# ---- design 1 ----
Design 1, clock nets:
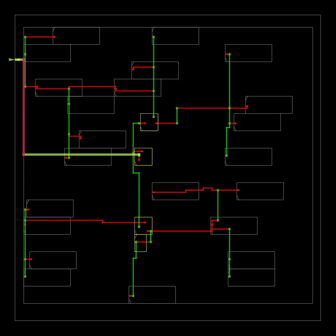

<file path="config.mk">
export PLATFORM = sky130hd
export DESIGN_NAME = onehot_event_decoder_flat
export DESIGN_NICKNAME = d
export VERILOG_FILES = /design/src/rtl/event_dec_pkg.sv /design/src/rtl/onehot_event_decoder_if.sv /design/src/rtl/dec_onehot.sv /design/src/rtl/onehot_event_decoder.sv /design/src/flat_wrapper.sv
export SDC_FILE = /design/constraint.sdc
export NUM_CORES = 1
export LEC_CHECK = 0
export ABC_AREA = 1
export ABC_CLOCK_PERIOD_IN_PS = 1750
export CORE_UTILIZATION = 50
export CTS_BUF_LIST = sky130_fd_sc_hd__clkbuf_4 sky130_fd_sc_hd__clkbuf_8
export DETAILED_ROUTE_END_ITERATION = 6
export GPL_ROUTABILITY_DRIVEN = 1
export PLACE_DENSITY_LB_ADDON = 0.08
export SETUP_SLACK_MARGIN = 0.02
export SLEW_MARGIN = 20
export SYNTH_ARGS = -nofsm -noshare
export SYNTH_HDL_FRONTEND = slang
export SYNTH_SLANG_ARGS = --single-unit
</file>
<file path="constraint.sdc">
create_clock -name clk -period 1.75 [get_ports clk]
set_input_delay 0.35 -clock clk [delete_from_list [all_inputs] [get_ports clk]]
set_output_delay 0.35 -clock clk [all_outputs]
set_load 0.02 [all_outputs]
</file>
<file path="src/rtl/event_dec_pkg.sv">
// Shared definitions for the one-hot event decoder: default index width,
// FSM state encoding and the pulse-length/counter-width legality check.
package event_dec_pkg;

  localparam int IDX_W_DEF     = 3;
  localparam int PULSE_LEN_MAX = 15;

  typedef enum logic {
    IDLE  = 1'b0,
    PULSE = 1'b1
  } state_t;

  // The counter must be able to hold PULSE_LEN-1 and the length must be 1..15.
  function automatic bit pulse_cfg_ok(input int pulse_len, input int cnt_w);
    return (pulse_len >= 1) && (pulse_len <= PULSE_LEN_MAX) &&
           ((1 << cnt_w) > pulse_len);
  endfunction

endpackage

</file>
<file path="src/rtl/onehot_event_decoder_if.sv">
// Encoded event bus: producer offers an index with idx_valid, the decoder
// answers with idx_ready.
interface onehot_event_decoder_if
  import event_dec_pkg::*;
#(
  parameter int IDX_W = IDX_W_DEF
) ();

  logic             idx_valid;
  logic [IDX_W-1:0] idx;
  logic             idx_ready;

  modport master (
    output idx_valid,
    output idx,
    input  idx_ready
  );

  modport slave (
    input  idx_valid,
    input  idx,
    output idx_ready
  );

endinterface

</file>
<file path="src/rtl/dec_onehot.sv">
// Combinational IDX_W-to-N_OUT one-hot decoder; output is all-zero while en
// is low so an undriven index never reaches the result.
module dec_onehot #(
  parameter int IDX_W = 3,
  parameter int N_OUT = 2 ** IDX_W
) (
  input  logic             en,
  input  logic [IDX_W-1:0] idx,
  output logic [N_OUT-1:0] onehot
);

  always_comb begin
    onehot = '0;
    if (en) begin
      onehot[idx] = 1'b1;
    end
  end

endmodule

</file>
<file path="src/rtl/onehot_event_decoder.sv">
// Decodes accepted event indices into a fixed-length one-hot strobe and
// sticky per-line pending flags with ack clearing and overflow detection.
module onehot_event_decoder
  import event_dec_pkg::*;
#(
  parameter int  IDX_W     = IDX_W_DEF,
  parameter int  PULSE_LEN = 2,
  parameter int  CNT_W     = 4,
  localparam int N_OUT     = 2 ** IDX_W
) (
  input  logic                   clk,
  input  logic                   reset,
  onehot_event_decoder_if.slave  bus,
  input  logic                   enable,
  input  logic [N_OUT-1:0]       ack,
  input  logic                   ovf_clr,
  output logic [N_OUT-1:0]       strobe,
  output logic [N_OUT-1:0]       pending,
  output logic                   busy,
  output logic                   overflow
);

  generate
    if (!pulse_cfg_ok(PULSE_LEN, CNT_W)) begin : g_cfg_err
      $error("onehot_event_decoder: PULSE_LEN must be 1..15 and fit in CNT_W bits");
    end
  endgenerate

  state_t           state;
  logic [CNT_W-1:0] cnt;
  logic             xfer;
  logic             set_en;
  logic [N_OUT-1:0] set_vec;
  logic             ovf_hit;

  assign bus.idx_ready = (state == IDLE) && !reset;
  assign xfer          = bus.idx_valid && bus.idx_ready;
  assign set_en        = xfer && enable;

  // One decoder feeds both the pending set vector and the strobe load value.
  dec_onehot #(
    .IDX_W (IDX_W),
    .N_OUT (N_OUT)
  ) u_dec (
    .en     (set_en),
    .idx    (bus.idx),
    .onehot (set_vec)
  );

  assign ovf_hit = |(set_vec & pending & ~ack);

  always_ff @(posedge clk) begin
    if (reset) begin
      state    <= IDLE;
      cnt      <= '0;
      strobe   <= '0;
      busy     <= 1'b0;
      pending  <= '0;
      overflow <= 1'b0;
    end else begin
      pending <= (pending & ~ack) | set_vec;

      if (ovf_hit) begin
        overflow <= 1'b1;
      end else if (ovf_clr) begin
        overflow <= 1'b0;
      end

      case (state)
        IDLE: begin
          if (set_en) begin
            state  <= PULSE;
            strobe <= set_vec;
            cnt    <= CNT_W'(PULSE_LEN - 1);
            busy   <= 1'b1;
          end
        end
        PULSE: begin
          if (cnt == '0) begin
            state  <= IDLE;
            strobe <= '0;
            busy   <= 1'b0;
          end else begin
            cnt <= cnt - CNT_W'(1);
          end
        end
        default: begin
          state  <= IDLE;
          strobe <= '0;
          busy   <= 1'b0;
        end
      endcase
    end
  end

endmodule

</file>
<file path="src/flat_wrapper.sv">
// flat-port wrapper written by rule: the top's interface ports become plain ports
module onehot_event_decoder_flat import event_dec_pkg::*;
#(
  parameter int  IDX_W     = IDX_W_DEF,
  parameter int  PULSE_LEN = 2,
  parameter int  CNT_W     = 4,
  localparam int N_OUT     = 2 ** IDX_W
)
  (clk, reset, enable, ack, ovf_clr, strobe, pending, busy, overflow, bus_idx_valid, bus_idx, bus_idx_ready);
  onehot_event_decoder_if #(.IDX_W(IDX_W)) bus_i ();
  input  logic clk;
  input  logic reset;
  input  logic enable;
  input  logic [N_OUT-1:0] ack;
  input  logic ovf_clr;
  output logic [N_OUT-1:0] strobe;
  output logic [N_OUT-1:0] pending;
  output logic busy;
  output logic overflow;
  input wire logic [$bits(bus_i.idx_valid)-1:0] bus_idx_valid;
  input wire logic [$bits(bus_i.idx)-1:0] bus_idx;
  output wire logic [$bits(bus_i.idx_ready)-1:0] bus_idx_ready;
  assign bus_i.idx_valid = bus_idx_valid;
  assign bus_i.idx = bus_idx;
  assign bus_idx_ready = bus_i.idx_ready;
  onehot_event_decoder #(.IDX_W(IDX_W), .PULSE_LEN(PULSE_LEN), .CNT_W(CNT_W)) u_core (.clk(clk), .reset(reset), .bus(bus_i), .enable(enable), .ack(ack), .ovf_clr(ovf_clr), .strobe(strobe), .pending(pending), .busy(busy), .overflow(overflow));
endmodule
</file>
# ---- design 2 ----
File: config.mk
export PLATFORM = sky130hd
export DESIGN_NAME = spike_rate_decoder
export DESIGN_NICKNAME = d
export VERILOG_FILES = /design/src/rtl/spike_rate_decoder.sv
export SDC_FILE = /design/constraint.sdc
export NUM_CORES = 1
export LEC_CHECK = 0
export CAP_MARGIN = 20
export CORE_ASPECT_RATIO = 0.9
export CORE_MARGIN = 4
export CORE_UTILIZATION = 50
export CTS_CLUSTER_DIAMETER = 100
export DETAILED_ROUTE_END_ITERATION = 6
export GPL_TIMING_DRIVEN = 1
export HOLD_SLACK_MARGIN = 0.1
export PLACE_DENSITY = 0.72
export SLEW_MARGIN = 20
export SYNTH_ARGS = -nofsm -noshare
export SYNTH_HDL_FRONTEND = slang
export SYNTH_SLANG_ARGS = --single-unit
File: constraint.sdc
create_clock -name clk -period 2.1 [get_ports clk]
set_input_delay 0.21 -clock clk [delete_from_list [all_inputs] [get_ports clk]]
set_output_delay 0.21 -clock clk [all_outputs]
set_load 0.03 [all_outputs]
File: src/rtl/spike_rate_decoder.sv
// Rate-coded spike counter: counts neuron spikes over a window of enabled cycles
// and hands the count to a consumer via a valid/ready handshake.
//
// state | meaning
// IDLE  | waiting for start; no counting
// COUNT | window open; enabled cycles consume window length and accumulate spikes
module spike_rate_decoder #(
  parameter int COUNT_W = 8
) (
  input  logic               clk,
  input  logic               reset,
  input  logic               enable,
  input  logic               spike_in,
  input  logic               start,
  input  logic               continuous,
  input  logic [7:0]         window_len,
  output logic [COUNT_W-1:0] count_out,
  output logic               count_valid,
  input  logic               count_ready,
  output logic               overrun,
  output logic               busy
);

  localparam logic [0:0] IDLE  = 1'b0;
  localparam logic [0:0] COUNT = 1'b1;

  localparam logic [COUNT_W-1:0] CNT_MAX = '1;
  localparam logic [COUNT_W-1:0] CNT_ONE = {{(COUNT_W-1){1'b0}}, 1'b1};

  logic [0:0]         state;
  logic [8:0]         remaining;
  logic [COUNT_W-1:0] spike_cnt;

  logic [8:0]         window_load;
  logic [COUNT_W-1:0] spike_sum;
  logic               window_done;
  logic               accept;

  always_comb begin
    window_load = (window_len == 8'd0) ? 9'd256 : {1'b0, window_len};
    spike_sum   = spike_cnt;
    if (enable && spike_in && (spike_cnt != CNT_MAX))
      spike_sum = spike_cnt + CNT_ONE;
    window_done = (state == COUNT) && enable && (remaining == 9'd1);
    accept      = count_valid && count_ready;
  end

  always_ff @(posedge clk) begin
    if (reset) begin
      state       <= IDLE;
      remaining   <= 9'd0;
      spike_cnt   <= '0;
      count_out   <= '0;
      count_valid <= 1'b0;
      overrun     <= 1'b0;
    end else begin
      case (state)
        IDLE: begin
          if (start) begin
            state     <= COUNT;
            remaining <= window_load;
            spike_cnt <= '0;
            overrun   <= 1'b0;
          end
        end
        default: begin
          if (window_done) begin
            // Back-to-back windows reload immediately so no spikes are lost.
            if (continuous) begin
              remaining <= window_load;
              spike_cnt <= '0;
            end else begin
              state     <= IDLE;
              remaining <= 9'd0;
              spike_cnt <= '0;
            end
          end else if (enable) begin
            remaining <= remaining - 9'd1;
            spike_cnt <= spike_sum;
          end
        end
      endcase

      // A pending unaccepted result wins over a new one; the loss is flagged.
      if (window_done) begin
        if (!count_valid || accept) begin
          count_out   <= spike_sum;
          count_valid <= 1'b1;
        end else begin
          overrun <= 1'b1;
        end
      end else if (accept) begin
        count_valid <= 1'b0;
      end
    end
  end

  assign busy = (state == COUNT);

endmodule


==> screenshots <==
Metal layers overlaid.
Only two layers are drawn.
picture 1
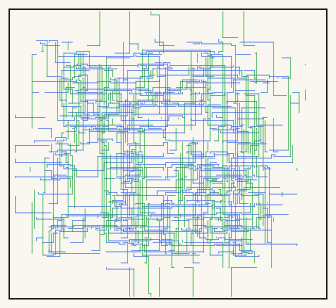
picture 2
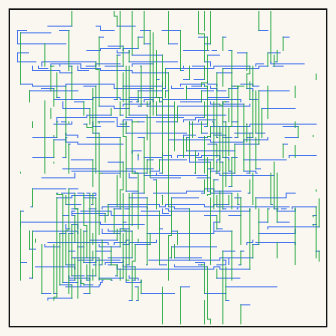
picture 2 -> design 1
picture 1 -> design 2
- most wire: picture 1

Key to picture 1:
layer	color	wire length
metal 2	green	2020 um
metal 1	blue	2130 um

Design 1, where the registers sit:
The bar under the picture is 10 um long.
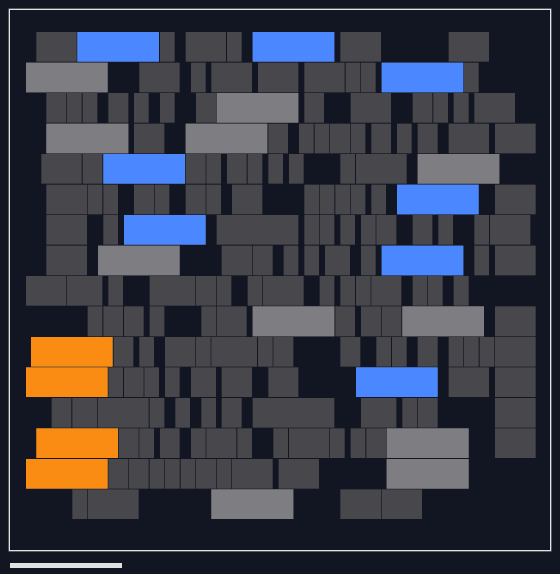
name in the netlist	color	flops
u_core.pending	blue	8
u_core.cnt	orange	4
not colored	11
area of all sequential standard cells: 460 um2
power in sequential cells: 0.543 mW
final core occ: 0.757
flop share of the area: 0.307

Design 1, wires at chosen ports, followed through buffers:
The bar under the picture is 10 um long.
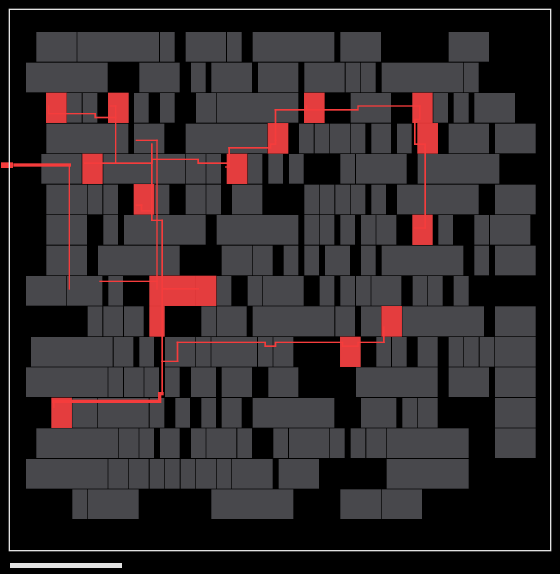
port	color	bits	direction	edge	end cells	buffers	wire
reset	red	1	input	left	16	2	162 um
num ports: 35
IO buf count: 34

Notes on 'clock nets' of design 1 above:
Fin Clk Skew: 0.00431 ns
clock sink count: 23
Num CTS Buffers: 3
clock latency on the worst-skew pair: 0.30 ns

==> flow_summary.json, design 1 <==
{
  "finalHoldViolCount": 0,
  "grt_busiest_layer": "met2",
  "top_cell": "nand2_1",
  "cp_num_buf_inv": 1,
  "post_drt_via_cell_ratio": 4.80,
  "wl_um": 2310,
  "worstPathMaxFanout": 2,
  "vias": 1052,
  "slowest_stage": "clkdlybuf4s50_1",
  "worstRegToRegCells": 7,
  "root_buffer": "clkbuf_4",
  "warnings": 27,
  "layout_min_cycle_time_ns": 1.62,
  "cts_hold_buf": 0,
  "grt_antenna_before_repair": 0,
  "fmax_mhz": 619,
  "routedWlPerCell_um": 10.6,
  "ctsResizeCount": 2,
  "grt_overflow": 0,
  "p_per_area_nw_per_um2": 626,
  "final_layout_top_logic_cells": "clkdlybuf4s50_1, nand2_1, inv_1",
  "holdCritStartpoint": "u_core.strobe[2]",
  "synthFlopType": "dfxtp_1",
  "crit_chain": "clkdlybuf4s50_1",
  "period_used_share": 0.923,
  "leakagePower_nw": 0.634,
  "clock_path_buffers": 2,
  "post_cts_buffers": 0,
  "slew_headroom": 0.810,
  "reg2reg_from": "u_core.cnt[0]",
  "async_flop_share": 0,
  "use_met2": 0.365,
  "grt_max_degree": 16,
  "worst_setup_path_end_kind": "output pin",
  "common_cells": "nand2_1, inv_1, dfxtp_1, nor2_1, a21oi_1",
  "grt_pass1_wl_um": 3530,
  "status": "complete, no violations",
  "hold_depth": 2,
  "syn_area_um2": 1070,
  "setup_tns_ns": 0,
  "cp.arrival_ns": 1.27
}
design 1: cell families (layout without fill, tap and decap cells):
family / Yosys count / after routing / share of synthesized area
and+or+nand+nor: 74 / 74 / 0.319
buffers and inverters: 33 / 75 / 0.141
DFF: 23 / 23 / 0.432
AOI/OAI and AO/OA: 18 / 18 / 0.0845
adders and majority gates: 2 / 2 / 0.0235
design 1: per-stage QoR:
stage	hold WS [ns]	cells	util
after floorplan	0.451	150	-
after global placement	0.448	215	0.744
after detailed placement	0.458	215	0.744
after CTS	0.476	219	0.757
after global routing	0.498	219	0.757
final	0.473	219	0.757
design 1: registers in the layout, indices dropped and copies added (netlist names):
signal,count
u_core.strobe,8
u_core.cnt,4
u_core.busy,1
u_core.state,1
u_core.overflow,1
u_core.pending,8
design 1: power breakdown:
part | switching, mW | leakage, nW | internal, mW
clock | 0.155 | 0.0177 | 0.0851
combinational | 0.0815 | 0.430 | 0.0743
sequential | 0.00728 | 0.186 | 0.536
total | 0.243 | 0.634 | 0.696
design 1: cell type report:
cell class	count	area, um2
fill	154	482
sequential	23	460
multi-input combinational	94	455
timing repair buffer	41	403
inverter	30	120
tap	27	33.8
clock buffer	3	22.5
clock inverter	1	5.00
Design 2, close-up of the layout:
Region (0, 23) to (40, 63) um. Cells in gray, sequential cells in the stronger gray; small squares are vias.
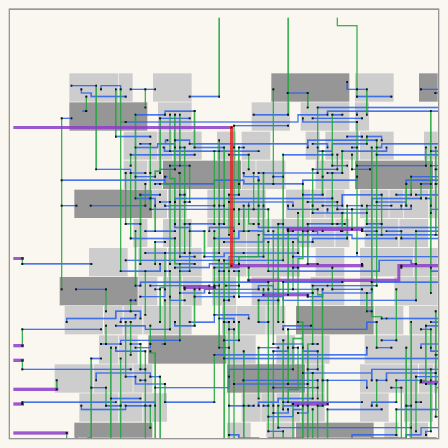
layer	color
metal 4	red
metal 2	green
metal 1	blue
metal 3	purple
cells with their middle in the window	103
netlist names of flops here include	spike_cnt (5), count_out (3), remaining (2)
sequential cells in the window	11
most frequent	buf_4 (12), dfxtp_1 (11), nand2_1 (10)

==> flow_summary.json, design 2 <==
{
  "status": "complete, no violations",
  "synth_top_area_share": 0.339,
  "finalHoldViolCount": 0,
  "cts_hold_buf": 0,
  "clock_path_buffers": 2,
  "fill_cells": 264,
  "area_growth_syn_to_layout_pct": 30.5,
  "routedWlPerCell_um": 15.6,
  "worstPathMaxFanout": 14,
  "first_pass_iters": 4,
  "tap_cells": 42,
  "period_used_share": 0.963,
  "yosysWarnings": 0,
  "synthFlopType": "dfxtp_1",
  "p_switching_mw": 0.342
}
design 2: worst reg2reg max path: stages, from the launching register on:
cell and delay (ns):
dfxtp_1 0.34, inv_1 0.08, ha_1 0.16, or4b_2 0.65, nor4_4 0.21, buf_12 0.18, nor2_1 0.06, a311oi_2 0.24
design 2: logic make-up after synthesis:
group	count (synthesis)
AND-OR/OR-AND	57
flip-flops	28
XOR/XNOR	4
AND/OR/NAND/NOR	90
multiplexers	1
buffers and inverters	17
adder cells (fa/ha/maj)	3
design 2: final timing paths:
path / endpoint / start / cells after the start / slack, ns
min: count_out[4] / count_out[4] / 2 / 0.48
min reg2reg: count_out[4] / count_out[4] / 2 / 0.48
max: count_out[5] / remaining[1] / 7 / 0.08
max reg2reg: count_out[5] / remaining[1] / 7 / 0.08
design 2: per-stage QoR:
step	power (mW)	setup TNS (ns)	hold slack, ns	area [um2]
after floorplan	0.746	0	0.349	1660
after global placement	0.856	0	0.465	2100
after detailed placement	0.861	0	0.470	2100
after CTS	1.20	0	0.490	2150
after global routing	1.26	-0.0365	0.532	2160
final	1.19	0	0.483	2160
design 2: flip-flops by register name (all words and copies together) (netlist names):
name         flops
remaining        9
overrun          1
spike_cnt        8
count_valid      1
count_out        8
busy             1

# ---- design 3 ----
Design 3, close-up of the layout:
Region (1, 43) to (41, 83) um. Cells in gray, sequential cells in the stronger gray; small squares are vias.
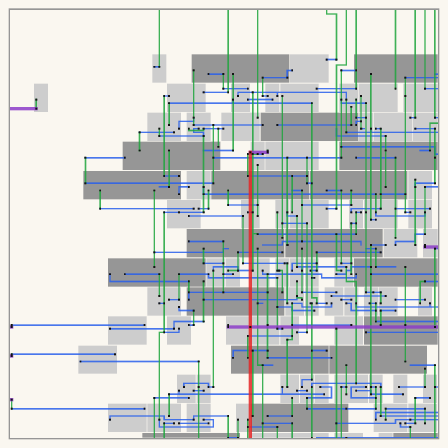

**config.mk**
```make
export PLATFORM = sky130hd
export DESIGN_NAME = a2d_intf
export DESIGN_NICKNAME = d
export VERILOG_FILES = /design/src/rtl/a2d_intf.sv
export SDC_FILE = /design/constraint.sdc
export NUM_CORES = 1
export LEC_CHECK = 0
export ABC_AREA = 1
export CORE_MARGIN = 3
export CORE_UTILIZATION = 47
export DETAILED_ROUTE_END_ITERATION = 7
export PLACE_DENSITY = 0.81
export RECOVER_POWER = 50
export SYNTH_ARGS = -nofsm -noshare
export SYNTH_HDL_FRONTEND = slang
export SYNTH_SLANG_ARGS = --single-unit
```
**constraint.sdc**
```tcl
create_clock -name clk -period 2.2 [get_ports clk]
set_clock_uncertainty 0.1 [all_clocks]
set_input_delay 0.66 -clock clk [delete_from_list [all_inputs] [get_ports clk]]
set_output_delay 0.66 -clock clk [all_outputs]
set_load 0.02 [all_outputs]
```
**src/rtl/a2d_intf.sv**
```systemverilog
// a2d_intf: round-robin SPI master for the Segway 12-bit A2D (channels 0, 4, 5).
// Define A2D_BATT_EN to convert the battery channel; otherwise batt reads full scale.
module a2d_intf (
    input  logic        clk,
    input  logic        rst_n,
    input  logic        nxt,
    input  logic        MISO,
    output logic        SS_n,
    output logic        SCLK,
    output logic        MOSI,
    output logic [11:0] lft_ld,
    output logic [11:0] rght_ld,
    output logic [11:0] batt,
    output logic        cnv_cmplt
);
    localparam int unsigned DIV_W  = 5;
    localparam int unsigned WORD_W = 16;
    localparam int unsigned CNT_W  = 5;
    localparam int unsigned RES_W  = 12;
    localparam int unsigned CH_W   = 3;
    localparam int unsigned PTR_W  = 2;

    localparam logic [DIV_W-1:0] DIV_START  = 5'b10111;
    localparam logic [DIV_W-1:0] DIV_RISE   = 5'b01111;
    localparam logic [DIV_W-1:0] DIV_FALL   = 5'b11111;
    localparam logic [CNT_W-1:0] LAST_SHIFT = CNT_W'(WORD_W - 1);
    localparam logic [CNT_W-1:0] DONE_CNT   = CNT_W'(WORD_W);

    typedef enum logic [2:0] {IDLE, TX1, GAP, TX2, CAPT} state_t;

    state_t              state, state_nxt;
    logic [DIV_W-1:0]    div;
    logic [DIV_W-1:0]    div_inc;
    logic [WORD_W-1:0]   shft;
    logic [CNT_W-1:0]    shft_cnt;
    logic                first_fall;
    logic                miso_q;
    logic                nxt_q;
    logic                gap_seen;
    logic [PTR_W-1:0]    ptr;
    logic [PTR_W-1:0]    ptr_nxt_c;
    logic [CH_W-1:0]     ch_c;
    logic [WORD_W-1:0]   cmd_c;
    logic                start_c;
    logic                capt_c;
    logic                done_c;

    assign div_inc = div + DIV_W'(1);
    assign done_c  = ~SS_n && (shft_cnt == DONE_CNT);
    assign MOSI    = shft[WORD_W-1];

    // Channel pointer to A2D channel number and command word
    always_comb begin
        ch_c      = CH_W'(0);
        ptr_nxt_c = PTR_W'(1);
        case (ptr)
            PTR_W'(1): begin
                ch_c = CH_W'(4);
`ifdef A2D_BATT_EN
                ptr_nxt_c = PTR_W'(2);
`else
                ptr_nxt_c = PTR_W'(0);
`endif
            end
            PTR_W'(2): begin
                ch_c      = CH_W'(5);
                ptr_nxt_c = PTR_W'(0);
            end
            default: ;
        endcase
        cmd_c = {2'b00, ch_c, 11'h000};
    end

    // SPI engine: first SCLK fall is a dummy, 16 shifts follow, SCLK held high after the last
    always_ff @(posedge clk or negedge rst_n) begin
        if (!rst_n) begin
            SS_n       <= 1'b1;
            SCLK       <= 1'b1;
            div        <= '0;
            shft       <= '0;
            shft_cnt   <= '0;
            first_fall <= 1'b0;
            miso_q     <= 1'b0;
        end else if (start_c) begin
            SS_n       <= 1'b0;
            SCLK       <= 1'b1;
            div        <= DIV_START;
            shft       <= cmd_c;
            shft_cnt   <= '0;
            first_fall <= 1'b1;
        end else if (!SS_n) begin
            if (done_c) begin
                SS_n     <= 1'b1;
                SCLK     <= 1'b1;
                shft_cnt <= '0;
            end else begin
                if (div == DIV_RISE)
                    miso_q <= MISO;
                if (div == DIV_FALL && first_fall)
                    first_fall <= 1'b0;
                else if (div == DIV_FALL) begin
                    shft     <= {shft[WORD_W-2:0], miso_q};
                    shft_cnt <= shft_cnt + CNT_W'(1);
                end
                if (div == DIV_FALL && !first_fall && shft_cnt == LAST_SHIFT)
                    SCLK <= 1'b1;
                else begin
                    div  <= div_inc;
                    SCLK <= div_inc[DIV_W-1];
                end
            end
        end
    end

    always_ff @(posedge clk or negedge rst_n) begin
        if (!rst_n)
            state <= IDLE;
        else
            state <= state_nxt;
    end

    always_comb begin
        state_nxt = state;
        start_c   = 1'b0;
        capt_c    = 1'b0;
        case (state)
            IDLE: if (nxt_q) begin
                start_c   = 1'b1;
                state_nxt = TX1;
            end
            TX1:  if (done_c) state_nxt = GAP;
            GAP:  if (gap_seen) begin
                start_c   = 1'b1;
                state_nxt = TX2;
            end
            TX2:  if (done_c) state_nxt = CAPT;
            CAPT: begin
                capt_c    = 1'b1;
                state_nxt = IDLE;
            end
            default: state_nxt = IDLE;
        endcase
    end

    // Request sampling, gap timing, result capture and pointer advance
    always_ff @(posedge clk or negedge rst_n) begin
        if (!rst_n) begin
            nxt_q     <= 1'b0;
            gap_seen  <= 1'b0;
            ptr       <= '0;
            cnv_cmplt <= 1'b0;
            lft_ld    <= '0;
            rght_ld   <= '0;
        end else begin
            nxt_q     <= nxt;
            gap_seen  <= (state == GAP);
            cnv_cmplt <= capt_c;
            if (capt_c) begin
                ptr <= ptr_nxt_c;
                case (ptr)
                    PTR_W'(0): lft_ld  <= shft[RES_W-1:0];
                    PTR_W'(1): rght_ld <= shft[RES_W-1:0];
                    default: ;
                endcase
            end
        end
    end

`ifdef A2D_BATT_EN
    always_ff @(posedge clk or negedge rst_n) begin
        if (!rst_n)
            batt <= '0;
        else if (capt_c && ptr == PTR_W'(2))
            batt <= shft[RES_W-1:0];
    end
`else
    assign batt = {RES_W{1'b1}};
`endif

endmodule

```
# ---- design 4 ----
<file path="config.mk">
export PLATFORM = sky130hd
export DESIGN_NAME = fetch_sequencer
export DESIGN_NICKNAME = d
export VERILOG_FILES = /design/src/rtl/fetch_sequencer.sv
export SDC_FILE = /design/constraint.sdc
export NUM_CORES = 1
export LEC_CHECK = 0
export ABC_CLOCK_PERIOD_IN_PS = 4400
export CAP_MARGIN = 20
export CORE_AREA = 4 4 126 128
export CTS_CLUSTER_SIZE = 25
export DETAILED_ROUTE_END_ITERATION = 12
export DIE_AREA = 0 0 130 132
export HOLD_SLACK_MARGIN = 0.02
export PLACE_DENSITY_LB_ADDON = 0.25
export SETUP_SLACK_MARGIN = 0.15
export SYNTH_ARGS = -nofsm -noshare
export SYNTH_HDL_FRONTEND = slang
export SYNTH_SLANG_ARGS = --single-unit
</file>
<file path="constraint.sdc">
create_clock -name clk -period 4.4 [get_ports clk]
set_clock_uncertainty 0.15 [all_clocks]
set_input_delay 0.88 -clock clk [delete_from_list [all_inputs] [get_ports clk]]
set_output_delay 0.88 -clock clk [all_outputs]
set_load 0.01 [all_outputs]
</file>
<file path="src/rtl/fetch_sequencer.sv">
// Instruction fetch sequencer: issues one request per cycle from an internal pc
// into a single-entry output register. Handles redirects, halt and memory timeouts.
module fetch_sequencer #(
  parameter logic [31:0] RESET_PC = 32'h0000_0000,
  parameter int          TIMEOUT  = 16
) (
  input  logic        clk,
  input  logic        rst_n,
  input  logic        redirect_valid,
  input  logic [31:0] redirect_pc,
  input  logic        halt,
  output logic        imem_req,
  output logic [31:0] imem_addr,
  input  logic        imem_ack,
  input  logic [31:0] imem_rdata,
  output logic        inst_valid,
  input  logic        inst_ready,
  output logic [31:0] instruction,
  output logic [31:0] current_procount,
  output logic        misalign_err,
  output logic        bus_err,
  output logic [31:0] fetch_count
);

  localparam logic [1:0] IDLE  = 2'd0;
  localparam logic [1:0] RUN   = 2'd1;
  localparam logic [1:0] HALT  = 2'd2;
  localparam logic [1:0] ERROR = 2'd3;

  localparam logic [7:0] TMO_LAST = 8'(TIMEOUT - 1);

  logic [1:0]  state;
  logic [31:0] pc;
  logic [7:0]  tcnt;
  logic        accept, transfer, stall_tick, expire;

  // A redirect suppresses the request so a stale fetch never goes out.
  assign imem_req   = (state == RUN) && (!inst_valid || inst_ready) && !redirect_valid;
  assign imem_addr  = pc;
  assign accept     = imem_req && imem_ack;
  assign transfer   = inst_valid && inst_ready;
  assign stall_tick = imem_req && !imem_ack;
  // The unacknowledged cycle that brings the counter to TIMEOUT ends the run.
  assign expire     = stall_tick && (tcnt == TMO_LAST);

  always_ff @(posedge clk) begin
    if (!rst_n) begin
      state            <= IDLE;
      pc               <= RESET_PC;
      tcnt             <= 8'd0;
      inst_valid       <= 1'b0;
      instruction      <= 32'd0;
      current_procount <= RESET_PC;
      misalign_err     <= 1'b0;
      bus_err          <= 1'b0;
      fetch_count      <= 32'd0;
    end else begin
      misalign_err <= redirect_valid && (redirect_pc[1:0] != 2'b00);
      tcnt         <= stall_tick ? tcnt + 8'd1 : 8'd0;
      if (transfer)
        fetch_count <= fetch_count + 32'd1;

      if (redirect_valid) begin
        pc         <= {redirect_pc[31:2], 2'b00};
        inst_valid <= 1'b0;
      end else if (accept) begin
        instruction      <= imem_rdata;
        current_procount <= pc;
        inst_valid       <= 1'b1;
        pc               <= pc + 32'd4;
      end else if (transfer) begin
        inst_valid <= 1'b0;
      end

      case (state)
        IDLE:  state <= RUN;
        RUN: begin
          if (expire) begin
            state   <= ERROR;
            bus_err <= 1'b1;
          end else if (halt) begin
            state <= HALT;
          end
        end
        HALT:  if (!halt) state <= RUN;
        ERROR: if (redirect_valid) state <= RUN;
        default: state <= IDLE;
      endcase
    end
  end

endmodule

</file>
# ---- design 5 ----
### config.mk
export PLATFORM = sky130hd
export DESIGN_NAME = td4_runctl
export DESIGN_NICKNAME = d
export VERILOG_FILES = /design/src/rtl/td4_ctl_pkg.sv /design/src/rtl/td4_loader.sv /design/src/rtl/td4_runctl.sv
export SDC_FILE = /design/constraint.sdc
export NUM_CORES = 1
export LEC_CHECK = 0
export CAP_MARGIN = 20
export CORE_ASPECT_RATIO = 1.4
export CORE_MARGIN = 2
export CORE_UTILIZATION = 47
export CTS_CLUSTER_DIAMETER = 200
export DETAILED_ROUTE_END_ITERATION = 6
export GPL_TIMING_DRIVEN = 0
export HOLD_SLACK_MARGIN = 0.06
export PLACE_DENSITY_LB_ADDON = 0.25
export SLEW_MARGIN = 25
export SYNTH_ARGS = -nofsm -noshare
export SYNTH_HDL_FRONTEND = slang
export SYNTH_SLANG_ARGS = --single-unit
### constraint.sdc
create_clock -name clk -period 3.65 [get_ports clk]
set_input_delay 0.73 -clock clk [delete_from_list [all_inputs] [get_ports clk]]
set_output_delay 0.73 -clock clk [all_outputs]
set_load 0.01 [all_outputs]
### src/rtl/td4_ctl_pkg.sv
// Shared encodings for the TD4 run/debug controller: commands, FSM states,
// halt causes and the stop-condition bundle.
package td4_ctl_pkg;

  localparam logic [2:0] CMD_NOP       = 3'd0;
  localparam logic [2:0] CMD_LOAD      = 3'd1;
  localparam logic [2:0] CMD_RUN       = 3'd2;
  localparam logic [2:0] CMD_STEP      = 3'd3;
  localparam logic [2:0] CMD_HALT      = 3'd4;
  localparam logic [2:0] CMD_SETBP     = 3'd5;
  localparam logic [2:0] CMD_CLRBP     = 3'd6;
  localparam logic [2:0] CMD_RESET_CPU = 3'd7;

  localparam logic [2:0] ST_CORE_RST = 3'd0;
  localparam logic [2:0] ST_HALT     = 3'd1;
  localparam logic [2:0] ST_LOAD     = 3'd2;
  localparam logic [2:0] ST_RUN      = 3'd3;
  localparam logic [2:0] ST_STEP     = 3'd4;

  localparam logic [1:0] CAUSE_NONE     = 2'd0;
  localparam logic [1:0] CAUSE_BP       = 2'd1;
  localparam logic [1:0] CAUSE_SELFLOOP = 2'd2;
  localparam logic [1:0] CAUSE_LIMIT    = 2'd3;

  localparam logic [3:0] OP_JMP = 4'hF;

  typedef struct packed {
    logic bp;
    logic sl;
    logic lim;
  } stop_t;

  // Highest-priority active stop wins: breakpoint, then self-loop, then limit.
  function automatic logic [1:0] stop_cause(input stop_t s);
    if (s.bp)       return CAUSE_BP;
    else if (s.sl)  return CAUSE_SELFLOOP;
    else if (s.lim) return CAUSE_LIMIT;
    else            return CAUSE_NONE;
  endfunction

endpackage

### src/rtl/td4_loader.sv
// Program-memory loader: accepts bytes from the host stream and writes them
// sequentially from address 0 up to the latched last address.
module td4_loader
  import td4_ctl_pkg::*;
#(
  parameter int unsigned ADDR_W = 4,
  parameter int unsigned INSN_W = 8
) (
  input  logic              clk,
  input  logic              reset,
  input  logic              i_start,
  input  logic [ADDR_W-1:0] i_last,
  input  logic              i_ld_valid,
  input  logic [INSN_W-1:0] i_ld_data,
  output logic              o_ld_ready,
  output logic              o_done_c,
  output logic              o_pm_we,
  output logic [ADDR_W-1:0] o_pm_waddr,
  output logic [INSN_W-1:0] o_pm_wdata
);

  logic              r_active;
  logic [ADDR_W-1:0] r_waddr;
  logic [ADDR_W-1:0] r_last;
  logic              r_we;
  logic [ADDR_W-1:0] r_pm_waddr;
  logic [INSN_W-1:0] r_pm_wdata;
  logic              w_hs;

  assign w_hs       = r_active && i_ld_valid;
  assign o_done_c   = w_hs && (r_waddr == r_last);
  assign o_ld_ready = r_active;
  assign o_pm_we    = r_we;
  assign o_pm_waddr = r_pm_waddr;
  assign o_pm_wdata = r_pm_wdata;

  // Write port trails each handshake by one cycle; reset drops any pending write.
  always_ff @(posedge clk) begin
    if (!reset) begin
      r_active   <= 1'b0;
      r_waddr    <= '0;
      r_last     <= '0;
      r_we       <= 1'b0;
      r_pm_waddr <= '0;
      r_pm_wdata <= '0;
    end else begin
      r_we <= w_hs;
      if (w_hs) begin
        r_pm_waddr <= r_waddr;
        r_pm_wdata <= i_ld_data;
        r_waddr    <= r_waddr + ADDR_W'(1);
      end
      if (i_start) begin
        r_active <= 1'b1;
        r_last   <= i_last;
        r_waddr  <= '0;
      end else if (o_done_c) begin
        r_active <= 1'b0;
      end
    end
  end

endmodule

### src/rtl/td4_runctl.sv
// Run/debug controller for the TD4 core: sequences program load, core reset,
// free-run/step execution and the breakpoint, self-loop and cycle-limit stops.
module td4_runctl
  import td4_ctl_pkg::*;
#(
  parameter int unsigned ADDR_W        = 4,
  parameter int unsigned INSN_W        = 8,
  parameter int unsigned SELFLOOP_HALT = 1,
  parameter int unsigned RUN_LIMIT     = 0,
  parameter int unsigned CNT_W         = 16
) (
  input  logic              clk,
  input  logic              reset,
  input  logic              cmd_valid,
  output logic              cmd_ready,
  input  logic [2:0]        cmd,
  input  logic [ADDR_W-1:0] cmd_arg,
  input  logic              ld_valid,
  output logic              ld_ready,
  input  logic [INSN_W-1:0] ld_data,
  input  logic [ADDR_W-1:0] pc,
  input  logic [INSN_W-1:0] instr,
  output logic              cpu_en,
  output logic              core_rst_n,
  output logic              pm_we,
  output logic [ADDR_W-1:0] pm_waddr,
  output logic [INSN_W-1:0] pm_wdata,
  output logic [2:0]        state,
  output logic [1:0]        halt_cause,
  output logic              cmd_err
);

  logic [2:0]        r_state,     w_state_nxt;
  logic [1:0]        r_cause,     w_cause_nxt;
  logic              r_bp_en,     w_bp_en_nxt;
  logic [ADDR_W-1:0] r_bp_addr,   w_bp_addr_nxt;
  logic [CNT_W-1:0]  r_cnt,       w_cnt_nxt;
  logic              r_skip,      w_skip_nxt;
  logic              r_cmd_err,   w_cmd_err_nxt;
  logic              w_ld_start;
  logic              w_ld_done;
  logic              w_cmd_hs;
  stop_t             w_stop;
  logic              w_stop_any;

  td4_loader #(
    .ADDR_W (ADDR_W),
    .INSN_W (INSN_W)
  ) u_loader (
    .clk        (clk),
    .reset      (reset),
    .i_start    (w_ld_start),
    .i_last     (cmd_arg),
    .i_ld_valid (ld_valid),
    .i_ld_data  (ld_data),
    .o_ld_ready (ld_ready),
    .o_done_c   (w_ld_done),
    .o_pm_we    (pm_we),
    .o_pm_waddr (pm_waddr),
    .o_pm_wdata (pm_wdata)
  );

  // Stop conditions are evaluated on the instruction about to execute.
  assign w_stop.bp  = r_bp_en && (pc == r_bp_addr) && !r_skip;
  assign w_stop.sl  = (SELFLOOP_HALT != 0) && (instr[INSN_W-1 -: 4] == OP_JMP)
                      && (instr[ADDR_W-1:0] == pc);
  assign w_stop.lim = (RUN_LIMIT != 0) && (r_cnt == CNT_W'(RUN_LIMIT));
  assign w_stop_any = w_stop.bp || w_stop.sl || w_stop.lim;

  assign cmd_ready  = (r_state == ST_HALT) || (r_state == ST_RUN);
  assign w_cmd_hs   = cmd_valid && cmd_ready;
  assign cpu_en     = ((r_state == ST_RUN) && !w_stop_any) || (r_state == ST_STEP);
  assign core_rst_n = reset && (r_state != ST_CORE_RST);
  assign state      = r_state;
  assign halt_cause = r_cause;
  assign cmd_err    = r_cmd_err;

  // Next-state and datapath-register updates.
  always_comb begin
    w_state_nxt   = r_state;
    w_cause_nxt   = r_cause;
    w_bp_en_nxt   = r_bp_en;
    w_bp_addr_nxt = r_bp_addr;
    w_cnt_nxt     = r_cnt;
    w_skip_nxt    = r_skip;
    w_cmd_err_nxt = 1'b0;
    w_ld_start    = 1'b0;

    case (r_state)
      ST_CORE_RST: w_state_nxt = ST_HALT;

      ST_HALT: begin
        if (w_cmd_hs) begin
          case (cmd)
            CMD_LOAD: begin
              w_ld_start  = 1'b1;
              w_state_nxt = ST_LOAD;
            end
            CMD_RUN: begin
              w_state_nxt = ST_RUN;
              w_cnt_nxt   = '0;
              w_cause_nxt = CAUSE_NONE;
              w_skip_nxt  = 1'b1;
            end
            CMD_STEP: begin
              w_state_nxt = ST_STEP;
              w_cause_nxt = CAUSE_NONE;
            end
            CMD_SETBP: begin
              w_bp_addr_nxt = cmd_arg;
              w_bp_en_nxt   = 1'b1;
            end
            CMD_CLRBP: w_bp_en_nxt = 1'b0;
            CMD_RESET_CPU: begin
              w_state_nxt = ST_CORE_RST;
              w_cause_nxt = CAUSE_NONE;
            end
            default: begin
            end
          endcase
        end
      end

      ST_LOAD: begin
        if (w_ld_done) w_state_nxt = ST_CORE_RST;
      end

      ST_RUN: begin
        if (cpu_en) begin
          w_skip_nxt = 1'b0;
          if (r_cnt != {CNT_W{1'b1}}) w_cnt_nxt = r_cnt + CNT_W'(1);
        end
        if (w_stop_any) begin
          w_state_nxt = ST_HALT;
          w_cause_nxt = stop_cause(w_stop);
        end
        // A host HALT leaves any same-cycle stop cause in place.
        if (w_cmd_hs) begin
          case (cmd)
            CMD_NOP: begin
            end
            CMD_HALT:      w_state_nxt   = ST_HALT;
            CMD_RESET_CPU: w_state_nxt   = ST_CORE_RST;
            default:       w_cmd_err_nxt = 1'b1;
          endcase
        end
      end

      ST_STEP: w_state_nxt = ST_HALT;

      default: w_state_nxt = ST_CORE_RST;
    endcase
  end

  always_ff @(posedge clk) begin
    if (!reset) begin
      r_state   <= ST_CORE_RST;
      r_cause   <= CAUSE_NONE;
      r_bp_en   <= 1'b0;
      r_bp_addr <= '0;
      r_cnt     <= '0;
      r_skip    <= 1'b0;
      r_cmd_err <= 1'b0;
    end else begin
      r_state   <= w_state_nxt;
      r_cause   <= w_cause_nxt;
      r_bp_en   <= w_bp_en_nxt;
      r_bp_addr <= w_bp_addr_nxt;
      r_cnt     <= w_cnt_nxt;
      r_skip    <= w_skip_nxt;
      r_cmd_err <= w_cmd_err_nxt;
    end
  end

endmodule

# ---- design 6 ----
--- src/rtl/dmem_ctrl_if.sv ---
// dmem_ctrl_if: req/ack bus between the data-memory controller and a
// variable-latency data memory.
//   MemReq   : access request, held high until MemAck or timeout
//   MemWe    : 1 = write, 0 = read (valid with MemReq)
//   MemAddr  : word address (valid with MemReq)
//   MemWData : store data (valid with MemReq)
//   MemAck   : one-cycle completion pulse from memory
//   MemRData : load data, valid while MemAck = 1
// master = controller side, slave = memory side.
interface dmem_ctrl_if #(
    parameter int ADDR_W = 16
);
    logic              MemReq;
    logic              MemWe;
    logic [ADDR_W-1:0] MemAddr;
    logic [31:0]       MemWData;
    logic              MemAck;
    logic [31:0]       MemRData;

    modport master (output MemReq, MemWe, MemAddr, MemWData,
                    input  MemAck, MemRData);
    modport slave  (input  MemReq, MemWe, MemAddr, MemWData,
                    output MemAck, MemRData);
endinterface

--- src/rtl/dmem_ctrl.sv ---
// dmem_ctrl: data-memory access controller behind a single-cycle datapath.
// Turns the datapath's MemRead/MemWrite strobes into one req/ack memory
// transaction, holds the datapath with Stall until it completes, and flags
// bus timeouts. Each access runs IDLE -> BUSY -> DONE; DONE always returns
// to IDLE so a retiring instruction is never issued twice.
//
// Ports:
//   CLK, Reset          : clock (rising edge), synchronous active-high reset
//   MemRead, MemWrite   : load / store strobes (both high = store)
//   Addr, WriteData     : byte address and store data from the datapath
//   ReadData            : load result, holds its value between loads
//   Stall               : hold PC / suppress RegWrite while access in flight
//   BusErr              : high in DONE of an access that timed out
//   Misalign            : high in DONE of a rejected misaligned request
//   AccessCnt           : count of successfully completed accesses (wraps)
//   mem                 : memory bus (dmem_ctrl_if master modport)
//
// Build option: define DMEM_ALIGN_CHECK_EN to reject requests whose
// Addr[1:0] != 0 (no memory access, Misalign pulse in DONE). Without it the
// low address bits are ignored and Misalign is tied low.
module dmem_ctrl #(
    parameter int ADDR_W  = 16,
    parameter int TIMEOUT = 64,
    parameter int CNT_W   = 16
) (
    input  logic             CLK,
    input  logic             Reset,
    input  logic             MemRead,
    input  logic             MemWrite,
    input  logic [31:0]      Addr,
    input  logic [31:0]      WriteData,
    output logic [31:0]      ReadData,
    output logic             Stall,
    output logic             BusErr,
    output logic             Misalign,
    output logic [CNT_W-1:0] AccessCnt,
    dmem_ctrl_if.master      mem
);
    localparam int TO_W = $clog2(TIMEOUT);

    typedef enum logic [1:0] {IDLE, BUSY, DONE} state_t;

    state_t          state, nextState;
    logic [TO_W-1:0] toCnt;
    logic            req;
    logic            misReq;   // misaligned request seen in IDLE
    logic            ackHit;   // BUSY cycle that completes with MemAck
    logic            timeOut;  // BUSY cycle that gives up waiting

    assign req = MemRead | MemWrite;

    // Address bits the memory never sees; Addr[1:0] is consumed only by the
    // optional alignment check.
    logic unusedAddrBits;
    assign unusedAddrBits = ^{Addr[31:ADDR_W+2], Addr[1:0]};

    always_ff @(posedge CLK) begin
        if (Reset) state <= IDLE;
        else       state <= nextState;
    end

    always_comb begin
        nextState = state;
        Stall     = 1'b0;
        misReq    = 1'b0;
        ackHit    = 1'b0;
        timeOut   = 1'b0;
        case (state)
            IDLE: begin
                if (req) begin
                    Stall = 1'b1;
`ifdef DMEM_ALIGN_CHECK_EN
                    misReq    = (Addr[1:0] != 2'b00);
                    nextState = misReq ? DONE : BUSY;
`else
                    nextState = BUSY;
`endif
                end
            end
            BUSY: begin
                Stall = 1'b1;
                if (mem.MemAck) begin
                    ackHit    = 1'b1;
                    nextState = DONE;
                end else if (toCnt == TO_W'(TIMEOUT - 1)) begin
                    timeOut   = 1'b1;
                    nextState = DONE;
                end
            end
            DONE:    nextState = IDLE;
            default: nextState = IDLE;
        endcase
    end

    // Request is a pure function of state, so it drops the cycle after
    // ack/timeout and is low immediately after reset.
    assign mem.MemReq = (state == BUSY);

    always_ff @(posedge CLK) begin
        if (Reset) begin
            mem.MemWe    <= 1'b0;
            mem.MemAddr  <= '0;
            mem.MemWData <= '0;
            ReadData     <= '0;
            BusErr       <= 1'b0;
            AccessCnt    <= '0;
            toCnt        <= '0;
        end else begin
            // Latch the request only when leaving IDLE for BUSY; the bus
            // fields then stay stable for the whole BUSY phase.
            if (state == IDLE && req && !misReq) begin
                mem.MemWe    <= MemWrite;
                mem.MemAddr  <= Addr[ADDR_W+1:2];
                mem.MemWData <= WriteData;
                toCnt        <= '0;
            end else if (state == BUSY) begin
                toCnt <= toCnt + 1'b1;
            end
            if (ackHit) begin
                if (!mem.MemWe) ReadData <= mem.MemRData;
                AccessCnt <= AccessCnt + 1'b1;
            end
            if (timeOut) ReadData <= '0;
            BusErr <= timeOut;
        end
    end

`ifdef DMEM_ALIGN_CHECK_EN
    always_ff @(posedge CLK) begin
        if (Reset) Misalign <= 1'b0;
        else       Misalign <= misReq;
    end
`else
    assign Misalign = 1'b0;
`endif

endmodule

--- src/flat_wrapper.sv ---
// flat-port wrapper written by rule: the top's interface ports become plain ports
module dmem_ctrl_flat 
#(
    parameter int ADDR_W  = 16,
    parameter int TIMEOUT = 64,
    parameter int CNT_W   = 16
)
  (CLK, Reset, MemRead, MemWrite, Addr, WriteData, ReadData, Stall, BusErr, Misalign, AccessCnt, mem_MemReq, mem_MemWe, mem_MemAddr, mem_MemWData, mem_MemAck, mem_MemRData);
  dmem_ctrl_if #(.ADDR_W(ADDR_W)) mem_i ();
  input  logic CLK;
  input  logic Reset;
  input  logic MemRead;
  input  logic MemWrite;
  input  logic [31:0] Addr;
  input  logic [31:0] WriteData;
  output logic [31:0] ReadData;
  output logic Stall;
  output logic BusErr;
  output logic Misalign;
  output logic [CNT_W-1:0] AccessCnt;
  output wire logic [$bits(mem_i.MemReq)-1:0] mem_MemReq;
  output wire logic [$bits(mem_i.MemWe)-1:0] mem_MemWe;
  output wire logic [$bits(mem_i.MemAddr)-1:0] mem_MemAddr;
  output wire logic [$bits(mem_i.MemWData)-1:0] mem_MemWData;
  input wire logic [$bits(mem_i.MemAck)-1:0] mem_MemAck;
  input wire logic [$bits(mem_i.MemRData)-1:0] mem_MemRData;
  assign mem_MemReq = mem_i.MemReq;
  assign mem_MemWe = mem_i.MemWe;
  assign mem_MemAddr = mem_i.MemAddr;
  assign mem_MemWData = mem_i.MemWData;
  assign mem_i.MemAck = mem_MemAck;
  assign mem_i.MemRData = mem_MemRData;
  dmem_ctrl #(.ADDR_W(ADDR_W), .TIMEOUT(TIMEOUT), .CNT_W(CNT_W)) u_core (.CLK(CLK), .Reset(Reset), .MemRead(MemRead), .MemWrite(MemWrite), .Addr(Addr), .WriteData(WriteData), .ReadData(ReadData), .Stall(Stall), .BusErr(BusErr), .Misalign(Misalign), .AccessCnt(AccessCnt), .mem(mem_i));
endmodule
--- config.mk ---
export PLATFORM = sky130hd
export DESIGN_NAME = dmem_ctrl_flat
export DESIGN_NICKNAME = d
export VERILOG_FILES = /design/src/rtl/dmem_ctrl_if.sv /design/src/rtl/dmem_ctrl.sv /design/src/flat_wrapper.sv
export SDC_FILE = /design/constraint.sdc
export NUM_CORES = 1
export LEC_CHECK = 0
export CAP_MARGIN = 20
export CORE_UTILIZATION = 36
export CTS_CLUSTER_SIZE = 12
export DETAILED_ROUTE_END_ITERATION = 8
export PLACE_DENSITY_LB_ADDON = 0.15
export RECOVER_POWER = 100
export SKIP_CTS_REPAIR_TIMING = 1
export SYNTH_ARGS = -nofsm -noshare
export SYNTH_HDL_FRONTEND = slang
export SYNTH_SLANG_ARGS = --single-unit
--- constraint.sdc ---
create_clock -name CLK -period 1.5 [get_ports CLK]
set_input_delay 0.45 -clock CLK [delete_from_list [all_inputs] [get_ports CLK]]
set_output_delay 0.45 -clock CLK [all_outputs]
set_load 0.02 [all_outputs]

==> notes/layouts.md <==
Pictures saved along the way, in no particular order.

Where the registers sit.
shot_01.png
The bar under the picture is 20 um long.
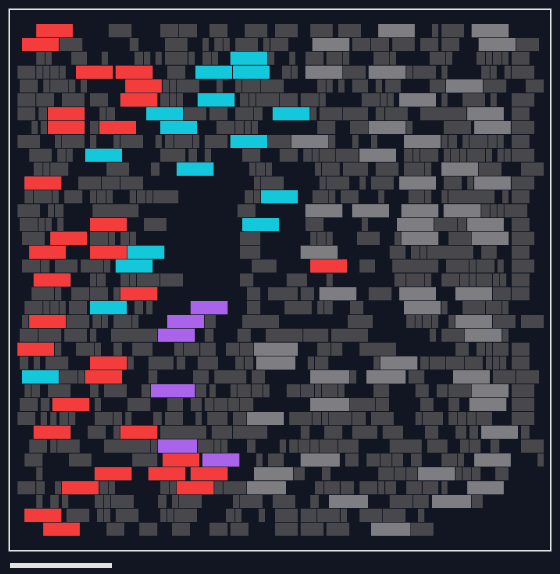
shot_02.png
The bar under the picture is 20 um long.
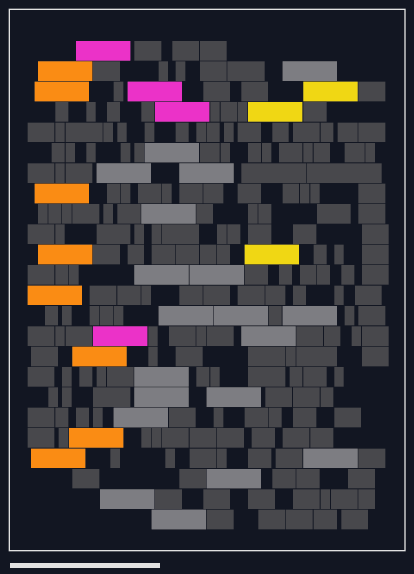
shot_03.png
The bar under the picture is 50 um long.
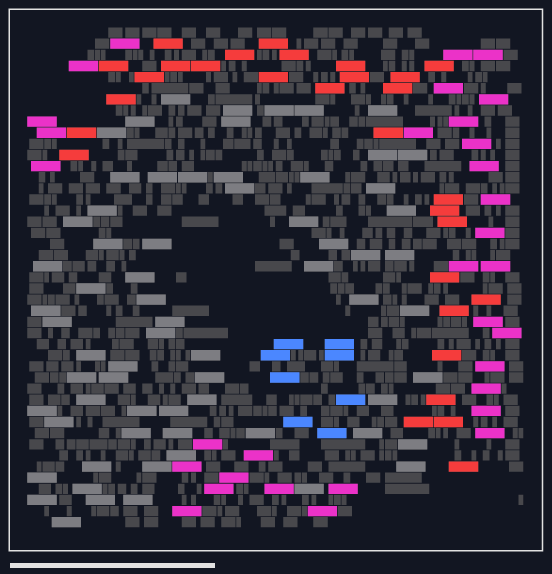
shot_04.png
The bar under the picture is 20 um long.
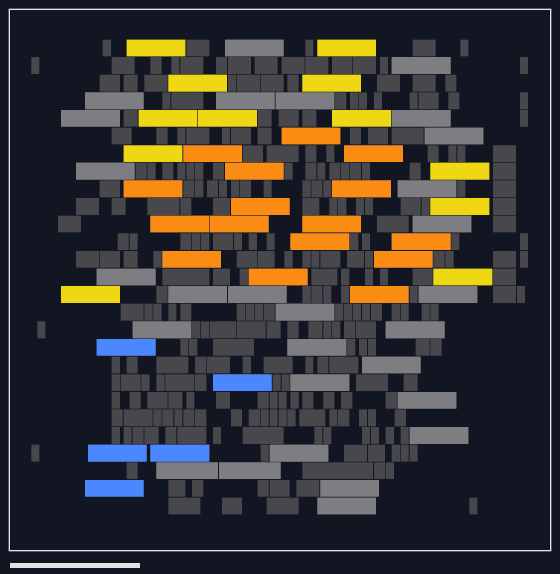
| picture | from |
|---|---|
| shot_03.png | design 4 |
| shot_02.png | design 5 |
| shot_01.png | design 6 |
| shot_04.png | design 3 |

Design 6, wires at chosen ports, followed through buffers:
The bar under the picture is 20 um long.
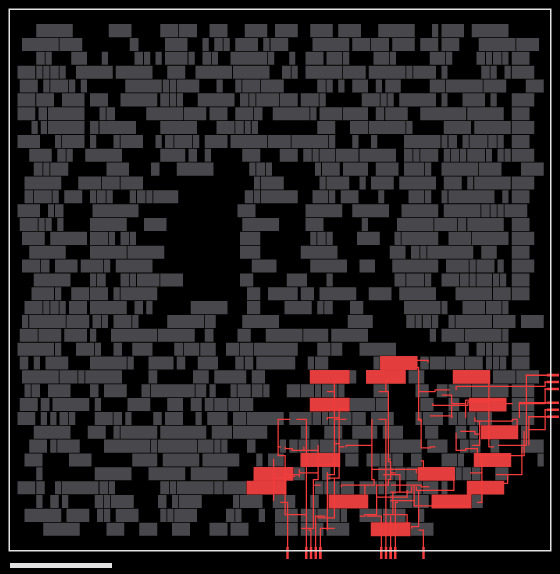
port	color	bits	direction	edge	end cells	buffers	wire
AccessCnt	red	16	output	10 bottom, 6 right	16	16	647 um
num ports: 202
IO buf count: 184

==> flow_summary.json, design 6 <==
{
  "vias": 4023,
  "p_per_area_nw_per_um2": 868,
  "violations": "setup timing",
  "drt_iter0_markers": 159,
  "common_cells": "nand2_1, dfxtp_1, a21oi_1, clkbuf_1, nor2_1",
  "hold_ws_ns": 0.318,
  "ff2ff_setup_slack_ns": -0.07,
  "post_drt_via_cell_ratio": 4.86,
  "numSynthFlops": 106,
  "setup_ws_ns": -0.100,
  "leakagePower_nw": 4.08,
  "top_cell": "nand2_1",
  "setup_viol": 4,
  "crit_cells": 3,
  "coreArea_um2": 10400,
  "status": "finished, violations left",
  "reg2reg_from": "u_core.state[0]",
  "yosys.area.top_type": "dfxtp_1",
  "routabilityCongestion": 0.745,
  "crit_end": "Stall",
  "wl_met1_um": 4930,
  "r2r_end": "u_core.AccessCnt[15]",
  "cp.arrival_ns": 1.15,
  "grt.met1_usage": 0.231,
  "root_buffer": "clkbuf_8",
  "cts_tree": "done",
  "grt_antenna_before_repair": 0
}
[design 6: power by group]
part           switching (mW)  internal, mW  leakage (nW)
sequential             0.0776          2.97         0.873
clock                   0.922         0.594        0.0762
combinational           0.684         0.716          3.13
total                    1.68          4.28          4.08
[design 6: per-stage QoR]
step           instance area (um2)  utilization
5_1_grt                       6870        0.659
6_report                      6870        0.659
3_3_place_gp                  6040        0.580
4_1_cts                       6200        0.595
3_5_place_dp                  6040        0.580
2_1_floorplan                 3920            -
[design 6: cell families (layout without fill, tap and decap cells)]
kind of cell,after synthesis,count (layout),share of synthesized area
compound gates,97,97,0.126
xor+xnor,14,14,0.0315
fa+ha+maj,2,2,0.00642
buf+inv,36,244,0.0392
flops,106,106,0.544
mux,1,1,0.00257
other cells,1,1,0.000962
simple gates,226,226,0.248
[design 6: area by class of cell]
type                    count  area [um2]
well taps                 136         170
fillers                   850        3550
flip-flops and latches    106        2140
clock inverters             3        17.5
repair buffers            226        2600
multi-input cells         341        1790
clock buffers              12         135
inverters                   3        13.8
Design 4, clock nets:
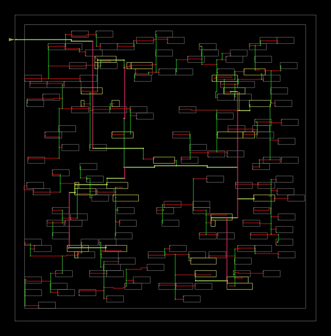
clock latency on the worst-skew pair: 0.42 ns
clock buffer count: 21
clock sink count: 137

==> flow_summary.json, design 4 <==
{
  "buffers": 210,
  "warnings": 26,
  "wl_um": 17100,
  "ios": 202,
  "status": "complete, no violations",
  "required_ns": 3.37,
  "final-comb-area_um2": 2860,
  "reg.largest.list": "fetch_count x32, instruction x32",
  "drc": 0,
  "rsz0062_at_grt": "no",
  "numSynthFlops": 137,
  "holdCritStartpoint": "tcnt[0]",
  "async_flop_share": 0,
  "floorplan.core_util": 0.392,
  "pg_comb_mw": 0.266,
  "startpoint_type": "input pin",
  "first_pass_iters": 4,
  "cp_num_buf_inv": 2,
  "drt_iter0_markers": 263,
  "yosys.area.top_type": "dfxtp_1",
  "worst_setup_path_end_kind": "output pin",
  "pg_clk_mw": 1.47,
  "area_growth_syn_to_layout_pct": 47.0,
  "finalHoldViolCount": 0
}
-- design 4: worst register-to-register path, stage by stage (launching register included) --
cell,delay (ns)
dfxtp_1,0.48
ha_1,0.26
nand3_1,0.30
nor4_1,0.84
nand4_1,0.22
xor2_1,0.19
o22ai_1,0.10
-- design 4: Yosys cell counts (2+ instances only) --
| library cell | instances |
|---|---|
| o21ai_0 | 21 |
| buf_1 | 6 |
| ha_1 | 3 |
| nand2_1 | 173 |
| xor2_1 | 33 |
| nor3_1 | 6 |
| buf_2 | 5 |
| or3_1 | 5 |
| and4_1 | 8 |
| nor2_1 | 54 |
| nand4_1 | 22 |
| o21a_1 | 4 |
| o31ai_1 | 3 |
| a31oi_1 | 11 |
| o2bb2ai_1 | 5 |
| mux2_2 | 3 |
| and3_1 | 12 |
| o31a_1 | 2 |
| a22oi_1 | 3 |
| buf_4 | 4 |
| clkbuf_1 | 32 |
| a21oi_1 | 86 |
| nand3_1 | 35 |
| dfxtp_1 | 137 |
| o22ai_1 | 4 |
| nand2b_1 | 2 |
| a32oi_1 | 2 |
| nor4_1 | 5 |
| xnor2_1 | 9 |
| inv_1 | 10 |
| and2_1 | 3 |
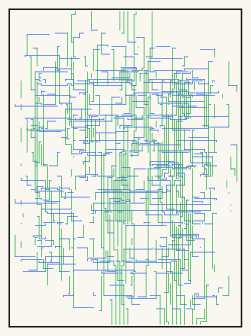
Design 5: metal layers overlaid
Only two layers are drawn.
layer	color	wire length
metal 2	green	1900 um
metal 1	blue	1290 um
gr usage total: 0.218
Total Wirelength: 3480 um
wire per inst: 12.6 um
routed via count: 1463

==> flow_summary.json, design 5 <==
{
  "period_used_share": 0.897,
  "post_drt_via_cell_ratio": 5.30,
  "floorplan.core_util": 0.494,
  "routabilityCongestion": 0.754,
  "maxSlewViolCount": 0,
  "die_area_um2": 3790,
  "drc": 0,
  "setup_ws_ns": 0.376,
  "top_cell": "dfxtp_1",
  "post_cts_buffers": 0,
  "grt_max_degree": 11,
  "seq_power_share": 0.502,
  "syn_area_um2": 1560,
  "required_ns": 2.92,
  "power.internal_mw": 0.582,
  "pg_clk_mw": 0.285,
  "warnings": 26,
  "slew_headroom": 0.673,
  "reg2reg_from": "state[1]",
  "ios": 54,
  "setup_tns_ns": 0,
  "die_h_um": 72.1,
  "regArea_um2": 681,
  "topCellsByArea": "dfxtp_1, nand2_1, mux2i_1",
  "edf_count": 0,
  "finalHoldViolCount": 0,
  "ff2ff_setup_slack_ns": 2.05,
  "power-top-group": "sequential cells",
  "buffers": 60,
  "grt_pass1_vias": 1472,
  "hold_depth": 2,
  "combAreaFraction": 0.380,
  "synthCells": 178,
  "status": "complete, no violations",
  "common_cells": "dfxtp_1, nand2_1, nor2_1, a21oi_1, xnor2_1",
  "combPwrFrac": 0.123,
  "ys_sh_simple": 0.263,
  "clkTransAtPathRegs_ns": 0.06,
  "area_share_nonclk_buffers": 0.246,
  "r2r_end": "u_loader.r_last[3]",
  "p_switching_mw": 0.178,
  "seq_area_frac": 0.308,
  "avgSynthCellArea_um2": 8.74,
  "grt_overflow": 0,
  "crit_end": "cpu_en",
  "ys_sh_mux": 0.0514,
  "place_ws_ns": 0.147,
  "grt_pass1_wl_um": 6250
}
==> design 5: per-stage QoR <==
| stage | area (um2) | hold slack (ns) | power, mW | util | cells |
|---|---|---|---|---|---|
| floorplan | 1560 | 0.441 | 0.430 | - | 178 |
| global placement | 2120 | 0.441 | 0.482 | 0.671 | 268 |
| detailed placement | 2120 | 0.446 | 0.483 | 0.671 | 268 |
| CTS | 2210 | 0.455 | 0.767 | 0.700 | 276 |
| global route | 2210 | 0.472 | 0.797 | 0.702 | 276 |
| finish | 2210 | 0.453 | 0.760 | 0.702 | 276 |
==> design 5: worst max-delay path, stage by stage <==
cell and delay, ns:
clkdlybuf4s50_1 0.52, xnor2_1 0.13, nand3_1 0.11, nor4b_2 0.40
o21ai_0 0.17, clkdlybuf4s50_1 0.50
==> design 5: cell families after synthesis <==
kind of cell / count (synthesis)
muxes: 8
xor gates and xnor gates: 16
adders and majority gates: 1
and+or+nand+nor: 78
AOI/OAI and AO/OA: 30
buffers and inverters: 11
DFF: 34
==> design 5: per-layer routing <==
metal	track usage	routed length (um)	vias up
met3	0.0638	214	9
met5	0	0	-
met1	0.226	1290	666
met2	0.390	1890	53
met4	0.103	80	0
li1	-	-	735
Design 3, wires at chosen ports, followed through buffers:
The bar under the picture is 20 um long.
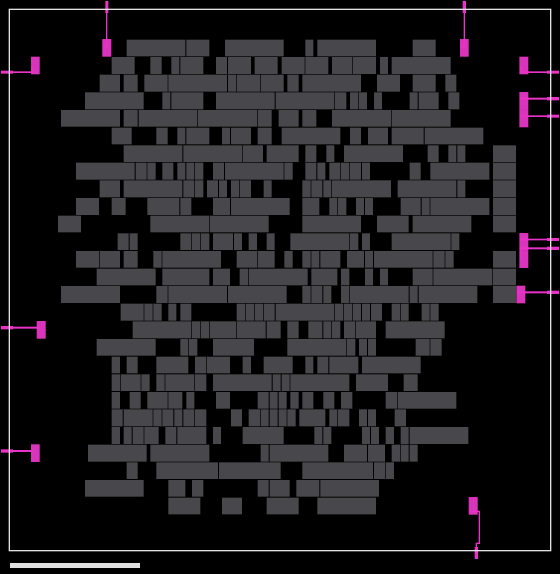
port	color	bits	direction	edge	end cells	buffers	wire
batt	magenta	12	output	6 right, 3 left, 2 top, 1 bottom	12	0	58.4 um

Design 3, clock nets:
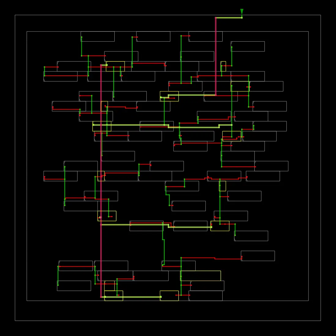
flop count: 61
clock latency on the worst-skew pair: 0.33 ns

About 'close-up of the layout' of design 3:
layer	color
metal 1	blue
metal 2	green
metal 3	purple
metal 4	red
sequential cells in the window	17
most frequent	dfrtp_1 (17), nand2_1 (14), clkdlybuf4s50_1 (12)
netlist names of flops here include	shft (7), lft_ld (5), rght_ld (5)
cells with their middle in the window	81

==> flow_summary.json, design 3 <==
{
  "hold_class": "reg2reg",
  "setup_viol": 0,
  "grt_pass1_wl_um": 8520,
  "nClkBuffers": 10,
  "drt_iter0_markers": 108,
  "numSynthFlops": 61,
  "crit_end": "lft_ld[4]",
  "synthFlopType": "dfrtp_1",
  "ys_sh_adder": 0.0267,
  "grt_overflow": 0,
  "ir_drop_mv": 0.432,
  "total_power_mw": 3.11,
  "finalInstanceArea_um2": 3320,
  "routabilityCongestion": 0.798,
  "topCellsByArea": "dfrtp_1, nand2_1, o21ai_2",
  "crit_cells": 1,
  "regArea_um2": 1530,
  "status": "complete, no violations",
  "dp.cells": 390,
  "leakagePower_nw": 1.58,
  "final_layout_top_logic_cells": "nand2_1, dfrtp_1, inv_1",
  "synthCells": 294,
  "coreArea_um2": 5640,
  "crit_chain": "clkdlybuf4s50_1",
  "layout_min_cycle_time_ns": 2.08,
  "holdCritStartpoint": "shft[10]",
  "hold_ws_ns": 0.381,
  "seq_area_frac": 0.461,
  "path_delay_family": "buffers and inverters",
  "synth_stat.cells": 294,
  "root_buffer": "clkbuf_8",
  "grt.total_usage": 0.151,
  "die_w_um": 83.4,
  "wl_um": 5100,
  "vias": 2029,
  "yosys.area.top_type": "dfrtp_1",
  "area_share_nonclk_buffers": 0.106,
  "slew_headroom": 0.0238,
  "finalHoldViolCount": 0,
  "first_pass_iters": 5,
  "reg2reg_from": "div[0]",
  "io_buffers": 31,
  "fin_util": 0.588,
  "drc": 0
}
design 3: report_power, final:
group	internal, mW	total, mW	switching [mW]	leakage [nW]
sequential	1.29	1.42	0.129	0.814
clock	0.511	0.929	0.418	0.0919
combinational	0.279	0.766	0.487	0.676
design 3: timing repair:
action                     CTS  global route
cloned                       0             1
resized                      2             2
setup endpoints to repair    2            10
buffers inserted             0             5
design 3: layer usage:
layer,vias up,part of all wire,track usage
li1,992,-,-
met1,986,0.46,0.192
met2,44,0.48,0.236
met3,7,0.049,0.0437
met4,0,0.016,0.0728
met5,-,0,0
design 3: worst min-delay path by stage:
stage / endpoint / slack (ns) / cells after the start
2_1_floorplan: cnv_cmplt / 0.26 / 0
3_3_place_gp: shft[12] / 0.35 / 2
3_5_place_dp: shft[12] / 0.36 / 2
4_1_cts: lft_ld[5] / 0.23 / 2
5_1_grt: shft[11] / 0.40 / 2
6_report: shft[11] / 0.38 / 2
design 3: state kept, by name (all words and copies together) (netlist names):
signal      flops
SCLK            1
SS_n            1
cnv_cmplt       1
div             5
first_fall      1
gap_seen        1
lft_ld         12
miso_q          1
nxt_q           1
ptr             1
rght_ld        12
shft           16
shft_cnt        5
state           3

# ---- design 7 ----
Design 7, clock nets:
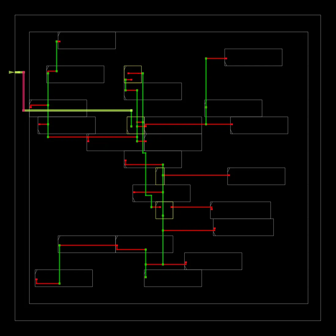

<file path="src/rtl/ddr_pkg.sv">
// ddr_pkg: constants and helpers shared by the DDR transmit path.
// The serializer FSM encoding, the idle output level and a clog2 helper
// live here. The ODDR wrapper reads its INIT value from DDR_IDLE_LEVEL.
package ddr_pkg;

    // Serializer FSM encoding
    localparam logic [0:0] ST_IDLE  = 1'b0;
    localparam logic [0:0] ST_SHIFT = 1'b1;

    // Level driven on the pin while no word is in flight. It must match the
    // DDR primitive's INIT value so that the pin does not glitch out of reset.
    localparam logic DDR_IDLE_LEVEL = 1'b1;

    // Number of bits needed to hold the values 0..n-1. Returns 0 for n <= 1.
    function automatic int ddr_clog2(input int n);
        int v;
        int b;
        v = n - 1;
        b = 0;
        while (v > 0) begin
            b = b + 1;
            v = v >> 1;
        end
        return b;
    endfunction

endpackage

</file>
<file path="src/rtl/ddr_tx_serializer.sv">
// ddr_tx_serializer: turns W-bit words into a stream of bit pairs for the
// ODDR stage. d[0] is sent in the rising half-cycle and d[1] in the falling
// half-cycle. en marks every cycle whose pair carries word data.
//
// Build option: define DDR_TX_GAPLESS_EN so that in_ready is also raised
// during the last-pair cycle. Back-to-back words then stream with no idle
// cycle between them. Without the macro, each word is followed by at least
// one idle cycle.
//
// state    | meaning
// ST_IDLE  | d at idle level, en low, in_ready high (one edge after reset)
// ST_SHIFT | d carries pair r_cnt of the current word, en high
module ddr_tx_serializer
    import ddr_pkg::*;
#(
    parameter int   W          = 16,
    parameter logic IDLE_LEVEL = DDR_IDLE_LEVEL,
    parameter int   MSB_FIRST  = 1
) (
    input  logic         c,
    input  logic         r,
    input  logic [W-1:0] in_data,
    input  logic         in_valid,
    output logic         in_ready,
    output logic [1:0]   d,
    output logic         en,
    output logic         busy
);

    localparam int NPAIR   = W / 2;
    localparam int CW_RAW  = ddr_clog2(NPAIR);
    localparam int CW      = (CW_RAW < 1) ? 1 : CW_RAW;
    localparam logic [CW-1:0] LAST_CNT  = CW'(NPAIR - 1);
    localparam logic [1:0]    IDLE_PAIR = {IDLE_LEVEL, IDLE_LEVEL};

`ifdef DDR_TX_GAPLESS_EN
    localparam bit GAPLESS = 1'b1;
`else
    localparam bit GAPLESS = 1'b0;
`endif

    logic [0:0]    r_state;
    logic [CW-1:0] r_cnt;
    logic [W-1:0]  r_shift;
    logic [1:0]    r_d;
    logic          r_en;
    logic          r_ready;

    logic [0:0]    w_state_nx;
    logic [CW-1:0] w_cnt_nx;
    logic [W-1:0]  w_shift_nx;
    logic [1:0]    w_d_nx;
    logic          w_en_nx;
    logic          w_ready_nx;
    logic          w_xfer;
    logic          w_last;
    logic          w_load;

    // Pair that goes out first from a word, as {d[1], d[0]}
    function automatic logic [1:0] head_pair(input logic [W-1:0] word);
        if (MSB_FIRST != 0) begin
            return {word[W-2], word[W-1]};
        end else begin
            return word[1:0];
        end
    endfunction

    // Word with its head pair removed, so the next pair becomes the head.
    // The vacated bits are zero-filled so no stale data lingers.
    function automatic logic [W-1:0] drop_pair(input logic [W-1:0] word);
        if (MSB_FIRST != 0) begin
            return {word[W-3:0], 2'b00};
        end else begin
            return {2'b00, word[W-1:2]};
        end
    endfunction

    assign w_xfer = in_valid && r_ready;
    assign w_last = (r_cnt == LAST_CNT);

    // Next-state decode. All outputs are computed one cycle ahead so that
    // d, en and in_ready leave this block straight from flops.
    always_comb begin
        w_state_nx = ST_IDLE;
        w_cnt_nx   = '0;
        w_shift_nx = '0;
        w_d_nx     = IDLE_PAIR;
        w_en_nx    = 1'b0;
        w_load     = 1'b0;

        case (r_state)
            ST_IDLE: begin
                if (w_xfer) begin
                    w_load = 1'b1;
                end
            end
            ST_SHIFT: begin
                if (!w_last) begin
                    w_state_nx = ST_SHIFT;
                    w_cnt_nx   = r_cnt + CW'(1);
                    w_d_nx     = head_pair(r_shift);
                    w_shift_nx = drop_pair(r_shift);
                    w_en_nx    = 1'b1;
                end else if (GAPLESS && w_xfer) begin
                    w_load = 1'b1;
                end
            end
            default: begin
                w_state_nx = ST_IDLE;
            end
        endcase

        // A new word puts its first pair out on the very next cycle; the rest
        // of the word waits in the shift register.
        if (w_load) begin
            w_state_nx = ST_SHIFT;
            w_cnt_nx   = '0;
            w_d_nx     = head_pair(in_data);
            w_shift_nx = drop_pair(in_data);
            w_en_nx    = 1'b1;
        end

        w_ready_nx = (w_state_nx == ST_IDLE) ||
                     (GAPLESS && (w_state_nx == ST_SHIFT) && (w_cnt_nx == LAST_CNT));
    end

    // State and output registers. Reset drops d to idle without a clock, which
    // aborts any word in flight.
    always_ff @(posedge c or posedge r) begin
        if (r) begin
            r_state <= ST_IDLE;
            r_cnt   <= '0;
            r_shift <= '0;
            r_d     <= IDLE_PAIR;
            r_en    <= 1'b0;
            r_ready <= 1'b0;
        end else begin
            r_state <= w_state_nx;
            r_cnt   <= w_cnt_nx;
            r_shift <= w_shift_nx;
            r_d     <= w_d_nx;
            r_en    <= w_en_nx;
            r_ready <= w_ready_nx;
        end
    end

    assign d        = r_d;
    assign en       = r_en;
    assign in_ready = r_ready;
    // A transfer always moves the FSM into SHIFT on the same edge, so being
    // in SHIFT covers both "word on the pins" and "word just accepted".
    assign busy     = (r_state == ST_SHIFT);

endmodule

</file>
<file path="config.mk">
export PLATFORM = sky130hd
export DESIGN_NAME = ddr_tx_serializer
export DESIGN_NICKNAME = d
export VERILOG_FILES = /design/src/rtl/ddr_pkg.sv /design/src/rtl/ddr_tx_serializer.sv
export SDC_FILE = /design/constraint.sdc
export NUM_CORES = 1
export LEC_CHECK = 0
export CAP_MARGIN = 30
export CORE_MARGIN = 2
export CORE_UTILIZATION = 47
export DETAILED_ROUTE_END_ITERATION = 16
export PLACE_DENSITY = 0.77
export SLEW_MARGIN = 20
export SYNTH_ARGS = -nofsm -noshare
export SYNTH_HDL_FRONTEND = slang
export SYNTH_SLANG_ARGS = --single-unit
</file>
<file path="constraint.sdc">
create_clock -name c -period 1.6 [get_ports c]
set_clock_uncertainty 0.1 [all_clocks]
set_input_delay 0.32 -clock c [delete_from_list [all_inputs] [get_ports c]]
set_output_delay 0.32 -clock c [all_outputs]
set_load 0.02 [all_outputs]
</file>
# ---- design 8 ----
===== src/rtl/enc_ssd_driver_if.sv =====
// Bundle between the encoder position source and the two-digit SSD driver.
// The source drives the position; the driver returns segment, digit-select and busy.
interface enc_ssd_driver_if;
  logic [4:0] EncIn;
  logic [6:0] Seg;
  logic       Cat;
  logic       Busy;

  modport master (
    output EncIn,
    input  Seg,
    input  Cat,
    input  Busy
  );

  modport slave (
    input  EncIn,
    output Seg,
    output Cat,
    output Busy
  );
endinterface


===== src/rtl/enc_ssd_driver.sv =====
// Encoder position to two-digit multiplexed seven-segment display driver.
// Optional macro SSD_BLANK_ZERO_EN blanks the tens digit when it is zero.
module enc_ssd_driver #(
  parameter int REFRESH_DIV = 100000
) (
  input logic              clk,
  input logic              BTN,
  enc_ssd_driver_if.slave  bus
);

  localparam int CntW = (REFRESH_DIV > 2) ? $clog2(REFRESH_DIV) : 1;
  localparam logic [CntW-1:0] CntLast = CntW'(REFRESH_DIV - 1);

  typedef enum logic [1:0] {
    IDLE,
    CONV,
    LOAD
  } state_e;

  state_e          state_q, state_d;
  logic [4:0]      work_q, work_d;
  logic [1:0]      tensCnt_q, tensCnt_d;
  logic [4:0]      shownVal_q, shownVal_d;
  logic [1:0]      dispTens_q, dispTens_d;
  logic [3:0]      dispOnes_q, dispOnes_d;
  logic [CntW-1:0] refreshCnt_q, refreshCnt_d;
  logic            cat_q, cat_d;
  logic [6:0]      seg_q, seg_d;
  logic [3:0]      digitSel;

  function automatic logic [6:0] decodeDigit(input logic [3:0] d);
    logic [6:0] s;
    case (d)
      4'd0:    s = 7'h3F;
      4'd1:    s = 7'h06;
      4'd2:    s = 7'h5B;
      4'd3:    s = 7'h4F;
      4'd4:    s = 7'h66;
      4'd5:    s = 7'h6D;
      4'd6:    s = 7'h7D;
      4'd7:    s = 7'h07;
      4'd8:    s = 7'h7F;
      4'd9:    s = 7'h6F;
      default: s = 7'h40;
    endcase
    return s;
  endfunction

  always_ff @(posedge clk) begin
    if (BTN) begin
      state_q      <= IDLE;
      work_q       <= 5'd0;
      tensCnt_q    <= 2'd0;
      shownVal_q   <= 5'd0;
      dispTens_q   <= 2'd0;
      dispOnes_q   <= 4'd0;
      refreshCnt_q <= '0;
      cat_q        <= 1'b0;
      seg_q        <= 7'h3F;
    end else begin
      state_q      <= state_d;
      work_q       <= work_d;
      tensCnt_q    <= tensCnt_d;
      shownVal_q   <= shownVal_d;
      dispTens_q   <= dispTens_d;
      dispOnes_q   <= dispOnes_d;
      refreshCnt_q <= refreshCnt_d;
      cat_q        <= cat_d;
      seg_q        <= seg_d;
    end
  end

  // Repeated subtract-by-ten; EncIn is only sampled in IDLE, so a value that
  // changed mid-conversion is picked up on the first IDLE edge afterwards.
  always_comb begin
    state_d    = state_q;
    work_d     = work_q;
    tensCnt_d  = tensCnt_q;
    shownVal_d = shownVal_q;
    dispTens_d = dispTens_q;
    dispOnes_d = dispOnes_q;
    case (state_q)
      IDLE: begin
        if (bus.EncIn != shownVal_q) begin
          work_d     = bus.EncIn;
          shownVal_d = bus.EncIn;
          tensCnt_d  = 2'd0;
          state_d    = CONV;
        end
      end
      CONV: begin
        if (work_q >= 5'd10) begin
          work_d    = work_q - 5'd10;
          tensCnt_d = tensCnt_q + 2'd1;
        end else begin
          state_d = LOAD;
        end
      end
      LOAD: begin
        dispTens_d = tensCnt_q;
        dispOnes_d = work_q[3:0];
        state_d    = IDLE;
      end
      default: state_d = IDLE;
    endcase
  end

  // Segments are decoded from the next digit select so Seg and Cat move together.
  always_comb begin
    refreshCnt_d = refreshCnt_q + 1'b1;
    cat_d        = cat_q;
    if (refreshCnt_q == CntLast) begin
      refreshCnt_d = '0;
      cat_d        = ~cat_q;
    end
    digitSel = cat_d ? {2'b00, dispTens_q} : dispOnes_q;
    seg_d    = decodeDigit(digitSel);
`ifdef SSD_BLANK_ZERO_EN
    if (cat_d && (dispTens_q == 2'd0)) begin
      seg_d = 7'h00;
    end
`endif
  end

  assign bus.Seg  = seg_q;
  assign bus.Cat  = cat_q;
  assign bus.Busy = (state_q != IDLE);

endmodule


===== src/flat_wrapper.sv =====
// flat-port wrapper written by rule: the top's interface ports become plain ports
module enc_ssd_driver_flat 
#(
  parameter int REFRESH_DIV = 100000
)
  (clk, BTN, bus_EncIn, bus_Seg, bus_Cat, bus_Busy);
  enc_ssd_driver_if bus_i ();
  input logic clk;
  input logic BTN;
  input wire logic [$bits(bus_i.EncIn)-1:0] bus_EncIn;
  output wire logic [$bits(bus_i.Seg)-1:0] bus_Seg;
  output wire logic [$bits(bus_i.Cat)-1:0] bus_Cat;
  output wire logic [$bits(bus_i.Busy)-1:0] bus_Busy;
  assign bus_i.EncIn = bus_EncIn;
  assign bus_Seg = bus_i.Seg;
  assign bus_Cat = bus_i.Cat;
  assign bus_Busy = bus_i.Busy;
  enc_ssd_driver #(.REFRESH_DIV(REFRESH_DIV)) u_core (.clk(clk), .BTN(BTN), .bus(bus_i));
endmodule

===== config.mk =====
export PLATFORM = sky130hd
export DESIGN_NAME = enc_ssd_driver_flat
export DESIGN_NICKNAME = d
export VERILOG_FILES = /design/src/rtl/enc_ssd_driver_if.sv /design/src/rtl/enc_ssd_driver.sv /design/src/flat_wrapper.sv
export SDC_FILE = /design/constraint.sdc
export NUM_CORES = 1
export LEC_CHECK = 0
export CAP_MARGIN = 5
export CELL_PAD_IN_SITES_DETAIL_PLACEMENT = 0
export CELL_PAD_IN_SITES_GLOBAL_PLACEMENT = 2
export CORE_UTILIZATION = 39
export CTS_CLUSTER_DIAMETER = 30
export DETAILED_ROUTE_END_ITERATION = 8
export GPL_ROUTABILITY_DRIVEN = 1
export GPL_TIMING_DRIVEN = 0
export PLACE_DENSITY = 0.91
export SYNTH_ARGS = -nofsm -noshare
export SYNTH_HDL_FRONTEND = slang
export SYNTH_SLANG_ARGS = --single-unit

===== constraint.sdc =====
create_clock -name clk -period 6.65 [get_ports clk]
set_clock_uncertainty 0.15 [all_clocks]
set_input_delay 0.9975 -clock clk [delete_from_list [all_inputs] [get_ports clk]]
set_output_delay 0.9975 -clock clk [all_outputs]
set_load 0.01 [all_outputs]

Design 7, wires at chosen ports, followed through buffers:
The bar under the picture is 10 um long.
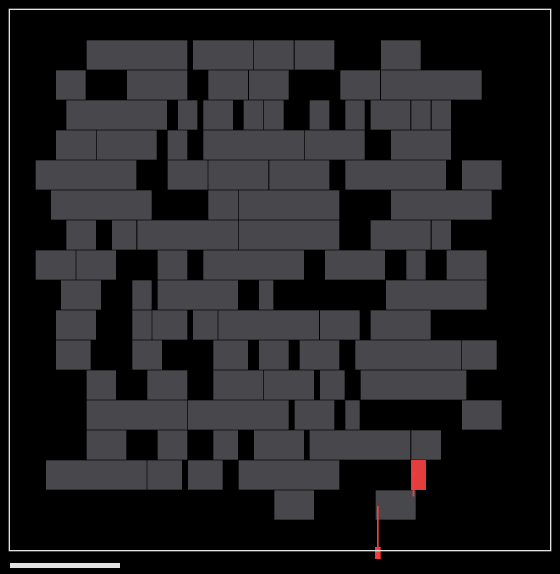
port	color	bits	direction	edge	end cells	buffers	wire
r	red	1	input	bottom	1	1	5.80 um
IO buf count: 23
num ports: 24

Notes on 'clock nets' of design 7 above:
clock sink count: 21
Clock Power: 0.246 mW
flop count: 21
clock buffer count: 4

==> flow_summary.json, design 7 <==
{
  "power-top-group": "combinational logic",
  "post_drt_via_cell_ratio": 4.96,
  "finalHoldViolCount": 0,
  "ir_drop_mv": 1.01,
  "synthCells": 67,
  "drive_above_1_share": 0.237,
  "numSynthFlops": 21,
  "setup_tns_ns": 0,
  "place_ws_ns": 0.0783,
  "synthFlopType": "dfrtp_1",
  "worst_setup_path_end_kind": "output pin",
  "regArea_um2": 528,
  "path_delay_family": "flip-flops",
  "combPwrFrac": 0.433,
  "htree_num_levels": 1,
  "grt_max_degree": 23,
  "clock.latency.late_pin_ns": 0.29,
  "antenna_cells": 0,
  "synth_top_area_share": 0.501,
  "top_area_cell_class": "sequential cells",
  "status": "complete, no violations",
  "stdcell_count": 120,
  "post_cts_buffers": 0,
  "seq_power_share": 0.428,
  "rows": 16,
  "ys_seq_share": 0.556,
  "crit_start": "d[1]",
  "hold_class": "in2async",
  "power.internal_mw": 1.15,
  "required_ns": 1.18,
  "finalInstanceArea_um2": 1220,
  "clkTransAtPathRegs_ns": 0.11,
  "fp_nets": 89,
  "ff2ff_setup_slack_ns": 0.11,
  "maxSlewViolCount": 0
}
==> design 7: final timing paths <==
path                            cells after the start     endpoint
worst max-delay path                                1         d[1]
min in group c                                      1     r_cnt[0]
worst min register to register                      1     r_cnt[0]
worst min-delay path                                3     r_cnt[0]
worst max register to register                      5  r_shift[10]
max in group asynchronous                           3         d[1]
==> design 7: cell usage in the layout, fill, tap and decap left out, drive strengths merged, types with 2 or more instances in the layout <==
master and count:
nand3 12, dfrtp 19, clkbuf 4, nor3b 2
o32a 2, o2bb2ai 12, ha 3, dfstp 2
dlygate4sd2 4, clkdlybuf4s50 18, buf 5, and2 2
==> design 7: cells by family (layout without fill, tap and decap cells) <==
group	Yosys count	after routing	share of synthesized area
and+or+nand+nor	20	20	0.120
AOI/OAI and AO/OA	16	16	0.216
DFF	21	21	0.556
buffers and inverters	7	33	0.0685
adders and majority gates	3	3	0.0395
==> design 7: routing by layer <==
metal / wire (um) / vias up / global-route usage / part of all wire
met3: 68 / 2 / 0.0337 / 0.043
met1: 687 / 285 / 0.196 / 0.43
met5: 0 / - / 0 / 0
li1: - / 295 / - / -
met2: 831 / 13 / 0.263 / 0.52
met4: 6 / 0 / 0.0571 / 0.0038
Design 8, metal layers overlaid:
Only two layers are drawn.
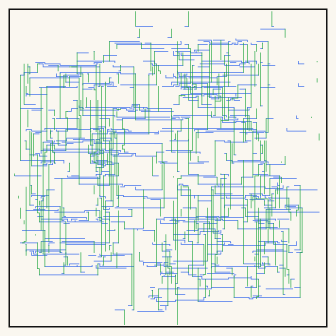
layer	color	wire length
metal 2	green	1900 um
metal 1	blue	2050 um

Design 8, clock nets:
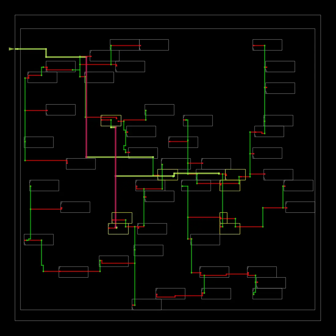
Clock Power: 0.184 mW
clock buffer count: 7
clock sink count: 45
clock latency on the worst-skew pair: 0.29 ns
Num CTS Buffers: 5

==> flow_summary.json, design 8 <==
{
  "path_class": "reg2out",
  "ios": 16,
  "num-nonclk-inverters": 8,
  "status": "complete, no violations",
  "ys_sh_simple": 0.246,
  "path_delay_family": "buffers and inverters",
  "slew_headroom": 0.616,
  "maxSlewViolCount": 0,
  "rsz0062_at_grt": "no",
  "ant_nets": 0,
  "routedWlPerCell_um": 12.2,
  "drv_cap": 0,
  "required_ns": 5.50,
  "final-comb-area_um2": 1200,
  "ys_sh_adder": 0.0458,
  "ys_chip_area_um2": 2190
}
## design 8: final timing paths
check / endpoint / slack, ns / cells past startpoint
hold reg to reg: u_core.refreshCnt_q[0] / 0.32 / 1
setup / recovery: bus_Busy / 3.84 / 3
hold / removal: u_core.refreshCnt_q[0] / 0.32 / 1
setup reg to reg: u_core.bus.Seg[4] / 3.98 / 10
## design 8: per-layer routing
metal  share of wire  vias up  track usage
li1                -      872            -
met1            0.50      761        0.202
met2            0.46       19        0.248
met3           0.025        5       0.0333
met4           0.012        0       0.0577
met5               0        -            0
## design 8: metrics by stage
stage	instances	power (mW)
6_report	336	0.707
2_1_floorplan	244	0.476
3_5_place_dp	328	0.530
4_1_cts	336	0.718
5_1_grt	336	0.757
3_3_place_gp	328	0.529
## design 8: state kept, by name (all words and copies together) (netlist names)
register / flops
u_core.work_q: 5
u_core.state_q: 2
u_core.dispOnes_q: 4
u_core.tensCnt_q: 2
u_core.shownVal_q: 5
u_core.dispTens_q: 2
u_core.bus.Cat: 1
u_core.bus.Seg: 7
u_core.refreshCnt_q: 17
## design 8: where the power goes
group,internal (mW),switching [mW]
sequential,0.301,0.0269
clock,0.0940,0.0901
combinational,0.0885,0.107
total,0.483,0.224

==> gallery <==
Where the registers sit.
Plate I
The bar under the picture is 20 um long.
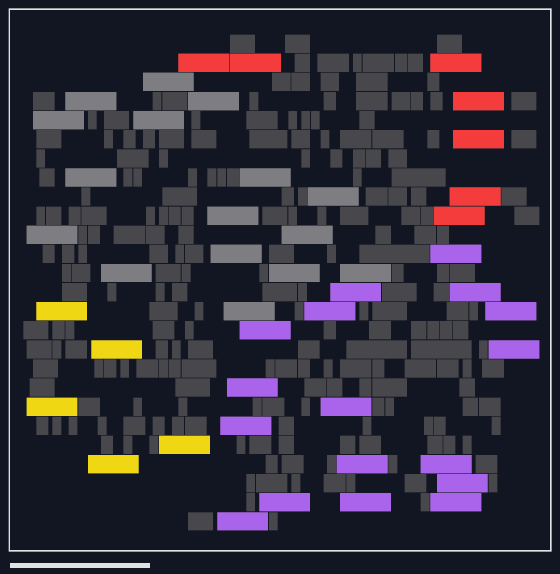
Plate II
The bar under the picture is 10 um long.
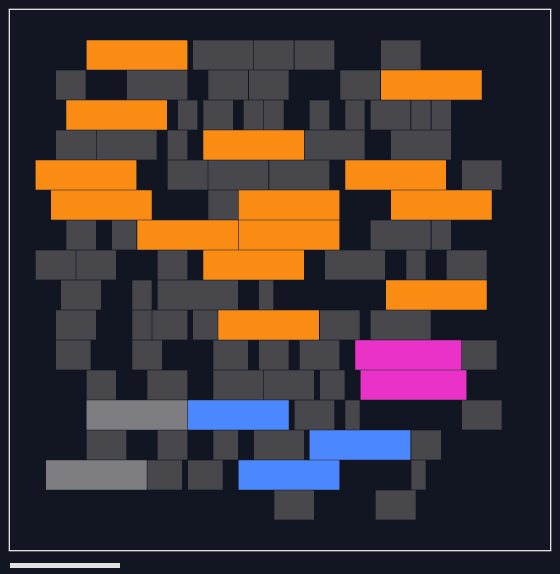
Plate II is design 7.
Plate I is design 8.
Of these, most sequential cells: Plate I
Of these, largest die: Plate I

Key to Plate II:
name in the netlist	color	flops
d	magenta	2
r_shift	orange	14
r_cnt	blue	3


# ---- design 9 ----
Design 9, metal layers overlaid:
Only two layers are drawn.
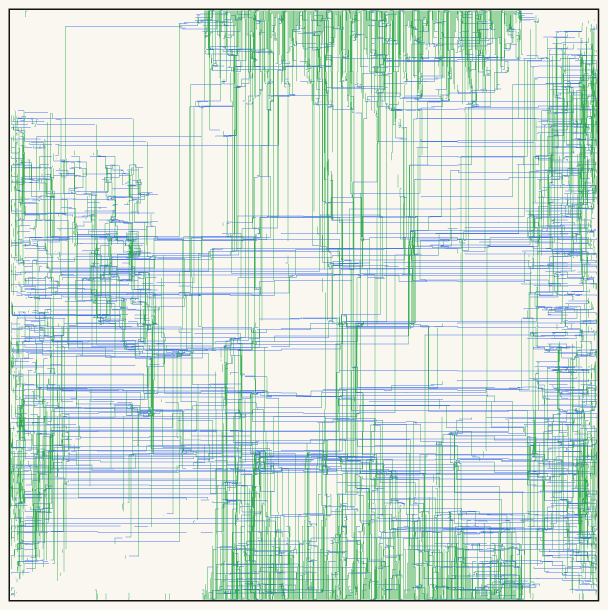

<file path="src/rtl/drop_ctrl_if.sv">
// Move-request, result and RAM write-port bundle for the drop controller.
// The master side is the requester plus the RAM; the slave side is drop_ctrl.
interface drop_ctrl_if #(
  parameter int unsigned ADDRESS_WIDTH = 8,
  parameter int unsigned DATA_WIDTH    = 32
);
  logic                     move_valid;
  logic [2:0]               move_col;
  logic                     move_ready;
  logic [ADDRESS_WIDTH-1:0] mem_addr;
  logic [DATA_WIDTH-1:0]    mem_wdata;
  logic                     mem_we;
  logic                     done_valid;
  logic                     done_ok;
  logic [2:0]               done_row;

  modport slave (
    input  move_valid, move_col,
    output move_ready, mem_addr, mem_wdata, mem_we,
    output done_valid, done_ok, done_row
  );

  modport master (
    output move_valid, move_col,
    input  move_ready, mem_addr, mem_wdata, mem_we,
    input  done_valid, done_ok, done_row
  );
endinterface

</file>
<file path="src/rtl/drop_ctrl.sv">
// Column-drop move controller: scans the board read-back for the lowest empty
// cell in the requested column, writes the mover's token and alternates turns.
module drop_ctrl #(
  parameter int unsigned ADDRESS_WIDTH = 8,
  parameter int unsigned DATA_WIDTH    = 32,
  parameter int unsigned ROWS          = 6,
  parameter int unsigned COLS          = 7,
  parameter int unsigned MEM_DEPTH     = ROWS * COLS
) (
  input  logic                            clk,
  input  logic                            rst_n,
  drop_ctrl_if.slave                      bus,
  input  logic [DATA_WIDTH*MEM_DEPTH-1:0] board,
  output logic [1:0]                      cur_player,
  output logic                            board_full
);

  localparam int unsigned POS_W = 3;
  localparam int unsigned CNT_W = $clog2(MEM_DEPTH + 1);
  localparam int unsigned BIT_W = $clog2(DATA_WIDTH * MEM_DEPTH);
  localparam logic [1:0]  P1    = 2'd1;
  localparam logic [1:0]  P2    = 2'd2;

  typedef enum logic [1:0] {
    IDLE  = 2'd0,
    SCAN  = 2'd1,
    WRITE = 2'd2,
    DONE  = 2'd3
  } state_t;

  state_t                   state;
  logic [POS_W-1:0]         col;
  logic [POS_W-1:0]         row;
  logic [CNT_W-1:0]         count;

  logic [ADDRESS_WIDTH-1:0] cell_addr_c;
  logic [BIT_W-1:0]         cell_bit_c;
  logic [DATA_WIDTH-1:0]    cell_c;
  logic                     cell_empty_c;
  logic                     last_row_c;
  logic                     bad_col_c;
  logic                     fills_board_c;

  // Cell under examination is selected from the flat read-back each cycle.
  always_comb begin
    cell_addr_c   = ADDRESS_WIDTH'(row) * ADDRESS_WIDTH'(COLS) + ADDRESS_WIDTH'(col);
    cell_bit_c    = BIT_W'(cell_addr_c) * BIT_W'(DATA_WIDTH);
    cell_c        = DATA_WIDTH'(board >> cell_bit_c);
    cell_empty_c  = (cell_c == '0);
    last_row_c    = (32'(row) == ROWS - 1);
    bad_col_c     = (32'(bus.move_col) >= COLS);
    fills_board_c = bus.done_ok && (32'(count) == MEM_DEPTH - 1);
  end

  // Move sequencer; every output is a register updated alongside the state.
  always_ff @(posedge clk or negedge rst_n) begin
    if (!rst_n) begin
      state          <= IDLE;
      col            <= '0;
      row            <= '0;
      count          <= '0;
      cur_player     <= P1;
      board_full     <= 1'b0;
      bus.move_ready <= 1'b1;
      bus.mem_we     <= 1'b0;
      bus.mem_addr   <= '0;
      bus.mem_wdata  <= '0;
      bus.done_valid <= 1'b0;
      bus.done_ok    <= 1'b0;
      bus.done_row   <= '0;
    end else begin
      bus.mem_we     <= 1'b0;
      bus.done_valid <= 1'b0;

      unique case (state)
        IDLE: begin
          if (bus.move_valid && bus.move_ready) begin
            col            <= bus.move_col;
            row            <= '0;
            bus.move_ready <= 1'b0;
            if (bad_col_c) begin
              state          <= DONE;
              bus.done_valid <= 1'b1;
              bus.done_ok    <= 1'b0;
              bus.done_row   <= '0;
            end else begin
              state <= SCAN;
            end
          end
        end

        SCAN: begin
          if (cell_empty_c) begin
            state         <= WRITE;
            bus.mem_we    <= 1'b1;
            bus.mem_addr  <= cell_addr_c;
            bus.mem_wdata <= DATA_WIDTH'(cur_player);
          end else if (last_row_c) begin
            state          <= DONE;
            bus.done_valid <= 1'b1;
            bus.done_ok    <= 1'b0;
            bus.done_row   <= '0;
          end else begin
            row <= row + POS_W'(1);
          end
        end

        WRITE: begin
          state          <= DONE;
          bus.done_valid <= 1'b1;
          bus.done_ok    <= 1'b1;
          bus.done_row   <= row;
        end

        DONE: begin
          state <= IDLE;
          // Turn and fill count advance only on a placed token.
          if (bus.done_ok) begin
            cur_player <= (cur_player == P1) ? P2 : P1;
            count      <= count + CNT_W'(1);
          end
          if (fills_board_c) begin
            board_full <= 1'b1;
          end
          bus.move_ready <= ~(board_full | fills_board_c);
        end

        default: begin
          state <= IDLE;
        end
      endcase
    end
  end

endmodule

</file>
<file path="src/flat_wrapper.sv">
// flat-port wrapper written by rule: the top's interface ports become plain ports
module drop_ctrl_flat 
#(
  parameter int unsigned ADDRESS_WIDTH = 8,
  parameter int unsigned DATA_WIDTH    = 32,
  parameter int unsigned ROWS          = 6,
  parameter int unsigned COLS          = 7,
  parameter int unsigned MEM_DEPTH     = ROWS * COLS
)
  (clk, rst_n, board, cur_player, board_full, bus_move_valid, bus_move_col, bus_move_ready, bus_mem_addr, bus_mem_wdata, bus_mem_we, bus_done_valid, bus_done_ok, bus_done_row);
  drop_ctrl_if #(.ADDRESS_WIDTH(ADDRESS_WIDTH), .DATA_WIDTH(DATA_WIDTH)) bus_i ();
  input  logic clk;
  input  logic rst_n;
  input  logic [DATA_WIDTH*MEM_DEPTH-1:0] board;
  output logic [1:0] cur_player;
  output logic board_full;
  input wire logic [$bits(bus_i.move_valid)-1:0] bus_move_valid;
  input wire logic [$bits(bus_i.move_col)-1:0] bus_move_col;
  output wire logic [$bits(bus_i.move_ready)-1:0] bus_move_ready;
  output wire logic [$bits(bus_i.mem_addr)-1:0] bus_mem_addr;
  output wire logic [$bits(bus_i.mem_wdata)-1:0] bus_mem_wdata;
  output wire logic [$bits(bus_i.mem_we)-1:0] bus_mem_we;
  output wire logic [$bits(bus_i.done_valid)-1:0] bus_done_valid;
  output wire logic [$bits(bus_i.done_ok)-1:0] bus_done_ok;
  output wire logic [$bits(bus_i.done_row)-1:0] bus_done_row;
  assign bus_i.move_valid = bus_move_valid;
  assign bus_i.move_col = bus_move_col;
  assign bus_move_ready = bus_i.move_ready;
  assign bus_mem_addr = bus_i.mem_addr;
  assign bus_mem_wdata = bus_i.mem_wdata;
  assign bus_mem_we = bus_i.mem_we;
  assign bus_done_valid = bus_i.done_valid;
  assign bus_done_ok = bus_i.done_ok;
  assign bus_done_row = bus_i.done_row;
  drop_ctrl #(.ADDRESS_WIDTH(ADDRESS_WIDTH), .DATA_WIDTH(DATA_WIDTH), .ROWS(ROWS), .COLS(COLS), .MEM_DEPTH(MEM_DEPTH)) u_core (.clk(clk), .rst_n(rst_n), .bus(bus_i), .board(board), .cur_player(cur_player), .board_full(board_full));
endmodule
</file>
<file path="config.mk">
export PLATFORM = sky130hd
export DESIGN_NAME = drop_ctrl_flat
export DESIGN_NICKNAME = d
export VERILOG_FILES = /design/src/rtl/drop_ctrl_if.sv /design/src/rtl/drop_ctrl.sv /design/src/flat_wrapper.sv
export SDC_FILE = /design/constraint.sdc
export NUM_CORES = 1
export LEC_CHECK = 0
export CELL_PAD_IN_SITES_DETAIL_PLACEMENT = 1
export CELL_PAD_IN_SITES_GLOBAL_PLACEMENT = 2
export CORE_AREA = 2 2 551 553
export CTS_CLUSTER_DIAMETER = 150
export DETAILED_ROUTE_END_ITERATION = 10
export DIE_AREA = 0 0 553 555
export GPL_ROUTABILITY_DRIVEN = 1
export PLACE_DENSITY_LB_ADDON = 0.12
export SYNTH_ARGS = -nofsm -noshare
export SYNTH_HDL_FRONTEND = slang
export SYNTH_SLANG_ARGS = --single-unit
</file>
<file path="constraint.sdc">
create_clock -name clk -period 7.03 [get_ports clk]
set_input_delay 1.0545 -clock clk [delete_from_list [all_inputs] [get_ports clk]]
set_output_delay 1.0545 -clock clk [all_outputs]
set_load 0.01 [all_outputs]
</file>
# ---- design 10 ----
**src/rtl/watchdog_timer_mc.sv**
```systemverilog
// Multi-channel watchdog timer: per-channel timeout, early-kick window, pre-expiry warning,
// sticky status with explicit clear and one aggregated interrupt.
module watchdog_timer_mc #(
  parameter int unsigned NUM_CH = 4,
  parameter int unsigned CNT_W  = 16
) (
  input  logic              clk,
  input  logic              rst,
  input  logic [NUM_CH-1:0] en,
  input  logic [NUM_CH-1:0] kick,
  input  logic [NUM_CH-1:0] clr,
  input  logic [CNT_W-1:0]  timeout,
  input  logic [CNT_W-1:0]  warn_val,
  input  logic [CNT_W-1:0]  win_open,
  input  logic              win_en,
  output logic [NUM_CH-1:0] expired,
  output logic [NUM_CH-1:0] early,
  output logic [NUM_CH-1:0] warn,
  output logic              irq
);

  typedef enum logic [1:0] {
    StIdle,
    StRun,
    StFault
  } state_e;

  state_e            state_q [NUM_CH];
  state_e            state_d [NUM_CH];
  logic [CNT_W-1:0]  cnt_q   [NUM_CH];
  logic [CNT_W-1:0]  cnt_d   [NUM_CH];
  logic [NUM_CH-1:0] expired_q, expired_d;
  logic [NUM_CH-1:0] early_q, early_d;
  logic [CNT_W-1:0]  te_m1;

  // Last count value before expiry; timeouts below 2 clamp to 2.
  assign te_m1 = (timeout < CNT_W'(2)) ? CNT_W'(1) : timeout - CNT_W'(1);

  always_comb begin
    expired_d = expired_q;
    early_d   = early_q;
    for (int i = 0; i < NUM_CH; i++) begin
      state_d[i] = state_q[i];
      cnt_d[i]   = cnt_q[i];
      case (state_q[i])
        StIdle: begin
          cnt_d[i] = '0;
          if (clr[i]) begin
            expired_d[i] = 1'b0;
            early_d[i]   = 1'b0;
          end
          if (en[i]) begin
            state_d[i] = StRun;
          end
        end
        StRun: begin
          // Clear first so a fault detected this same cycle re-sets the sticky bit.
          if (clr[i]) begin
            expired_d[i] = 1'b0;
            early_d[i]   = 1'b0;
          end
          if (!en[i]) begin
            state_d[i] = StIdle;
            cnt_d[i]   = '0;
          end else if (kick[i] && win_en && (cnt_q[i] < win_open)) begin
            state_d[i] = StFault;
            early_d[i] = 1'b1;
          end else if (kick[i]) begin
            cnt_d[i] = '0;
          end else if (cnt_q[i] >= te_m1) begin
            state_d[i]   = StFault;
            expired_d[i] = 1'b1;
          end else begin
            cnt_d[i] = cnt_q[i] + CNT_W'(1);
          end
        end
        StFault: begin
          if (clr[i]) begin
            expired_d[i] = 1'b0;
            early_d[i]   = 1'b0;
            state_d[i]   = en[i] ? StRun : StIdle;
            cnt_d[i]     = '0;
          end else if (!en[i]) begin
            state_d[i] = StIdle;
            cnt_d[i]   = '0;
          end
        end
        default: begin
          state_d[i] = StIdle;
          cnt_d[i]   = '0;
        end
      endcase
    end
  end

  always_ff @(posedge clk) begin
    if (rst) begin
      for (int i = 0; i < NUM_CH; i++) begin
        state_q[i] <= StIdle;
        cnt_q[i]   <= '0;
      end
      expired_q <= '0;
      early_q   <= '0;
    end else begin
      for (int i = 0; i < NUM_CH; i++) begin
        state_q[i] <= state_d[i];
        cnt_q[i]   <= cnt_d[i];
      end
      expired_q <= expired_d;
      early_q   <= early_d;
    end
  end

  always_comb begin
    warn = '0;
    for (int i = 0; i < NUM_CH; i++) begin
      warn[i] = (state_q[i] == StRun) && (cnt_q[i] >= warn_val);
    end
  end

  assign expired = expired_q;
  assign early   = early_q;
  assign irq     = |(expired_q | early_q);

endmodule

```
**config.mk**
```make
export PLATFORM = sky130hd
export DESIGN_NAME = watchdog_timer_mc
export DESIGN_NICKNAME = d
export VERILOG_FILES = /design/src/rtl/watchdog_timer_mc.sv
export SDC_FILE = /design/constraint.sdc
export NUM_CORES = 1
export LEC_CHECK = 0
export CORE_MARGIN = 8
export CORE_UTILIZATION = 50
export CTS_BUF_LIST = sky130_fd_sc_hd__clkbuf_4 sky130_fd_sc_hd__clkbuf_8 sky130_fd_sc_hd__clkbuf_16
export DETAILED_ROUTE_END_ITERATION = 7
export PLACE_DENSITY = 0.68
export SYNTH_ARGS = -nofsm -noshare
export SYNTH_HDL_FRONTEND = slang
export SYNTH_SLANG_ARGS = --single-unit
```
**constraint.sdc**
```tcl
create_clock -name clk -period 5.7 [get_ports clk]
set_clock_uncertainty 0.05 [all_clocks]
set_input_delay 1.14 -clock clk [delete_from_list [all_inputs] [get_ports clk]]
set_output_delay 1.14 -clock clk [all_outputs]
set_load 0.01 [all_outputs]
```
# ---- design 11 ----
### src/rtl/pio_cmd_pkg.sv
// Shared definitions for the PIO command sequencer: word field positions,
// status bit positions, the local CLEAR opcode and the issue FSM encoding.
package pio_cmd_pkg;

  localparam int CMD_TOGGLE = 11;
  localparam int CMD_OP_HI  = 10;
  localparam int CMD_OP_LO  = 8;
  localparam int CMD_ARG_HI = 7;
  localparam int CMD_ARG_LO = 0;

  // FIFO entries hold {opcode, argument}
  localparam int ENTRY_W = 11;

  localparam int ST_OVERFLOW = 11;
  localparam int ST_TIMEOUT  = 10;
  localparam int ST_BUSY     = 9;
  localparam int ST_LEVEL_HI = 8;
  localparam int ST_LEVEL_LO = 6;
  localparam int ST_DONE_HI  = 5;
  localparam int ST_DONE_LO  = 0;

  localparam logic [2:0] OP_CLEAR = 3'b111;

  typedef enum logic [1:0] {
    IDLE      = 2'd0,
    ISSUE     = 2'd1,
    WAIT_DONE = 2'd2
  } state_t;

endpackage

### src/rtl/pio_cmd_fifo.sv
// Synchronous show-ahead FIFO for queued host commands. A push into a full
// FIFO is accepted only when a pop happens in the same cycle.
module pio_cmd_fifo
  import pio_cmd_pkg::*;
#(
  parameter int DEPTH = 4,
  parameter int WIDTH = ENTRY_W,
  parameter int AW    = $clog2(DEPTH),
  parameter int LW    = $clog2(DEPTH) + 1
) (
  input  logic             clk,
  input  logic             reset,
  input  logic             push,
  input  logic [WIDTH-1:0] din,
  input  logic             pop,
  output logic [WIDTH-1:0] dout,
  output logic             full,
  output logic             empty,
  output logic [LW-1:0]    level
);

  logic [WIDTH-1:0] mem [DEPTH];
  logic [AW-1:0]    wr_ptr;
  logic [AW-1:0]    rd_ptr;
  logic [LW-1:0]    count;
  logic             do_push;
  logic             do_pop;

  assign full    = (count == LW'(DEPTH));
  assign empty   = (count == '0);
  assign level   = count;
  assign dout    = mem[rd_ptr];
  assign do_pop  = pop && !empty;
  assign do_push = push && (!full || do_pop);

  always_ff @(posedge clk) begin
    if (reset) begin
      wr_ptr <= '0;
      rd_ptr <= '0;
      count  <= '0;
    end else begin
      // NOTE: sequential state uses non-blocking assignments so every flop samples pre-edge values.
      if (do_push) wr_ptr <= wr_ptr + AW'(1);
      if (do_pop)  rd_ptr <= rd_ptr + AW'(1);
      case ({do_push, do_pop})
        2'b10:   count <= count + LW'(1);
        2'b01:   count <= count - LW'(1);
        default: count <= count;
      endcase
    end
  end

  // NOTE: storage is deliberately not reset; count gates every read, so stale data is never seen.
  always_ff @(posedge clk) begin
    if (do_push) mem[wr_ptr] <= din;
  end

endmodule

### src/rtl/pio_cmd_sequencer.sv
// Turns toggle-flagged host PIO writes into queued, handshaked coprocessor
// commands and exports a registered status word for the host to poll.
module pio_cmd_sequencer
  import pio_cmd_pkg::*;
#(
  parameter int FIFO_DEPTH  = 4,
  parameter int TIMEOUT_CYC = 65535
) (
  input  logic        clk,
  input  logic        reset,
  input  logic [11:0] pio_cmd,
  output logic        cmd_valid,
  output logic [2:0]  cmd_op,
  output logic [7:0]  cmd_arg,
  input  logic        cmd_ready,
  input  logic        op_done,
  output logic [11:0] status
);

  localparam int          LW         = $clog2(FIFO_DEPTH) + 1;
  localparam logic [15:0] TIMER_LAST = 16'(TIMEOUT_CYC - 1);

  state_t              state_q;
  state_t              state_next;
  logic                toggle_q;
  logic                new_cmd;
  logic                is_clear;
  logic                push;
  logic                pop;
  logic [ENTRY_W-1:0]  head;
  logic                fifo_full;
  logic                fifo_empty;
  logic [LW-1:0]       level;
  logic [15:0]         timer_q;
  logic                overflow_q;
  logic                timeout_q;
  logic                busy_q;
  logic [5:0]          done_cnt_q;
  logic                done_evt;
  logic                timeout_evt;

  assign new_cmd  = (pio_cmd[CMD_TOGGLE] != toggle_q);
  assign is_clear = new_cmd && (pio_cmd[CMD_OP_HI:CMD_OP_LO] == OP_CLEAR);
  assign push     = new_cmd && !is_clear;

  pio_cmd_fifo #(
    .DEPTH (FIFO_DEPTH),
    .WIDTH (ENTRY_W)
  ) u_fifo (
    .clk   (clk),
    .reset (reset),
    .push  (push),
    .din   (pio_cmd[CMD_OP_HI:CMD_ARG_LO]),
    .pop   (pop),
    .dout  (head),
    .full  (fifo_full),
    .empty (fifo_empty),
    .level (level)
  );

  always_ff @(posedge clk) begin
    if (reset) state_q <= IDLE;
    else       state_q <= state_next;
  end

  always_comb begin
    // NOTE: every output gets a default first so no path can infer a latch.
    state_next  = state_q;
    pop         = 1'b0;
    done_evt    = 1'b0;
    timeout_evt = 1'b0;
    case (state_q)
      IDLE: begin
        if (!fifo_empty) begin
          pop        = 1'b1;
          state_next = ISSUE;
        end
      end
      ISSUE: begin
        if (cmd_ready) state_next = WAIT_DONE;
      end
      WAIT_DONE: begin
        // Completion outranks an expiry landing in the same cycle
        if (op_done) begin
          done_evt   = 1'b1;
          state_next = IDLE;
        end else if (timer_q == TIMER_LAST) begin
          timeout_evt = 1'b1;
          state_next  = IDLE;
        end
      end
      default: state_next = IDLE;
    endcase
  end

  always_ff @(posedge clk) begin
    if (reset) begin
      toggle_q   <= 1'b0;
      cmd_valid  <= 1'b0;
      cmd_op     <= '0;
      cmd_arg    <= '0;
      timer_q    <= '0;
      overflow_q <= 1'b0;
      timeout_q  <= 1'b0;
      busy_q     <= 1'b0;
      done_cnt_q <= '0;
    end else begin
      toggle_q <= pio_cmd[CMD_TOGGLE];
      busy_q   <= (state_next != IDLE);

      if (pop) begin
        cmd_valid <= 1'b1;
        cmd_op    <= head[CMD_OP_HI:CMD_OP_LO];
        cmd_arg   <= head[CMD_ARG_HI:CMD_ARG_LO];
      end else if (state_q == ISSUE && cmd_ready) begin
        cmd_valid <= 1'b0;
      end

      if (state_q == WAIT_DONE) timer_q <= timer_q + 16'd1;
      else                      timer_q <= '0;

      // CLEAR takes priority over any flag event in the same cycle
      if (is_clear)                          overflow_q <= 1'b0;
      else if (push && fifo_full && !pop)    overflow_q <= 1'b1;

      if (is_clear)         timeout_q <= 1'b0;
      else if (timeout_evt) timeout_q <= 1'b1;

      if (is_clear)      done_cnt_q <= '0;
      else if (done_evt) done_cnt_q <= done_cnt_q + 6'd1;
    end
  end

  assign status = {overflow_q, timeout_q, busy_q, 3'(level), done_cnt_q};

endmodule

### config.mk
export PLATFORM = sky130hd
export DESIGN_NAME = pio_cmd_sequencer
export DESIGN_NICKNAME = d
export VERILOG_FILES = /design/src/rtl/pio_cmd_pkg.sv /design/src/rtl/pio_cmd_fifo.sv /design/src/rtl/pio_cmd_sequencer.sv
export SDC_FILE = /design/constraint.sdc
export NUM_CORES = 1
export LEC_CHECK = 0
export ABC_AREA = 1
export CAP_MARGIN = 20
export CORE_ASPECT_RATIO = 0.9
export CORE_MARGIN = 5
export CORE_UTILIZATION = 30
export DETAILED_ROUTE_END_ITERATION = 7
export MAX_ROUTING_LAYER = met4
export PLACE_DENSITY_LB_ADDON = 0.15
export SYNTH_ARGS = -nofsm -noshare
export SYNTH_HDL_FRONTEND = slang
export SYNTH_SLANG_ARGS = --single-unit
### constraint.sdc
create_clock -name clk -period 2.4 [get_ports clk]
set_input_delay 0.48 -clock clk [delete_from_list [all_inputs] [get_ports clk]]
set_output_delay 0.48 -clock clk [all_outputs]
set_load 0.05 [all_outputs]
Design 11, wires at chosen ports, followed through buffers:
The bar under the picture is 50 um long.
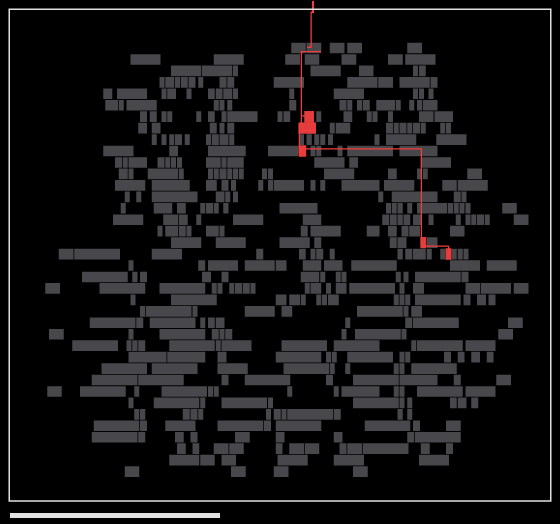
port	color	bits	direction	edge	end cells	buffers	wire
reset	red	1	input	top	6	1	106 um
num ports: 40
IO buf count: 39

==> flow_summary.json, design 11 <==
{
  "ys_sh_adder": 0.0285,
  "required_ns": 2.63,
  "ctsResizeCount": 0,
  "synth_top_area_share": 0.350,
  "die_h_um": 116,
  "yosys-dominant-comb-family": "simple AND/OR/NAND/NOR gates",
  "dp.cells": 600,
  "avgSynthCellArea_um2": 9.38,
  "power-top-group": "sequential cells",
  "worstPathMaxFanout": 6,
  "grt.total_usage": 0.118,
  "synthFlopType": "dfxtp_1",
  "drc": 0,
  "top_layer": "met4",
  "place_ws_ns": 0.00245,
  "synth_stat.cells": 403,
  "cp.arrival_ns": 2.31,
  "wl_met1_um": 3780,
  "antenna_cells": 0,
  "total_power_mw": 5.45,
  "topCellsByArea": "edfxtp_1, dfxtp_1, nor2_1",
  "maxSlewViolCount": 0,
  "xor_share": 0.00464,
  "status": "complete, no violations",
  "warnings": 30,
  "cts.sinks": 91,
  "yosys.cell_types.count": 32,
  "placed_area_um2": 4380,
  "slowest_delay_ns": 0.63,
  "ir_drop_mv": 0.377,
  "fin_skew_ns": 0.00630,
  "slowest_stage": "clkdlybuf4s50_1",
  "ys_sh_mux": 0,
  "path_class": "in2reg",
  "rsz0062_at_grt": "no",
  "ys_chip_area_um2": 3780,
  "met2_length_um": 3700,
  "rows": 38,
  "async_flop_share": 0,
  "fin_nets": 475,
  "reg.largest.list": "u_fifo.mem x44, timer_q x16, cmd_arg x8",
  "fmax_mhz": 480,
  "cp_num_buf_inv": 2,
  "use_met2": 0.190,
  "grt_pass1_vias": 2744,
  "holdCritStartpoint": "cmd_valid",
  "cts_hold_buf": 0,
  "leakagePower_nw": 1.68
}
-- design 11: cells in the final DEF, fill, tap and decap left out, types with 2 or more instances in the layout --
| cell | n |
|---|---|
| nand3_2 | 2 |
| clkdlybuf4s50_1 | 39 |
| clkbuf_16 | 9 |
| nand2_1 | 47 |
| edfxtp_1 | 44 |
| clkbuf_1 | 2 |
| or2_2 | 2 |
| inv_1 | 37 |
| o21ai_0 | 31 |
| inv_2 | 5 |
| nor3_1 | 4 |
| nand3_1 | 10 |
| nor2_2 | 3 |
| o21ai_1 | 13 |
| bufinv_16 | 4 |
| o21ai_2 | 2 |
| a31oi_1 | 13 |
| dfxtp_1 | 47 |
| nor2_1 | 81 |
| or2_0 | 2 |
| nand4_1 | 7 |
| a21oi_1 | 21 |
| nor3_2 | 2 |
| ha_1 | 7 |
| nand2_2 | 3 |
| buf_4 | 11 |
-- design 11: area by class of cell --
class / count / area, um2
flip-flops and latches: 91 / 2260
multi-input cells: 256 / 1280
inverters: 43 / 164
repair buffers: 50 / 473
clock buffers: 11 / 233
fillers: 1221 / 7480
well taps: 160 / 200
clock inverters: 5 / 128
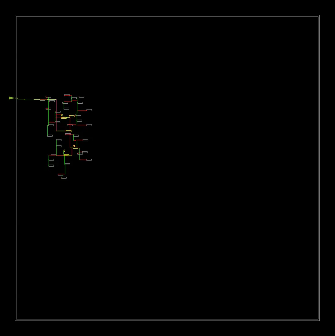
Design 9: clock nets
Clock Power: 0.228 mW
Num CTS Buffers: 5

Design 9, routed metal per tile:
28 x 28 tiles, from dark blue (low) to red (high), scaled to the fullest tile. Values are wire area over tile area, all layers added.
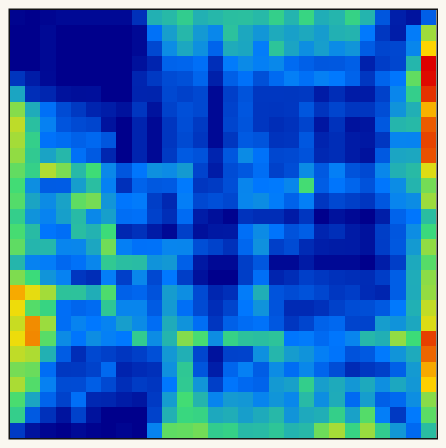
mean over tiles	0.092
nearly empty tiles	9.6%
emptiest ninth of the die	top left
fullest tile	0.38
tiles over half the peak	9.2%

About 'metal layers overlaid' of design 9:
layer	color	wire length
metal 2	green	92.6 mm
metal 1	blue	66.6 mm

==> flow_summary.json, design 9 <==
{
  "flops": 33,
  "xor_share": 0.0102,
  "cp_num_buf_inv": 2,
  "drc": 0,
  "finalInstanceArea_um2": 27000,
  "synthCells": 1064,
  "root_buffer": "clkbuf_16",
  "grt_antenna_before_repair": 133,
  "hold_class": "reg2reg",
  "crit_chain": "fa_1, fa_1, fa_4, buf_4, inv_2, mux2i_1, o32ai_1, o2111ai_1, a211oi_1, a21oi_1, nand2_1, o211ai_4, nor2_8, mux2_2",
  "die_h_um": 555,
  "avgSynthCellArea_um2": 7.23,
  "ir_drop_mv": 0.447,
  "synth_top_area_share": 0.140,
  "slowest_stage": "fa_4",
  "cts_tree": "done",
  "worstPathMaxFanout": 19,
  "layout_min_cycle_time_ns": 6.32,
  "slew_headroom": 0.267,
  "setup_tns_ns": 0,
  "status": "complete, no violations",
  "seq_area_frac": 0.0307,
  "startpoint_type": "register",
  "edf_count": 0,
  "top_cell": "nor4_1",
  "required_ns": 7.20
}
## design 9: path summary, 6_finish.rpt
| check | startpoint | to | slack (ns) | depth (start not counted) |
|---|---|---|---|---|
| max in group asynchronous | rst_n | u_core.bus.move_ready | 5.44 | 2 |
| max | u_core.row[0] | u_core.bus.mem_addr[0] | 0.71 | 14 |
| min | u_core.count[5] | u_core.count[5] | 0.48 | 1 |
| min in group asynchronous | rst_n | u_core.bus.mem_wdata[0] | 1.21 | 2 |
| min reg2reg | u_core.count[5] | u_core.count[5] | 0.48 | 1 |
| max reg2reg | u_core.row[0] | u_core.bus.mem_addr[0] | 0.71 | 14 |
## design 9: metal layers
metal  vias to the layer above  global-route usage
met2                       990               0.211
li1                       7103                   -
met5                         -                   0
met4                        72             0.00558
met1                      7130               0.120
met3                       154              0.0368
## design 9: power breakdown
group          leakage (nW)  switching (mW)  total (mW)  internal [mW]
logic                  7.50            5.73        8.37           2.63
registers             0.438          0.0608       0.298          0.238
clock network        0.0697          0.0982       0.228          0.130
Design 10, where the registers sit:
The bar under the picture is 50 um long.
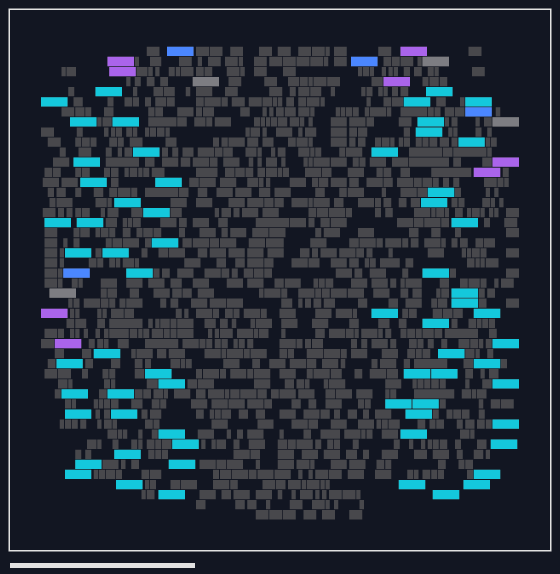
name in the netlist	color	flops
state_q	purple	8
cnt_q	cyan	64
expired	blue	4
not colored	4

==> flow_summary.json, design 10 <==
{
  "worstPathMaxFanout": 13,
  "first_pass_iters": 7,
  "crit_start": "timeout[3]",
  "floorplan.core_util": 0.510,
  "setup_viol": 0,
  "worst_setup_path_end_kind": "register",
  "cp_num_buf_inv": 1,
  "power.share.clock": 0.456,
  "area_share_nonclk_buffers": 0.0842,
  "rsz0062_at_grt": "no",
  "grt_overflow": 0,
  "status": "complete, no violations",
  "ys_chip_area_um2": 8430,
  "clock_cell_area_share": 0.0347,
  "clock.latency.late_pin_ns": 0.35,
  "p_per_area_nw_per_um2": 153,
  "edf_count": 0,
  "area_growth_syn_to_layout_pct": 16.0,
  "synthFlopType": "dfxtp_1",
  "ios": 76,
  "p_switching_mw": 0.395,
  "tap_cells": 220,
  "final-comb-area_um2": 6530,
  "finalInstanceArea_um2": 9780,
  "crit_cells": 14,
  "synth_stat.cells": 1048,
  "switching_share": 0.265,
  "r2r_end": "cnt_q[1][15]",
  "fin_util": 0.592,
  "top_area_cell_class": "multi-input combinational cells",
  "avgSynthCellArea_um2": 8.04,
  "flops": 80,
  "hold_depth": 2,
  "syn_area_um2": 8430,
  "grt.total_usage": 0.258,
  "cts_tree": "done"
}
==> design 10: cells in the final DEF, fill, tap and decap left out, types with 21 or more instances in the layout <==
| cell | count |
|---|---|
| a21o_1 | 54 |
| a21oi_1 | 95 |
| and3_1 | 21 |
| clkdlybuf4s50_1 | 75 |
| dfxtp_1 | 80 |
| ha_1 | 193 |
| inv_1 | 56 |
| nand2_1 | 88 |
| nand3_1 | 41 |
| nand4_1 | 28 |
| nor2_1 | 60 |
| o21ai_0 | 73 |
| or3_1 | 27 |
==> design 10: cells by family after synthesis <==
| kind of cell | after synthesis | share of synthesized area |
|---|---|---|
| XOR/XNOR | 13 | 0.0135 |
| buffers and inverters | 75 | 0.0359 |
| flip-flops | 80 | 0.190 |
| multiplexers | 4 | 0.00475 |
| adder cells (fa/ha/maj) | 193 | 0.287 |
| AND-OR/OR-AND | 310 | 0.234 |
| AND/OR/NAND/NOR | 373 | 0.235 |
==> design 10: sequential cells by signal, indices dropped and copies added (netlist names) <==
| signal | flops |
|---|---|
| cnt_q | 64 |
| early | 4 |
| expired | 4 |
| state_q | 8 |

# ---- design 12 ----
Design 12, close-up of the layout:
Region (23, 50) to (63, 90) um. Cells in gray, sequential cells in the stronger gray; small squares are vias.
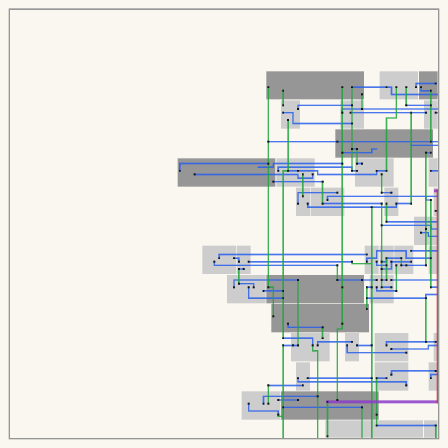

### src/rtl/morse_pkg.sv
// Shared types and the A..Z Morse table for the Morse letter transmitter.
// Latency: n/a (types and pure functions only).
// Backpressure: n/a.
package morse_pkg;

  typedef enum logic [2:0] {
    ST_IDLE,
    ST_LOAD,
    ST_MARK,
    ST_GAP,
    ST_LGAP
  } state_e;

  localparam int LETTER_COUNT = 26;
  localparam int MAX_SYMBOLS  = 4;

  // pattern is left-aligned: symbol i lives in pattern[3-i]; 1 = dash.
  typedef struct packed {
    logic [2:0] len;
    logic [3:0] pattern;
  } morse_sym_t;

  function automatic morse_sym_t morse_lookup(input logic [4:0] code);
    morse_sym_t s;
    case (code)
      5'd0:    s = {3'd2, 4'b0100}; // A .-
      5'd1:    s = {3'd4, 4'b1000}; // B -...
      5'd2:    s = {3'd4, 4'b1010}; // C -.-.
      5'd3:    s = {3'd3, 4'b1000}; // D -..
      5'd4:    s = {3'd1, 4'b0000}; // E .
      5'd5:    s = {3'd4, 4'b0010}; // F ..-.
      5'd6:    s = {3'd3, 4'b1100}; // G --.
      5'd7:    s = {3'd4, 4'b0000}; // H ....
      5'd8:    s = {3'd2, 4'b0000}; // I ..
      5'd9:    s = {3'd4, 4'b0111}; // J .---
      5'd10:   s = {3'd3, 4'b1010}; // K -.-
      5'd11:   s = {3'd4, 4'b0100}; // L .-..
      5'd12:   s = {3'd2, 4'b1100}; // M --
      5'd13:   s = {3'd2, 4'b1000}; // N -.
      5'd14:   s = {3'd3, 4'b1110}; // O ---
      5'd15:   s = {3'd4, 4'b0110}; // P .--.
      5'd16:   s = {3'd4, 4'b1101}; // Q --.-
      5'd17:   s = {3'd3, 4'b0100}; // R .-.
      5'd18:   s = {3'd3, 4'b0000}; // S ...
      5'd19:   s = {3'd1, 4'b1000}; // T -
      5'd20:   s = {3'd3, 4'b0010}; // U ..-
      5'd21:   s = {3'd4, 4'b0001}; // V ...-
      5'd22:   s = {3'd3, 4'b0110}; // W .--
      5'd23:   s = {3'd4, 4'b1001}; // X -..-
      5'd24:   s = {3'd4, 4'b1011}; // Y -.--
      5'd25:   s = {3'd4, 4'b1100}; // Z --..
      default: s = '0;
    endcase
    return s;
  endfunction

  function automatic int max3(input int a, input int b, input int c);
    int m;
    m = (a > b) ? a : b;
    return (m > c) ? m : c;
  endfunction

endpackage

### src/rtl/morse_unit_timer.sv
// Unit-based interval timer: prescaler of UNIT_CYCLES feeding a unit counter.
// Latency: expire_o is combinational, high in the last cycle of target_units_i units after clear.
// Backpressure: none; clear_i restarts both counters on the next edge.
// Ports: clk_i/rst_ni clock and async active-low reset; clear_i restart;
//        target_units_i interval length in units (>=1); expire_o one-cycle end pulse.
module morse_unit_timer #(
  parameter int UNIT_CYCLES = 4,
  parameter int UW          = 2
) (
  input  logic          clk_i,
  input  logic          rst_ni,
  input  logic          clear_i,
  input  logic [UW-1:0] target_units_i,
  output logic          expire_o
);

  localparam int PW = $clog2(UNIT_CYCLES);

  logic [PW-1:0] pre_q, pre_d;
  logic [UW-1:0] units_q, units_d;
  logic          tick;

  assign tick     = (pre_q == PW'(UNIT_CYCLES - 1));
  assign expire_o = tick && ((units_q + UW'(1)) == target_units_i);

  // The unit counter restarts on expiry so it never wraps, even while the
  // owning FSM sits in an untimed state and ignores expire_o.
  always_comb begin
    pre_d   = pre_q + PW'(1);
    units_d = units_q;
    if (clear_i) begin
      pre_d   = '0;
      units_d = '0;
    end else if (tick) begin
      pre_d   = '0;
      units_d = expire_o ? '0 : (units_q + UW'(1));
    end
  end

  always_ff @(posedge clk_i or negedge rst_ni) begin
    if (!rst_ni) begin
      pre_q   <= '0;
      units_q <= '0;
    end else begin
      pre_q   <= pre_d;
      units_q <= units_d;
    end
  end

endmodule

### src/rtl/morse_seq.sv
// Morse letter transmitter A..Z with one-shot/repeat, abort and status outputs.
// Latency: TONE rises after the 4th CLK edge counting the first edge that samples KEY[1]=1.
// Backpressure: none; KEY[1] rises while busy abort, SW is ignored while busy.
// Ports: CLK clock; KEY[0] async active-low reset, KEY[1] start/abort button;
//        SW[4:0] letter, SW[5] repeat; LEDR one-hot symbol; TONE key; BUSY; DONE pulse; ERR sticky.
module morse_seq
  import morse_pkg::*;
#(
  parameter int UNIT_CYCLES      = 25_000_000,
  parameter int DASH_UNITS       = 3,
  parameter int GAP_UNITS        = 1,
  parameter int LETTER_GAP_UNITS = 3
) (
  input  logic       CLK,
  input  logic [1:0] KEY,
  input  logic [5:0] SW,
  output logic [3:0] LEDR,
  output logic       TONE,
  output logic       BUSY,
  output logic       DONE,
  output logic       ERR
);

  localparam int UW = $clog2(max3(DASH_UNITS, GAP_UNITS, LETTER_GAP_UNITS) + 1);

  logic rst_n;
  assign rst_n = KEY[0];

  logic sync1_q, sync2_q, delay_q, rise;
  state_e state_q, state_d;
  logic [1:0] idx_q, idx_d;
  logic [4:0] code_q, code_d;
  logic rep_q, rep_d, err_q, err_d, done_q, done_d, tone_q, tone_d, busy_q, busy_d;
  logic [3:0] ledr_q, ledr_d;
  logic [UW-1:0] target;
  logic expire, is_last, cur_dash;
  morse_sym_t sym;

  assign rise     = sync2_q & ~delay_q;
  assign sym      = morse_lookup(code_q);
  assign is_last  = ({1'b0, idx_q} == (sym.len - 3'd1));
  assign cur_dash = sym.pattern[2'd3 - idx_q];

  always_comb begin
    target = UW'(1);
    case (state_q)
      ST_MARK: target = cur_dash ? UW'(DASH_UNITS) : UW'(1);
      ST_GAP:  target = UW'(GAP_UNITS);
      ST_LGAP: target = UW'(LETTER_GAP_UNITS);
      default: target = UW'(1);
    endcase
  end

  // Clearing on every state change makes each timed state exactly its length.
  morse_unit_timer #(.UNIT_CYCLES(UNIT_CYCLES), .UW(UW)) u_timer (
    .clk_i          (CLK),
    .rst_ni         (rst_n),
    .clear_i        (state_d != state_q),
    .target_units_i (target),
    .expire_o       (expire)
  );

  always_comb begin
    state_d = state_q;
    idx_d   = idx_q;
    code_d  = code_q;
    rep_d   = rep_q;
    err_d   = err_q;
    done_d  = 1'b0;
    case (state_q)
      ST_IDLE: if (rise) begin
        state_d = ST_LOAD;
        code_d  = SW[4:0];
        rep_d   = SW[5];
      end
      ST_LOAD: begin
        if (rise) begin
          state_d = ST_IDLE;
        end else if (code_q >= 5'(LETTER_COUNT)) begin
          state_d = ST_IDLE;
          err_d   = 1'b1;
        end else begin
          state_d = ST_MARK;
          err_d   = 1'b0;
          idx_d   = 2'd0;
        end
      end
      ST_MARK: begin
        // Abort is tested first so it wins over a coincident expiry.
        if (rise) begin
          state_d = ST_IDLE;
        end else if (expire) begin
          if (!is_last) begin
            state_d = ST_GAP;
          end else if (rep_q) begin
            state_d = ST_LGAP;
          end else begin
            state_d = ST_IDLE;
            done_d  = 1'b1;
          end
        end
      end
      ST_GAP: begin
        if (rise) begin
          state_d = ST_IDLE;
        end else if (expire) begin
          state_d = ST_MARK;
          idx_d   = idx_q + 2'd1;
        end
      end
      ST_LGAP: begin
        if (rise) begin
          state_d = ST_IDLE;
        end else if (expire) begin
          state_d = ST_MARK;
          idx_d   = 2'd0;
        end
      end
      default: state_d = ST_IDLE;
    endcase
  end

  // Outputs are registered from the next state so they change on the same
  // edge as the state itself.
  always_comb begin
    tone_d = (state_d == ST_MARK);
    busy_d = (state_d != ST_IDLE);
    ledr_d = ((state_d == ST_MARK) || (state_d == ST_GAP)) ? (4'b1000 >> idx_d) : 4'b0000;
  end

  always_ff @(posedge CLK or negedge rst_n) begin
    if (!rst_n) begin
      sync1_q <= 1'b0;
      sync2_q <= 1'b0;
      delay_q <= 1'b0;
      state_q <= ST_IDLE;
      idx_q   <= '0;
      code_q  <= '0;
      rep_q   <= 1'b0;
      err_q   <= 1'b0;
      done_q  <= 1'b0;
      tone_q  <= 1'b0;
      busy_q  <= 1'b0;
      ledr_q  <= '0;
    end else begin
      sync1_q <= KEY[1];
      sync2_q <= sync1_q;
      delay_q <= sync2_q;
      state_q <= state_d;
      idx_q   <= idx_d;
      code_q  <= code_d;
      rep_q   <= rep_d;
      err_q   <= err_d;
      done_q  <= done_d;
      tone_q  <= tone_d;
      busy_q  <= busy_d;
      ledr_q  <= ledr_d;
    end
  end

  assign LEDR = ledr_q;
  assign TONE = tone_q;
  assign BUSY = busy_q;
  assign DONE = done_q;
  assign ERR  = err_q;

endmodule

### config.mk
export PLATFORM = sky130hd
export DESIGN_NAME = morse_seq
export DESIGN_NICKNAME = d
export VERILOG_FILES = /design/src/rtl/morse_pkg.sv /design/src/rtl/morse_unit_timer.sv /design/src/rtl/morse_seq.sv
export SDC_FILE = /design/constraint.sdc
export NUM_CORES = 1
export LEC_CHECK = 0
export CAP_MARGIN = 30
export CELL_PAD_IN_SITES_DETAIL_PLACEMENT = 0
export CELL_PAD_IN_SITES_GLOBAL_PLACEMENT = 1
export CORE_AREA = 5 5 167 89
export DETAILED_ROUTE_END_ITERATION = 12
export DIE_AREA = 0 0 172 94
export HOLD_SLACK_MARGIN = 0.06
export MAX_ROUTING_LAYER = met4
export PLACE_DENSITY_LB_ADDON = 0.15
export SYNTH_ARGS = -nofsm -noshare
export SYNTH_HDL_FRONTEND = slang
export SYNTH_SLANG_ARGS = --single-unit
export TNS_END_PERCENT = 10
### constraint.sdc
create_clock -name CLK -period 4.74 [get_ports CLK]
set_clock_uncertainty 0.05 [all_clocks]
set_input_delay 0.711 -clock CLK [delete_from_list [all_inputs] [get_ports CLK]]
set_output_delay 0.711 -clock CLK [all_outputs]
set_load 0.005 [all_outputs]
# ---- design 13 ----
`src/rtl/lane_pkg.sv`:
```
// Shared colour definitions and score limits for the note lane display.
// Lane colours are indexed by lane number, left to right.
package lane_pkg;

  typedef logic [5:0] rgb_t;

  localparam rgb_t RGB_BLACK     = 6'b000000;
  localparam rgb_t RGB_DIM_WHITE = 6'b010101;
  localparam rgb_t RGB_GREEN     = 6'b001100;
  localparam rgb_t RGB_YELLOW    = 6'b111100;
  localparam rgb_t RGB_BLUE      = 6'b000011;
  localparam rgb_t RGB_ORANGE    = 6'b110100;
  localparam rgb_t RGB_RED       = 6'b110000;

  localparam int SCORE_W   = 14;
  localparam int SCORE_MAX = 9999;

  function automatic rgb_t laneColour(input int lane);
    case (lane)
      0:       laneColour = RGB_GREEN;
      1:       laneColour = RGB_YELLOW;
      2:       laneColour = RGB_BLUE;
      3:       laneColour = RGB_ORANGE;
      default: laneColour = RGB_RED;
    endcase
  endfunction

endpackage

```
`src/rtl/lane_slots.sv`:
```
// One note lane: DEPTH-slot shift register scrolling downward, button edge
// detect, and hit/miss flags for the bottom (hit-zone) slot.
module lane_slots #(
  parameter int DEPTH = 15
) (
  input  logic             clk_i,
  input  logic             reset_i,
  input  logic             step_i,
  input  logic             load_i,
  input  logic             button_i,
  output logic [DEPTH-1:0] slots_o,
  output logic             hit_o,
  output logic             miss_o
);

  logic [DEPTH-1:0] slots_q, slots_d;
  logic             button_q;
  logic             buttonRise;

  // A hit clears the zone before any shift, so a simultaneous step never sees it as a miss.
  always_comb begin
    buttonRise = button_i & ~button_q;
    hit_o      = buttonRise & slots_q[DEPTH-1];
    miss_o     = step_i & slots_q[DEPTH-1] & ~hit_o;
    slots_d    = slots_q;
    if (hit_o) begin
      slots_d[DEPTH-1] = 1'b0;
    end
    if (step_i) begin
      slots_d = (slots_d << 1) | DEPTH'(load_i);
    end
  end

  always_ff @(posedge clk_i or posedge reset_i) begin
    if (reset_i) begin
      slots_q  <= '0;
      button_q <= 1'b0;
    end else begin
      slots_q  <= slots_d;
      button_q <= button_i;
    end
  end

  assign slots_o = slots_q;

endmodule

```
`src/rtl/note_lane_gen.sv`:
```
// Rhythm-game note lanes: queues note rows, scrolls them once per SCROLL_DIV
// frames, scores button hits in the bottom slot and renders the lanes as pixels.
module note_lane_gen
  import lane_pkg::*;
#(
  parameter int NUM_LANES  = 4,
  parameter int LANE_X0    = 220,
  parameter int LANE_WIDTH = 35,
  parameter int LANE_GAP   = 20,
  parameter int SLOT_LOG2  = 5,
  parameter int DEPTH      = 15,
  parameter int SCROLL_DIV = 2
) (
  input  logic                 clk,
  input  logic                 reset,
  input  logic [9:0]           col,
  input  logic [9:0]           row,
  input  logic                 valid,
  input  logic                 note_push,
  input  logic [NUM_LANES-1:0] note_lanes,
  input  logic [NUM_LANES-1:0] button,
  output rgb_t                 rgb,
  output logic [SCORE_W-1:0]   score,
  output logic                 hit,
  output logic                 miss
);

  localparam logic [15:0] SCROLL_LAST = 16'(SCROLL_DIV - 1);

  logic                             frameTick, scrollStep;
  logic [15:0]                      scrollCnt_q, scrollCnt_d;
  logic [NUM_LANES-1:0]             pending_q, pending_d;
  logic [NUM_LANES-1:0]             pushLanes, loadLanes, laneHit, laneMiss;
  logic [NUM_LANES-1:0][DEPTH-1:0]  laneSlots;
  logic [SCORE_W-1:0]               score_q, score_d;
  logic [SCORE_W:0]                 scoreSum;
  logic [3:0]                       hitCount;
  logic                             hit_q, miss_q;
  rgb_t                             rgb_q, rgb_d;

  // A push in the same cycle as a scroll step lands directly in slot 0.
  always_comb begin
    frameTick   = (row == 10'd480) && (col == 10'd0);
    scrollStep  = frameTick && (scrollCnt_q == SCROLL_LAST);
    scrollCnt_d = scrollCnt_q;
    if (frameTick) begin
      scrollCnt_d = scrollStep ? 16'd0 : scrollCnt_q + 16'd1;
    end
    pushLanes = note_push ? note_lanes : '0;
    loadLanes = pending_q | pushLanes;
    pending_d = scrollStep ? '0 : loadLanes;
  end

  for (genvar g = 0; g < NUM_LANES; g++) begin : gLane
    lane_slots #(
      .DEPTH(DEPTH)
    ) uSlots (
      .clk_i   (clk),
      .reset_i (reset),
      .step_i  (scrollStep),
      .load_i  (loadLanes[g]),
      .button_i(button[g]),
      .slots_o (laneSlots[g]),
      .hit_o   (laneHit[g]),
      .miss_o  (laneMiss[g])
    );
  end

  always_comb begin
    hitCount = 4'd0;
    for (int i = 0; i < NUM_LANES; i++) begin
      hitCount = hitCount + 4'(laneHit[i]);
    end
    scoreSum = {1'b0, score_q} + {11'b0, hitCount};
    score_d  = (scoreSum > 15'(SCORE_MAX)) ? 14'(SCORE_MAX) : scoreSum[SCORE_W-1:0];
  end

  // Pixel colour: a set slot paints the lane colour; empty hit-zone slots are dim white.
  always_comb begin
    logic [31:0] colW, rowW, slotIdx, laneLo;
    logic        noteHere;
    colW     = {22'b0, col};
    rowW     = {22'b0, row};
    slotIdx  = rowW >> SLOT_LOG2;
    laneLo   = 32'd0;
    noteHere = 1'b0;
    rgb_d    = RGB_BLACK;
    if (valid && (slotIdx < 32'(DEPTH))) begin
      for (int i = 0; i < NUM_LANES; i++) begin
        laneLo   = 32'(LANE_X0 + i * (LANE_WIDTH + LANE_GAP));
        noteHere = 1'b0;
        for (int j = 0; j < DEPTH; j++) begin
          if (slotIdx == 32'(j)) begin
            noteHere = laneSlots[i][j];
          end
        end
        if ((colW >= laneLo) && (colW < laneLo + 32'(LANE_WIDTH))) begin
          if (noteHere) begin
            rgb_d = laneColour(i);
          end else if (slotIdx == 32'(DEPTH - 1)) begin
            rgb_d = RGB_DIM_WHITE;
          end
        end
      end
    end
  end

  always_ff @(posedge clk or posedge reset) begin
    if (reset) begin
      scrollCnt_q <= 16'd0;
      pending_q   <= '0;
      score_q     <= '0;
      hit_q       <= 1'b0;
      miss_q      <= 1'b0;
      rgb_q       <= RGB_BLACK;
    end else begin
      scrollCnt_q <= scrollCnt_d;
      pending_q   <= pending_d;
      score_q     <= score_d;
      hit_q       <= |laneHit;
      miss_q      <= |laneMiss;
      rgb_q       <= rgb_d;
    end
  end

  assign rgb   = rgb_q;
  assign score = score_q;
  assign hit   = hit_q;
  assign miss  = miss_q;

endmodule

```
`config.mk`:
```
export PLATFORM = sky130hd
export DESIGN_NAME = note_lane_gen
export DESIGN_NICKNAME = d
export VERILOG_FILES = /design/src/rtl/lane_pkg.sv /design/src/rtl/lane_slots.sv /design/src/rtl/note_lane_gen.sv
export SDC_FILE = /design/constraint.sdc
export NUM_CORES = 1
export LEC_CHECK = 0
export CORE_MARGIN = 2
export CORE_UTILIZATION = 42
export DETAILED_ROUTE_END_ITERATION = 6
export PLACE_DENSITY = 0.6
export SYNTH_ARGS = -nofsm -noshare
export SYNTH_HDL_FRONTEND = slang
export SYNTH_HIERARCHICAL = 1
export SYNTH_SLANG_ARGS = --single-unit
```
`constraint.sdc`:
```
create_clock -name clk -period 9.7 [get_ports clk]
set_clock_uncertainty 0.1 [all_clocks]
set_input_delay 1.94 -clock clk [delete_from_list [all_inputs] [get_ports clk]]
set_output_delay 1.94 -clock clk [all_outputs]
set_load 0.05 [all_outputs]
```
# ---- design 14 ----
### src/rtl/serial_cmp_ctrl.sv
// Bit-serial unsigned magnitude comparator: one bit per cycle, MSB first.
// Define SERIAL_CMP_EARLY_EXIT_EN to finish as soon as the first differing bit is seen.
module serial_cmp_ctrl #(
    parameter int WIDTH = 8
) (
    input  logic             clk,
    input  logic             rst_n,
    input  logic             start,
    input  logic [WIDTH-1:0] a,
    input  logic [WIDTH-1:0] b,
    output logic             busy,
    output logic             done,
    output logic             eq,
    output logic             gt,
    output logic             lt
);
    localparam int CW = (WIDTH > 1) ? $clog2(WIDTH) : 1;

    typedef enum logic [1:0] {IDLE, RUN, DONE} state_t;

    state_t           state;
    logic [WIDTH-1:0] sa, sb;
    logic [CW-1:0]    cnt;
    logic             diff, dgt, dlt;

    logic bit_a, bit_b, bit_ne;
    logic nxt_diff, nxt_gt, nxt_lt, last;

    // 1-bit compare stage; the first difference wins and is never overwritten
    assign bit_a    = sa[WIDTH-1];
    assign bit_b    = sb[WIDTH-1];
    assign bit_ne   = bit_a ^ bit_b;
    assign nxt_diff = diff | bit_ne;
    assign nxt_gt   = diff ? dgt : (bit_a & ~bit_b);
    assign nxt_lt   = diff ? dlt : (~bit_a & bit_b);

`ifdef SERIAL_CMP_EARLY_EXIT_EN
    assign last = (cnt == '0) || nxt_diff;
`else
    assign last = (cnt == '0);
`endif

    always_ff @(posedge clk) begin
        if (!rst_n) begin
            state <= IDLE;
            sa    <= '0;
            sb    <= '0;
            cnt   <= '0;
            diff  <= 1'b0;
            dgt   <= 1'b0;
            dlt   <= 1'b0;
            busy  <= 1'b0;
            done  <= 1'b0;
            eq    <= 1'b0;
            gt    <= 1'b0;
            lt    <= 1'b0;
        end else begin
            case (state)
                IDLE: begin
                    done <= 1'b0;
                    if (start) begin
                        sa    <= a;
                        sb    <= b;
                        cnt   <= CW'(WIDTH - 1);
                        diff  <= 1'b0;
                        dgt   <= 1'b0;
                        dlt   <= 1'b0;
                        busy  <= 1'b1;
                        state <= RUN;
                    end
                end
                RUN: begin
                    sa   <= sa << 1;
                    sb   <= sb << 1;
                    diff <= nxt_diff;
                    dgt  <= nxt_gt;
                    dlt  <= nxt_lt;
                    if (cnt != '0)
                        cnt <= cnt - CW'(1);
                    if (last) begin
                        state <= DONE;
                        done  <= 1'b1;
                        eq    <= ~nxt_diff;
                        gt    <= nxt_gt;
                        lt    <= nxt_lt;
                    end
                end
                DONE: begin
                    done  <= 1'b0;
                    busy  <= 1'b0;
                    state <= IDLE;
                end
                default: begin
                    done  <= 1'b0;
                    busy  <= 1'b0;
                    state <= IDLE;
                end
            endcase
        end
    end
endmodule

### config.mk
export PLATFORM = sky130hd
export DESIGN_NAME = serial_cmp_ctrl
export DESIGN_NICKNAME = d
export VERILOG_FILES = /design/src/rtl/serial_cmp_ctrl.sv
export SDC_FILE = /design/constraint.sdc
export NUM_CORES = 1
export LEC_CHECK = 0
export CAP_MARGIN = 20
export CORE_MARGIN = 4
export CORE_UTILIZATION = 32
export DETAILED_ROUTE_END_ITERATION = 8
export GPL_ROUTABILITY_DRIVEN = 1
export SYNTH_ARGS = -nofsm -noshare
export SYNTH_HDL_FRONTEND = slang
export SYNTH_SLANG_ARGS = --single-unit
### constraint.sdc
create_clock -name clk -period 1.2 [get_ports clk]
set_clock_uncertainty 0.15 [all_clocks]
set_input_delay 0.24 -clock clk [delete_from_list [all_inputs] [get_ports clk]]
set_output_delay 0.24 -clock clk [all_outputs]
set_load 0.01 [all_outputs]
# ---- design 15 ----
<file path="config.mk">
export PLATFORM = sky130hd
export DESIGN_NAME = maquina_estados_tamagotchi
export DESIGN_NICKNAME = d
export VERILOG_FILES = /design/src/rtl/maquina_estados_tamagotchi.sv
export SDC_FILE = /design/constraint.sdc
export NUM_CORES = 1
export LEC_CHECK = 0
export CORE_MARGIN = 4
export CORE_UTILIZATION = 26
export CTS_CLUSTER_SIZE = 24
export DETAILED_ROUTE_END_ITERATION = 8
export GPL_TIMING_DRIVEN = 0
export REMOVE_ABC_BUFFERS = 1
export SETUP_SLACK_MARGIN = 0.05
export SYNTH_ARGS = -nofsm -noshare
export SYNTH_HDL_FRONTEND = slang
export SYNTH_SLANG_ARGS = --single-unit
</file>
<file path="constraint.sdc">
create_clock -name clk -period 2.3 [get_ports clk]
set_input_delay 0.46 -clock clk [delete_from_list [all_inputs] [get_ports clk]]
set_output_delay 0.46 -clock clk [all_outputs]
set_load 0.01 [all_outputs]
</file>
<file path="src/rtl/maquina_estados_tamagotchi.sv">
// Pet state FSM: buttons and attribute levels drive the one-hot estado bus.
// Optional AUTO_DORMIR_EN: idle pet with low sono falls asleep unprompted.
module maquina_estados_tamagotchi #(
  parameter int unsigned DURACAO_ATIV = 83886080,
  parameter int unsigned LIMITE_ZERO  = 8388608,
  parameter int unsigned MAX_ATRIB    = 100,
  parameter int unsigned LIMIAR_SONO  = 20
) (
  input  logic       clk,
  input  logic       rst_n,
  input  logic       btn_start,
  input  logic       btn_comer,
  input  logic       btn_dormir,
  input  logic       btn_aula,
  input  logic [7:0] fome,
  input  logic [7:0] felicidade,
  input  logic [7:0] sono,
  output logic [4:0] estado,
  output logic       evento_morte
);

  localparam int unsigned MAXC =
    (DURACAO_ATIV > LIMITE_ZERO) ? DURACAO_ATIV : LIMITE_ZERO;
  localparam int CW = (MAXC > 1) ? $clog2(MAXC) : 1;

  localparam logic [CW-1:0] ATIV_FIM = CW'(DURACAO_ATIV - 1);
  localparam logic [CW-1:0] ZERO_FIM = CW'(LIMITE_ZERO - 1);
  localparam logic [CW-1:0] UM       = CW'(1);
  localparam logic [7:0]    MAX_A    = 8'(MAX_ATRIB);
  localparam logic [7:0]    LIM_S    = 8'(LIMIAR_SONO);

`ifdef AUTO_DORMIR_EN
  localparam bit AUTO_ON = 1'b1;
`else
  localparam bit AUTO_ON = 1'b0;
`endif

  typedef enum logic [4:0] {
    INTRO      = 5'b00000,
    IDLE       = 5'b00001,
    DORMINDO   = 5'b00010,
    COMENDO    = 5'b00100,
    DANDO_AULA = 5'b01000,
    MORTO      = 5'b10000
  } estado_t;

  estado_t st, st_n;

  logic [3:0] btn_raw, s1, s2, prev, press;
  logic [CW-1:0] acnt, acnt_n, zcnt, zcnt_n;
  logic p_start, p_comer, p_dormir, p_aula;
  logic zero_any, em_ativ, vivo, completo, morre;

  assign btn_raw  = {btn_aula, btn_dormir, btn_comer, btn_start};
  assign p_start  = press[0];
  assign p_comer  = press[1];
  assign p_dormir = press[2];
  assign p_aula   = press[3];
  assign estado   = st;

  // All-ones reset hides a button held through reset until it is re-pressed
  always_ff @(posedge clk) begin
    if (!rst_n) begin
      s1    <= 4'hF;
      s2    <= 4'hF;
      prev  <= 4'hF;
      press <= 4'h0;
    end else begin
      s1    <= btn_raw;
      s2    <= s1;
      prev  <= s2;
      press <= s2 & ~prev;
    end
  end

  assign zero_any = (fome == 8'd0) || (felicidade == 8'd0)
                 || (sono == 8'd0);
  assign em_ativ  = (st == DORMINDO) || (st == COMENDO)
                 || (st == DANDO_AULA);
  assign vivo     = em_ativ || (st == IDLE);
  assign morre    = vivo && zero_any && (zcnt == ZERO_FIM);

  always_comb begin
    completo = 1'b0;
    case (st)
      COMENDO:    completo = (fome >= MAX_A);
      DORMINDO:   completo = (sono >= MAX_A);
      DANDO_AULA: completo = (felicidade >= MAX_A);
      default:    completo = 1'b0;
    endcase
  end

  always_comb begin
    st_n = st;
    if (morre) begin
      st_n = MORTO;
    end else begin
      case (st)
        INTRO: if (p_start) st_n = IDLE;
        IDLE: begin
          if (p_comer)                         st_n = COMENDO;
          else if (p_dormir)                   st_n = DORMINDO;
          else if (p_aula)                     st_n = DANDO_AULA;
          else if (AUTO_ON && (sono < LIM_S))  st_n = DORMINDO;
        end
        DORMINDO, COMENDO, DANDO_AULA:
          if (p_start || completo || (acnt == ATIV_FIM)) st_n = IDLE;
        MORTO: if (p_start) st_n = INTRO;
        default: st_n = INTRO;
      endcase
    end
  end

  always_comb begin
    acnt_n = '0;
    zcnt_n = '0;
    if (em_ativ && (st_n == st)) acnt_n = acnt + UM;
    if (vivo && zero_any && (st_n != MORTO))
      zcnt_n = (zcnt == '1) ? zcnt : zcnt + UM;
  end

  always_ff @(posedge clk) begin
    if (!rst_n) begin
      st           <= INTRO;
      evento_morte <= 1'b0;
      acnt         <= '0;
      zcnt         <= '0;
    end else begin
      st           <= st_n;
      evento_morte <= (st_n == MORTO) && (st != MORTO);
      acnt         <= acnt_n;
      zcnt         <= zcnt_n;
    end
  end

endmodule

</file>
Design 15, metal layers overlaid:
Only two layers are drawn.
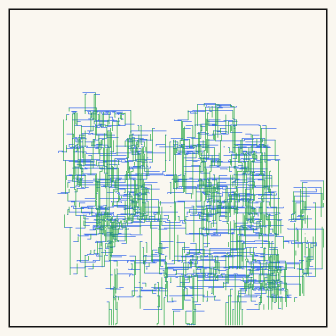
layer	color	wire length
metal 1	blue	4210 um
metal 2	green	4720 um
wire per inst: 14.5 um
routed via count: 3334

==> flow_summary.json, design 15 <==
{
  "syn_area_um2": 3670,
  "cp.arrival_ns": 2.49,
  "worstRegToRegCells": 7,
  "rows": 43,
  "slew_headroom": 0.611,
  "clock.latency.late_pin_ns": 0.33,
  "required_ns": 2.58,
  "gr-usage-met3": 0.0328,
  "die_area_um2": 16100,
  "io_buffers": 35,
  "grt.total_usage": 0.113,
  "synthCells": 410,
  "topCellsByArea": "dfxtp_1, nor4_1, xnor2_1",
  "ff2ff_setup_slack_ns": 0.11,
  "use_met2": 0.190,
  "flops": 76,
  "wl_met3_um": 393,
  "pg_comb_mw": 0.101,
  "placed_area_um2": 4150,
  "hold_depth": 1,
  "fin_nets": 502,
  "floorplan.core_util": 0.265,
  "worst_pin_slew_ns": 0.577,
  "final_layout_top_logic_cells": "dfxtp_1, nor2_1, nand3_1, xnor2_1, clkdlybuf4s50_1",
  "worst_setup_path_end_kind": "register",
  "synthFlopType": "dfxtp_1",
  "status": "complete, no violations",
  "area_growth_syn_to_layout_pct": 39.0,
  "leakagePower_nw": 1.57,
  "ys_chip_area_um2": 3670,
  "post_cts_buffers": 6,
  "period_used_share": 0.960,
  "yosys.area.top_type": "dfxtp_1",
  "grt_pass1_wl_um": 15000,
  "synth_top_area_share": 0.414,
  "hold_ws_ns": 0.386,
  "clkTransAtPathRegs_ns": 0.06
}
==> design 15: synthesized netlist by cell type, types with 3 or more instances <==
cell type,count
xnor2_1,25
inv_1,7
a31oi_1,4
nand2_1,22
or4_1,12
o21ai_0,12
nor2_1,33
nor4b_1,4
or3_1,11
clkbuf_1,8
buf_2,7
mux2i_1,3
buf_6,3
dfxtp_1,76
nor4_1,37
nor3b_1,7
o31ai_1,3
xor2_1,13
nor3_1,10
nand3_1,26
a21oi_1,11
and3_1,9
nand2b_1,13
nand4_1,12
==> design 15: per-stage QoR <==
stage / setup slack [ns] / instances / util / power [mW] / setup TNS (ns)
floorplan: -0.135 / 390 / - / 1.38 / -2.33
global placement: -0.919 / 605 / 0.297 / 1.44 / -47.19
detailed placement: -0.913 / 607 / 0.299 / 1.45 / -37.61
CTS: 0.0383 / 632 / 0.336 / 2.77 / 0
global route: 0.0309 / 654 / 0.368 / 2.83 / 0
finish: 0.0914 / 654 / 0.368 / 2.74 / 0
==> design 15: worst max-delay path, stage by stage <==
cell and delay [ns]:
clkdlybuf4s50_1 0.42, or4_1 0.58, nor2_4 0.13, nor3_4 0.08
or4b_4 0.57, o21ba_4 0.24
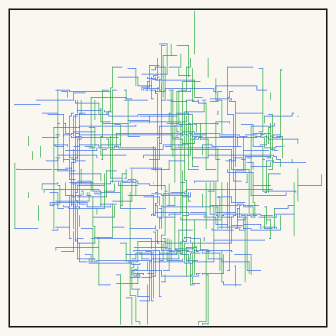
Design 14: metal layers overlaid
Only two layers are drawn.
layer	color	wire length
metal 1	blue	1550 um
metal 2	green	1650 um
wire per inst: 13.7 um
gr usage total: 0.136
routed via count: 1249

==> flow_summary.json, design 14 <==
{
  "top_cell": "dfxtp_1",
  "crit_start": "cnt[1]",
  "ys_seq_share": 0.411,
  "r2r_end": "cnt[0]",
  "worst_pin_slew_ns": 0.241,
  "setup_ws_ns": -0.132,
  "ff2ff_setup_slack_ns": -0.13,
  "cts.sinks": 29,
  "fin_nets": 225,
  "reg.largest.list": "sa x8, sb x8, cnt x3",
  "clock_path_buffers": 2,
  "worst_setup_path_end_kind": "register",
  "die_w_um": 74.5,
  "coreArea_um2": 4140,
  "worstRegToRegCells": 5,
  "post_drt_via_cell_ratio": 4.96,
  "path_class": "reg2reg",
  "floorplan.core_util": 0.341,
  "finalInstanceArea_um2": 2110,
  "setup_viol": 19,
  "final_layout_top_logic_cells": "nand2_1, dfxtp_1, clkdlybuf4s50_1",
  "met2_length_um": 1650,
  "fmax_mhz": 751,
  "slowest_delay_ns": 0.32,
  "hold_ws_ns": 0.324,
  "violations": "setup timing",
  "slew_headroom": 0.840,
  "grt_overflow": 0,
  "synthCells": 158,
  "status": "finished, violations left",
  "common_cells": "dfxtp_1, nand2_1, a21oi_1, o21ai_0, a21oi_2",
  "worstPathMaxFanout": 6,
  "regArea_um2": 594,
  "ys_chip_area_um2": 1410,
  "synthFlopType": "dfxtp_1",
  "grt_pass1_wl_um": 5500,
  "required_ns": 1.22,
  "final-comb-area_um2": 871
}
design 14: area by class of cell:
type | count | area share
multi-input combinational | 111 | 0.413
tap | 50 | 0.0297
inverter | 6 | 0.0107
sequential | 29 | 0.282
timing repair buffer | 49 | 0.223
clock buffer | 7 | 0.0410
design 14: per-stage QoR:
step           setup WS [ns]  cells  setup TNS (ns)  power (mW)
3_3_place_gp          -0.414    239           -8.90        1.85
6_report              -0.132    252          -0.665        2.85
5_1_grt               -0.186    252           -1.91        3.02
4_1_cts               -0.122    251          -0.573        2.82
3_5_place_dp          -0.453    239           -9.52        1.88
2_1_floorplan         -0.109    158          -0.518        1.61
design 14: logic make-up (layout without fill, tap and decap cells):
family,count (synthesis),in the layout,share of synthesized area
flip-flops,29,29,0.411
AND-OR/OR-AND,64,64,0.307
multiplexers,2,2,0.0142
AND/OR/NAND/NOR,41,41,0.148
adder cells (fa/ha/maj),4,4,0.0354
buffers and inverters,18,62,0.0849
design 14: critical path, delay by kind of cell (launching register included):
family                   cells  cell delay (ns)
AND/OR/NAND/NOR              2             0.34
flip-flops                   1             0.32
AND-OR/OR-AND                1             0.20
adder cells (fa/ha/maj)      1             0.13
buffers and inverters        1             0.07
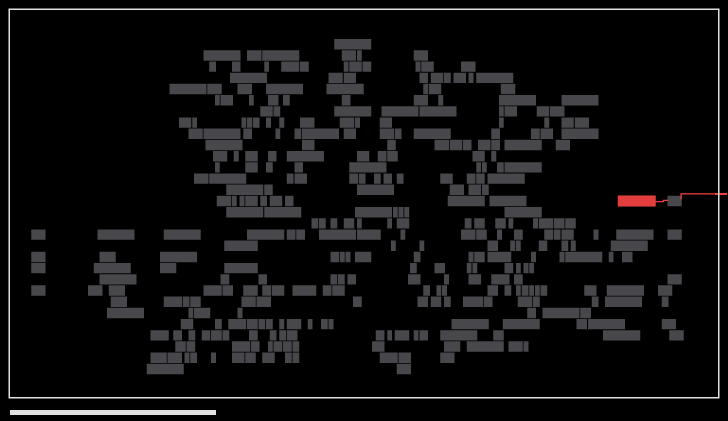
Design 12: wires at chosen ports, followed through buffers
The bar under the picture is 50 um long.
port	color	bits	direction	edge	end cells	buffers	wire
BUSY	red	1	output	right	1	1	13.3 um

About 'close-up of the layout' of design 12:
layer	color
metal 2	green
metal 1	blue
metal 4	red
metal 3	purple
netlist names of flops here include	u_timer.pre_q (6)
sequential cells in the window	6
cells with their middle in the window	32
most frequent	nand2_1 (7), nor3_2 (6), dfrtp_1 (6)

==> flow_summary.json, design 12 <==
{
  "finalHoldViolCount": 0,
  "status": "complete, no violations",
  "grt.total_usage": 0.108,
  "post_cts_buffers": 0,
  "die_area_um2": 16200,
  "dp.cells": 512,
  "grt_max_degree": 31,
  "hold_ws_ns": 0.308,
  "clkTransAtPathRegs_ns": 0.07,
  "drt_iter0_markers": 152,
  "crit_end": "LEDR[2]",
  "placed_area_um2": 3470,
  "required_ns": 4.89,
  "seq_power_share": 0.340,
  "die_w_um": 172,
  "async_flop_share": 1.00,
  "combPwrFrac": 0.462,
  "top_register": "u_timer.pre_q",
  "avgSynthCellArea_um2": 9.53,
  "fp_nets": 354,
  "place_ws_ns": 0.932,
  "power-top-group": "combinational logic",
  "cp.arrival_ns": 4.02,
  "finalInstanceArea_um2": 3610,
  "worstRegToRegCells": 12,
  "topCellsByArea": "dfrtp_1, nor3_2, nand2_1",
  "cts.sinks": 49,
  "largest_reg_flops": 25
}
-- design 12: layer usage --
| metal | wire length (um) | GRT usage | up-vias |
|---|---|---|---|
| met3 | 367 | 0.0244 | 4 |
| met4 | 57 | 0.0177 | 0 |
| met2 | 2770 | 0.128 | 39 |
| li1 | - | - | 1210 |
| met5 | 0 | - | - |
| met1 | 4950 | 0.180 | 1114 |
-- design 12: layout make-up --
| cell class | instances | area, um2 |
|---|---|---|
| inverter | 8 | 30.0 |
| sequential | 49 | 1230 |
| timing repair buffer | 20 | 185 |
| multi-input combinational | 259 | 1810 |
| fill | 1435 | 9600 |
| clock buffer | 8 | 136 |
| tap | 176 | 220 |
-- design 12: kinds of logic (layout without fill, tap and decap cells) --
kind of cell	Yosys count	after routing	synth area share
AND-OR/OR-AND	45	45	0.0951
XOR/XNOR	25	25	0.0705
adder cells (fa/ha/maj)	8	8	0.0312
buffers and inverters	29	36	0.0538
flip-flops	49	49	0.382
multiplexers	14	14	0.0553
AND/OR/NAND/NOR	167	167	0.312
Design 13, close-up of the layout:
Region (10, 71) to (50, 111) um. Cells in gray, sequential cells in the stronger gray; small squares are vias.
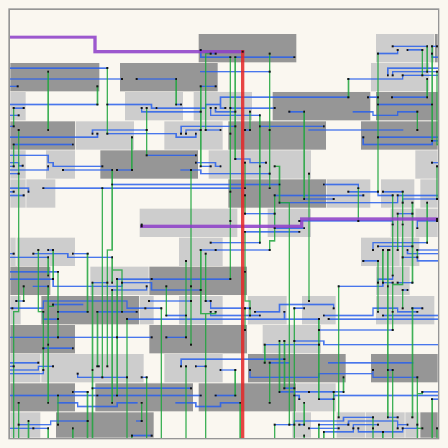
layer	color
metal 4	red
metal 1	blue
metal 2	green
metal 3	purple
netlist names of flops here include	gLane.uSlots/slots_o (18), pending_q (2)
sequential cells in the window	20
cells with their middle in the window	59
most frequent	dfrtp_1 (20), mux2_4 (11), mux2_2 (5)

Design 13, metal layers overlaid:
Only two layers are drawn.
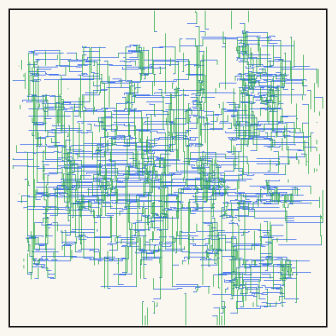
layer	color	wire length
metal 2	green	5580 um
metal 1	blue	5750 um
routed via count: 3884
Total Wirelength: 11900 um

==> flow_summary.json, design 13 <==
{
  "post_drt_via_cell_ratio": 5.36,
  "slowest_delay_ns": 0.51,
  "dp.cells": 709,
  "topCellsByArea": "dfrtp_1, mux2_4, mux2_2",
  "synth_top_area_share": 0.461,
  "grt_antenna_before_repair": 0,
  "ff2ff_setup_slack_ns": 6.16,
  "crit_end": "score[5]",
  "layout_min_cycle_time_ns": 5.27,
  "hold_ws_ns": 0.397,
  "rows": 42,
  "required_ns": 9.84,
  "yosys.area.top_type": "dfrtp_1",
  "reg2reg_from": "gLane[0].uSlots/slots_o[14]",
  "slew_headroom": 0.276,
  "hold_class": "reg2reg",
  "yosys.cell_types.count": 82,
  "status": "complete, no violations",
  "rsz0062_at_grt": "no",
  "top_cell": "dfrtp_1"
}
==> design 13: power breakdown <==
part	switching [mW]	internal, mW
clock network	0.163	0.201
logic	0.0327	0.0215
registers	0.000218	0.443
==> design 13: through the flow <==
step,utilization,total power [mW]
4_1_cts,0.498,0.873
5_1_grt,0.498,0.897
2_1_floorplan,-,0.481
3_5_place_dp,0.476,0.506
6_report,0.498,0.860
3_3_place_gp,0.476,0.505
==> design 13: layer usage <==
layer,vias up,track usage,routed length (um)
met5,-,0,0
met4,0,0.0429,86
met3,7,0.0451,523
met2,88,0.277,5580
met1,1918,0.239,5750
li1,1871,-,-
==> design 13: worst register-to-register path, cell delays in order (launching register included) <==
cell and delay [ns]:
dfrtp_1 0.44, and2_1 0.19, fa_1 0.51, inv_1 0.05, fa_1 0.37, inv_1 0.08, fa_1 0.24, nand4_1 0.30
nor3b_1 0.28, a31oi_1 0.06, o22ai_1 0.17, nand3_1 0.09, a31o_1 0.35, and2_4 0.20
==> design 13: area by class of cell <==
type,count,area share
Clock buffer,10,0.0346
Clock inverter,6,0.0102
Inverter,20,0.0113
Multi-Input combinational cell,350,0.425
Sequential cell,106,0.401
Tap cell,176,0.0333
Timing Repair Buffer,57,0.0846

==> layout pictures side by side <==
Clock nets.
(a)
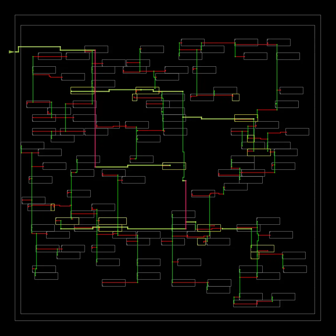
(b)
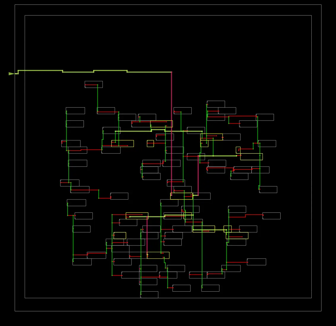
(c)
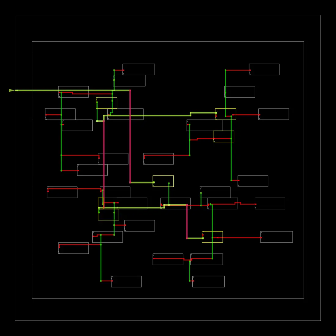
(d)
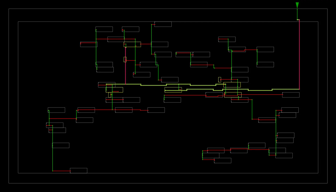
design 14 -> (c)
design 13 -> (a)
design 12 -> (d)
design 15 -> (b)
The one with the most sequential cells is (a).



==> layout pictures side by side <==
Routed metal per tile.
panel A
10 x 10 tiles, from dark blue (low) to red (high), scaled to the fullest tile. Values are wire area over tile area, all layers added.
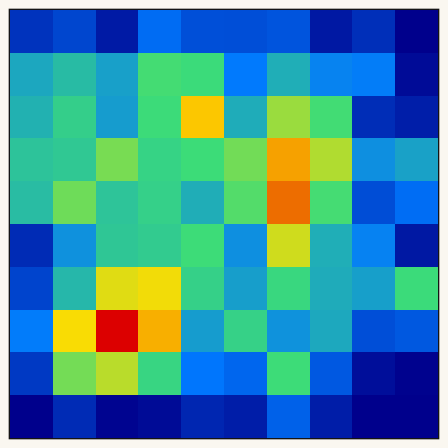
panel B
11 x 14 tiles, from dark blue (low) to red (high), scaled to the fullest tile. Values are wire area over tile area, all layers added.
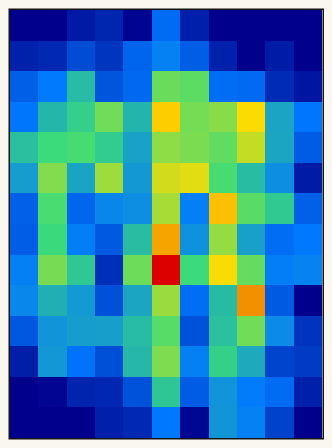
panel C
10 x 10 tiles, from dark blue (low) to red (high), scaled to the fullest tile. Values are wire area over tile area, all layers added.
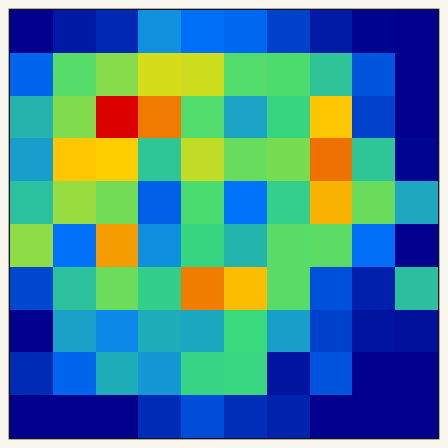
panel A -> design 1
panel B -> design 5
panel C -> design 7

Key to panel C:
tiles over half the peak	30%
fullest tile	0.30
nearly empty tiles	16%
mean over tiles	0.10
emptiest ninth of the die	bottom right


## Gallery

Close-up of the layout.
image #1
Region (16, 89) to (56, 129) um. Cells in gray, sequential cells in the stronger gray; small squares are vias.
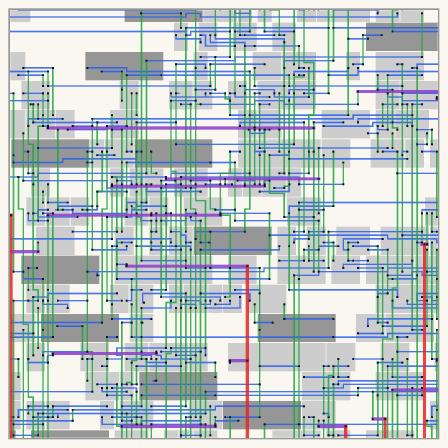
image #2
Region (0, 34) to (40, 74) um. Cells in gray, sequential cells in the stronger gray; small squares are vias.
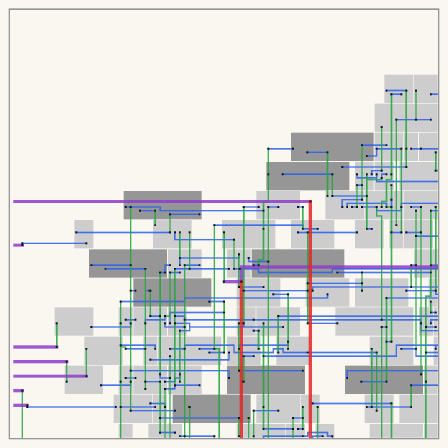
image #3
Region (12, 75) to (52, 115) um. Cells in gray, sequential cells in the stronger gray; small squares are vias.
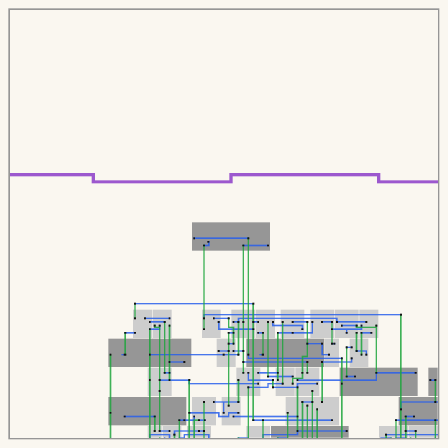
image #4
Region (0, 37) to (40, 77) um. Cells in gray, sequential cells in the stronger gray; small squares are vias.
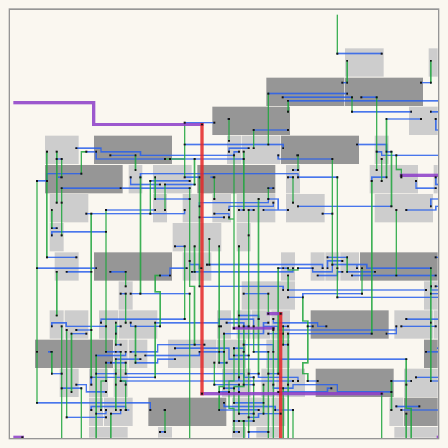
image #5
Region (12, 79) to (52, 119) um. Cells in gray, sequential cells in the stronger gray; small squares are vias.
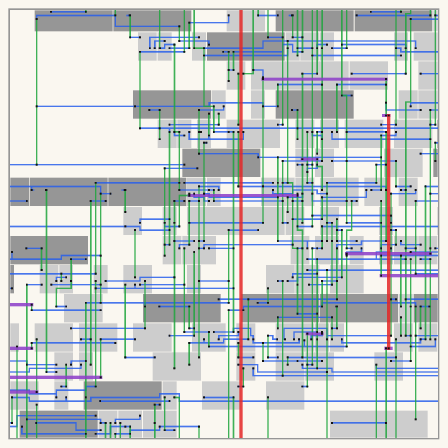
image #6
Region (7, 60) to (47, 100) um. Cells in gray, sequential cells in the stronger gray; small squares are vias.
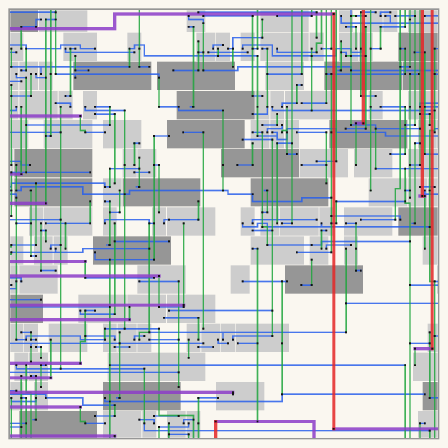
For design 4, see image #5.
For design 14, see image #2.
For design 15, see image #3.
For design 8, see image #4.
For design 6, see image #6.
For design 10, see image #1.

Power is estimated from default activity; no workload was simulated.
